=== eco32f_cache_refill ===
eco32f_cache_refill, cell sizes after repair:
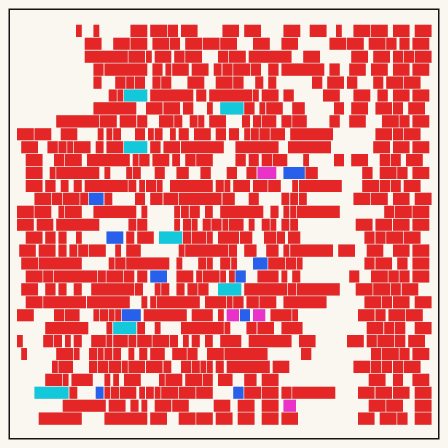

[src/rtl/eco32f_cache_refill.sv]
// Cache line refill and whole-cache flush engine for the eco32f core.
// It fetches a 32-byte line over a Wishbone incrementing burst, or invalidates all 128 tag entries.
module eco32f_cache_refill (
  input  logic        clk,
  input  logic        rst,
  input  logic        req,
  input  logic [31:0] req_addr,
  input  logic        flush_req,
  output logic        busy,
  output logic        done,
  output logic        err,
  output logic [31:0] cache_write_addr,
  output logic [31:0] cache_write_data,
  output logic        cache_write_en,
  output logic        cache_invalidate,
  output logic [31:0] wbm_adr_o,
  output logic        wbm_cyc_o,
  output logic        wbm_stb_o,
  output logic [2:0]  wbm_cti_o,
  output logic [1:0]  wbm_bte_o,
  input  logic [31:0] wbm_dat_i,
  input  logic        wbm_ack_i,
  input  logic        wbm_err_i
);

  typedef enum logic [1:0] {
    IDLE   = 2'd0,
    REFILL = 2'd1,
    FLUSH  = 2'd2
  } state_t;

  state_t      state_reg, state_next;
  logic [2:0]  beat_reg, beat_next;
  logic [6:0]  idx_reg, idx_next;
  logic [31:0] adr_reg, adr_next;
  logic        done_reg, done_next;
  logic        err_reg, err_next;

  always_ff @(posedge clk or negedge rst) begin
    if (!rst) begin
      state_reg <= IDLE;
      beat_reg  <= 3'd0;
      idx_reg   <= 7'd0;
      adr_reg   <= 32'd0;
      done_reg  <= 1'b0;
      err_reg   <= 1'b0;
    end else begin
      state_reg <= state_next;
      beat_reg  <= beat_next;
      idx_reg   <= idx_next;
      adr_reg   <= adr_next;
      done_reg  <= done_next;
      err_reg   <= err_next;
    end
  end

  always_comb begin
    state_next = state_reg;
    beat_next  = beat_reg;
    idx_next   = idx_reg;
    adr_next   = adr_reg;
    done_next  = 1'b0;
    err_next   = 1'b0;
    case (state_reg)
      IDLE: begin
        if (flush_req) begin
          state_next = FLUSH;
          idx_next   = 7'd0;
        end else if (req) begin
          state_next = REFILL;
          adr_next   = {req_addr[31:5], 5'b0};
          beat_next  = 3'd0;
        end
      end
      REFILL: begin
        // A bus error outranks a simultaneous ack: the beat is discarded.
        if (wbm_err_i) begin
          state_next = IDLE;
          beat_next  = 3'd0;
          err_next   = 1'b1;
        end else if (wbm_ack_i) begin
          if (beat_reg == 3'd7) begin
            state_next = IDLE;
            beat_next  = 3'd0;
            done_next  = 1'b1;
          end else begin
            beat_next = beat_reg + 3'd1;
            adr_next  = adr_reg + 32'd4;
          end
        end
      end
      FLUSH: begin
        idx_next = idx_reg + 7'd1;
        if (idx_reg == 7'd127) begin
          state_next = IDLE;
          done_next  = 1'b1;
        end
      end
      default: state_next = IDLE;
    endcase
  end

  logic refill_write;
  assign refill_write = (state_reg == REFILL) && wbm_ack_i && !wbm_err_i;

  always_comb begin
    cache_write_en   = 1'b0;
    cache_invalidate = 1'b0;
    cache_write_addr = 32'd0;
    cache_write_data = 32'd0;
    if (refill_write) begin
      cache_write_en   = 1'b1;
      // The tag only turns valid with the last word, so a partial line never hits.
      cache_invalidate = (beat_reg != 3'd7);
      cache_write_addr = adr_reg;
      cache_write_data = wbm_dat_i;
    end else if (state_reg == FLUSH) begin
      cache_write_en   = 1'b1;
      cache_invalidate = 1'b1;
      cache_write_addr = {20'b0, idx_reg, 5'b0};
    end
  end

  assign busy      = (state_reg != IDLE);
  assign done      = done_reg;
  assign err       = err_reg;
  assign wbm_adr_o = adr_reg;
  assign wbm_cyc_o = (state_reg == REFILL);
  assign wbm_stb_o = (state_reg == REFILL);
  assign wbm_cti_o = (state_reg != REFILL) ? 3'b000 :
                     (beat_reg == 3'd7)    ? 3'b111 : 3'b010;
  assign wbm_bte_o = 2'b00;

endmodule

[config.mk]
export PLATFORM = sky130hd
export DESIGN_NAME = eco32f_cache_refill
export DESIGN_NICKNAME = d
export VERILOG_FILES = /design/src/rtl/eco32f_cache_refill.sv
export SDC_FILE = /design/constraint.sdc
export NUM_CORES = 1
export LEC_CHECK = 0
export CAP_MARGIN = 20
export CORE_UTILIZATION = 43
export DETAILED_ROUTE_END_ITERATION = 6
export GPL_TIMING_DRIVEN = 1
export HOLD_SLACK_MARGIN = 0.08
export PLACE_DENSITY = 0.88
export SKIP_CTS_REPAIR_TIMING = 1
export SYNTH_ARGS = -nofsm -noshare
export SYNTH_HDL_FRONTEND = slang
export SYNTH_SLANG_ARGS = --single-unit
[constraint.sdc]
create_clock -name clk -period 6.3 [get_ports clk]
set_input_delay 0.945 -clock clk [delete_from_list [all_inputs] [get_ports clk]]
set_output_delay 0.945 -clock clk [all_outputs]
set_load 0.01 [all_outputs]
=== pwm_capture_flat ===
$ cat src/rtl/pwm_capture_if.sv
// Register read port of pwm_capture: PWM input, clear, read select, read data and capture strobe.
interface pwm_capture_if #(
    parameter int unsigned W = 16
);
    logic         in;
    logic         clr;
    logic [1:0]   sel;
    logic [W-1:0] q;
    logic         cap;

    modport master (output in, clr, sel, input  q, cap);
    modport slave  (input  in, clr, sel, output q, cap);
endinterface

$ cat src/rtl/pwm_capture.sv
// PWM receiver: synchronizes an asynchronous PWM input and measures its period and high time
// between consecutive rising edges, exposed through a sel-addressed read mux.
module pwm_capture #(
    parameter int unsigned W    = 16,
    parameter int unsigned SYNC = 2
) (
    input  logic         clk,
    input  logic         nrst,
    pwm_capture_if.slave bus
);
    typedef enum logic {IDLE = 1'b0, MEAS = 1'b1} state_t;

    localparam logic [W-1:0] CNT_MAX = {W{1'b1}};
    localparam logic [W-1:0] CNT_ONE = W'(1);

    state_t          state_q, state_d;
    logic [SYNC-1:0] sync_q, sync_d;
    logic            in_d_q, in_d_d;
    logic [W-1:0]    cnt_q, cnt_d;
    logic [W-1:0]    hcnt_q, hcnt_d;
    logic [W-1:0]    period_q, period_d;
    logic [W-1:0]    high_q, high_d;
    logic            valid_q, valid_d;
    logic            timeout_q, timeout_d;

    logic in_s;
    logic rise;
    logic at_max;

    assign in_s   = sync_q[SYNC-1];
    assign rise   = in_s & ~in_d_q;
    assign at_max = (cnt_q == CNT_MAX);

    // State register
    always_ff @(posedge clk or negedge nrst) begin
        if (!nrst) begin
            state_q   <= IDLE;
            sync_q    <= '0;
            in_d_q    <= 1'b0;
            cnt_q     <= '0;
            hcnt_q    <= '0;
            period_q  <= '0;
            high_q    <= '0;
            valid_q   <= 1'b0;
            timeout_q <= 1'b0;
        end else begin
            state_q   <= state_d;
            sync_q    <= sync_d;
            in_d_q    <= in_d_d;
            cnt_q     <= cnt_d;
            hcnt_q    <= hcnt_d;
            period_q  <= period_d;
            high_q    <= high_d;
            valid_q   <= valid_d;
            timeout_q <= timeout_d;
        end
    end

    // Next-state logic; clr wins over any rise in the same cycle
    always_comb begin
        state_d = state_q;
        if (bus.clr) begin
            state_d = IDLE;
        end else begin
            case (state_q)
                IDLE:    if (rise) state_d = MEAS;
                MEAS:    if (!rise && at_max) state_d = IDLE;
                default: state_d = IDLE;
            endcase
        end
    end

    // Datapath and flag updates
    always_comb begin
        sync_d    = {sync_q[SYNC-2:0], bus.in};
        in_d_d    = in_s;
        cnt_d     = cnt_q;
        hcnt_d    = hcnt_q;
        period_d  = period_q;
        high_d    = high_q;
        valid_d   = valid_q;
        timeout_d = timeout_q;
        bus.cap   = 1'b0;
        if (bus.clr) begin
            cnt_d     = '0;
            hcnt_d    = '0;
            valid_d   = 1'b0;
            timeout_d = 1'b0;
        end else if (state_q == IDLE) begin
            if (rise) begin
                cnt_d  = CNT_ONE;
                hcnt_d = CNT_ONE;
            end
        end else if (rise) begin
            period_d = cnt_q;
            high_d   = hcnt_q;
            valid_d  = 1'b1;
            bus.cap  = 1'b1;
            cnt_d    = CNT_ONE;
            hcnt_d   = CNT_ONE;
        end else if (at_max) begin
            // Counter saturated without a rise: give up and hold cnt for readback
            timeout_d = 1'b1;
            valid_d   = 1'b0;
        end else begin
            cnt_d  = cnt_q + CNT_ONE;
            hcnt_d = hcnt_q + W'(in_s);
        end
    end

    // Read mux
    always_comb begin
        case (bus.sel)
            2'd0:    bus.q = {{(W-3){1'b0}}, timeout_q, valid_q, in_s};
            2'd1:    bus.q = high_q;
            2'd2:    bus.q = period_q;
            default: bus.q = cnt_q;
        endcase
    end
endmodule
$ cat src/flat_wrapper.sv
// flat-port wrapper written by rule: the top's interface ports become plain ports
module pwm_capture_flat 
#(
    parameter int unsigned W    = 16,
    parameter int unsigned SYNC = 2
)
  (clk, nrst, bus_in, bus_clr, bus_sel, bus_q, bus_cap);
  pwm_capture_if #(.W(W)) bus_i ();
  input  logic clk;
  input  logic nrst;
  input wire logic [$bits(bus_i.in)-1:0] bus_in;
  input wire logic [$bits(bus_i.clr)-1:0] bus_clr;
  input wire logic [$bits(bus_i.sel)-1:0] bus_sel;
  output wire logic [$bits(bus_i.q)-1:0] bus_q;
  output wire logic [$bits(bus_i.cap)-1:0] bus_cap;
  assign bus_i.in = bus_in;
  assign bus_i.clr = bus_clr;
  assign bus_i.sel = bus_sel;
  assign bus_q = bus_i.q;
  assign bus_cap = bus_i.cap;
  pwm_capture #(.W(W), .SYNC(SYNC)) u_core (.clk(clk), .nrst(nrst), .bus(bus_i));
endmodule
$ cat config.mk
export PLATFORM = sky130hd
export DESIGN_NAME = pwm_capture_flat
export DESIGN_NICKNAME = d
export VERILOG_FILES = /design/src/rtl/pwm_capture_if.sv /design/src/rtl/pwm_capture.sv /design/src/flat_wrapper.sv
export SDC_FILE = /design/constraint.sdc
export NUM_CORES = 1
export LEC_CHECK = 0
export ABC_AREA = 1
export CORE_ASPECT_RATIO = 1.5
export CORE_MARGIN = 2
export CORE_UTILIZATION = 35
export CTS_BUF_LIST = sky130_fd_sc_hd__clkbuf_2
export DETAILED_ROUTE_END_ITERATION = 8
export PLACE_DENSITY = 0.48
export RECOVER_POWER = 50
export SETUP_SLACK_MARGIN = 0.1
export SYNTH_ARGS = -nofsm -noshare
export SYNTH_HDL_FRONTEND = slang
export SYNTH_SLANG_ARGS = --single-unit
$ cat constraint.sdc
create_clock -name clk -period 3 [get_ports clk]
set_input_delay 0.9 -clock clk [delete_from_list [all_inputs] [get_ports clk]]
set_output_delay 0.9 -clock clk [all_outputs]
set_load 0.05 [all_outputs]
=== fc_layer ===
<file path="config.mk">
export PLATFORM = sky130hd
export DESIGN_NAME = fc_layer
export DESIGN_NICKNAME = d
export VERILOG_FILES = /design/src/rtl/layer_pkg.sv /design/src/rtl/fc_mac.sv /design/src/rtl/fc_layer.sv
export SDC_FILE = /design/constraint.sdc
export NUM_CORES = 2
export LEC_CHECK = 0
export ABC_AREA = 1
export ABC_CLOCK_PERIOD_IN_PS = 8900
export CAP_MARGIN = 20
export CORE_MARGIN = 2
export CORE_UTILIZATION = 55
export DETAILED_ROUTE_END_ITERATION = 7
export HOLD_SLACK_MARGIN = 0.02
export PLACE_DENSITY = 0.77
export SYNTH_ARGS = -nofsm -noshare
export SYNTH_HDL_FRONTEND = slang
export SYNTH_SLANG_ARGS = --single-unit
</file>
<file path="constraint.sdc">
create_clock -name clk -period 8.9 [get_ports clk]
set_input_delay 2.67 -clock clk [delete_from_list [all_inputs] [get_ports clk]]
set_output_delay 2.67 -clock clk [all_outputs]
set_load 0.03 [all_outputs]
</file>
<file path="src/rtl/layer_pkg.sv">
// Shared definitions for the layer engines: DRAM memory map, FSM states,
// request tags and the saturate/ReLU output stage.
package layer_pkg;

    localparam int unsigned PARAM_BASE  = 0;
    localparam int unsigned POOL_BASE   = 65536;
    localparam int unsigned FC_BASE     = 131072;
    localparam int          Q_FRAC_BITS = 16;

    typedef enum logic [2:0] {
        S_IDLE,
        S_LD_BIAS,
        S_MAC,
        S_DRAIN,
        S_WRITE,
        S_DONE
    } layer_state_t;

    // Kind of read issued last cycle, so the returning word can be routed.
    typedef enum logic [1:0] {
        TAG_NONE,
        TAG_BIAS,
        TAG_ACT,
        TAG_WT
    } req_tag_t;

    // Clamp a signed value to a signed 'width'-bit range, then optionally zero negatives.
    function automatic logic signed [63:0] sat_relu(input logic signed [63:0] v,
                                                    input int unsigned        width,
                                                    input logic               relu);
        logic signed [63:0] hi;
        logic signed [63:0] lo;
        logic signed [63:0] r;
        hi = (64'sd1 <<< (width - 1)) - 64'sd1;
        lo = -hi - 64'sd1;
        if (v > hi)      r = hi;
        else if (v < lo) r = lo;
        else             r = v;
        if (relu && (r < 64'sd0)) r = '0;
        return r;
    endfunction

endpackage

</file>
<file path="src/rtl/fc_mac.sv">
// Datapath of the FC engine: routes returning DRAM words by request tag into
// the bias/activation/product registers and accumulates one neuron.
module fc_mac
    import layer_pkg::*;
#(
    parameter int DATA_WIDTH = 32,
    parameter int ACC_WIDTH  = 48,
    parameter int FRAC_BITS  = 16,
    parameter int RELU_EN    = 1
) (
    input  logic                  clk,
    input  logic                  srst,
    input  req_tag_t              req_tag,
    input  logic                  dram_valid,
    input  logic [DATA_WIDTH-1:0] data_in,
    output logic [DATA_WIDTH-1:0] result
);

    req_tag_t                      tag_q;
    logic signed [DATA_WIDTH-1:0]  act_reg;
    logic signed [ACC_WIDTH-1:0]   prod_reg;
    logic signed [ACC_WIDTH-1:0]   acc;
    logic                          prod_valid;
    logic signed [2*DATA_WIDTH-1:0] prod_full;
    logic signed [ACC_WIDTH-1:0]   prod_trunc;

    assign prod_full  = act_reg * $signed(data_in);
    assign prod_trunc = ACC_WIDTH'(prod_full >>> FRAC_BITS);

    always_ff @(posedge clk) begin
        if (srst) begin
            tag_q      <= TAG_NONE;
            act_reg    <= '0;
            prod_reg   <= '0;
            acc        <= '0;
            prod_valid <= 1'b0;
        end else begin
            tag_q      <= req_tag;
            prod_valid <= 1'b0;
            if (prod_valid) acc <= acc + prod_reg;
            // A dropped word (no dram_valid) is simply lost.
            if (dram_valid) begin
                case (tag_q)
                    TAG_BIAS: acc     <= ACC_WIDTH'($signed(data_in));
                    TAG_ACT:  act_reg <= data_in;
                    TAG_WT: begin
                        prod_reg   <= prod_trunc;
                        prod_valid <= 1'b1;
                    end
                    default: ;
                endcase
            end
        end
    end

    assign result = DATA_WIDTH'(sat_relu({{(64-ACC_WIDTH){acc[ACC_WIDTH-1]}}, acc},
                                         DATA_WIDTH, RELU_EN != 0));

endmodule

</file>
<file path="src/rtl/fc_layer.sv">
// Fully-connected layer engine: per neuron loads the bias, streams
// activation/weight pairs through fc_mac, drains, and writes one result word.
module fc_layer
    import layer_pkg::*;
#(
    parameter int DATA_WIDTH = 32,
    parameter int ADDR_WIDTH = 18,
    parameter int FRAC_BITS  = layer_pkg::Q_FRAC_BITS,
    parameter int ACC_WIDTH  = 48,
    parameter int IN_DEPTH   = 16,
    parameter int IN_DIM     = 5,
    parameter int OUT_LEN    = 10,
    parameter int RELU_EN    = 1
) (
    input  logic                  clk,
    input  logic                  srst,
    input  logic                  enable,
    input  logic                  dram_valid,
    input  logic [DATA_WIDTH-1:0] data_in,
    output logic [DATA_WIDTH-1:0] data_out,
    output logic [ADDR_WIDTH-1:0] addr_in,
    output logic [ADDR_WIDTH-1:0] addr_out,
    output logic                  dram_en_rd,
    output logic                  dram_en_wr,
    output logic                  done
);

    localparam int N  = IN_DEPTH * IN_DIM * IN_DIM;
    localparam int OW = $clog2(OUT_LEN + 1);
    localparam int IW = $clog2(N + 1);

    localparam logic [OW-1:0]         O_LAST    = OW'(OUT_LEN - 1);
    localparam logic [IW-1:0]         I_LAST    = IW'(N - 1);
    localparam logic [3:0]            DIM_LAST  = 4'(IN_DIM - 1);
    localparam logic [ADDR_WIDTH-1:0] BIAS_BASE = ADDR_WIDTH'(PARAM_BASE + OUT_LEN * N);
    localparam logic [ADDR_WIDTH-1:0] POOL_A    = ADDR_WIDTH'(POOL_BASE);
    localparam logic [ADDR_WIDTH-1:0] PARAM_A   = ADDR_WIDTH'(PARAM_BASE);
    localparam logic [ADDR_WIDTH-1:0] FC_A      = ADDR_WIDTH'(FC_BASE);

    layer_state_t          state, state_nxt;
    logic [OW-1:0]         o_cnt;
    logic [IW-1:0]         i_cnt;
    logic [3:0]            x_cnt, y_cnt, z_cnt;
    logic [ADDR_WIDTH-1:0] w_addr;
    logic                  phase;
    logic                  drn;
    req_tag_t              req_tag;
    logic [DATA_WIDTH-1:0] result;

    fc_mac #(
        .DATA_WIDTH(DATA_WIDTH),
        .ACC_WIDTH (ACC_WIDTH),
        .FRAC_BITS (FRAC_BITS),
        .RELU_EN   (RELU_EN)
    ) u_mac (
        .clk       (clk),
        .srst      (srst),
        .req_tag   (req_tag),
        .dram_valid(dram_valid),
        .data_in   (data_in),
        .result    (result)
    );

    always_ff @(posedge clk) begin
        if (srst) state <= S_IDLE;
        else      state <= state_nxt;
    end

    // Weights are contiguous across neurons, so w_addr just keeps counting.
    always_ff @(posedge clk) begin
        if (srst) begin
            o_cnt  <= '0;
            i_cnt  <= '0;
            x_cnt  <= '0;
            y_cnt  <= '0;
            z_cnt  <= '0;
            w_addr <= '0;
            phase  <= 1'b0;
            drn    <= 1'b0;
        end else begin
            case (state)
                S_IDLE: begin
                    o_cnt  <= '0;
                    w_addr <= '0;
                end
                S_LD_BIAS: begin
                    i_cnt <= '0;
                    x_cnt <= '0;
                    y_cnt <= '0;
                    z_cnt <= '0;
                    phase <= 1'b0;
                    drn   <= 1'b0;
                end
                S_MAC: begin
                    phase <= ~phase;
                    if (phase) begin
                        i_cnt  <= i_cnt + 1'b1;
                        w_addr <= w_addr + 1'b1;
                        if (x_cnt == DIM_LAST) begin
                            x_cnt <= '0;
                            if (y_cnt == DIM_LAST) begin
                                y_cnt <= '0;
                                z_cnt <= z_cnt + 1'b1;
                            end else begin
                                y_cnt <= y_cnt + 1'b1;
                            end
                        end else begin
                            x_cnt <= x_cnt + 1'b1;
                        end
                    end
                end
                S_DRAIN: drn <= 1'b1;
                S_WRITE: if (o_cnt != O_LAST) o_cnt <= o_cnt + 1'b1;
                default: ;
            endcase
        end
    end

    always_comb begin
        state_nxt  = state;
        dram_en_rd = 1'b0;
        dram_en_wr = 1'b0;
        done       = 1'b0;
        addr_in    = '0;
        addr_out   = '0;
        data_out   = '0;
        req_tag    = TAG_NONE;
        case (state)
            S_IDLE: if (enable) state_nxt = S_LD_BIAS;
            S_LD_BIAS: begin
                dram_en_rd = 1'b1;
                addr_in    = BIAS_BASE + ADDR_WIDTH'(o_cnt);
                req_tag    = TAG_BIAS;
                state_nxt  = S_MAC;
            end
            S_MAC: begin
                dram_en_rd = 1'b1;
                if (phase) begin
                    addr_in = PARAM_A + w_addr;
                    req_tag = TAG_WT;
                    if (i_cnt == I_LAST) state_nxt = S_DRAIN;
                end else begin
                    addr_in = POOL_A + ADDR_WIDTH'({z_cnt, y_cnt, x_cnt});
                    req_tag = TAG_ACT;
                end
            end
            // Two idle cycles let the last product land and be accumulated.
            S_DRAIN: if (drn) state_nxt = S_WRITE;
            S_WRITE: begin
                dram_en_wr = 1'b1;
                addr_out   = FC_A + ADDR_WIDTH'(o_cnt);
                data_out   = result;
                state_nxt  = (o_cnt == O_LAST) ? S_DONE : S_LD_BIAS;
            end
            S_DONE: begin
                done      = 1'b1;
                state_nxt = S_IDLE;
            end
            default: state_nxt = S_IDLE;
        endcase
    end

endmodule
</file>
=== projection_stream_reader ===
==> src/rtl/projection_stream_reader.sv <==
// Read sequencer for the projection memory: sweeps the stored hypervector two words per
// cycle and streams 2*IN_WIDTH-bit chunks through a credit-controlled FIFO.
// Optional feature macro: PROJ_READER_ONES_CNT_EN adds a running popcount of delivered bits.
module projection_stream_reader #(
  parameter int Dhv_SIZE   = 4000,
  parameter int IN_WIDTH   = 16,
  parameter int ADDR_WIDTH = 8,
  parameter int FIFO_DEPTH = 4
) (
  input  logic                    clk,
  input  logic                    reset_n,
  input  logic                    start,
  input  logic                    invert,
  input  logic                    proj_ready,
  output logic [ADDR_WIDTH-1:0]   read_address0,
  output logic [ADDR_WIDTH-1:0]   read_address1,
  output logic                    re,
  input  logic [IN_WIDTH-1:0]     out0,
  input  logic [IN_WIDTH-1:0]     out1,
  output logic [2*IN_WIDTH-1:0]   chunk_out,
  output logic [ADDR_WIDTH-1:0]   chunk_index,
  output logic                    chunk_valid,
  input  logic                    chunk_ready,
  output logic                    chunk_last,
  output logic                    busy,
  output logic                    done
`ifdef PROJ_READER_ONES_CNT_EN
  ,
  output logic [$clog2(Dhv_SIZE+1)-1:0] ones_count
`endif
);

  localparam int WORDS = Dhv_SIZE / IN_WIDTH;
  localparam int CW    = 2 * IN_WIDTH;
  localparam int PTR_W = $clog2(FIFO_DEPTH);
  localparam int CNT_W = PTR_W + 1;
  localparam logic [ADDR_WIDTH-1:0] LAST_ADDR = ADDR_WIDTH'(WORDS - 2);

  typedef enum logic [1:0] {S_IDLE, S_RUN, S_DRAIN} state_e;

  state_e                state_q, state_d;
  logic [ADDR_WIDTH-1:0] addr_q, addr_d;
  logic [ADDR_WIDTH-1:0] raddr0_q, raddr0_d;
  logic [ADDR_WIDTH-1:0] raddr1_q, raddr1_d;
  logic                  inv_q, inv_d;
  logic                  inflight_q, inflight_d;
  logic [PTR_W-1:0]      wr_ptr_q, wr_ptr_d;
  logic [PTR_W-1:0]      rd_ptr_q, rd_ptr_d;
  logic [CNT_W-1:0]      count_q, count_d;

  logic [CW-1:0]         data_mem [FIFO_DEPTH];
  logic [ADDR_WIDTH-1:0] idx_mem  [FIFO_DEPTH];

  logic                  accept, issue, push, pop, fifo_empty, drained;
  logic [CNT_W:0]        occupancy;

  assign accept     = (state_q == S_IDLE) && start && proj_ready;
  // A read issued now lands in the FIFO two edges later, so the previous issue holds a credit.
  assign occupancy  = {1'b0, count_q} + {{CNT_W{1'b0}}, inflight_q};
  assign issue      = (state_q == S_RUN) && (occupancy < (CNT_W+1)'(FIFO_DEPTH));
  assign fifo_empty = (count_q == '0);
  assign drained    = fifo_empty && !inflight_q;
  assign push       = inflight_q;
  assign pop        = chunk_valid && chunk_ready;

  // NOTE: sequential state uses non-blocking assignments so every flop samples pre-edge values.
  always_ff @(posedge clk or negedge reset_n) begin
    if (!reset_n) begin
      state_q <= S_IDLE;
    end else begin
      state_q <= state_d;
    end
  end

  // NOTE: every always_comb output gets a default first so no latch is inferred.
  always_comb begin
    state_d = state_q;
    case (state_q)
      S_IDLE:  if (accept) state_d = S_RUN;
      S_RUN:   if (issue && (addr_q == LAST_ADDR)) state_d = S_DRAIN;
      S_DRAIN: if (drained) state_d = S_IDLE;
      default: state_d = S_IDLE;
    endcase
  end

  always_comb begin
    busy          = (state_q != S_IDLE);
    done          = (state_q == S_DRAIN) && drained;
    re            = issue;
    read_address0 = issue ? addr_q : raddr0_q;
    read_address1 = issue ? (addr_q + ADDR_WIDTH'(1)) : raddr1_q;
    chunk_valid   = !fifo_empty;
    // Gating on valid keeps the payload at zero while empty without resetting the storage.
    chunk_out     = chunk_valid ? (data_mem[rd_ptr_q] ^ {CW{inv_q}}) : '0;
    chunk_index   = chunk_valid ? idx_mem[rd_ptr_q] : '0;
    chunk_last    = chunk_valid && (idx_mem[rd_ptr_q] == LAST_ADDR);
  end

  always_comb begin
    addr_d     = addr_q;
    raddr0_d   = raddr0_q;
    raddr1_d   = raddr1_q;
    inv_d      = inv_q;
    inflight_d = issue;
    if (accept) begin
      addr_d = '0;
      inv_d  = invert;
    end else if (issue) begin
      addr_d   = addr_q + ADDR_WIDTH'(2);
      raddr0_d = addr_q;
      raddr1_d = addr_q + ADDR_WIDTH'(1);
    end
    wr_ptr_d = wr_ptr_q + PTR_W'(push);
    rd_ptr_d = rd_ptr_q + PTR_W'(pop);
    count_d  = count_q + CNT_W'(push) - CNT_W'(pop);
  end

  always_ff @(posedge clk or negedge reset_n) begin
    if (!reset_n) begin
      addr_q     <= '0;
      raddr0_q   <= '0;
      raddr1_q   <= '0;
      inv_q      <= 1'b0;
      inflight_q <= 1'b0;
      wr_ptr_q   <= '0;
      rd_ptr_q   <= '0;
      count_q    <= '0;
    end else begin
      addr_q     <= addr_d;
      raddr0_q   <= raddr0_d;
      raddr1_q   <= raddr1_d;
      inv_q      <= inv_d;
      inflight_q <= inflight_d;
      wr_ptr_q   <= wr_ptr_d;
      rd_ptr_q   <= rd_ptr_d;
      count_q    <= count_d;
    end
  end

  // NOTE: FIFO storage is not reset; the pointers and count define which entries are live.
  always_ff @(posedge clk) begin
    if (push) begin
      data_mem[wr_ptr_q] <= {out1, out0};
      idx_mem[wr_ptr_q]  <= raddr0_q;
    end
  end

`ifdef PROJ_READER_ONES_CNT_EN
  localparam int OW = $clog2(Dhv_SIZE + 1);
  logic [OW-1:0] ones_q, ones_d;

  always_comb begin
    ones_d = ones_q;
    if (accept)   ones_d = '0;
    else if (pop) ones_d = ones_q + OW'($countones(chunk_out));
  end

  always_ff @(posedge clk or negedge reset_n) begin
    if (!reset_n) ones_q <= '0;
    else          ones_q <= ones_d;
  end

  assign ones_count = ones_q;
`endif

endmodule

==> config.mk <==
export PLATFORM = sky130hd
export DESIGN_NAME = projection_stream_reader
export DESIGN_NICKNAME = d
export VERILOG_FILES = /design/src/rtl/projection_stream_reader.sv
export SDC_FILE = /design/constraint.sdc
export NUM_CORES = 1
export LEC_CHECK = 0
export ABC_AREA = 1
export CAP_MARGIN = 20
export CORE_UTILIZATION = 32
export CTS_BUF_LIST = sky130_fd_sc_hd__clkbuf_16
export DETAILED_ROUTE_END_ITERATION = 6
export SETUP_SLACK_MARGIN = 0.2
export SYNTH_ARGS = -nofsm -noshare
export SYNTH_HDL_FRONTEND = slang
export SYNTH_SLANG_ARGS = --single-unit
==> constraint.sdc <==
create_clock -name clk -period 5 [get_ports clk]
set_clock_uncertainty 0.2 [all_clocks]
set_input_delay 1.25 -clock clk [delete_from_list [all_inputs] [get_ports clk]]
set_output_delay 1.25 -clock clk [all_outputs]
set_load 0.1 [all_outputs]

## Gallery

Cells coloured by class.
(a)
Scale bar: 50 um.
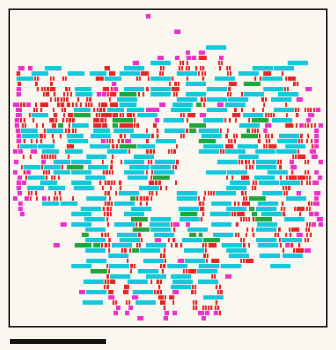
(b)
Scale bar: 20 um.
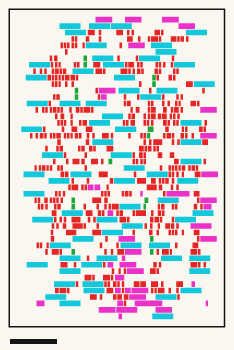
(c)
Scale bar: 100 um.
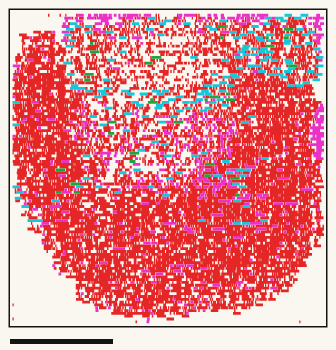
(d)
Scale bar: 20 um.
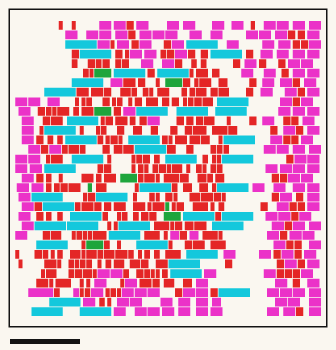
For eco32f_cache_refill, see (d).
For pwm_capture_flat, see (b).
For fc_layer, see (c).
For projection_stream_reader, see (a).
- smallest die: (d)
- most cells: (c)

fc_layer, wires at chosen ports, followed through buffers:
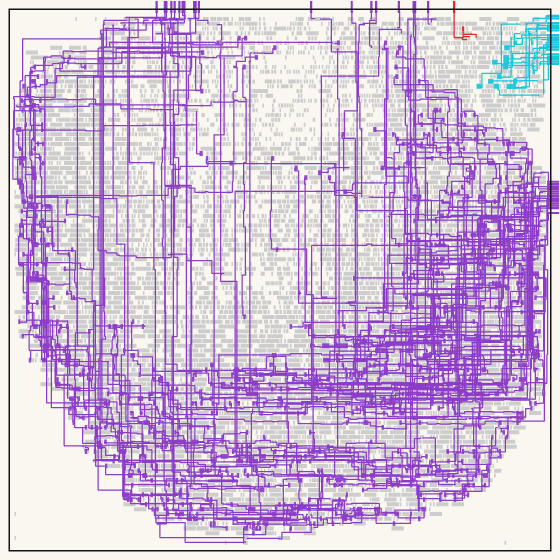
Purple marks data_in, direction input, edge 19 north, 13 east, end cells 1055, buffers 232, wire 36.2 mm. Red marks dram_en_wr, direction output, edge north, end cells 1, buffers 1, wire 43.1 um. Cyan marks addr_in, direction output, edge east, end cells 18, buffers 18, wire 606 um.

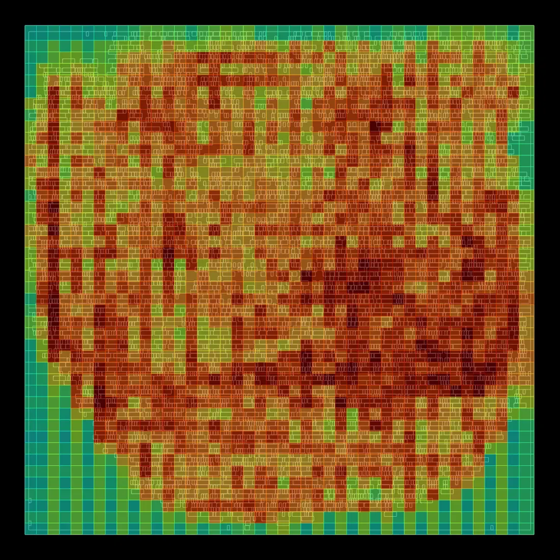
fc_layer: routing congestion map
Wirelength per Cell: 20.8 um
most utilized layer in the global route result: met2

==> out/writeup.txt, fc_layer <==
The core outline area is 90100 um^2, and the reported max-cap violation count is 0. The flow ran to the end, but the final reports show violations.

By area the synthesized netlist is led by sky130_fd_sc_hd__fa_1, sky130_fd_sc_hd__inv_1, sky130_fd_sc_hd__nand2_1. In the global route stage, met2 resource usage came out at 59.3%.

The critical path startpoint was data_in[4]. Yosys reports that the leading cell type by area covers 43.3% of the netlist area.

According to the I/O placement log, the pin count is 107. The global routing report lists met3 layer usage as 8.28%. With the total setup violations reported at the end of the flow at 11, the per-instance average area after synthesis is 7.36 um^2. The checks that failed: setup timing. In the final layout, multi-input gates take up 67.7% of the cell area. The run gives 306 um for the vertical die size.

Of all flip-flops after synthesis, the portion carrying an async set or reset was 0%. Excluding fillers, the count of instances in the completed layout stands at 8343. For the post-layout worst setup margin, the log shows -75.8 ps. The first TritonRoute pass finished after 6 iterations. The CTS report gives the tree buffer count as 17.

The number of multi-input combinational cells in the layout is 4400. For the summed negative setup slack over all endpoints, the log shows -276 ps. The layout has 18 clock buffers.

The run gives 93 for the number of I/O port buffers. Main logic family after synthesis: adder cells. Post-CTS timing repair inserted 53 buffers for setup. The tools report the clock tree root buffer cell as sky130_fd_sc_hd__clkbuf_16.

Critical path required time: 9310 ps. In the synthesized netlist the dominant register cell turns out to be sky130_fd_sc_hd__dfxtp_1. The cell depth of the worst setup path is 28. The tools report the placement-stage worst setup slack as -1150 ps. Counting every instance in the synthesized netlist gives 6801. The routed design uses 78000 um of met2 wire. Clock cells make up 1.04% of the layout cell area.

The Yosys warning count is 0. For the tally of filler cells in the layout, the log shows 7307. The end point of the critical path was u_mac.prod_reg[24].
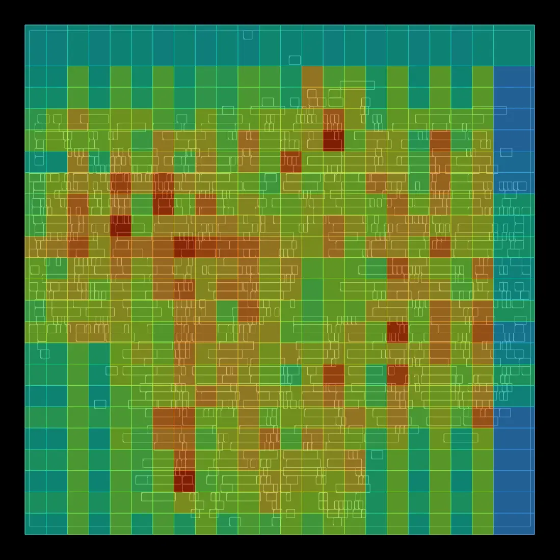
projection_stream_reader: routing congestion map
most utilized layer in the global route result: met2
met2 usage: 23.6%
routing usage on met3: 3.72%
global-route usage over all layers: 14.1%
grt met1 use: 18.0%

==> out/writeup.txt, projection_stream_reader <==
The number of hold buffers added after CTS was 0. Wire segments on met3 add up to 905 um in the final route. The run gives 5660 um^2 as the register cell area after layout. The register with the most flip-flops in the final layout is data_mem.

The filler-free cell count of the finished design is 1239, and the largest net degree at the start of global routing is 71. The mux share of post-synthesis cell area is 0.132%. The wire length per cell after detailed routing works out to 14.8 um.

During tapcell insertion the tool placed 335 well taps. The timing report lists the critical path depth as 9 cells. The tools report the quantity of gates resized following cts as 0. Summing the areas of all compound-gate instances in the mapped netlist gives 5.62% of the synthesized area.

The first global-routing pass estimated 28700 um of wire. The registers reported with the highest flop counts are data_mem x128, idx_mem x32. Measured on the final layout, the clock distribution area share stands at 5.87%. In this run, the synthesized area fraction spent on adder and majority cells is recorded as 0.823%.

Among cell families on the critical path, the largest total delay comes from buffers and inverters. Clock tree synthesis selected as its root buffer the cell sky130_fd_sc_hd__clkbuf_16. With the number of ordinary and repair buffers in the finished layout at 108, the multi-input combinational gate total is 509. Clock period minus final worst setup slack: 4260 ps. The number of iterations in the first detailed-routing pass was 4. The share of synthesized cell area in and, or, nand and nor gates was 20.1%. The synthesized netlist was found by Yosys to have 802 cells. The capture endpoint of the worst hold path is raddr1_q[0]. The flow ran to the end, and the final reports show no timing, DRC or antenna violations. The tools report the kind of end point of the critical path as a primary output.

The depth of the worst register-to-register path was 8. Sequential cells placed in the final layout were counted as 194. The most frequently placed logic cell in the final layout is sky130_fd_sc_hd__nand2_1. The synthesized design contains 194 register bits.

After synthesis, the netlist uses 30 different library cells. The combined buffer and inverter count along the critical path is 3, and the tally of filler cells in the layout is 2502. The final timing report gives a worst setup slack of 738 ps. The sequential portion of the cell area is 55.2%.

The worst register-to-register path has a setup slack of 1860 ps. In this run the core area contains 59 standard-cell rows.
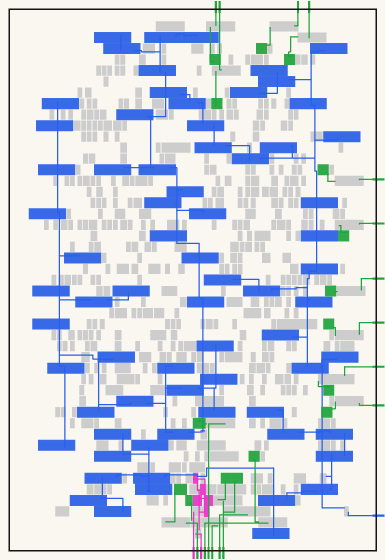
pwm_capture_flat: wires at chosen ports, followed through buffers
Blue marks nrst, direction input, edge east, end cells 70, buffers 3, wire 703 um. Green marks bus_q, direction output, edge 6 south, 6 east, 4 north, end cells 16, buffers 16, wire 262 um. Magenta marks bus_sel, direction input, edge south, end cells 5, buffers 2, wire 43.9 um.

==> out/writeup.txt, pwm_capture_flat <==
For met2 alone, demand over resource in global routing was 32.8%. The registers of the reported paths see a clock transition of 180 ps. The register cell area after layout was 1750 um^2. In this run the standard cell core region covers 10900 um^2. Measured against the total synthesized area, the mux share comes to 0%. The final design was reported to hold multi-input combinational gates totalling 363. The most frequently placed logic cell in the final layout is sky130_fd_sc_hd__nand2_1.

The tools report the antenna diode count as 1. The end point of the critical path was bus_q[1]. CTS built an H-tree with a depth of 3. In the hold timing report, the worst path depth is 0.

Max-slew check failures listed in the final report amount to 38. The number of synthesized flops with an enable pin came out at 0. The run finished, with violations left. For the area of all placed cells without fillers, the log shows 4620 um^2. Input and output buffers added on the ports amount to 22.

The reported max-cap violation count is 1. Looking at hold timing, the worst path starts from u_core.sync_q[0]. The checks that failed: capacitance limit, slew limit.
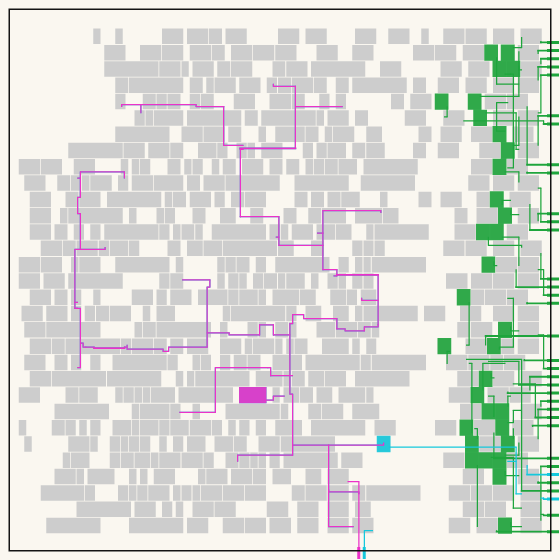
eco32f_cache_refill: wires at chosen ports, followed through buffers
Cyan marks wbm_cti_o, direction output, edge 2 east, 1 south, end cells 2, buffers 4, wire 407 um. Green marks cache_write_data, direction output, edge east, end cells 32, buffers 32, wire 427 um. Magenta marks wbm_stb_o, direction output, edge south, end cells 1, buffers 2, wire 378 um.
count of port buffers added during placement: 166
Boundary Pins: 178

## Picture notes: 'cell sizes after repair' of eco32f_cache_refill
Blue marks _2 cells, cells 10, share 1.8%. Red marks _0 and _1 cells, cells 536, share 96%, most used clkdlybuf4s50_1. Magenta marks _3 and _4 cells, cells 4, share 0.72%, most used buf_4. Cyan marks _6 and larger, cells 7, share 1.3%, most used clkbuf_8.

==> out/writeup.txt, eco32f_cache_refill <==
The depth of the worst register-to-register path is 7. The overflow left after global routing was 0; the placed cell area was 4950 um^2. The design received a total of 99 well taps at floorplan. The number of flip-flops under the largest register name works out to 30. The clock reaches the later pin of the worst-skew pair after 300 ps. Setup repair after global routing left no endpoint under its margin. The kind of end point of the critical path is a primary output.

In the post-synthesis netlist, the cell with the most instances is sky130_fd_sc_hd__and3_1. The floorplan has 31 rows. The run gives 8080 um for the HPWL after detailed placement.

After detailed routing, the wire length on met1 is 4440 um. Ranking logic cells in the layout by count gives the top entries sky130_fd_sc_hd__clkdlybuf4s50_1, sky130_fd_sc_hd__and3_1, sky130_fd_sc_hd__nand2_1, sky130_fd_sc_hd__dfrtp_1, sky130_fd_sc_hd__a21oi_1. Yosys mapped a number of flops with a built-in enable equal to 0.

The kind of path behind the tightest hold check was primary input to async pin. The most frequently placed logic cell in the final layout is sky130_fd_sc_hd__clkdlybuf4s50_1. The run finished with clean final reports.

The all-layer global routing usage was 26.8%. The total number of vias is 3901. The critical path endpoint has a required time of 5350 ps. The uppermost signal routing layer after detailed routing is met4.

The tally of filler cells in the layout was 603.

=== stroke_sched ===
stroke_sched, cells coloured by class:
Scale bar: 50 um.
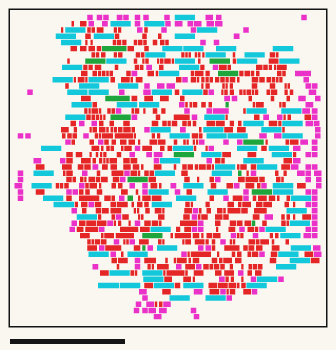

### config.mk
export PLATFORM = sky130hd
export DESIGN_NAME = stroke_sched
export DESIGN_NICKNAME = d
export VERILOG_FILES = /design/src/rtl/stroke_sched.sv
export SDC_FILE = /design/constraint.sdc
export NUM_CORES = 1
export LEC_CHECK = 0
export CORE_MARGIN = 1.5
export CORE_UTILIZATION = 35
export CTS_CLUSTER_SIZE = 30
export DETAILED_ROUTE_END_ITERATION = 10
export SYNTH_ARGS = -nofsm -noshare
export SYNTH_HDL_FRONTEND = slang
export SYNTH_SLANG_ARGS = --single-unit
### constraint.sdc
create_clock -name i_clk -period 3.1 [get_ports i_clk]
set_input_delay 0.465 -clock i_clk [delete_from_list [all_inputs] [get_ports i_clk]]
set_output_delay 0.465 -clock i_clk [all_outputs]
set_load 0.1 [all_outputs]
### src/rtl/stroke_sched.sv
// -----------------------------------------------------------------------------
// stroke_sched
// Sequencer for one painterly stroke layer. The canvas is scanned on a grid
// whose pitch is the brush radius R. One stroke is launched per grid cell.
// The block walks each stroke through the external per-step engine, one
// control point at a time, and streams the control points to the rasteriser.
//
// Ports
//   i_clk, i_rst_n          clock, asynchronous active-low reset
//   i_start                 start a layer (sampled only when idle)
//   i_abort                 abandon the layer from any state (highest priority)
//   i_radius[3:0]           brush radius / grid pitch (0 is used as 1)
//   o_step_req              step request to the engine
//   o_step_x/y[9:0]         current point sent to the engine
//   o_step_first            current point starts a stroke
//   i_step_ack              engine response valid
//   i_step_nx/ny[10:0]      next point, two's complement
//   i_step_stop             engine termination request
//   o_pt_valid/i_pt_ready   control point handshake to the rasteriser
//   o_pt_x/y[9:0]           control point coordinates
//   o_pt_idx[5:0]           point index within the stroke
//   o_pt_last               final point of the stroke
//   o_busy                  high whenever not idle
//   o_done                  one-cycle pulse at layer completion
//   o_stroke_cnt[15:0]      strokes launched this layer (saturating)
// -----------------------------------------------------------------------------
module stroke_sched #(
    parameter int IMG_W   = 640,
    parameter int IMG_H   = 480,
    parameter int MIN_LEN = 4,
    parameter int MAX_LEN = 16
) (
    input  logic        i_clk,
    input  logic        i_rst_n,
    input  logic        i_start,
    input  logic        i_abort,
    input  logic [3:0]  i_radius,
    output logic        o_step_req,
    output logic [9:0]  o_step_x,
    output logic [9:0]  o_step_y,
    output logic        o_step_first,
    input  logic        i_step_ack,
    input  logic [10:0] i_step_nx,
    input  logic [10:0] i_step_ny,
    input  logic        i_step_stop,
    output logic        o_pt_valid,
    input  logic        i_pt_ready,
    output logic [9:0]  o_pt_x,
    output logic [9:0]  o_pt_y,
    output logic [5:0]  o_pt_idx,
    output logic        o_pt_last,
    output logic        o_busy,
    output logic        o_done,
    output logic [15:0] o_stroke_cnt
);

    typedef enum logic [2:0] {
        S_IDLE = 3'd0,
        S_STEP = 3'd1,
        S_EMIT = 3'd2,
        S_ADV  = 3'd3,
        S_DONE = 3'd4
    } state_t;

    localparam logic [10:0] W_L      = 11'(IMG_W);
    localparam logic [10:0] H_L      = 11'(IMG_H);
    localparam logic [9:0]  X_MAX    = 10'(IMG_W - 1);
    localparam logic [9:0]  Y_MAX    = 10'(IMG_H - 1);
    localparam logic [5:0]  LAST_IDX = 6'(MAX_LEN - 1);
    localparam logic [6:0]  MIN_L    = 7'(MIN_LEN);

    // Cell centre along one axis: origin plus half the pitch, clamped to the canvas.
    function automatic logic [9:0] centre(input logic [9:0] org,
                                          input logic [2:0] half,
                                          input logic [9:0] lim);
        logic [10:0] sum;
        sum = {1'b0, org} + {8'd0, half};
        centre = (sum > {1'b0, lim}) ? lim : sum[9:0];
    endfunction

    state_t      state_r, state_s;
    logic [3:0]  rad_r, rad_s;
    logic [9:0]  ox_r, ox_s, oy_r, oy_s;
    logic [9:0]  cur_x_r, cur_x_s, cur_y_r, cur_y_s;
    logic [9:0]  nx_r, nx_s, ny_r, ny_s;
    logic [5:0]  idx_r, idx_s;
    logic        first_r, first_s;
    logic        term_r, term_s;
    logic [15:0] cnt_r, cnt_s;
    logic        step_req_r, pt_valid_r, busy_r, done_r;

    logic [3:0]  rad_in_s;
    logic [10:0] next_ox_s, next_oy_s;
    logic        oob_s, min_ok_s;
    logic [15:0] cnt_inc_s;

    assign rad_in_s  = (i_radius == 4'd0) ? 4'd1 : i_radius;
    assign next_ox_s = {1'b0, ox_r} + {7'd0, rad_r};
    assign next_oy_s = {1'b0, oy_r} + {7'd0, rad_r};
    // A negative response has bit 10 set, so it also fails the upper compare.
    assign oob_s     = i_step_nx[10] || (i_step_nx >= W_L) ||
                       i_step_ny[10] || (i_step_ny >= H_L);
    assign min_ok_s  = (({1'b0, idx_r} + 7'd1) >= MIN_L);
    assign cnt_inc_s = (cnt_r == 16'hFFFF) ? cnt_r : (cnt_r + 16'd1);

    // Next-state and datapath register updates.
    always_comb begin
        state_s = state_r;
        rad_s   = rad_r;
        ox_s    = ox_r;
        oy_s    = oy_r;
        cur_x_s = cur_x_r;
        cur_y_s = cur_y_r;
        nx_s    = nx_r;
        ny_s    = ny_r;
        idx_s   = idx_r;
        first_s = first_r;
        term_s  = term_r;
        cnt_s   = cnt_r;
        if (i_abort) begin
            state_s = S_IDLE;
        end else begin
            case (state_r)
                S_IDLE: begin
                    if (i_start) begin
                        rad_s   = rad_in_s;
                        ox_s    = 10'd0;
                        oy_s    = 10'd0;
                        cur_x_s = centre(10'd0, rad_in_s[3:1], X_MAX);
                        cur_y_s = centre(10'd0, rad_in_s[3:1], Y_MAX);
                        idx_s   = 6'd0;
                        first_s = 1'b1;
                        term_s  = 1'b0;
                        cnt_s   = 16'd1;
                        state_s = S_STEP;
                    end else begin
                        state_s = S_IDLE;
                    end
                end
                S_STEP: begin
                    if (i_step_ack) begin
                        nx_s    = i_step_nx[9:0];
                        ny_s    = i_step_ny[9:0];
                        term_s  = oob_s || (i_step_stop && min_ok_s);
                        state_s = S_EMIT;
                    end else begin
                        state_s = S_STEP;
                    end
                end
                S_EMIT: begin
                    if (i_pt_ready) begin
                        if (term_r) begin
                            state_s = S_ADV;
                        end else begin
                            cur_x_s = nx_r;
                            cur_y_s = ny_r;
                            idx_s   = idx_r + 6'd1;
                            first_s = 1'b0;
                            // The final permitted point needs no engine step.
                            if ((idx_r + 6'd1) == LAST_IDX) begin
                                term_s  = 1'b1;
                                state_s = S_EMIT;
                            end else begin
                                term_s  = 1'b0;
                                state_s = S_STEP;
                            end
                        end
                    end else begin
                        state_s = S_EMIT;
                    end
                end
                S_ADV: begin
                    if (next_ox_s < W_L) begin
                        ox_s    = next_ox_s[9:0];
                        cur_x_s = centre(next_ox_s[9:0], rad_r[3:1], X_MAX);
                        cur_y_s = centre(oy_r, rad_r[3:1], Y_MAX);
                        idx_s   = 6'd0;
                        first_s = 1'b1;
                        term_s  = 1'b0;
                        cnt_s   = cnt_inc_s;
                        state_s = S_STEP;
                    end else if (next_oy_s < H_L) begin
                        ox_s    = 10'd0;
                        oy_s    = next_oy_s[9:0];
                        cur_x_s = centre(10'd0, rad_r[3:1], X_MAX);
                        cur_y_s = centre(next_oy_s[9:0], rad_r[3:1], Y_MAX);
                        idx_s   = 6'd0;
                        first_s = 1'b1;
                        term_s  = 1'b0;
                        cnt_s   = cnt_inc_s;
                        state_s = S_STEP;
                    end else begin
                        state_s = S_DONE;
                    end
                end
                S_DONE: begin
                    state_s = S_IDLE;
                end
                default: begin
                    state_s = S_IDLE;
                end
            endcase
        end
    end

    // State, datapath and registered output flags.
    always_ff @(posedge i_clk or negedge i_rst_n) begin
        if (!i_rst_n) begin
            state_r    <= S_IDLE;
            rad_r      <= 4'd0;
            ox_r       <= 10'd0;
            oy_r       <= 10'd0;
            cur_x_r    <= 10'd0;
            cur_y_r    <= 10'd0;
            nx_r       <= 10'd0;
            ny_r       <= 10'd0;
            idx_r      <= 6'd0;
            first_r    <= 1'b0;
            term_r     <= 1'b0;
            cnt_r      <= 16'd0;
            step_req_r <= 1'b0;
            pt_valid_r <= 1'b0;
            busy_r     <= 1'b0;
            done_r     <= 1'b0;
        end else begin
            state_r    <= state_s;
            rad_r      <= rad_s;
            ox_r       <= ox_s;
            oy_r       <= oy_s;
            cur_x_r    <= cur_x_s;
            cur_y_r    <= cur_y_s;
            nx_r       <= nx_s;
            ny_r       <= ny_s;
            idx_r      <= idx_s;
            first_r    <= first_s;
            term_r     <= term_s;
            cnt_r      <= cnt_s;
            step_req_r <= (state_s == S_STEP);
            pt_valid_r <= (state_s == S_EMIT);
            busy_r     <= (state_s != S_IDLE);
            done_r     <= (state_s == S_DONE);
        end
    end

    assign o_step_req   = step_req_r;
    assign o_step_x     = cur_x_r;
    assign o_step_y     = cur_y_r;
    assign o_step_first = first_r;
    assign o_pt_valid   = pt_valid_r;
    assign o_pt_x       = cur_x_r;
    assign o_pt_y       = cur_y_r;
    assign o_pt_idx     = idx_r;
    assign o_pt_last    = term_r;
    assign o_busy       = busy_r;
    assign o_done       = done_r;
    assign o_stroke_cnt = cnt_r;

endmodule

=== pinger_localizer ===
===== config.mk =====
export PLATFORM = sky130hd
export DESIGN_NAME = pinger_localizer
export DESIGN_NICKNAME = d
export VERILOG_FILES = /design/src/rtl/pinger_localizer.sv
export SDC_FILE = /design/constraint.sdc
export NUM_CORES = 2
export LEC_CHECK = 0
export CAP_MARGIN = 10
export CORE_MARGIN = 10
export CORE_UTILIZATION = 55
export DETAILED_ROUTE_END_ITERATION = 6
export HOLD_SLACK_MARGIN = 0.08
export PLACE_DENSITY = 0.79
export SYNTH_ARGS = -nofsm -noshare
export SYNTH_HDL_FRONTEND = slang
export SYNTH_SLANG_ARGS = --single-unit

===== constraint.sdc =====
create_clock -name clk -period 14.1 [get_ports clk]
set_input_delay 2.82 -clock clk [delete_from_list [all_inputs] [get_ports clk]]
set_output_delay 2.82 -clock clk [all_outputs]
set_load 0.01 [all_outputs]

===== src/rtl/pinger_localizer.sv =====
// Weighted-centroid pinger localizer: serial accumulate over channels,
// then three parallel restoring dividers produce fixed-point x/y/z.
module pinger_localizer #(
    parameter int N  = 4,
    parameter int DW = 12,
    parameter int PW = 8,
    parameter int FB = 4,
    localparam int QW = PW + FB
) (
    input  logic              clk,
    input  logic              rst,
    input  logic              in_valid,
    output logic              in_ready,
    input  logic [N*DW-1:0]   in_weight,
    input  logic [N*3*PW-1:0] in_pos,
    output logic              out_valid,
    input  logic              out_ready,
    output logic [QW-1:0]     out_x,
    output logic [QW-1:0]     out_y,
    output logic [QW-1:0]     out_z,
    output logic              out_err,
    output logic              busy
);

    localparam int CW = (N > 1) ? $clog2(N) : 1;
    localparam int SW = DW + PW + CW;
    localparam int WW = DW + CW;
    localparam int NW = WW + QW;
    localparam int BW = $clog2(QW + 1);

    typedef enum logic [1:0] {
        IDLE,
        ACCUM,
        DIVIDE,
        DONE
    } state_t;

    state_t              state_q, state_d;
    logic [N*DW-1:0]     w_q, w_d;
    logic [N*3*PW-1:0]   pos_q, pos_d;
    logic [CW-1:0]       idx_q, idx_d;
    logic [BW-1:0]       bit_q, bit_d;
    logic [SW-1:0]       sx_q, sx_d, sy_q, sy_d, sz_q, sz_d;
    logic [WW-1:0]       sw_q, sw_d;
    logic [NW-1:0]       rx_q, rx_d, ry_q, ry_d, rz_q, rz_d;
    logic [NW-1:0]       dsh_q, dsh_d;
    logic [QW-1:0]       qx_q, qx_d, qy_q, qy_d, qz_q, qz_d;
    logic                err_q, err_d;

    logic [DW-1:0]       wsel;
    logic [PW-1:0]       xsel, ysel, zsel;
    logic [DW+PW-1:0]    px, py, pz;
    logic [SW-1:0]       sx_add, sy_add, sz_add;
    logic [WW-1:0]       sw_add;
    logic                gx, gy, gz;

    // Current channel operands and running sums including that channel
    always_comb begin
        wsel = '0;
        xsel = '0;
        ysel = '0;
        zsel = '0;
        for (int i = 0; i < N; i++) begin
            if (int'(idx_q) == i) begin
                wsel = w_q[i*DW +: DW];
                xsel = pos_q[(3*i)*PW +: PW];
                ysel = pos_q[(3*i+1)*PW +: PW];
                zsel = pos_q[(3*i+2)*PW +: PW];
            end
        end
        px = {{PW{1'b0}}, wsel} * {{DW{1'b0}}, xsel};
        py = {{PW{1'b0}}, wsel} * {{DW{1'b0}}, ysel};
        pz = {{PW{1'b0}}, wsel} * {{DW{1'b0}}, zsel};
        sx_add = sx_q + {{CW{1'b0}}, px};
        sy_add = sy_q + {{CW{1'b0}}, py};
        sz_add = sz_q + {{CW{1'b0}}, pz};
        sw_add = sw_q + {{CW{1'b0}}, wsel};
        gx = (rx_q >= dsh_q);
        gy = (ry_q >= dsh_q);
        gz = (rz_q >= dsh_q);
    end

    always_comb begin
        state_d = state_q;
        w_d     = w_q;
        pos_d   = pos_q;
        idx_d   = idx_q;
        bit_d   = bit_q;
        sx_d    = sx_q;
        sy_d    = sy_q;
        sz_d    = sz_q;
        sw_d    = sw_q;
        rx_d    = rx_q;
        ry_d    = ry_q;
        rz_d    = rz_q;
        dsh_d   = dsh_q;
        qx_d    = qx_q;
        qy_d    = qy_q;
        qz_d    = qz_q;
        err_d   = err_q;
        unique case (state_q)
            IDLE: begin
                if (in_valid) begin
                    state_d = ACCUM;
                    w_d     = in_weight;
                    pos_d   = in_pos;
                    idx_d   = '0;
                    sx_d    = '0;
                    sy_d    = '0;
                    sz_d    = '0;
                    sw_d    = '0;
                    qx_d    = '0;
                    qy_d    = '0;
                    qz_d    = '0;
                    err_d   = 1'b0;
                end
            end
            ACCUM: begin
                sx_d  = sx_add;
                sy_d  = sy_add;
                sz_d  = sz_add;
                sw_d  = sw_add;
                idx_d = idx_q + CW'(1);
                if (idx_q == CW'(N - 1)) begin
                    idx_d = '0;
                    if (sw_add == '0) begin
                        state_d = DONE;
                        err_d   = 1'b1;
                    end else begin
                        state_d = DIVIDE;
                        rx_d    = NW'(sx_add) << FB;
                        ry_d    = NW'(sy_add) << FB;
                        rz_d    = NW'(sz_add) << FB;
                        // Quotient fits in QW bits, so start at bit QW-1
                        dsh_d   = NW'(sw_add) << (QW - 1);
                        bit_d   = BW'(QW - 1);
                    end
                end
            end
            DIVIDE: begin
                rx_d  = gx ? rx_q - dsh_q : rx_q;
                ry_d  = gy ? ry_q - dsh_q : ry_q;
                rz_d  = gz ? rz_q - dsh_q : rz_q;
                qx_d  = {qx_q[QW-2:0], gx};
                qy_d  = {qy_q[QW-2:0], gy};
                qz_d  = {qz_q[QW-2:0], gz};
                dsh_d = dsh_q >> 1;
                bit_d = bit_q - BW'(1);
                if (bit_q == '0) begin
                    state_d = DONE;
                    bit_d   = '0;
                end
            end
            DONE: begin
                if (out_ready) begin
                    state_d = IDLE;
                end
            end
            default: state_d = IDLE;
        endcase
    end

    always_ff @(posedge clk or posedge rst) begin
        if (rst) begin
            state_q <= IDLE;
            w_q     <= '0;
            pos_q   <= '0;
            idx_q   <= '0;
            bit_q   <= '0;
            sx_q    <= '0;
            sy_q    <= '0;
            sz_q    <= '0;
            sw_q    <= '0;
            rx_q    <= '0;
            ry_q    <= '0;
            rz_q    <= '0;
            dsh_q   <= '0;
            qx_q    <= '0;
            qy_q    <= '0;
            qz_q    <= '0;
            err_q   <= 1'b0;
        end else begin
            state_q <= state_d;
            w_q     <= w_d;
            pos_q   <= pos_d;
            idx_q   <= idx_d;
            bit_q   <= bit_d;
            sx_q    <= sx_d;
            sy_q    <= sy_d;
            sz_q    <= sz_d;
            sw_q    <= sw_d;
            rx_q    <= rx_d;
            ry_q    <= ry_d;
            rz_q    <= rz_d;
            dsh_q   <= dsh_d;
            qx_q    <= qx_d;
            qy_q    <= qy_d;
            qz_q    <= qz_d;
            err_q   <= err_d;
        end
    end

    assign in_ready  = (state_q == IDLE);
    assign busy      = (state_q != IDLE);
    assign out_valid = (state_q == DONE);
    assign out_x     = qx_q;
    assign out_y     = qy_q;
    assign out_z     = qz_q;
    assign out_err   = err_q;

endmodule


=== seq_decoder ===
## src/rtl/seq_decoder.sv

```systemverilog
// Multi-cycle picoMIPS instruction decoder: Mealy strobes for accumulator, switch input,
// register write and PC, with input handshake, multi-cycle MAC, HALT/resume and a retire counter.
module seq_decoder #(
    parameter int OPW        = 3,
    parameter int MAC_CYCLES = 4,
    parameter int CNT_W      = 16
) (
    input  logic             clk,
    input  logic             nReset,
    input  logic [OPW-1:0]   opcode,
    input  logic             z,
    input  logic             in_valid,
    input  logic             resume,
    output logic             acc_en,
    output logic             acc_add,
    output logic             in_en,
    output logic             w,
    output logic             pc_incr,
    output logic             pc_relbranch,
    output logic             busy,
    output logic             illegal_op,
    output logic             err,
    output logic [CNT_W-1:0] instr_count
);

    // state    | meaning
    // RUN      | decode opcode and issue strobes
    // WAIT_IN  | ACCI stalled until in_valid
    // MAC_BUSY | MACI counting down mac_cnt before the accumulate
    // HALTED   | stopped until resume

    localparam int MCW = (MAC_CYCLES > 0) ? $clog2(MAC_CYCLES + 1) : 1;
    localparam logic [MCW-1:0] MAC_INIT = (MAC_CYCLES > 0) ? MCW'(MAC_CYCLES - 1) : '0;

    localparam logic [OPW-1:0] OP_NOP  = OPW'(0);
    localparam logic [OPW-1:0] OP_ACCI = OPW'(1);
    localparam logic [OPW-1:0] OP_MACI = OPW'(2);
    localparam logic [OPW-1:0] OP_BEQ  = OPW'(3);
    localparam logic [OPW-1:0] OP_BNE  = OPW'(4);
    localparam logic [OPW-1:0] OP_JMP  = OPW'(5);
    localparam logic [OPW-1:0] OP_HALT = OPW'(6);

    typedef enum logic [1:0] {RUN, WAIT_IN, MAC_BUSY, HALTED} state_t;

    state_t           state_q, state_d;
    logic [MCW-1:0]   mac_cnt_q, mac_cnt_d;
    logic             err_q, err_d;
    logic [CNT_W-1:0] instr_count_q, instr_count_d;

    logic acc_en_c, acc_add_c, in_en_c, w_c, pc_incr_c, pc_rel_c, illegal_c;

    always_comb begin
        state_d   = state_q;
        mac_cnt_d = mac_cnt_q;
        acc_en_c  = 1'b0;
        acc_add_c = 1'b0;
        in_en_c   = 1'b0;
        w_c       = 1'b0;
        pc_incr_c = 1'b0;
        pc_rel_c  = 1'b0;
        illegal_c = 1'b0;
        case (state_q)
            RUN: begin
                case (opcode)
                    OP_NOP: pc_incr_c = 1'b1;
                    OP_ACCI: begin
                        if (in_valid) begin
                            acc_en_c  = 1'b1;
                            in_en_c   = 1'b1;
                            w_c       = 1'b1;
                            pc_incr_c = 1'b1;
                        end else begin
                            state_d = WAIT_IN;
                        end
                    end
                    OP_MACI: begin
                        if (MAC_CYCLES == 0) begin
                            acc_en_c  = 1'b1;
                            acc_add_c = 1'b1;
                            pc_incr_c = 1'b1;
                        end else begin
                            mac_cnt_d = MAC_INIT;
                            state_d   = MAC_BUSY;
                        end
                    end
                    OP_BEQ: begin
                        pc_rel_c  = z;
                        pc_incr_c = ~z;
                    end
                    OP_BNE: begin
                        pc_rel_c  = ~z;
                        pc_incr_c = z;
                    end
                    OP_JMP:  pc_rel_c = 1'b1;
                    OP_HALT: state_d  = HALTED;
                    default: begin
                        illegal_c = 1'b1;
                        pc_incr_c = 1'b1;
                    end
                endcase
            end
            WAIT_IN: begin
                if (in_valid) begin
                    acc_en_c  = 1'b1;
                    in_en_c   = 1'b1;
                    w_c       = 1'b1;
                    pc_incr_c = 1'b1;
                    state_d   = RUN;
                end
            end
            MAC_BUSY: begin
                if (mac_cnt_q == '0) begin
                    acc_en_c  = 1'b1;
                    acc_add_c = 1'b1;
                    pc_incr_c = 1'b1;
                    state_d   = RUN;
                end else begin
                    mac_cnt_d = mac_cnt_q - MCW'(1);
                end
            end
            HALTED: begin
                if (resume) begin
                    pc_incr_c = 1'b1;
                    state_d   = RUN;
                end
            end
            default: state_d = RUN;
        endcase

        err_d         = err_q | illegal_c;
        instr_count_d = instr_count_q;
        if ((pc_incr_c | pc_rel_c) && (instr_count_q != '1)) begin
            instr_count_d = instr_count_q + CNT_W'(1);
        end
    end

    always_ff @(posedge clk or negedge nReset) begin
        if (!nReset) begin
            state_q       <= RUN;
            mac_cnt_q     <= '0;
            err_q         <= 1'b0;
            instr_count_q <= '0;
        end else begin
            state_q       <= state_d;
            mac_cnt_q     <= mac_cnt_d;
            err_q         <= err_d;
            instr_count_q <= instr_count_d;
        end
    end

    // Mealy strobes follow the inputs, so they are gated to stay quiet while reset is held.
    assign acc_en       = acc_en_c  & nReset;
    assign acc_add      = acc_add_c & nReset;
    assign in_en        = in_en_c   & nReset;
    assign w            = w_c       & nReset;
    assign pc_incr      = pc_incr_c & nReset;
    assign pc_relbranch = pc_rel_c  & nReset;
    assign illegal_op   = illegal_c & nReset;
    assign busy         = (state_q != RUN) & nReset;
    assign err          = err_q;
    assign instr_count  = instr_count_q;

endmodule

```

## config.mk

```make
export PLATFORM = sky130hd
export DESIGN_NAME = seq_decoder
export DESIGN_NICKNAME = d
export VERILOG_FILES = /design/src/rtl/seq_decoder.sv
export SDC_FILE = /design/constraint.sdc
export NUM_CORES = 1
export LEC_CHECK = 0
export ABC_AREA = 1
export CAP_MARGIN = 20
export CELL_PAD_IN_SITES_DETAIL_PLACEMENT = 1
export CELL_PAD_IN_SITES_GLOBAL_PLACEMENT = 2
export CORE_MARGIN = 4
export CORE_UTILIZATION = 25
export CTS_CLUSTER_DIAMETER = 60
export DETAILED_ROUTE_END_ITERATION = 10
export PLACE_DENSITY = 0.73
export SLEW_MARGIN = 40
export SYNTH_ARGS = -nofsm -noshare
export SYNTH_HDL_FRONTEND = slang
export SYNTH_SLANG_ARGS = --single-unit
```

## constraint.sdc

```tcl
create_clock -name clk -period 1.45 [get_ports clk]
set_input_delay 0.29 -clock clk [delete_from_list [all_inputs] [get_ports clk]]
set_output_delay 0.29 -clock clk [all_outputs]
set_load 0.005 [all_outputs]
```

pinger_localizer, cell sizes after repair:
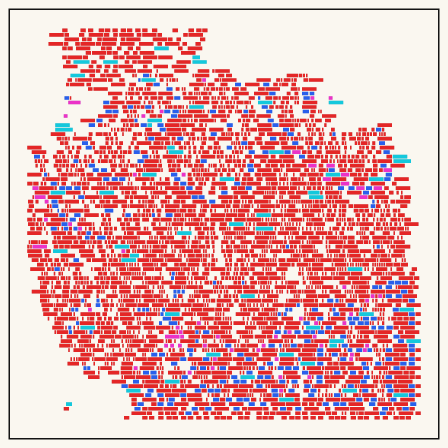
Blue marks _2 cells, cells 309, share 8.9%, most used mux2_2. Magenta marks _3 and _4 cells, cells 65, share 1.9%, most used buf_4. Red marks _0 and _1 cells, cells 3024, share 88%, most used inv_1. Cyan marks _6 and larger, cells 55, share 1.6%, most used clkbuf_16.
Non-clock buffers: 233
Area Overhead vs Synth: 13.0%
summed area of non-filler cells in the final layout: 35400 um^2
final setup margin: 6100 ps

==> out/writeup.txt, pinger_localizer <==
The run finished with clean final reports. The tally of clock buffers in the finished layout was 61. For reference, the top logic cell family by area is adder cells. The number of flip-flops and latches in the synthesized netlist was 372. Logic depth along the worst register-to-register path is recorded as 26.

STA classifies the critical path startpoint as a flip-flop. In the per-layer breakdown of the detailed-route log, met1 shows 35600 um. The tools report the all-layer global routing usage as 25.2%.

The buffers inserted during post-CTS setup optimization came out at 0. The smallest hold slack came out at 475 ps. The main area contributors are sky130_fd_sc_hd__dfrtp_1, sky130_fd_sc_hd__fa_1, sky130_fd_sc_hd__ha_1. After Yosys synthesis, XOR and XNOR cells account for 3.36% of the synthesized area. The run gives 4586 as the tally of filler cells in the layout. Wires add up to 84500 um. Ranked by flip-flop count, first place goes to pos_q. The report shows a maximum critical-path fanout of 67. The cell sitting at the root of the clock tree is a sky130_fd_sc_hd__clkbuf_16. The cell type contributing the most total cell area after synthesis was sky130_fd_sc_hd__dfrtp_1. Looking at the reg2reg group, the worst path starts from idx_q[1]. Counting only logic cells after layout, the most numerous master is sky130_fd_sc_hd__inv_1. The largest net degree at the start of global routing came out at 103.

The layout summary lists the proportion of cells stronger than drive strength 1 as 12.4%. Counting instances in the post-synthesis netlist gives the leading cell types as sky130_fd_sc_hd__inv_1, sky130_fd_sc_hd__dfrtp_1, sky130_fd_sc_hd__nor2_1, sky130_fd_sc_hd__fa_1, sky130_fd_sc_hd__mux2_2. The kind of path behind the tightest hold check was flip-flop to flip-flop. The share of synthesized area in the top cell type comes to 29.8%. The largest registers in the layout are pos_q x96, w_q x48.

Of the total synthesized cell area, the portion taken by full adders, half adders and majority gates is 24.3%. TritonCTS built the clock tree.

With the clock-pin slew on the worst setup and hold paths at 60 ps, the sequential portion of the cell area is 26.3%. The number of synthesized flops with an enable pin came out at 0. Headroom to the max-slew limit came out at 14.6%. The largest single stage delay on the critical path is 890 ps.

The path with the worst hold slack has its endpoint at dsh_q[10]. Global routing consumed, on the met1 layer, 32.6% of the routing resources. The layout report lists the combined flip-flop and latch area as 9310 um^2. The chip area is 66800 um^2. The wire length per cell after detailed routing is 20.0 um.
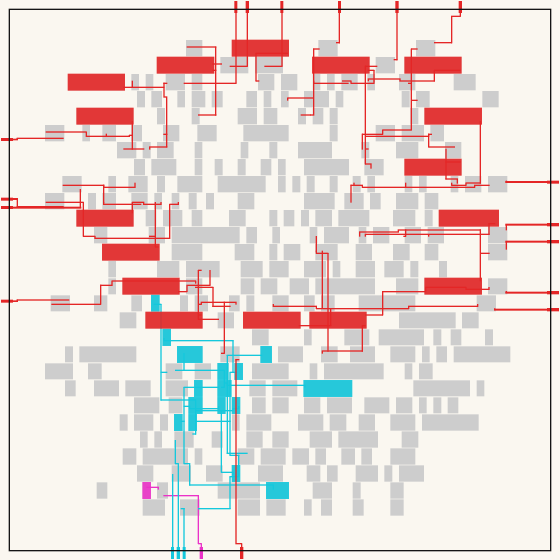
seq_decoder: wires at chosen ports, followed through buffers
Red marks instr_count, direction output, edge 6 north, 5 east, 4 west, 1 south, end cells 16, buffers 24, wire 715 um. Cyan marks opcode, direction input, edge south, end cells 16, buffers 5, wire 232 um. Magenta marks pc_relbranch, direction output, edge south, end cells 1, buffers 1, wire 16.5 um.

==> out/writeup.txt, seq_decoder <==
The run finished, with violations left. The final reports fail on setup timing. For the number of antenna violations at the first check in global routing, the log shows 0. The STA report counts the stages on the worst setup path as 9. The tools report the worst reg2reg path startpoint as mac_cnt_q[1].

Per Yosys stat, the portion of area used by sequential elements is 35.9%. The post-layout worst setup margin is -388 ps, and the setup skew after layout is 9.60 ps. The detailed-route wire length on metal 1 was 2440 um.

The main logic family after synthesis was simple AND/OR/NAND/NOR gates. Summing all non-filler instances in the final layout gives an area of 2660 um^2. The worst path needs 1840 ps of the cycle, external delays included.

The kind of end point of the critical path was a primary output. The filler-free cell count of the finished design came out at 372. The number of design rule violations left after detail routing was 0.

Signal routing reaches up to met4. The slowest cell on the critical path was sky130_fd_sc_hd__dfrtp_1. Leaving out the clock tree, the finished layout contains a buffer count of 90. Looking at the clock tree report, the maximum root-to-sink buffer count equals 2.

The synthesis report gives the async set-or-reset register share as 100%. The run gives 86.3 um for the vertical die size. As reported, the later end of the worst-skew pair has a clock insertion delay of 270 ps. The final timing report counts setup violations totalling 29. The via-per-instance ratio was 4.44; the OpenROAD warning count was 29. Per the post-synthesis report, the nets total 216.

For reference, XOR and XNOR gates occupy 6.85% of the area reported after synthesis. The all-layer global routing usage was 14.5%. Including well taps, the total number of placed cells is 343.
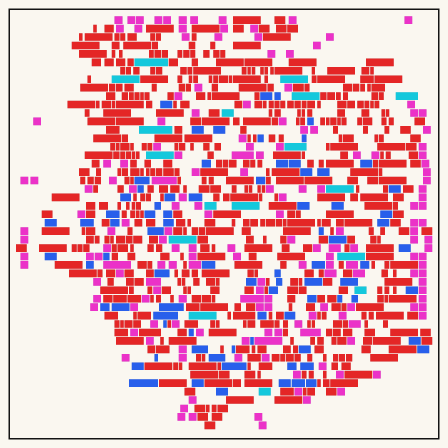
stroke_sched: cell sizes after repair
Blue marks _2 cells, cells 80, share 9.3%, most used mux2_2. Red marks _0 and _1 cells, cells 589, share 69%, most used dfrtp_1. Cyan marks _6 and larger, cells 17, share 2.0%, most used clkbuf_16. Magenta marks _3 and _4 cells, cells 172, share 20%, most used buf_4.

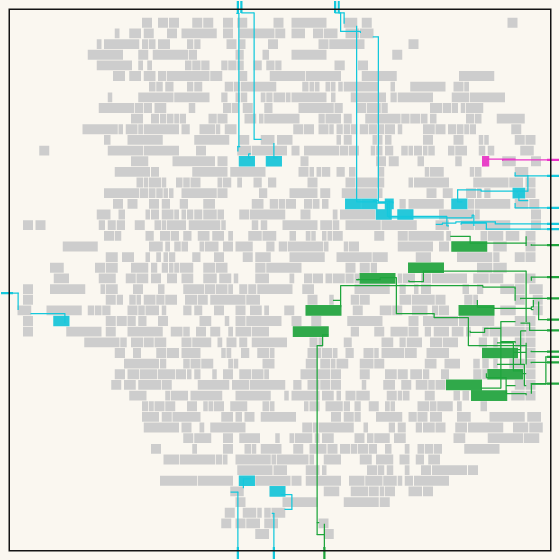
stroke_sched: wires at chosen ports, followed through buffers
Magenta marks i_step_stop, direction input, edge east, end cells 1, buffers 1, wire 19.3 um. Cyan marks i_step_ny, direction input, edge 4 east, 4 north, 2 south, 1 west, end cells 12, buffers 11, wire 409 um. Green marks o_pt_x, direction output, edge 9 east, 1 south, end cells 10, buffers 10, wire 433 um.

Notes on 'cells coloured by class' of stroke_sched above:
Green marks clock drivers and dummy loads, cells 16, share of their area 3.8%. Cyan marks sequential cells, cells 95, share of their area 29%. Magenta marks remaining buffers and delay cells, cells 195, share of their area 19%. Red marks combinational and other logic, cells 552, share of their area 48%.
fraction of standard cell area that is sequential: 28.2%
# rows: 49
final core utilization: 47.1%

==> out/writeup.txt, stroke_sched <==
Looking at the global route congestion table, the highest-usage layer is met2. The number of instances in the synthesized netlist came out at 705.

The logic share of the area is 44.9%. Counting the fill cells in the layout gives 1734. Main logic family after synthesis: simple AND/OR/NAND/NOR gates.

For reference, simple AND, OR, NAND and NOR cells occupy 21.4% of the area reported after synthesis. The run gives 29300 um as the wire length of the first global-routing pass. The number of I/O port buffers works out to 100. The total setup violations reported at the end of the flow is 2.

The run finished, with violations left. The final reports fail on setup timing. The post-synthesis chip area from yosys is 6370 um^2. In the detailed route, the total length drawn on met2 is 8820 um. With the adder and majority cell fraction of the synthesized area at 5.50%, the non-clock buffer share of cell area is 18.8%. Once placement completed, the tool counted placed cells totaling 1063. The layout summary lists the proportion of cells stronger than drive strength 1 as 31.4%.

The core region is 17900 um^2. The tools report the number of antenna violations at the first check in global routing as 0. The run gives -42.5 ps for the post-layout worst setup margin.

==> layout pictures side by side <==
Routing congestion map.
shot_01.png
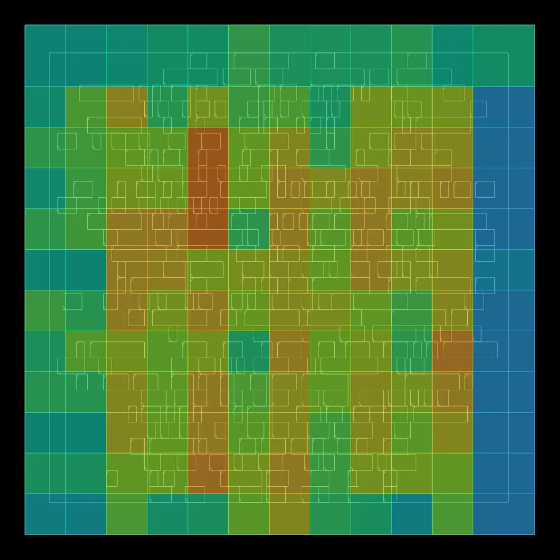
shot_02.png
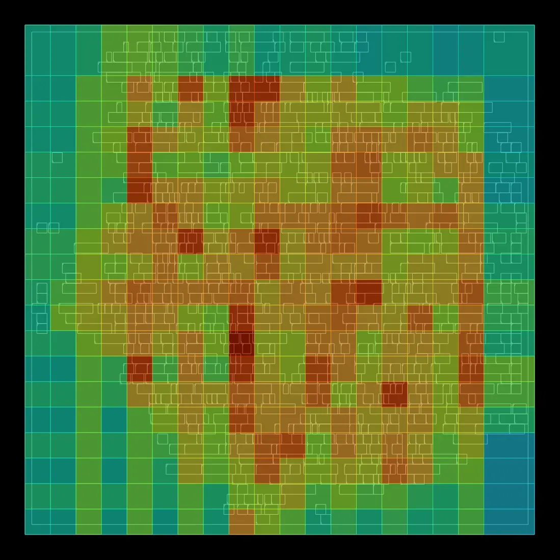
shot_03.png
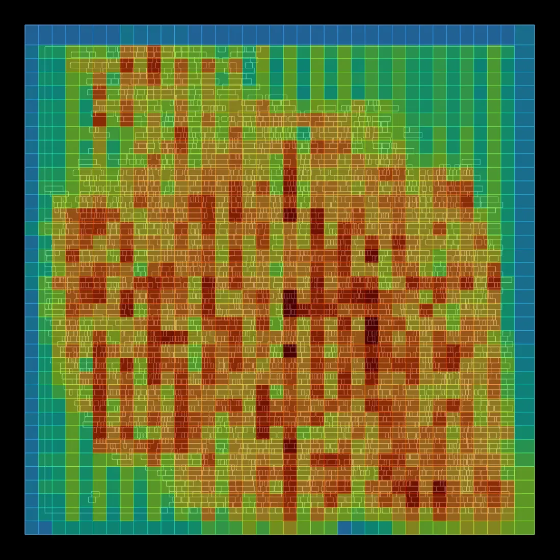
seq_decoder: shot_01.png
stroke_sched: shot_02.png
pinger_localizer: shot_03.png
- highest track usage: shot_03.png
- least wire per cell: shot_01.png


=== swb_isu_arb ===
--- config.mk ---
export PLATFORM = sky130hd
export DESIGN_NAME = swb_isu_arb
export DESIGN_NICKNAME = d
export VERILOG_FILES = /design/src/rtl/swb_isu_arb_pkg.sv /design/src/rtl/rr_arb.sv /design/src/rtl/swb_isu_arb.sv
export SDC_FILE = /design/constraint.sdc
export NUM_CORES = 1
export LEC_CHECK = 0
export CORE_AREA = 2 2 157 159
export CTS_CLUSTER_SIZE = 24
export DETAILED_ROUTE_END_ITERATION = 16
export DIE_AREA = 0 0 159 161
export SYNTH_ARGS = -nofsm -noshare
export SYNTH_HDL_FRONTEND = slang
export SYNTH_SLANG_ARGS = --single-unit
--- constraint.sdc ---
create_clock -name clk -period 3.3 [get_ports clk]
set_clock_uncertainty 0.05 [all_clocks]
set_input_delay 0.495 -clock clk [delete_from_list [all_inputs] [get_ports clk]]
set_output_delay 0.495 -clock clk [all_outputs]
set_load 0.05 [all_outputs]
--- src/rtl/swb_isu_arb_pkg.sv ---
// Shared store-write-buffer definitions.
// The buffer and the issue arbiter both import these, so entry count and widths always agree.
package swb_isu_arb_pkg;

    localparam int unsigned SWB_DEPTH_DEF = 8;
    localparam int unsigned SWB_ID_W_DEF  = $clog2(SWB_DEPTH_DEF);
    localparam int unsigned SWB_DATA_W    = 128;

endpackage

--- src/rtl/rr_arb.sv ---
// Round-robin picker.
// The first request at or after ptr, taken modulo NUM_REQ, wins.
module rr_arb #(
    parameter int unsigned NUM_REQ = 2,
    parameter int unsigned IDX_W   = $clog2(NUM_REQ)
) (
    input  logic [NUM_REQ-1:0] req,
    input  logic [IDX_W-1:0]   ptr,
    output logic [NUM_REQ-1:0] gnt,
    output logic [IDX_W-1:0]   idx
);

    logic found;
    int   cand;

    always_comb begin
        gnt   = '0;
        idx   = '0;
        found = 1'b0;
        cand  = 0;
        for (int i = 0; i < int'(NUM_REQ); i++) begin
            cand = int'(ptr) + i;
            if (cand >= int'(NUM_REQ)) begin
                cand = cand - int'(NUM_REQ);
            end
            if (!found && req[IDX_W'(cand)]) begin
                found                = 1'b1;
                gnt[IDX_W'(cand)]    = 1'b1;
                idx                  = IDX_W'(cand);
            end
        end
    end

endmodule

--- src/rtl/swb_isu_arb.sv ---
// Store issue arbiter.
// Round-robin grants stores into the store write buffer, tracks credits and registers each write.
module swb_isu_arb
    import swb_isu_arb_pkg::*;
#(
    parameter int unsigned SWB_DEPTH = SWB_DEPTH_DEF,
    parameter int unsigned NUM_REQ   = 2,
    parameter int unsigned SWB_ID_W  = $clog2(SWB_DEPTH)
) (
    input  logic                                 clk,
    input  logic                                 rstn,
    input  logic [NUM_REQ-1:0]                   req_valid,
    input  logic [NUM_REQ-1:0][SWB_DATA_W-1:0]   req_data,
    output logic [NUM_REQ-1:0]                   req_ready,
    output logic                                 d_rc_valid,
    output logic [SWB_ID_W-1:0]                  d_rc_swb_id,
    output logic [SWB_DATA_W-1:0]                d_rc_data,
    input  logic                                 d_isu_crdt_rtn,
    output logic [SWB_ID_W:0]                    crdt_cnt,
    output logic                                 swb_full,
    output logic                                 swb_empty,
    output logic                                 crdt_err
);

    localparam int unsigned IDX_W = $clog2(NUM_REQ);
    localparam logic [SWB_ID_W:0] CRDT_MAX = (SWB_ID_W + 1)'(SWB_DEPTH);

    logic [SWB_ID_W:0]       crdt_q, crdt_d;
    logic [SWB_ID_W-1:0]     alloc_q;
    logic [IDX_W-1:0]        rr_ptr_q, rr_ptr_d;
    logic                    vld_q;
    logic [SWB_ID_W-1:0]     id_q;
    logic [SWB_DATA_W-1:0]   data_q;
    logic                    err_q, err_d;
    logic                    rtn_q;

    logic [NUM_REQ-1:0]      pick_gnt;
    logic [IDX_W-1:0]        pick_idx;
    logic                    grant;
    logic                    rtn_edge;

    rr_arb #(
        .NUM_REQ (NUM_REQ),
        .IDX_W   (IDX_W)
    ) u_rr_arb (
        .req (req_valid),
        .ptr (rr_ptr_q),
        .gnt (pick_gnt),
        .idx (pick_idx)
    );

    // Gate on the registered count so a credit returned this cycle is not spent this cycle.
    assign req_ready = (rstn && crdt_q != '0) ? pick_gnt : '0;
    assign grant     = |req_ready;
    assign rtn_edge  = d_isu_crdt_rtn & ~rtn_q;

    always_comb begin
        crdt_d   = crdt_q;
        err_d    = err_q;
        rr_ptr_d = rr_ptr_q;
        if (grant) begin
            rr_ptr_d = (pick_idx == IDX_W'(NUM_REQ - 1)) ? '0 : pick_idx + 1'b1;
        end
        unique case ({grant, rtn_edge})
            2'b10: crdt_d = crdt_q - 1'b1;
            2'b01: begin
                if (crdt_q == CRDT_MAX) begin
                    err_d = 1'b1;
                end else begin
                    crdt_d = crdt_q + 1'b1;
                end
            end
            default: crdt_d = crdt_q;
        endcase
    end

    always_ff @(posedge clk or negedge rstn) begin
        if (!rstn) begin
            crdt_q   <= CRDT_MAX;
            alloc_q  <= '0;
            rr_ptr_q <= '0;
            vld_q    <= 1'b0;
            id_q     <= '0;
            data_q   <= '0;
            err_q    <= 1'b0;
            rtn_q    <= 1'b0;
        end else begin
            crdt_q   <= crdt_d;
            rr_ptr_q <= rr_ptr_d;
            err_q    <= err_d;
            rtn_q    <= d_isu_crdt_rtn;
            vld_q    <= grant;
            if (grant) begin
                // Power-of-two depth: natural wrap tracks the buffer's in-order drain pointer.
                alloc_q <= alloc_q + 1'b1;
                id_q    <= alloc_q;
                data_q  <= req_data[pick_idx];
            end
        end
    end

    assign d_rc_valid  = vld_q;
    assign d_rc_swb_id = id_q;
    assign d_rc_data   = data_q;
    assign crdt_cnt    = crdt_q;
    assign swb_full    = (crdt_q == '0);
    assign swb_empty   = (crdt_q == CRDT_MAX);
    assign crdt_err    = err_q;

endmodule

=== ula_muldiv_flat ===
`config.mk`:
```
export PLATFORM = sky130hd
export DESIGN_NAME = ula_muldiv_flat
export DESIGN_NICKNAME = d
export VERILOG_FILES = /design/src/rtl/ula_muldiv_if.sv /design/src/rtl/ula_muldiv.sv /design/src/flat_wrapper.sv
export SDC_FILE = /design/constraint.sdc
export NUM_CORES = 1
export LEC_CHECK = 0
export CAP_MARGIN = 20
export CORE_MARGIN = 4
export CORE_UTILIZATION = 29
export CTS_BUF_LIST = sky130_fd_sc_hd__clkbuf_4
export CTS_CLUSTER_DIAMETER = 40
export DETAILED_ROUTE_END_ITERATION = 6
export MAX_ROUTING_LAYER = met4
export PLACE_DENSITY_LB_ADDON = 0.1
export SLEW_MARGIN = 40
export SYNTH_ARGS = -nofsm -noshare
export SYNTH_HDL_FRONTEND = slang
export SYNTH_SLANG_ARGS = --single-unit
```
`constraint.sdc`:
```
create_clock -name clk -period 4.1 [get_ports clk]
set_input_delay 0.615 -clock clk [delete_from_list [all_inputs] [get_ports clk]]
set_output_delay 0.615 -clock clk [all_outputs]
set_load 0.01 [all_outputs]
```
`src/rtl/ula_muldiv_if.sv`:
```
// Datapath-side connection to the HI/LO multiply/divide unit: operation
// request, direct HI/LO writes, and status/result readback.
interface ula_muldiv_if;
    logic        start;
    logic [1:0]  OP;
    logic [31:0] In1;
    logic [31:0] In2;
    logic        mt_we;
    logic        mt_sel;
    logic [31:0] mt_data;
    logic        busy;
    logic        done;
    logic        div_by_zero;
    logic [31:0] HI;
    logic [31:0] LO;

    modport master (
        output start, OP, In1, In2, mt_we, mt_sel, mt_data,
        input  busy, done, div_by_zero, HI, LO
    );

    modport slave (
        input  start, OP, In1, In2, mt_we, mt_sel, mt_data,
        output busy, done, div_by_zero, HI, LO
    );
endinterface

```
`src/rtl/ula_muldiv.sv`:
```
// MIPS HI/LO owner: bit-serial MULT/MULTU/DIV/DIVU on magnitudes, one bit per
// cycle for 32 cycles, followed by a sign-fix cycle that writes HI/LO.
module ula_muldiv (
    input  logic         clk,
    input  logic         reset,
    ula_muldiv_if.slave  bus
);

    typedef enum logic [1:0] {
        S_IDLE = 2'd0,
        S_RUN  = 2'd1,
        S_FIX  = 2'd2
    } state_t;

    state_t      state_q, state_d;
    logic [4:0]  cnt_q, cnt_d;
    logic [63:0] acc_q, acc_d;
    logic [31:0] opb_q, opb_d;
    logic        is_div_q, is_div_d;
    logic        sign_q_q, sign_q_d;
    logic        sign_r_q, sign_r_d;
    logic        dz_q, dz_d;
    logic [31:0] hi_q, hi_d;
    logic [31:0] lo_q, lo_d;
    logic        busy_q, busy_d;
    logic        done_q, done_d;
    logic        dbz_q, dbz_d;

    logic        op_signed;
    logic [31:0] a_mag;
    logic [31:0] b_mag;
    logic [32:0] shifted;
    logic [31:0] rem_sub;
    logic [32:0] sum;
    logic [63:0] prod;

    function automatic logic [31:0] abs32(input logic signed [31:0] v);
        return v[31] ? (~v + 32'd1) : v;
    endfunction

    function automatic logic [31:0] cond_neg32(input logic [31:0] v, input logic s);
        return s ? (~v + 32'd1) : v;
    endfunction

    function automatic logic [63:0] cond_neg64(input logic [63:0] v, input logic s);
        return s ? (~v + 64'd1) : v;
    endfunction

    always_comb begin
        state_d  = state_q;
        cnt_d    = cnt_q;
        acc_d    = acc_q;
        opb_d    = opb_q;
        is_div_d = is_div_q;
        sign_q_d = sign_q_q;
        sign_r_d = sign_r_q;
        dz_d     = dz_q;
        hi_d     = hi_q;
        lo_d     = lo_q;
        busy_d   = busy_q;
        done_d   = 1'b0;
        dbz_d    = 1'b0;

        op_signed = ~bus.OP[0];
        a_mag     = op_signed ? abs32(bus.In1) : bus.In1;
        b_mag     = op_signed ? abs32(bus.In2) : bus.In2;
        shifted   = {acc_q[63:32], acc_q[31]};
        rem_sub   = shifted[31:0] - opb_q;
        sum       = {1'b0, acc_q[63:32]} + (acc_q[0] ? {1'b0, opb_q} : 33'd0);
        prod      = cond_neg64(acc_q, sign_q_q);

        case (state_q)
            S_IDLE: begin
                if (bus.start) begin
                    is_div_d = bus.OP[1];
                    sign_q_d = op_signed & (bus.In1[31] ^ bus.In2[31]);
                    sign_r_d = op_signed & bus.In1[31];
                    cnt_d    = 5'd0;
                    busy_d   = 1'b1;
                    if (bus.OP[1] && (bus.In2 == 32'd0)) begin
                        // Keep the raw dividend; it becomes HI unchanged.
                        dz_d    = 1'b1;
                        acc_d   = {bus.In1, 32'd0};
                        opb_d   = 32'd0;
                        state_d = S_FIX;
                    end else begin
                        dz_d    = 1'b0;
                        acc_d   = {32'd0, bus.OP[1] ? a_mag : b_mag};
                        opb_d   = bus.OP[1] ? b_mag : a_mag;
                        state_d = S_RUN;
                    end
                end else if (bus.mt_we) begin
                    if (bus.mt_sel) hi_d = bus.mt_data;
                    else            lo_d = bus.mt_data;
                end
            end
            S_RUN: begin
                cnt_d = cnt_q + 5'd1;
                // Divide: acc = {partial remainder, dividend/quotient bits}.
                // Multiply: acc = {running high product, remaining multiplier}.
                if (is_div_q) begin
                    if (shifted >= {1'b0, opb_q}) acc_d = {rem_sub, acc_q[30:0], 1'b1};
                    else                          acc_d = {shifted[31:0], acc_q[30:0], 1'b0};
                end else begin
                    acc_d = {sum, acc_q[31:1]};
                end
                if (cnt_q == 5'd31) state_d = S_FIX;
            end
            S_FIX: begin
                busy_d  = 1'b0;
                done_d  = 1'b1;
                state_d = S_IDLE;
                if (dz_q) begin
                    hi_d  = acc_q[63:32];
                    lo_d  = 32'hFFFF_FFFF;
                    dbz_d = 1'b1;
                end else if (is_div_q) begin
                    hi_d = cond_neg32(acc_q[63:32], sign_r_q);
                    lo_d = cond_neg32(acc_q[31:0], sign_q_q);
                end else begin
                    hi_d = prod[63:32];
                    lo_d = prod[31:0];
                end
            end
            default: begin
                state_d = S_IDLE;
                busy_d  = 1'b0;
            end
        endcase
    end

    always_ff @(posedge clk) begin
        if (reset) begin
            state_q  <= S_IDLE;
            cnt_q    <= 5'd0;
            acc_q    <= 64'd0;
            opb_q    <= 32'd0;
            is_div_q <= 1'b0;
            sign_q_q <= 1'b0;
            sign_r_q <= 1'b0;
            dz_q     <= 1'b0;
            hi_q     <= 32'd0;
            lo_q     <= 32'd0;
            busy_q   <= 1'b0;
            done_q   <= 1'b0;
            dbz_q    <= 1'b0;
        end else begin
            state_q  <= state_d;
            cnt_q    <= cnt_d;
            acc_q    <= acc_d;
            opb_q    <= opb_d;
            is_div_q <= is_div_d;
            sign_q_q <= sign_q_d;
            sign_r_q <= sign_r_d;
            dz_q     <= dz_d;
            hi_q     <= hi_d;
            lo_q     <= lo_d;
            busy_q   <= busy_d;
            done_q   <= done_d;
            dbz_q    <= dbz_d;
        end
    end

    assign bus.busy        = busy_q;
    assign bus.done        = done_q;
    assign bus.div_by_zero = dbz_q;
    assign bus.HI          = hi_q;
    assign bus.LO          = lo_q;

endmodule

```
`src/flat_wrapper.sv`:
```
// flat-port wrapper written by rule: the top's interface ports become plain ports
module ula_muldiv_flat 
  (clk, reset, bus_start, bus_OP, bus_In1, bus_In2, bus_mt_we, bus_mt_sel, bus_mt_data, bus_busy, bus_done, bus_div_by_zero, bus_HI, bus_LO);
  ula_muldiv_if bus_i ();
  input  logic clk;
  input  logic reset;
  input wire logic [$bits(bus_i.start)-1:0] bus_start;
  input wire logic [$bits(bus_i.OP)-1:0] bus_OP;
  input wire logic [$bits(bus_i.In1)-1:0] bus_In1;
  input wire logic [$bits(bus_i.In2)-1:0] bus_In2;
  input wire logic [$bits(bus_i.mt_we)-1:0] bus_mt_we;
  input wire logic [$bits(bus_i.mt_sel)-1:0] bus_mt_sel;
  input wire logic [$bits(bus_i.mt_data)-1:0] bus_mt_data;
  output wire logic [$bits(bus_i.busy)-1:0] bus_busy;
  output wire logic [$bits(bus_i.done)-1:0] bus_done;
  output wire logic [$bits(bus_i.div_by_zero)-1:0] bus_div_by_zero;
  output wire logic [$bits(bus_i.HI)-1:0] bus_HI;
  output wire logic [$bits(bus_i.LO)-1:0] bus_LO;
  assign bus_i.start = bus_start;
  assign bus_i.OP = bus_OP;
  assign bus_i.In1 = bus_In1;
  assign bus_i.In2 = bus_In2;
  assign bus_i.mt_we = bus_mt_we;
  assign bus_i.mt_sel = bus_mt_sel;
  assign bus_i.mt_data = bus_mt_data;
  assign bus_busy = bus_i.busy;
  assign bus_done = bus_i.done;
  assign bus_div_by_zero = bus_i.div_by_zero;
  assign bus_HI = bus_i.HI;
  assign bus_LO = bus_i.LO;
  ula_muldiv u_core (.clk(clk), .reset(reset), .bus(bus_i));
endmodule
```
ula_muldiv_flat, wires at chosen ports, followed through buffers:
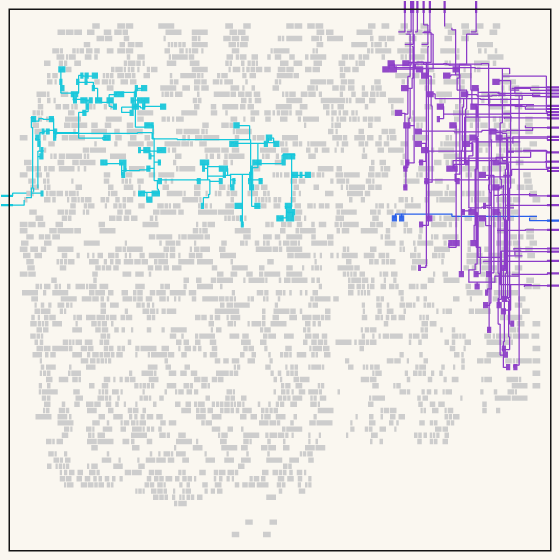
Cyan marks bus_OP, direction input, edge west, end cells 117, buffers 3, wire 780 um. Purple marks bus_mt_data, direction input, edge 24 east, 8 north, end cells 65, buffers 32, wire 3380 um. Blue marks bus_mt_we, direction input, edge east, end cells 2, buffers 1, wire 77.0 um.

==> out/writeup.txt, ula_muldiv_flat <==
The flow ran to the end, and the final reports show no timing, DRC or antenna violations. The die span in x was 237 um. The layout report lists the combined flip-flop and latch area as 3490 um^2. TritonCTS built the clock tree. The run gives 0.264 GHz for the highest clock frequency the design can meet. The signal on the critical path passes through inv_1 > nor2_1 > ha_1 > a211oi_1 > o21ai_1 > o21a_1 > o31ai_1 > buf_4 > o21ai_0 > a221oi_2 > o21ai_0 > o41ai_1 > a311oi_1. The share of power burned in the clock network came out at 9.5%. The wire length of the first global-routing pass was 101000 um. The tools report the clock buffer count from CTS as 17.

The total setup violations reported at the end of the flow is 0, and the fraction of synthesized cell area taken by the top area cell type is 22.9%. The worst setup path is captured at a flip-flop. After detailed routing, the met3 layer carries 3880 um of wire. STA lists the maximum fanout along the critical path as 3. Largest net degree at the start of global routing: 110.

The reg-to-reg setup timing slack was 320 ps. The mux share of post-synthesis cell area was 3.64%. The number of buffers and inverters on the critical path is 2. For the net switching power, the log shows 6.05 mW.

For this run, global-route usage on met1 was measured as 32.4%.
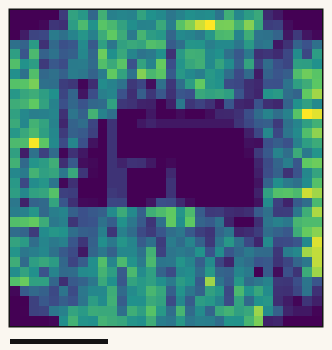
swb_isu_arb: signal metal coverage by tile
Scale bar: 50 um. 32 x 32 tiles, from dark purple (low) to yellow (high), scaled to the fullest tile. Values are wire area over tile area, all layers added.
15% of the tiles are nearly empty. The fullest tile reaches 0.39. The emptiest ninth of the die: centre. The mean over all tiles is 0.13. 27% of the tiles are over half the peak.
Wirelength per Cell: 16.0 um
total length of routed wires: 21200 um
global-route usage over all layers: 16.5%

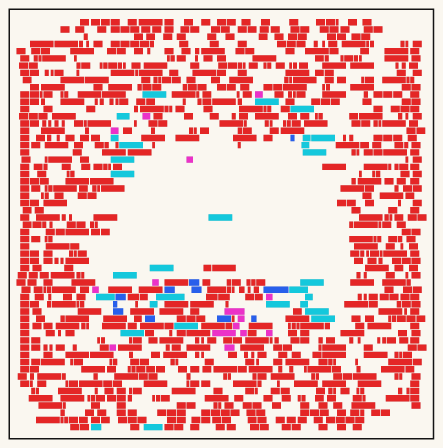
swb_isu_arb: cell sizes after repair
Cyan marks _6 and larger, cells 29, share 2.9%, most used clkbuf_16. Red marks _0 and _1 cells, cells 950, share 95%, most used clkdlybuf4s50_1. Blue marks _2 cells, cells 11, share 1.1%, most used mux2_2. Magenta marks _3 and _4 cells, cells 15, share 1.5%, most used buf_4.

==> out/writeup.txt, swb_isu_arb <==
The tool flagged a number of max-cap violations equal to 0. Most frequently placed logic cell in the final layout: sky130_fd_sc_hd__clkdlybuf4s50_1. Of all flip-flops after synthesis, the portion carrying an async set or reset was 100%. The run finished with clean final reports. Walking the critical path from launch to capture passes 2 cell instances. The final design was reported to hold multi-input combinational gates totalling 420. The run gives 11.8 mW as the overall power after layout. The worst reg2reg path startpoint was crdt_cnt[0]. After synthesis, the design contains 609 cells according to Yosys. The tools report the buffers inserted during post-CTS setup optimization as 0. For this design the total switching power over the nets is 5.72 mW. Combinational cells account for 57.7% of the total power. The global-route layer with the greatest usage is met2.

Number of hold-repair buffers added at the cts stage: 1. The timing report gives the biggest stage delay along the critical path as 940 ps.

## Gallery

Cells coloured by class.
Scale bar: 50 um.
panel A
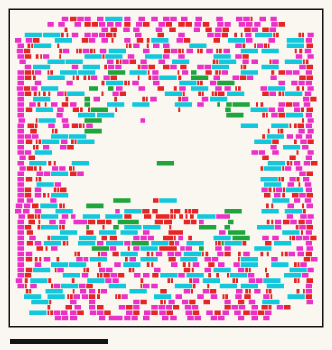
panel B
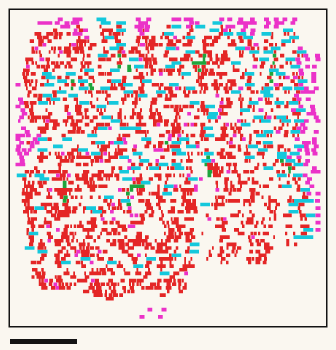
panel A -> swb_isu_arb
panel B -> ula_muldiv_flat

Key to panel B:
Cyan marks sequential cells, cells 174, share of their area 20%. Red marks combinational and other logic, cells 1742, share of their area 64%. Magenta marks remaining buffers and delay cells, cells 255, share of their area 14%. Green marks clock drivers and dummy loads, cells 32, share of their area 1.6%.


=== nasti_stream_reader ===
[config.mk]
export PLATFORM = sky130hd
export DESIGN_NAME = nasti_stream_reader
export DESIGN_NICKNAME = d
export VERILOG_FILES = /design/src/rtl/nasti_stream_reader.sv
export SDC_FILE = /design/constraint.sdc
export NUM_CORES = 1
export LEC_CHECK = 0
export CAP_MARGIN = 10
export CORE_MARGIN = 2
export CORE_UTILIZATION = 50
export DETAILED_ROUTE_END_ITERATION = 8
export GPL_TIMING_DRIVEN = 0
export PLACE_DENSITY = 0.71
export SLEW_MARGIN = 25
export SYNTH_ARGS = -nofsm -noshare
export SYNTH_HDL_FRONTEND = slang
export SYNTH_SLANG_ARGS = --single-unit
[constraint.sdc]
create_clock -name aclk -period 6.85 [get_ports aclk]
set_clock_uncertainty 0.1 [all_clocks]
set_input_delay 1.37 -clock aclk [delete_from_list [all_inputs] [get_ports aclk]]
set_output_delay 1.37 -clock aclk [all_outputs]
set_load 0.02 [all_outputs]
[src/rtl/nasti_stream_reader.sv]
// Memory-to-stream mover: fetches r_len beats over NASTI AR/R in INCR bursts and emits them as one stream packet.
// Optional macro NASTI_STREAM_READER_RESP_CHECK_EN: non-OKAY R beats set the sticky err flag and zero that beat's t_strb.
module nasti_stream_reader #(
    parameter int ADDR_WIDTH       = 64,
    parameter int DATA_WIDTH       = 64,
    parameter int MAX_BURST_LENGTH = 8,
    parameter int LEN_WIDTH        = 16
) (
    input  logic                    aclk,
    input  logic                    aresetn,
    // Every handshake below transfers on a rising aclk edge where valid and ready are both high;
    // a raised valid keeps its payload stable until that edge.
    output logic                    src_ar_valid,
    input  logic                    src_ar_ready,
    output logic [3:0]              src_ar_id,
    output logic [ADDR_WIDTH-1:0]   src_ar_addr,
    output logic [7:0]              src_ar_len,
    output logic [2:0]              src_ar_size,
    output logic [1:0]              src_ar_burst,
    output logic                    src_ar_lock,
    output logic [3:0]              src_ar_cache,
    output logic [2:0]              src_ar_prot,
    input  logic                    src_r_valid,
    output logic                    src_r_ready,
    input  logic [DATA_WIDTH-1:0]   src_r_data,
    input  logic [1:0]              src_r_resp,
    input  logic                    src_r_last,
    output logic                    src_aw_valid,
    output logic                    src_w_valid,
    output logic                    src_b_ready,
    output logic                    dest_t_valid,
    input  logic                    dest_t_ready,
    output logic [DATA_WIDTH-1:0]   dest_t_data,
    output logic [DATA_WIDTH/8-1:0] dest_t_keep,
    output logic [DATA_WIDTH/8-1:0] dest_t_strb,
    output logic                    dest_t_last,
    input  logic [ADDR_WIDTH-1:0]   r_src,
    input  logic [LEN_WIDTH-1:0]    r_len,
    input  logic                    r_valid,
    output logic                    r_ready,
    output logic                    err,
    output logic [1:0]              dbg_req_state,
    output logic [1:0]              dbg_ar_state
);
    localparam int ADDR_SHIFT = $clog2(DATA_WIDTH / 8);
    localparam int DEPTH      = 2 * MAX_BURST_LENGTH;
    localparam int IW         = $clog2(DEPTH);
    localparam int PW         = IW + 1;
    localparam int OW         = $clog2(MAX_BURST_LENGTH) + 1;
    localparam logic [ADDR_WIDTH-1:0] ADDR_MASK = ADDR_WIDTH'((64'd1 << ADDR_SHIFT) - 64'd1);
    localparam logic [LEN_WIDTH-1:0]  MAX_BLEN  = LEN_WIDTH'(MAX_BURST_LENGTH);

    typedef enum logic [1:0] {S_IDLE, S_RUN, S_ZERO} req_state_t;
    typedef enum logic [1:0] {AR_IDLE, AR_ADDR, AR_DATA} ar_state_t;

    req_state_t            req_state, req_next;
    ar_state_t             ar_state, ar_next;
    logic [ADDR_WIDTH-1:0] addr;
    logic [LEN_WIDTH-1:0]  ar_rem, out_rem, blen;
    logic [OW-1:0]         outstanding;
    logic [PW-1:0]         wr_ptr, rd_ptr, used, free_slots;
    logic [DATA_WIDTH-1:0] fifo_data [DEPTH];
    logic                  accept, ar_fire, r_fire, pop, fifo_empty, free_ok, head_bad;

    assign accept     = r_valid && r_ready;
    assign ar_fire    = src_ar_valid && src_ar_ready;
    assign r_fire     = src_r_valid && src_r_ready;
    assign pop        = dest_t_valid && dest_t_ready && (req_state == S_RUN);
    assign fifo_empty = (wr_ptr == rd_ptr);
    assign used       = wr_ptr - rd_ptr;
    assign free_slots = PW'(DEPTH) - used;
    assign blen       = (ar_rem > MAX_BLEN) ? MAX_BLEN : ar_rem;
    // A burst is only requested when the whole of it fits, so R never needs back-pressure.
    assign free_ok    = (LEN_WIDTH'(free_slots) >= blen);

    assign src_ar_id    = 4'd0;
    assign src_ar_addr  = addr;
    assign src_ar_len   = 8'(blen - LEN_WIDTH'(1));
    assign src_ar_size  = 3'(ADDR_SHIFT);
    assign src_ar_burst = 2'b01;
    assign src_ar_lock  = 1'b0;
    assign src_ar_cache = 4'd0;
    assign src_ar_prot  = 3'd0;
    assign src_aw_valid = 1'b0;
    assign src_w_valid  = 1'b0;
    assign src_b_ready  = 1'b1;
    assign dest_t_data  = fifo_data[rd_ptr[IW-1:0]];
    assign dbg_req_state = req_state;
    assign dbg_ar_state  = ar_state;

    always_ff @(posedge aclk or negedge aresetn) begin
        if (!aresetn) begin
            req_state <= S_IDLE;
            ar_state  <= AR_IDLE;
        end else begin
            req_state <= req_next;
            ar_state  <= ar_next;
        end
    end

    always_comb begin
        req_next = req_state;
        case (req_state)
            S_IDLE:  if (r_valid) req_next = (r_len == '0) ? S_ZERO : S_RUN;
            S_RUN:   if (pop && out_rem == LEN_WIDTH'(1)) req_next = S_IDLE;
            S_ZERO:  if (dest_t_ready) req_next = S_IDLE;
            default: req_next = S_IDLE;
        endcase
        ar_next = ar_state;
        case (ar_state)
            AR_IDLE: if (ar_rem != '0 && free_ok) ar_next = AR_ADDR;
            AR_ADDR: if (src_ar_ready) ar_next = AR_DATA;
            AR_DATA: if (r_fire && src_r_last) ar_next = AR_IDLE;
            default: ar_next = AR_IDLE;
        endcase
    end

    always_comb begin
        r_ready      = (req_state == S_IDLE);
        src_ar_valid = (ar_state == AR_ADDR);
        src_r_ready  = (ar_state == AR_DATA);
        dest_t_valid = 1'b0;
        dest_t_last  = 1'b0;
        dest_t_keep  = '0;
        dest_t_strb  = '0;
        case (req_state)
            S_RUN: begin
                dest_t_valid = !fifo_empty;
                dest_t_last  = !fifo_empty && (out_rem == LEN_WIDTH'(1));
                dest_t_keep  = '1;
                dest_t_strb  = head_bad ? '0 : '1;
            end
            S_ZERO: begin
                dest_t_valid = 1'b1;
                dest_t_last  = 1'b1;
            end
            default: ;
        endcase
    end

    always_ff @(posedge aclk or negedge aresetn) begin
        if (!aresetn) begin
            addr        <= '0;
            ar_rem      <= '0;
            out_rem     <= '0;
            outstanding <= '0;
            wr_ptr      <= '0;
            rd_ptr      <= '0;
        end else begin
            if (accept) begin
                addr    <= r_src & ~ADDR_MASK;
                ar_rem  <= r_len;
                out_rem <= r_len;
            end
            if (ar_fire) begin
                addr        <= addr + (ADDR_WIDTH'(blen) << ADDR_SHIFT);
                ar_rem      <= ar_rem - blen;
                outstanding <= OW'(blen);
            end
            if (r_fire) begin
                outstanding <= outstanding - OW'(1);
                wr_ptr      <= wr_ptr + PW'(1);
            end
            if (pop) begin
                rd_ptr  <= rd_ptr + PW'(1);
                out_rem <= out_rem - LEN_WIDTH'(1);
            end
        end
    end

    always_ff @(posedge aclk) begin
        if (r_fire) fifo_data[wr_ptr[IW-1:0]] <= src_r_data;
    end

`ifdef NASTI_STREAM_READER_RESP_CHECK_EN
    logic fifo_bad [DEPTH];
    logic err_q;

    always_ff @(posedge aclk) begin
        if (r_fire) fifo_bad[wr_ptr[IW-1:0]] <= (src_r_resp != 2'b00);
    end

    always_ff @(posedge aclk or negedge aresetn) begin
        if (!aresetn)                           err_q <= 1'b0;
        else if (accept)                        err_q <= 1'b0;
        else if (r_fire && src_r_resp != 2'b00) err_q <= 1'b1;
    end

    assign head_bad = fifo_bad[rd_ptr[IW-1:0]];
    assign err      = err_q;
`else
    logic unused_resp;
    assign unused_resp = ^src_r_resp;
    assign head_bad    = 1'b0;
    assign err         = 1'b0;
`endif

    a_aligned: assert property (@(posedge aclk) disable iff (!aresetn)
        accept |-> ((r_src & ADDR_MASK) == '0));
    a_r_last: assert property (@(posedge aclk) disable iff (!aresetn)
        r_fire |-> (src_r_last == (outstanding == OW'(1))));
endmodule

=== pipeline_ctrl_flat ===
--- src/rtl/pipeline_ctrl_pkg.sv ---
// Shared definitions for the pipeline stall/flush scheduler.
// FSM state codes, control bundle layout and counter width default.
package pipeline_ctrl_pkg;

    localparam int CNT_W_DEF = 32;

    localparam logic [2:0] S_INIT     = 3'd0;
    localparam logic [2:0] S_RUN      = 3'd1;
    localparam logic [2:0] S_STEP     = 3'd2;
    localparam logic [2:0] S_MEM_WAIT = 3'd3;
    localparam logic [2:0] S_HALT     = 3'd4;

    typedef struct packed {
        logic pc_we;
        logic ifid_we;
        logic pipe_en;
        logic flush_IF;
        logic flush_ID;
    } ctrl_t;

    // Order: {pc_we, ifid_we, pipe_en, flush_IF, flush_ID}
    localparam ctrl_t C_IDLE   = 5'b00000;
    localparam ctrl_t C_INIT   = 5'b00011;
    localparam ctrl_t C_GO     = 5'b11100;
    localparam ctrl_t C_FLUSH  = 5'b11111;
    localparam ctrl_t C_BUBBLE = 5'b00101;

endpackage

--- src/rtl/pipeline_ctrl_if.sv ---
// Handshake/control bundle between the scheduler and the pipeline.
// The slave side is the scheduler itself.
interface pipeline_ctrl_if
    import pipeline_ctrl_pkg::*;
#(
    parameter int CNT_W = CNT_W_DEF
) ();

    logic             run;
    logic             step;
    logic             load_use_hazard;
    logic             mispredict;
    logic             dmem_req;
    logic             dmem_ready;
    logic             pc_we;
    logic             ifid_we;
    logic             flush_IF;
    logic             flush_ID;
    logic             pipe_en;
    logic             halted;
    logic             mem_fault;
    logic [CNT_W-1:0] cycle_cnt;
    logic [CNT_W-1:0] stall_cnt;
    logic [CNT_W-1:0] flush_cnt;

    modport master (
        output run, step, load_use_hazard, mispredict,
        output dmem_req, dmem_ready,
        input  pc_we, ifid_we, flush_IF, flush_ID, pipe_en,
        input  halted, mem_fault,
        input  cycle_cnt, stall_cnt, flush_cnt
    );

    modport slave (
        input  run, step, load_use_hazard, mispredict,
        input  dmem_req, dmem_ready,
        output pc_we, ifid_we, flush_IF, flush_ID, pipe_en,
        output halted, mem_fault,
        output cycle_cnt, stall_cnt, flush_cnt
    );

endinterface

--- src/rtl/pipeline_ctrl_perf_counter.sv ---
// Wrapping performance counter with increment enable.
module perf_counter
    import pipeline_ctrl_pkg::*;
#(
    parameter int CNT_W = CNT_W_DEF
) (
    input  logic             clk,
    input  logic             rst,
    input  logic             inc,
    output logic [CNT_W-1:0] cnt
);

    always_ff @(posedge clk or posedge rst) begin
        if (rst) begin
            cnt <= '0;
        end else if (inc) begin
            cnt <= cnt + CNT_W'(1);
        end
    end

endmodule

--- src/rtl/pipeline_ctrl.sv ---
// Central stall/flush scheduler for the 5-stage RV32 pipeline.
// Arbitrates memory wait, mispredict, load-use and debug run/step.
module pipeline_ctrl
    import pipeline_ctrl_pkg::*;
#(
    parameter bit START_RUN   = 1'b1,
    parameter int MEM_TIMEOUT = 16,
    parameter int CNT_W       = CNT_W_DEF
) (
    input logic            clk,
    input logic            rst,
    pipeline_ctrl_if.slave bus
);

    localparam int            WW   = $clog2(MEM_TIMEOUT);
    localparam logic [WW-1:0] WMAX = WW'(MEM_TIMEOUT - 2);

    logic [2:0]    state;
    logic [2:0]    nxt;
    logic [WW-1:0] wcnt;
    logic          from_run;
    logic          armed;
    logic          fault;
    logic          halted_q;
    logic          fault_set;
    logic          mem_stall;
    logic          cyc_inc;
    logic          stall_inc;
    logic          flush_inc;
    ctrl_t         ctrl;

    assign mem_stall = bus.dmem_req & ~bus.dmem_ready;

    always_comb begin
        ctrl      = C_IDLE;
        nxt       = state;
        cyc_inc   = 1'b0;
        stall_inc = 1'b0;
        flush_inc = 1'b0;
        fault_set = 1'b0;
        unique case (state)
            S_INIT: begin
                ctrl = C_INIT;
                nxt  = START_RUN ? S_RUN : S_HALT;
            end
            S_RUN, S_STEP: begin
                if (mem_stall) begin
                    stall_inc = 1'b1;
                    nxt       = S_MEM_WAIT;
                end else begin
                    cyc_inc = 1'b1;
                    if (bus.mispredict) begin
                        ctrl      = C_FLUSH;
                        flush_inc = 1'b1;
                    end else if (bus.load_use_hazard) begin
                        ctrl      = C_BUBBLE;
                        stall_inc = 1'b1;
                    end else begin
                        ctrl = C_GO;
                    end
                    nxt = (state == S_RUN && bus.run) ? S_RUN : S_HALT;
                end
            end
            S_MEM_WAIT: begin
                stall_inc = 1'b1;
                if (bus.dmem_ready) begin
                    nxt = (from_run && bus.run) ? S_RUN : S_HALT;
                end else if (wcnt == WMAX) begin
                    fault_set = 1'b1;
                    nxt       = S_HALT;
                end
            end
            S_HALT: begin
                if (bus.step && armed) begin
                    nxt = S_STEP;
                end else if (bus.run && !fault) begin
                    nxt = S_RUN;
                end
            end
            default: nxt = S_INIT;
        endcase
    end

    always_ff @(posedge clk or posedge rst) begin
        if (rst) begin
            state    <= S_INIT;
            wcnt     <= '0;
            from_run <= 1'b0;
            armed    <= 1'b1;
            fault    <= 1'b0;
            halted_q <= 1'b0;
        end else begin
            state    <= nxt;
            halted_q <= (nxt == S_HALT);
            if (fault_set) begin
                fault <= 1'b1;
            end
            if (state != S_MEM_WAIT) begin
                from_run <= (state == S_RUN);
            end
            if (state == S_MEM_WAIT && nxt == S_MEM_WAIT) begin
                wcnt <= wcnt + WW'(1);
            end else begin
                wcnt <= '0;
            end
            // A step is re-armed only by a low step level seen while halted
            if (nxt == S_STEP) begin
                armed <= 1'b0;
            end else if (state == S_HALT && !bus.step) begin
                armed <= 1'b1;
            end
        end
    end

    assign bus.pc_we     = ctrl.pc_we;
    assign bus.ifid_we   = ctrl.ifid_we;
    assign bus.pipe_en   = ctrl.pipe_en;
    assign bus.flush_IF  = ctrl.flush_IF;
    assign bus.flush_ID  = ctrl.flush_ID;
    assign bus.halted    = halted_q;
    assign bus.mem_fault = fault;

    perf_counter #(.CNT_W(CNT_W)) u_cycle (
        .clk (clk),
        .rst (rst),
        .inc (cyc_inc),
        .cnt (bus.cycle_cnt)
    );

    perf_counter #(.CNT_W(CNT_W)) u_stall (
        .clk (clk),
        .rst (rst),
        .inc (stall_inc),
        .cnt (bus.stall_cnt)
    );

    perf_counter #(.CNT_W(CNT_W)) u_flush (
        .clk (clk),
        .rst (rst),
        .inc (flush_inc),
        .cnt (bus.flush_cnt)
    );

endmodule

--- src/flat_wrapper.sv ---
// flat-port wrapper written by rule: the top's interface ports become plain ports
module pipeline_ctrl_flat import pipeline_ctrl_pkg::*;
#(
    parameter bit START_RUN   = 1'b1,
    parameter int MEM_TIMEOUT = 16,
    parameter int CNT_W       = CNT_W_DEF
)
  (clk, rst, bus_run, bus_step, bus_load_use_hazard, bus_mispredict, bus_dmem_req, bus_dmem_ready, bus_pc_we, bus_ifid_we, bus_flush_IF, bus_flush_ID, bus_pipe_en, bus_halted, bus_mem_fault, bus_cycle_cnt, bus_stall_cnt, bus_flush_cnt);
  pipeline_ctrl_if #(.CNT_W(CNT_W)) bus_i ();
  input logic clk;
  input logic rst;
  input wire logic [$bits(bus_i.run)-1:0] bus_run;
  input wire logic [$bits(bus_i.step)-1:0] bus_step;
  input wire logic [$bits(bus_i.load_use_hazard)-1:0] bus_load_use_hazard;
  input wire logic [$bits(bus_i.mispredict)-1:0] bus_mispredict;
  input wire logic [$bits(bus_i.dmem_req)-1:0] bus_dmem_req;
  input wire logic [$bits(bus_i.dmem_ready)-1:0] bus_dmem_ready;
  output wire logic [$bits(bus_i.pc_we)-1:0] bus_pc_we;
  output wire logic [$bits(bus_i.ifid_we)-1:0] bus_ifid_we;
  output wire logic [$bits(bus_i.flush_IF)-1:0] bus_flush_IF;
  output wire logic [$bits(bus_i.flush_ID)-1:0] bus_flush_ID;
  output wire logic [$bits(bus_i.pipe_en)-1:0] bus_pipe_en;
  output wire logic [$bits(bus_i.halted)-1:0] bus_halted;
  output wire logic [$bits(bus_i.mem_fault)-1:0] bus_mem_fault;
  output wire logic [$bits(bus_i.cycle_cnt)-1:0] bus_cycle_cnt;
  output wire logic [$bits(bus_i.stall_cnt)-1:0] bus_stall_cnt;
  output wire logic [$bits(bus_i.flush_cnt)-1:0] bus_flush_cnt;
  assign bus_i.run = bus_run;
  assign bus_i.step = bus_step;
  assign bus_i.load_use_hazard = bus_load_use_hazard;
  assign bus_i.mispredict = bus_mispredict;
  assign bus_i.dmem_req = bus_dmem_req;
  assign bus_i.dmem_ready = bus_dmem_ready;
  assign bus_pc_we = bus_i.pc_we;
  assign bus_ifid_we = bus_i.ifid_we;
  assign bus_flush_IF = bus_i.flush_IF;
  assign bus_flush_ID = bus_i.flush_ID;
  assign bus_pipe_en = bus_i.pipe_en;
  assign bus_halted = bus_i.halted;
  assign bus_mem_fault = bus_i.mem_fault;
  assign bus_cycle_cnt = bus_i.cycle_cnt;
  assign bus_stall_cnt = bus_i.stall_cnt;
  assign bus_flush_cnt = bus_i.flush_cnt;
  pipeline_ctrl #(.START_RUN(START_RUN), .MEM_TIMEOUT(MEM_TIMEOUT), .CNT_W(CNT_W)) u_core (.clk(clk), .rst(rst), .bus(bus_i));
endmodule
--- config.mk ---
export PLATFORM = sky130hd
export DESIGN_NAME = pipeline_ctrl_flat
export DESIGN_NICKNAME = d
export VERILOG_FILES = /design/src/rtl/pipeline_ctrl_pkg.sv /design/src/rtl/pipeline_ctrl_if.sv /design/src/rtl/pipeline_ctrl_perf_counter.sv /design/src/rtl/pipeline_ctrl.sv /design/src/flat_wrapper.sv
export SDC_FILE = /design/constraint.sdc
export NUM_CORES = 1
export LEC_CHECK = 0
export ABC_AREA = 1
export CORE_MARGIN = 1.5
export CORE_UTILIZATION = 50
export CTS_CLUSTER_SIZE = 12
export DETAILED_ROUTE_END_ITERATION = 7
export HOLD_SLACK_MARGIN = 0.1
export PLACE_DENSITY = 0.77
export SLEW_MARGIN = 20
export SYNTH_ARGS = -nofsm -noshare
export SYNTH_HDL_FRONTEND = slang
export SYNTH_HIERARCHICAL = 1
export SYNTH_SLANG_ARGS = --single-unit
export TNS_END_PERCENT = 10
--- constraint.sdc ---
create_clock -name clk -period 3.6 [get_ports clk]
set_input_delay 0.72 -clock clk [delete_from_list [all_inputs] [get_ports clk]]
set_output_delay 0.72 -clock clk [all_outputs]
set_load 0.05 [all_outputs]
=== ysyx_25030085_lsu ===
==> config.mk <==
export PLATFORM = sky130hd
export DESIGN_NAME = ysyx_25030085_lsu
export DESIGN_NICKNAME = d
export VERILOG_FILES = /design/src/rtl/ysyx_25030085_lsu.sv
export SDC_FILE = /design/constraint.sdc
export NUM_CORES = 1
export LEC_CHECK = 0
export CAP_MARGIN = 20
export CORE_MARGIN = 4
export CORE_UTILIZATION = 39
export DETAILED_ROUTE_END_ITERATION = 8
export HOLD_SLACK_MARGIN = 0.02
export PLACE_DENSITY = 0.8
export SETUP_SLACK_MARGIN = 0.05
export SLEW_MARGIN = 30
export SYNTH_ARGS = -nofsm -noshare
export SYNTH_HDL_FRONTEND = slang
export SYNTH_SLANG_ARGS = --single-unit
export TNS_END_PERCENT = 30
==> constraint.sdc <==
create_clock -name clk -period 2.3 [get_ports clk]
set_input_delay 0.69 -clock clk [delete_from_list [all_inputs] [get_ports clk]]
set_output_delay 0.69 -clock clk [all_outputs]
set_load 0.02 [all_outputs]
==> src/rtl/ysyx_25030085_lsu.sv <==
//==============================================================================
// Module      : ysyx_25030085_lsu
// Description : Blocking load/store unit. Accepts one access at a time from the
//               EXU, runs a req/gnt + rvalid bus transaction, and returns
//               lane-extracted, sign/zero-extended load data with an error flag.
// Revision    : 1.0 - initial release
//==============================================================================
`timescale 1ns/1ps
`default_nettype none

module ysyx_25030085_lsu #(
  parameter int unsigned TIMEOUT = 255,
  parameter int unsigned CNT_W   = 8
) (
  input  logic        clk,
  input  logic        rst,
  input  logic        lsu_valid_i,
  output logic        lsu_ready_o,
  input  logic        is_load_i,
  input  logic        is_store_i,
  input  logic [2:0]  funct3_i,
  input  logic [31:0] addr_i,
  input  logic [31:0] wdata_i,
  output logic        mem_req_o,
  output logic        mem_we_o,
  output logic [31:0] mem_addr_o,
  output logic [31:0] mem_wdata_o,
  output logic [3:0]  mem_wstrb_o,
  input  logic        mem_gnt_i,
  input  logic        mem_rvalid_i,
  input  logic [31:0] mem_rdata_i,
  output logic        done_o,
  output logic [31:0] rdata_o,
  output logic        err_o
);

  typedef enum logic [1:0] {
    S_IDLE = 2'd0,
    S_REQ  = 2'd1,
    S_WAIT = 2'd2,
    S_RESP = 2'd3
  } state_e;

  // Last counter value on which REQ/WAIT may still make progress.
  localparam logic [CNT_W-1:0] TO_LAST = CNT_W'(TIMEOUT - 1);

  state_e           state_q, state_d;
  logic [CNT_W-1:0] cnt_q;
  logic [31:0]      addr_q;
  logic [1:0]       off_q;
  logic [2:0]       funct3_q;
  logic             we_q;
  logic [31:0]      wdata_q;
  logic [3:0]       wstrb_q;
  logic [31:0]      rdata_q;
  logic             err_q;

  logic        w_accept;
  logic        w_illegal;
  logic        w_misaligned;
  logic        w_bad;
  logic        w_timeout;
  logic [31:0] w_fmt_wdata;
  logic [3:0]  w_fmt_wstrb;
  logic [31:0] w_load_data;
  logic [31:0] w_shifted;

  assign w_accept  = (state_q == S_IDLE) && lsu_valid_i && (is_load_i || is_store_i);
  assign w_timeout = (cnt_q >= TO_LAST);

  // Classify the incoming request: illegal width code, misalignment, or conflicting type flags.
  always_comb begin
    w_illegal    = 1'b0;
    w_misaligned = 1'b0;
    if (is_load_i) begin
      w_illegal = (funct3_i == 3'b011) || (funct3_i == 3'b110) || (funct3_i == 3'b111);
    end else begin
      w_illegal = (funct3_i > 3'b010);
    end
    case (funct3_i[1:0])
      2'b01:   w_misaligned = addr_i[0];
      2'b10:   w_misaligned = (addr_i[1:0] != 2'b00);
      default: w_misaligned = 1'b0;
    endcase
    w_bad = w_illegal || w_misaligned || (is_load_i && is_store_i);
  end

  // Replicate store data into every lane and select the byte enables for the access size.
  always_comb begin
    w_fmt_wdata = wdata_i;
    w_fmt_wstrb = 4'b1111;
    case (funct3_i[1:0])
      2'b00: begin
        w_fmt_wdata = {4{wdata_i[7:0]}};
        w_fmt_wstrb = 4'b0001 << addr_i[1:0];
      end
      2'b01: begin
        w_fmt_wdata = {2{wdata_i[15:0]}};
        w_fmt_wstrb = addr_i[1] ? 4'b1100 : 4'b0011;
      end
      default: begin
        w_fmt_wdata = wdata_i;
        w_fmt_wstrb = 4'b1111;
      end
    endcase
  end

  // Pick the addressed lane out of the read word and extend it to 32 bits.
  always_comb begin
    w_shifted   = mem_rdata_i >> {off_q, 3'b000};
    w_load_data = mem_rdata_i;
    case (funct3_q)
      3'b000:  w_load_data = {{24{w_shifted[7]}}, w_shifted[7:0]};
      3'b001:  w_load_data = {{16{w_shifted[15]}}, w_shifted[15:0]};
      3'b100:  w_load_data = {24'd0, w_shifted[7:0]};
      3'b101:  w_load_data = {16'd0, w_shifted[15:0]};
      default: w_load_data = mem_rdata_i;
    endcase
  end

  // State register.
  always_ff @(posedge clk) begin
    if (rst) begin
      state_q <= S_IDLE;
    end else begin
      state_q <= state_d;
    end
  end

  // Next-state logic; errors detected at accept skip the bus entirely.
  always_comb begin
    state_d = state_q;
    case (state_q)
      S_IDLE: if (w_accept) state_d = w_bad ? S_RESP : S_REQ;
      S_REQ: begin
        if (mem_gnt_i)      state_d = S_WAIT;
        else if (w_timeout) state_d = S_RESP;
      end
      S_WAIT: begin
        if (mem_rvalid_i)   state_d = S_RESP;
        else if (w_timeout) state_d = S_RESP;
      end
      default:              state_d = S_IDLE;
    endcase
  end

  // Request latch, timeout counter and result registers.
  always_ff @(posedge clk) begin
    if (rst) begin
      cnt_q    <= '0;
      addr_q   <= '0;
      off_q    <= '0;
      funct3_q <= '0;
      we_q     <= 1'b0;
      wdata_q  <= '0;
      wstrb_q  <= '0;
      rdata_q  <= '0;
      err_q    <= 1'b0;
    end else begin
      case (state_q)
        S_IDLE: begin
          if (w_accept) begin
            cnt_q    <= '0;
            addr_q   <= {addr_i[31:2], 2'b00};
            off_q    <= addr_i[1:0];
            funct3_q <= funct3_i;
            we_q     <= is_store_i && !w_bad;
            wdata_q  <= w_fmt_wdata;
            wstrb_q  <= (is_store_i && !w_bad) ? w_fmt_wstrb : 4'b0000;
            rdata_q  <= '0;
            err_q    <= w_bad;
          end
        end
        S_REQ: begin
          cnt_q <= cnt_q + 1'b1;
          if (!mem_gnt_i && w_timeout) begin
            err_q   <= 1'b1;
            rdata_q <= '0;
          end
        end
        S_WAIT: begin
          cnt_q <= cnt_q + 1'b1;
          if (mem_rvalid_i) begin
            rdata_q <= we_q ? 32'd0 : w_load_data;
          end else if (w_timeout) begin
            err_q   <= 1'b1;
            rdata_q <= '0;
          end
        end
        default: begin
        end
      endcase
    end
  end

  assign lsu_ready_o = (state_q == S_IDLE);
  assign mem_req_o   = (state_q == S_REQ);
  assign done_o      = (state_q == S_RESP);
  assign mem_we_o    = we_q;
  assign mem_addr_o  = addr_q;
  assign mem_wdata_o = wdata_q;
  assign mem_wstrb_o = wstrb_q;
  assign rdata_o     = rdata_q;
  assign err_o       = err_q;

endmodule

`default_nettype wire

ysyx_25030085_lsu, routing congestion map:
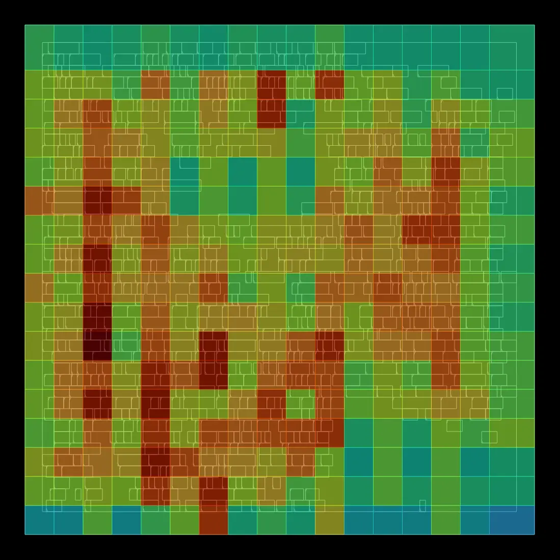
final core utilization: 64.4%
routing usage on met3: 9.60%
global-route usage over all layers: 23.4%

==> out/writeup.txt, ysyx_25030085_lsu <==
The run finished with clean final reports. For the clock group, total power comes out at 2.35 mW. Data on the critical path arrives at its endpoint at 2510 ps. Internal power comes to 5.12 mW.

The highest clock frequency the design can meet is 0.452 GHz. The launch point of the worst min-delay path is recorded as mem_addr_o[22]. The worst register-to-register path ends at rdata_o[12]. For the number of iterations in the first detailed-routing pass, the log shows 7. With the number of I/O port buffers at 208, the register cell area after layout is 2300 um^2. The most common logic cells in the final layout are sky130_fd_sc_hd__clkdlybuf4s50_1, sky130_fd_sc_hd__nand2_1, sky130_fd_sc_hd__dfxtp_1, sky130_fd_sc_hd__a21oi_1, sky130_fd_sc_hd__buf_4. Leakage component of the power: 3.08 nW. The worst reg2reg path startpoint is state_q[0].

The sequential portion of the cell area is 28.5%. The tool flagged a number of max-cap violations equal to 0. The share of the clock period used by the worst path was 96.3%; the area overhead of the layout relative to synthesis was 62.1%.

The clock buffer and inverter area fraction after layout was 6.60%. With the number of flip-flops and latches in the synthesized netlist at 115, the cell depth of the worst setup path is 9. Cell type group with the largest total delay on the critical path: AND-OR/OR-AND gates. The critical path class was flip-flop to flip-flop. With the number of antenna violations at the first check in global routing at 0, the clock buffer count from CTS is 17. The layout report lists the non-clock buffer share of cell area as 31.0%. Summing internal, switching and leakage power gives 7.78 mW. Sequential logic power: 2.54 mW. The run gives 7520 um^2 for the placed cell area.

STA classifies the critical path startpoint as a flip-flop. The tools report the floorplan utilization as 39.7%. The run gives 17.3 um for the wire length per cell after detailed routing. With the portion of total power attributed to sequential cells at 32.7%, the relative max-transition margin is 56.6%. For reference, the critical path is launched at state_q[0].
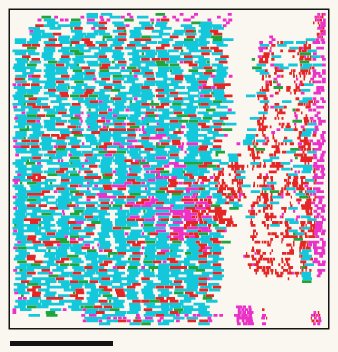
nasti_stream_reader: cells coloured by class
Scale bar: 100 um.
Magenta marks remaining buffers and delay cells, cells 539, share of their area 10%. Red marks combinational and other logic, cells 1117, share of their area 22%. Cyan marks sequential cells, cells 1131, share of their area 61%. Green marks clock drivers and dummy loads, cells 203, share of their area 6.4%.

==> out/writeup.txt, nasti_stream_reader <==
For the clock latency on the worst-skew pair, the log shows 690 ps. The run finished with clean final reports. The script extracted a net switching power of 7.36 mW. The number of antenna violations at the first check in global routing was 10; the reported clock group power was 5.88 mW. All stages included, the depth of the critical timing path comes to 6. The fraction of synthesized cell area taken by the top area cell type works out to 66.8%. The most critical setup path has its startpoint at rd_ptr[0].

The mux share of post-synthesis cell area came out at 15.8%. Of the cells placed in the final design, the portion with a size suffix greater than 1 is 22.6%. The run gives 305 for the number of I/O port buffers.

The run gives 182000 um as the wire length of the first global-routing pass. The cell type contributing the most total cell area after synthesis was sky130_fd_sc_hd__edfxtp_1. The tools report the multi-input combinational gate total as 1080.

The cell count listed in synth_stat.txt was 2368; the clock buffer count from CTS was 109. According to the report, the first pass of detailed routing completed in 5 iterations. The total routed wirelength is 125000 um.
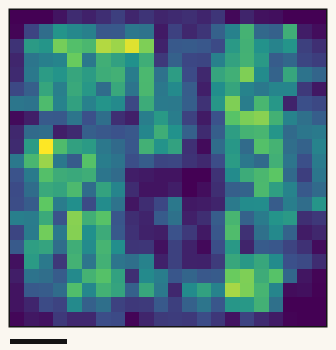
pipeline_ctrl_flat: signal metal coverage by tile
Scale bar: 20 um. 22 x 22 tiles, from dark purple (low) to yellow (high), scaled to the fullest tile. Values are wire area over tile area, all layers added.
4.1% of the tiles are nearly empty. The mean over all tiles is 0.17. 27% of the tiles are over half the peak.

==> out/writeup.txt, pipeline_ctrl_flat <==
The flow ran to the end, and the final reports show no timing, DRC or antenna violations. STA shows the worst reg2reg path with a cell count of 12. The fraction of synthesized cell area taken by the top area cell type came out at 45.4%.

The fraction of cell area in multi-input combinational cells is reported as 37.5%. Per the final report, the share of cell area in clock cells is 3.81%. In this run, the combinational gates consume 32.8% of the power. Leaving out filler cells and counting taps, the final layout contains 980. The logs give 0 for the number of antenna violations at the first check in global routing and 1370 ps for the reg-to-reg setup timing slack. The quantity of gates resized following cts is 0. The vertical die dimension reported for this design is 111 um. Across all setup checks in the final design, the least slack found is 353 ps. Among all flip-flop cells after synthesis, the most frequent one is sky130_fd_sc_hd__dfrtp_1.

The highest net fanout along the worst path is 5. For the count of pins over their slew limit, the log shows 0. From left edge to right edge, the die measures 111 um. The cell depth of the worst setup path is 6. The tools report the tally of nets with antenna violations remaining after routing as 0. The largest registers in the layout are u_core/u_cycle/cnt x32, u_core/u_flush/cnt x32, u_core/u_stall/cnt x32. met2 track demand over resource after global routing is 38.0%. STA classifies the critical path endpoint as a primary output. In the synthesized netlist, mux cells make up 0.578% of the area. For this run, the post-layout net count is 847.

The final antenna diode tally reported by the flow is 0. The clock tree has to reach 107 sinks. The per-instance average area after synthesis is 8.22 um^2.

The run gives 9780 um for the HPWL after detailed placement. With the fraction of final layout cells with drive strength greater than 1 at 9.44%, the reported clock group power is 977 uW. Global-route layer with the greatest usage: met2. For reference, the top logic cell family by area is simple AND/OR/NAND/NOR gates.

For hold timing, the worst endpoint is u_core/wcnt[0]. The Yosys warning count was 6; the internal portion of total power was 2.26 mW. The run gives 4963 as the number of global-route vias before repair. The most frequently placed logic cell in the final layout was sky130_fd_sc_hd__nand2_1. Global routing consumed, on the met3 layer, 4.37% of the routing resources.

With the combined buffer and inverter count along the critical path at 3, the buffer levels on the longest clock path is 2. STA lists the startpoint of the worst register-to-register path as u_core/state[2]. The post-synthesis share of cell area spent on xor and xnor gates came out at 9.74%. Total global-route track usage over all layers is 21.9%. After its last routability iteration, the placer logged a weighted congestion of 0.837. The run gives 275 for the number of design-rule violations left by the first detailed-router iteration.


## Gallery

Wires at chosen ports, followed through buffers.
picture 1
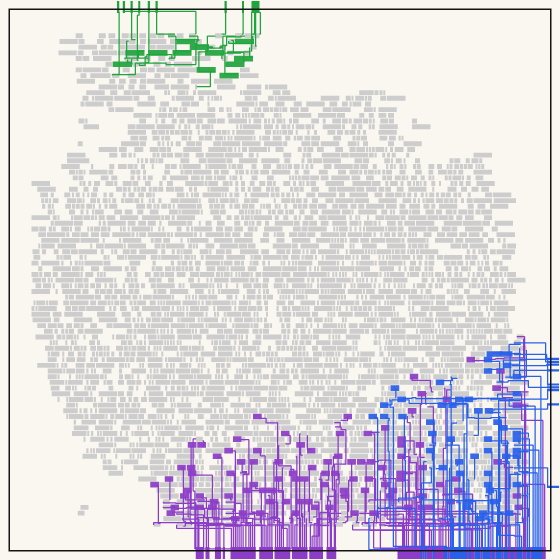
picture 2
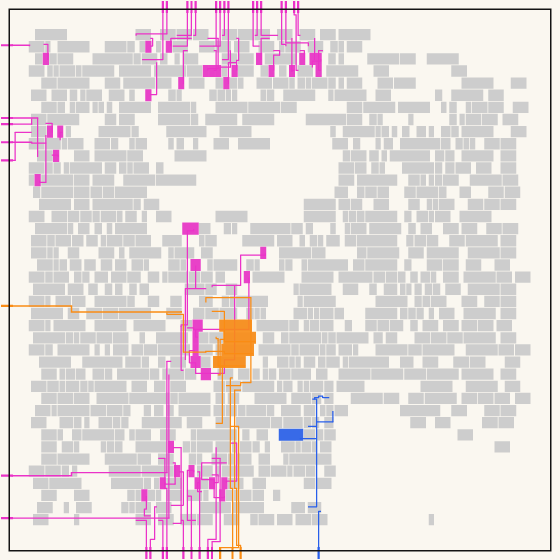
picture 3
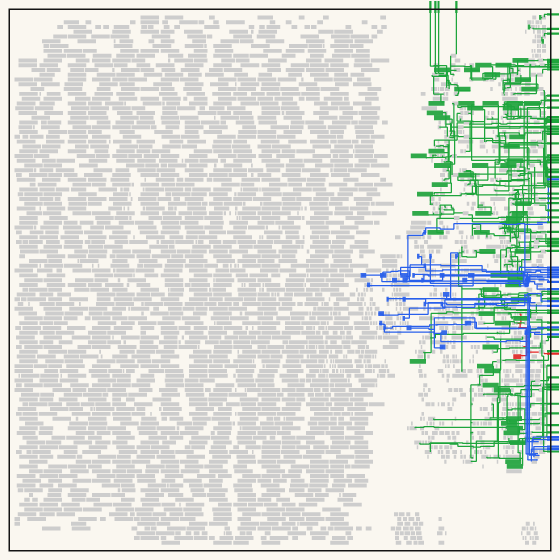
picture 4
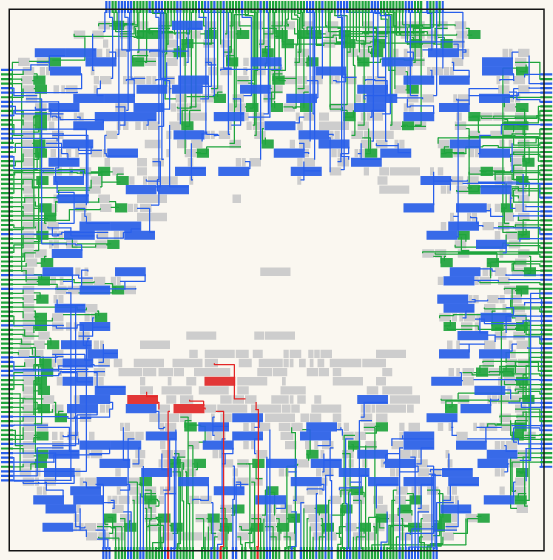
picture 5
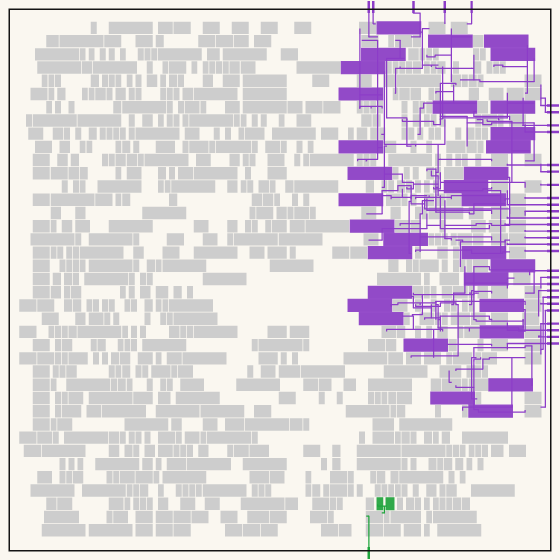
picture 6
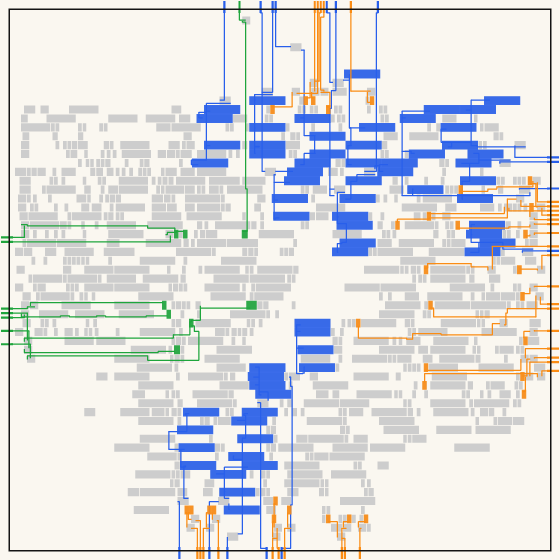
| picture | from |
|---|---|
| picture 3 | nasti_stream_reader |
| picture 5 | pipeline_ctrl_flat |
| picture 2 | ysyx_25030085_lsu |
| picture 4 | swb_isu_arb |
| picture 1 | pinger_localizer |
| picture 6 | projection_stream_reader |


==> gallery <==
Cell sizes after repair.
image #1
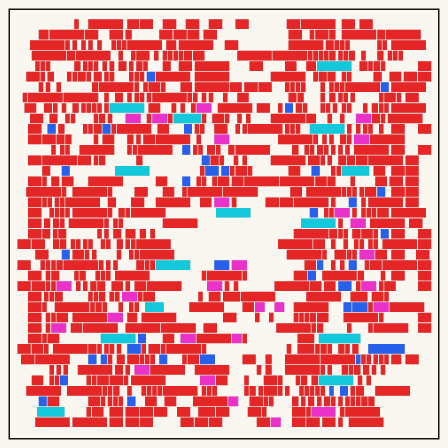
image #2
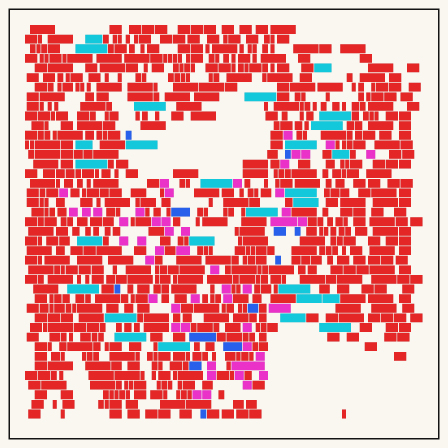
image #3
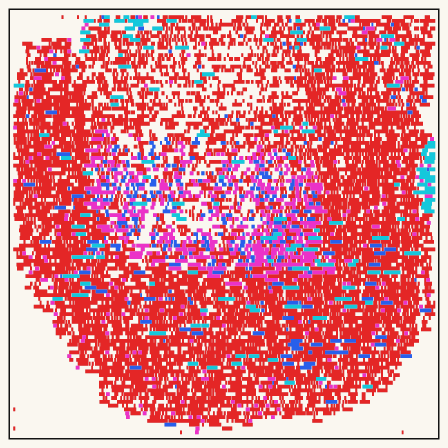
image #4
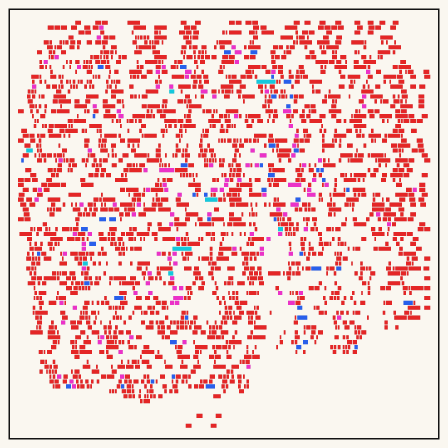
image #5
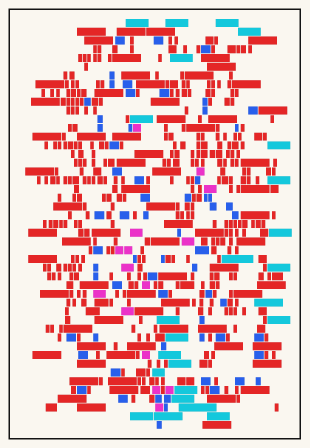
image #6
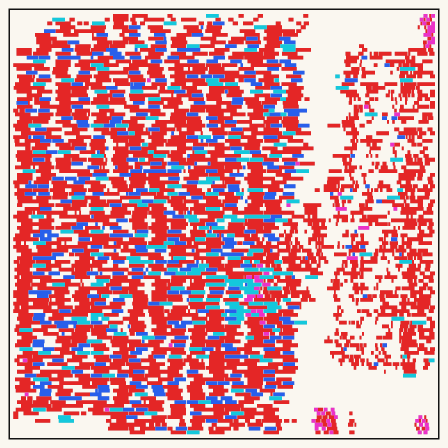
fc_layer -> image #3
ysyx_25030085_lsu -> image #2
nasti_stream_reader -> image #6
pipeline_ctrl_flat -> image #1
ula_muldiv_flat -> image #4
pwm_capture_flat -> image #5
The one with the most cells is image #3.
The one with the fewest cells is image #5.

Key to image #4:
Red marks _0 and _1 cells, cells 2028, share 92%, most used nor2_1. Blue marks _2 cells, cells 49, share 2.2%, most used or2_2. Cyan marks _6 and larger, cells 8, share 0.36%, most used inv_6. Magenta marks _3 and _4 cells, cells 118, share 5.4%, most used buf_4.

Power and IR drop assume default switching activity.
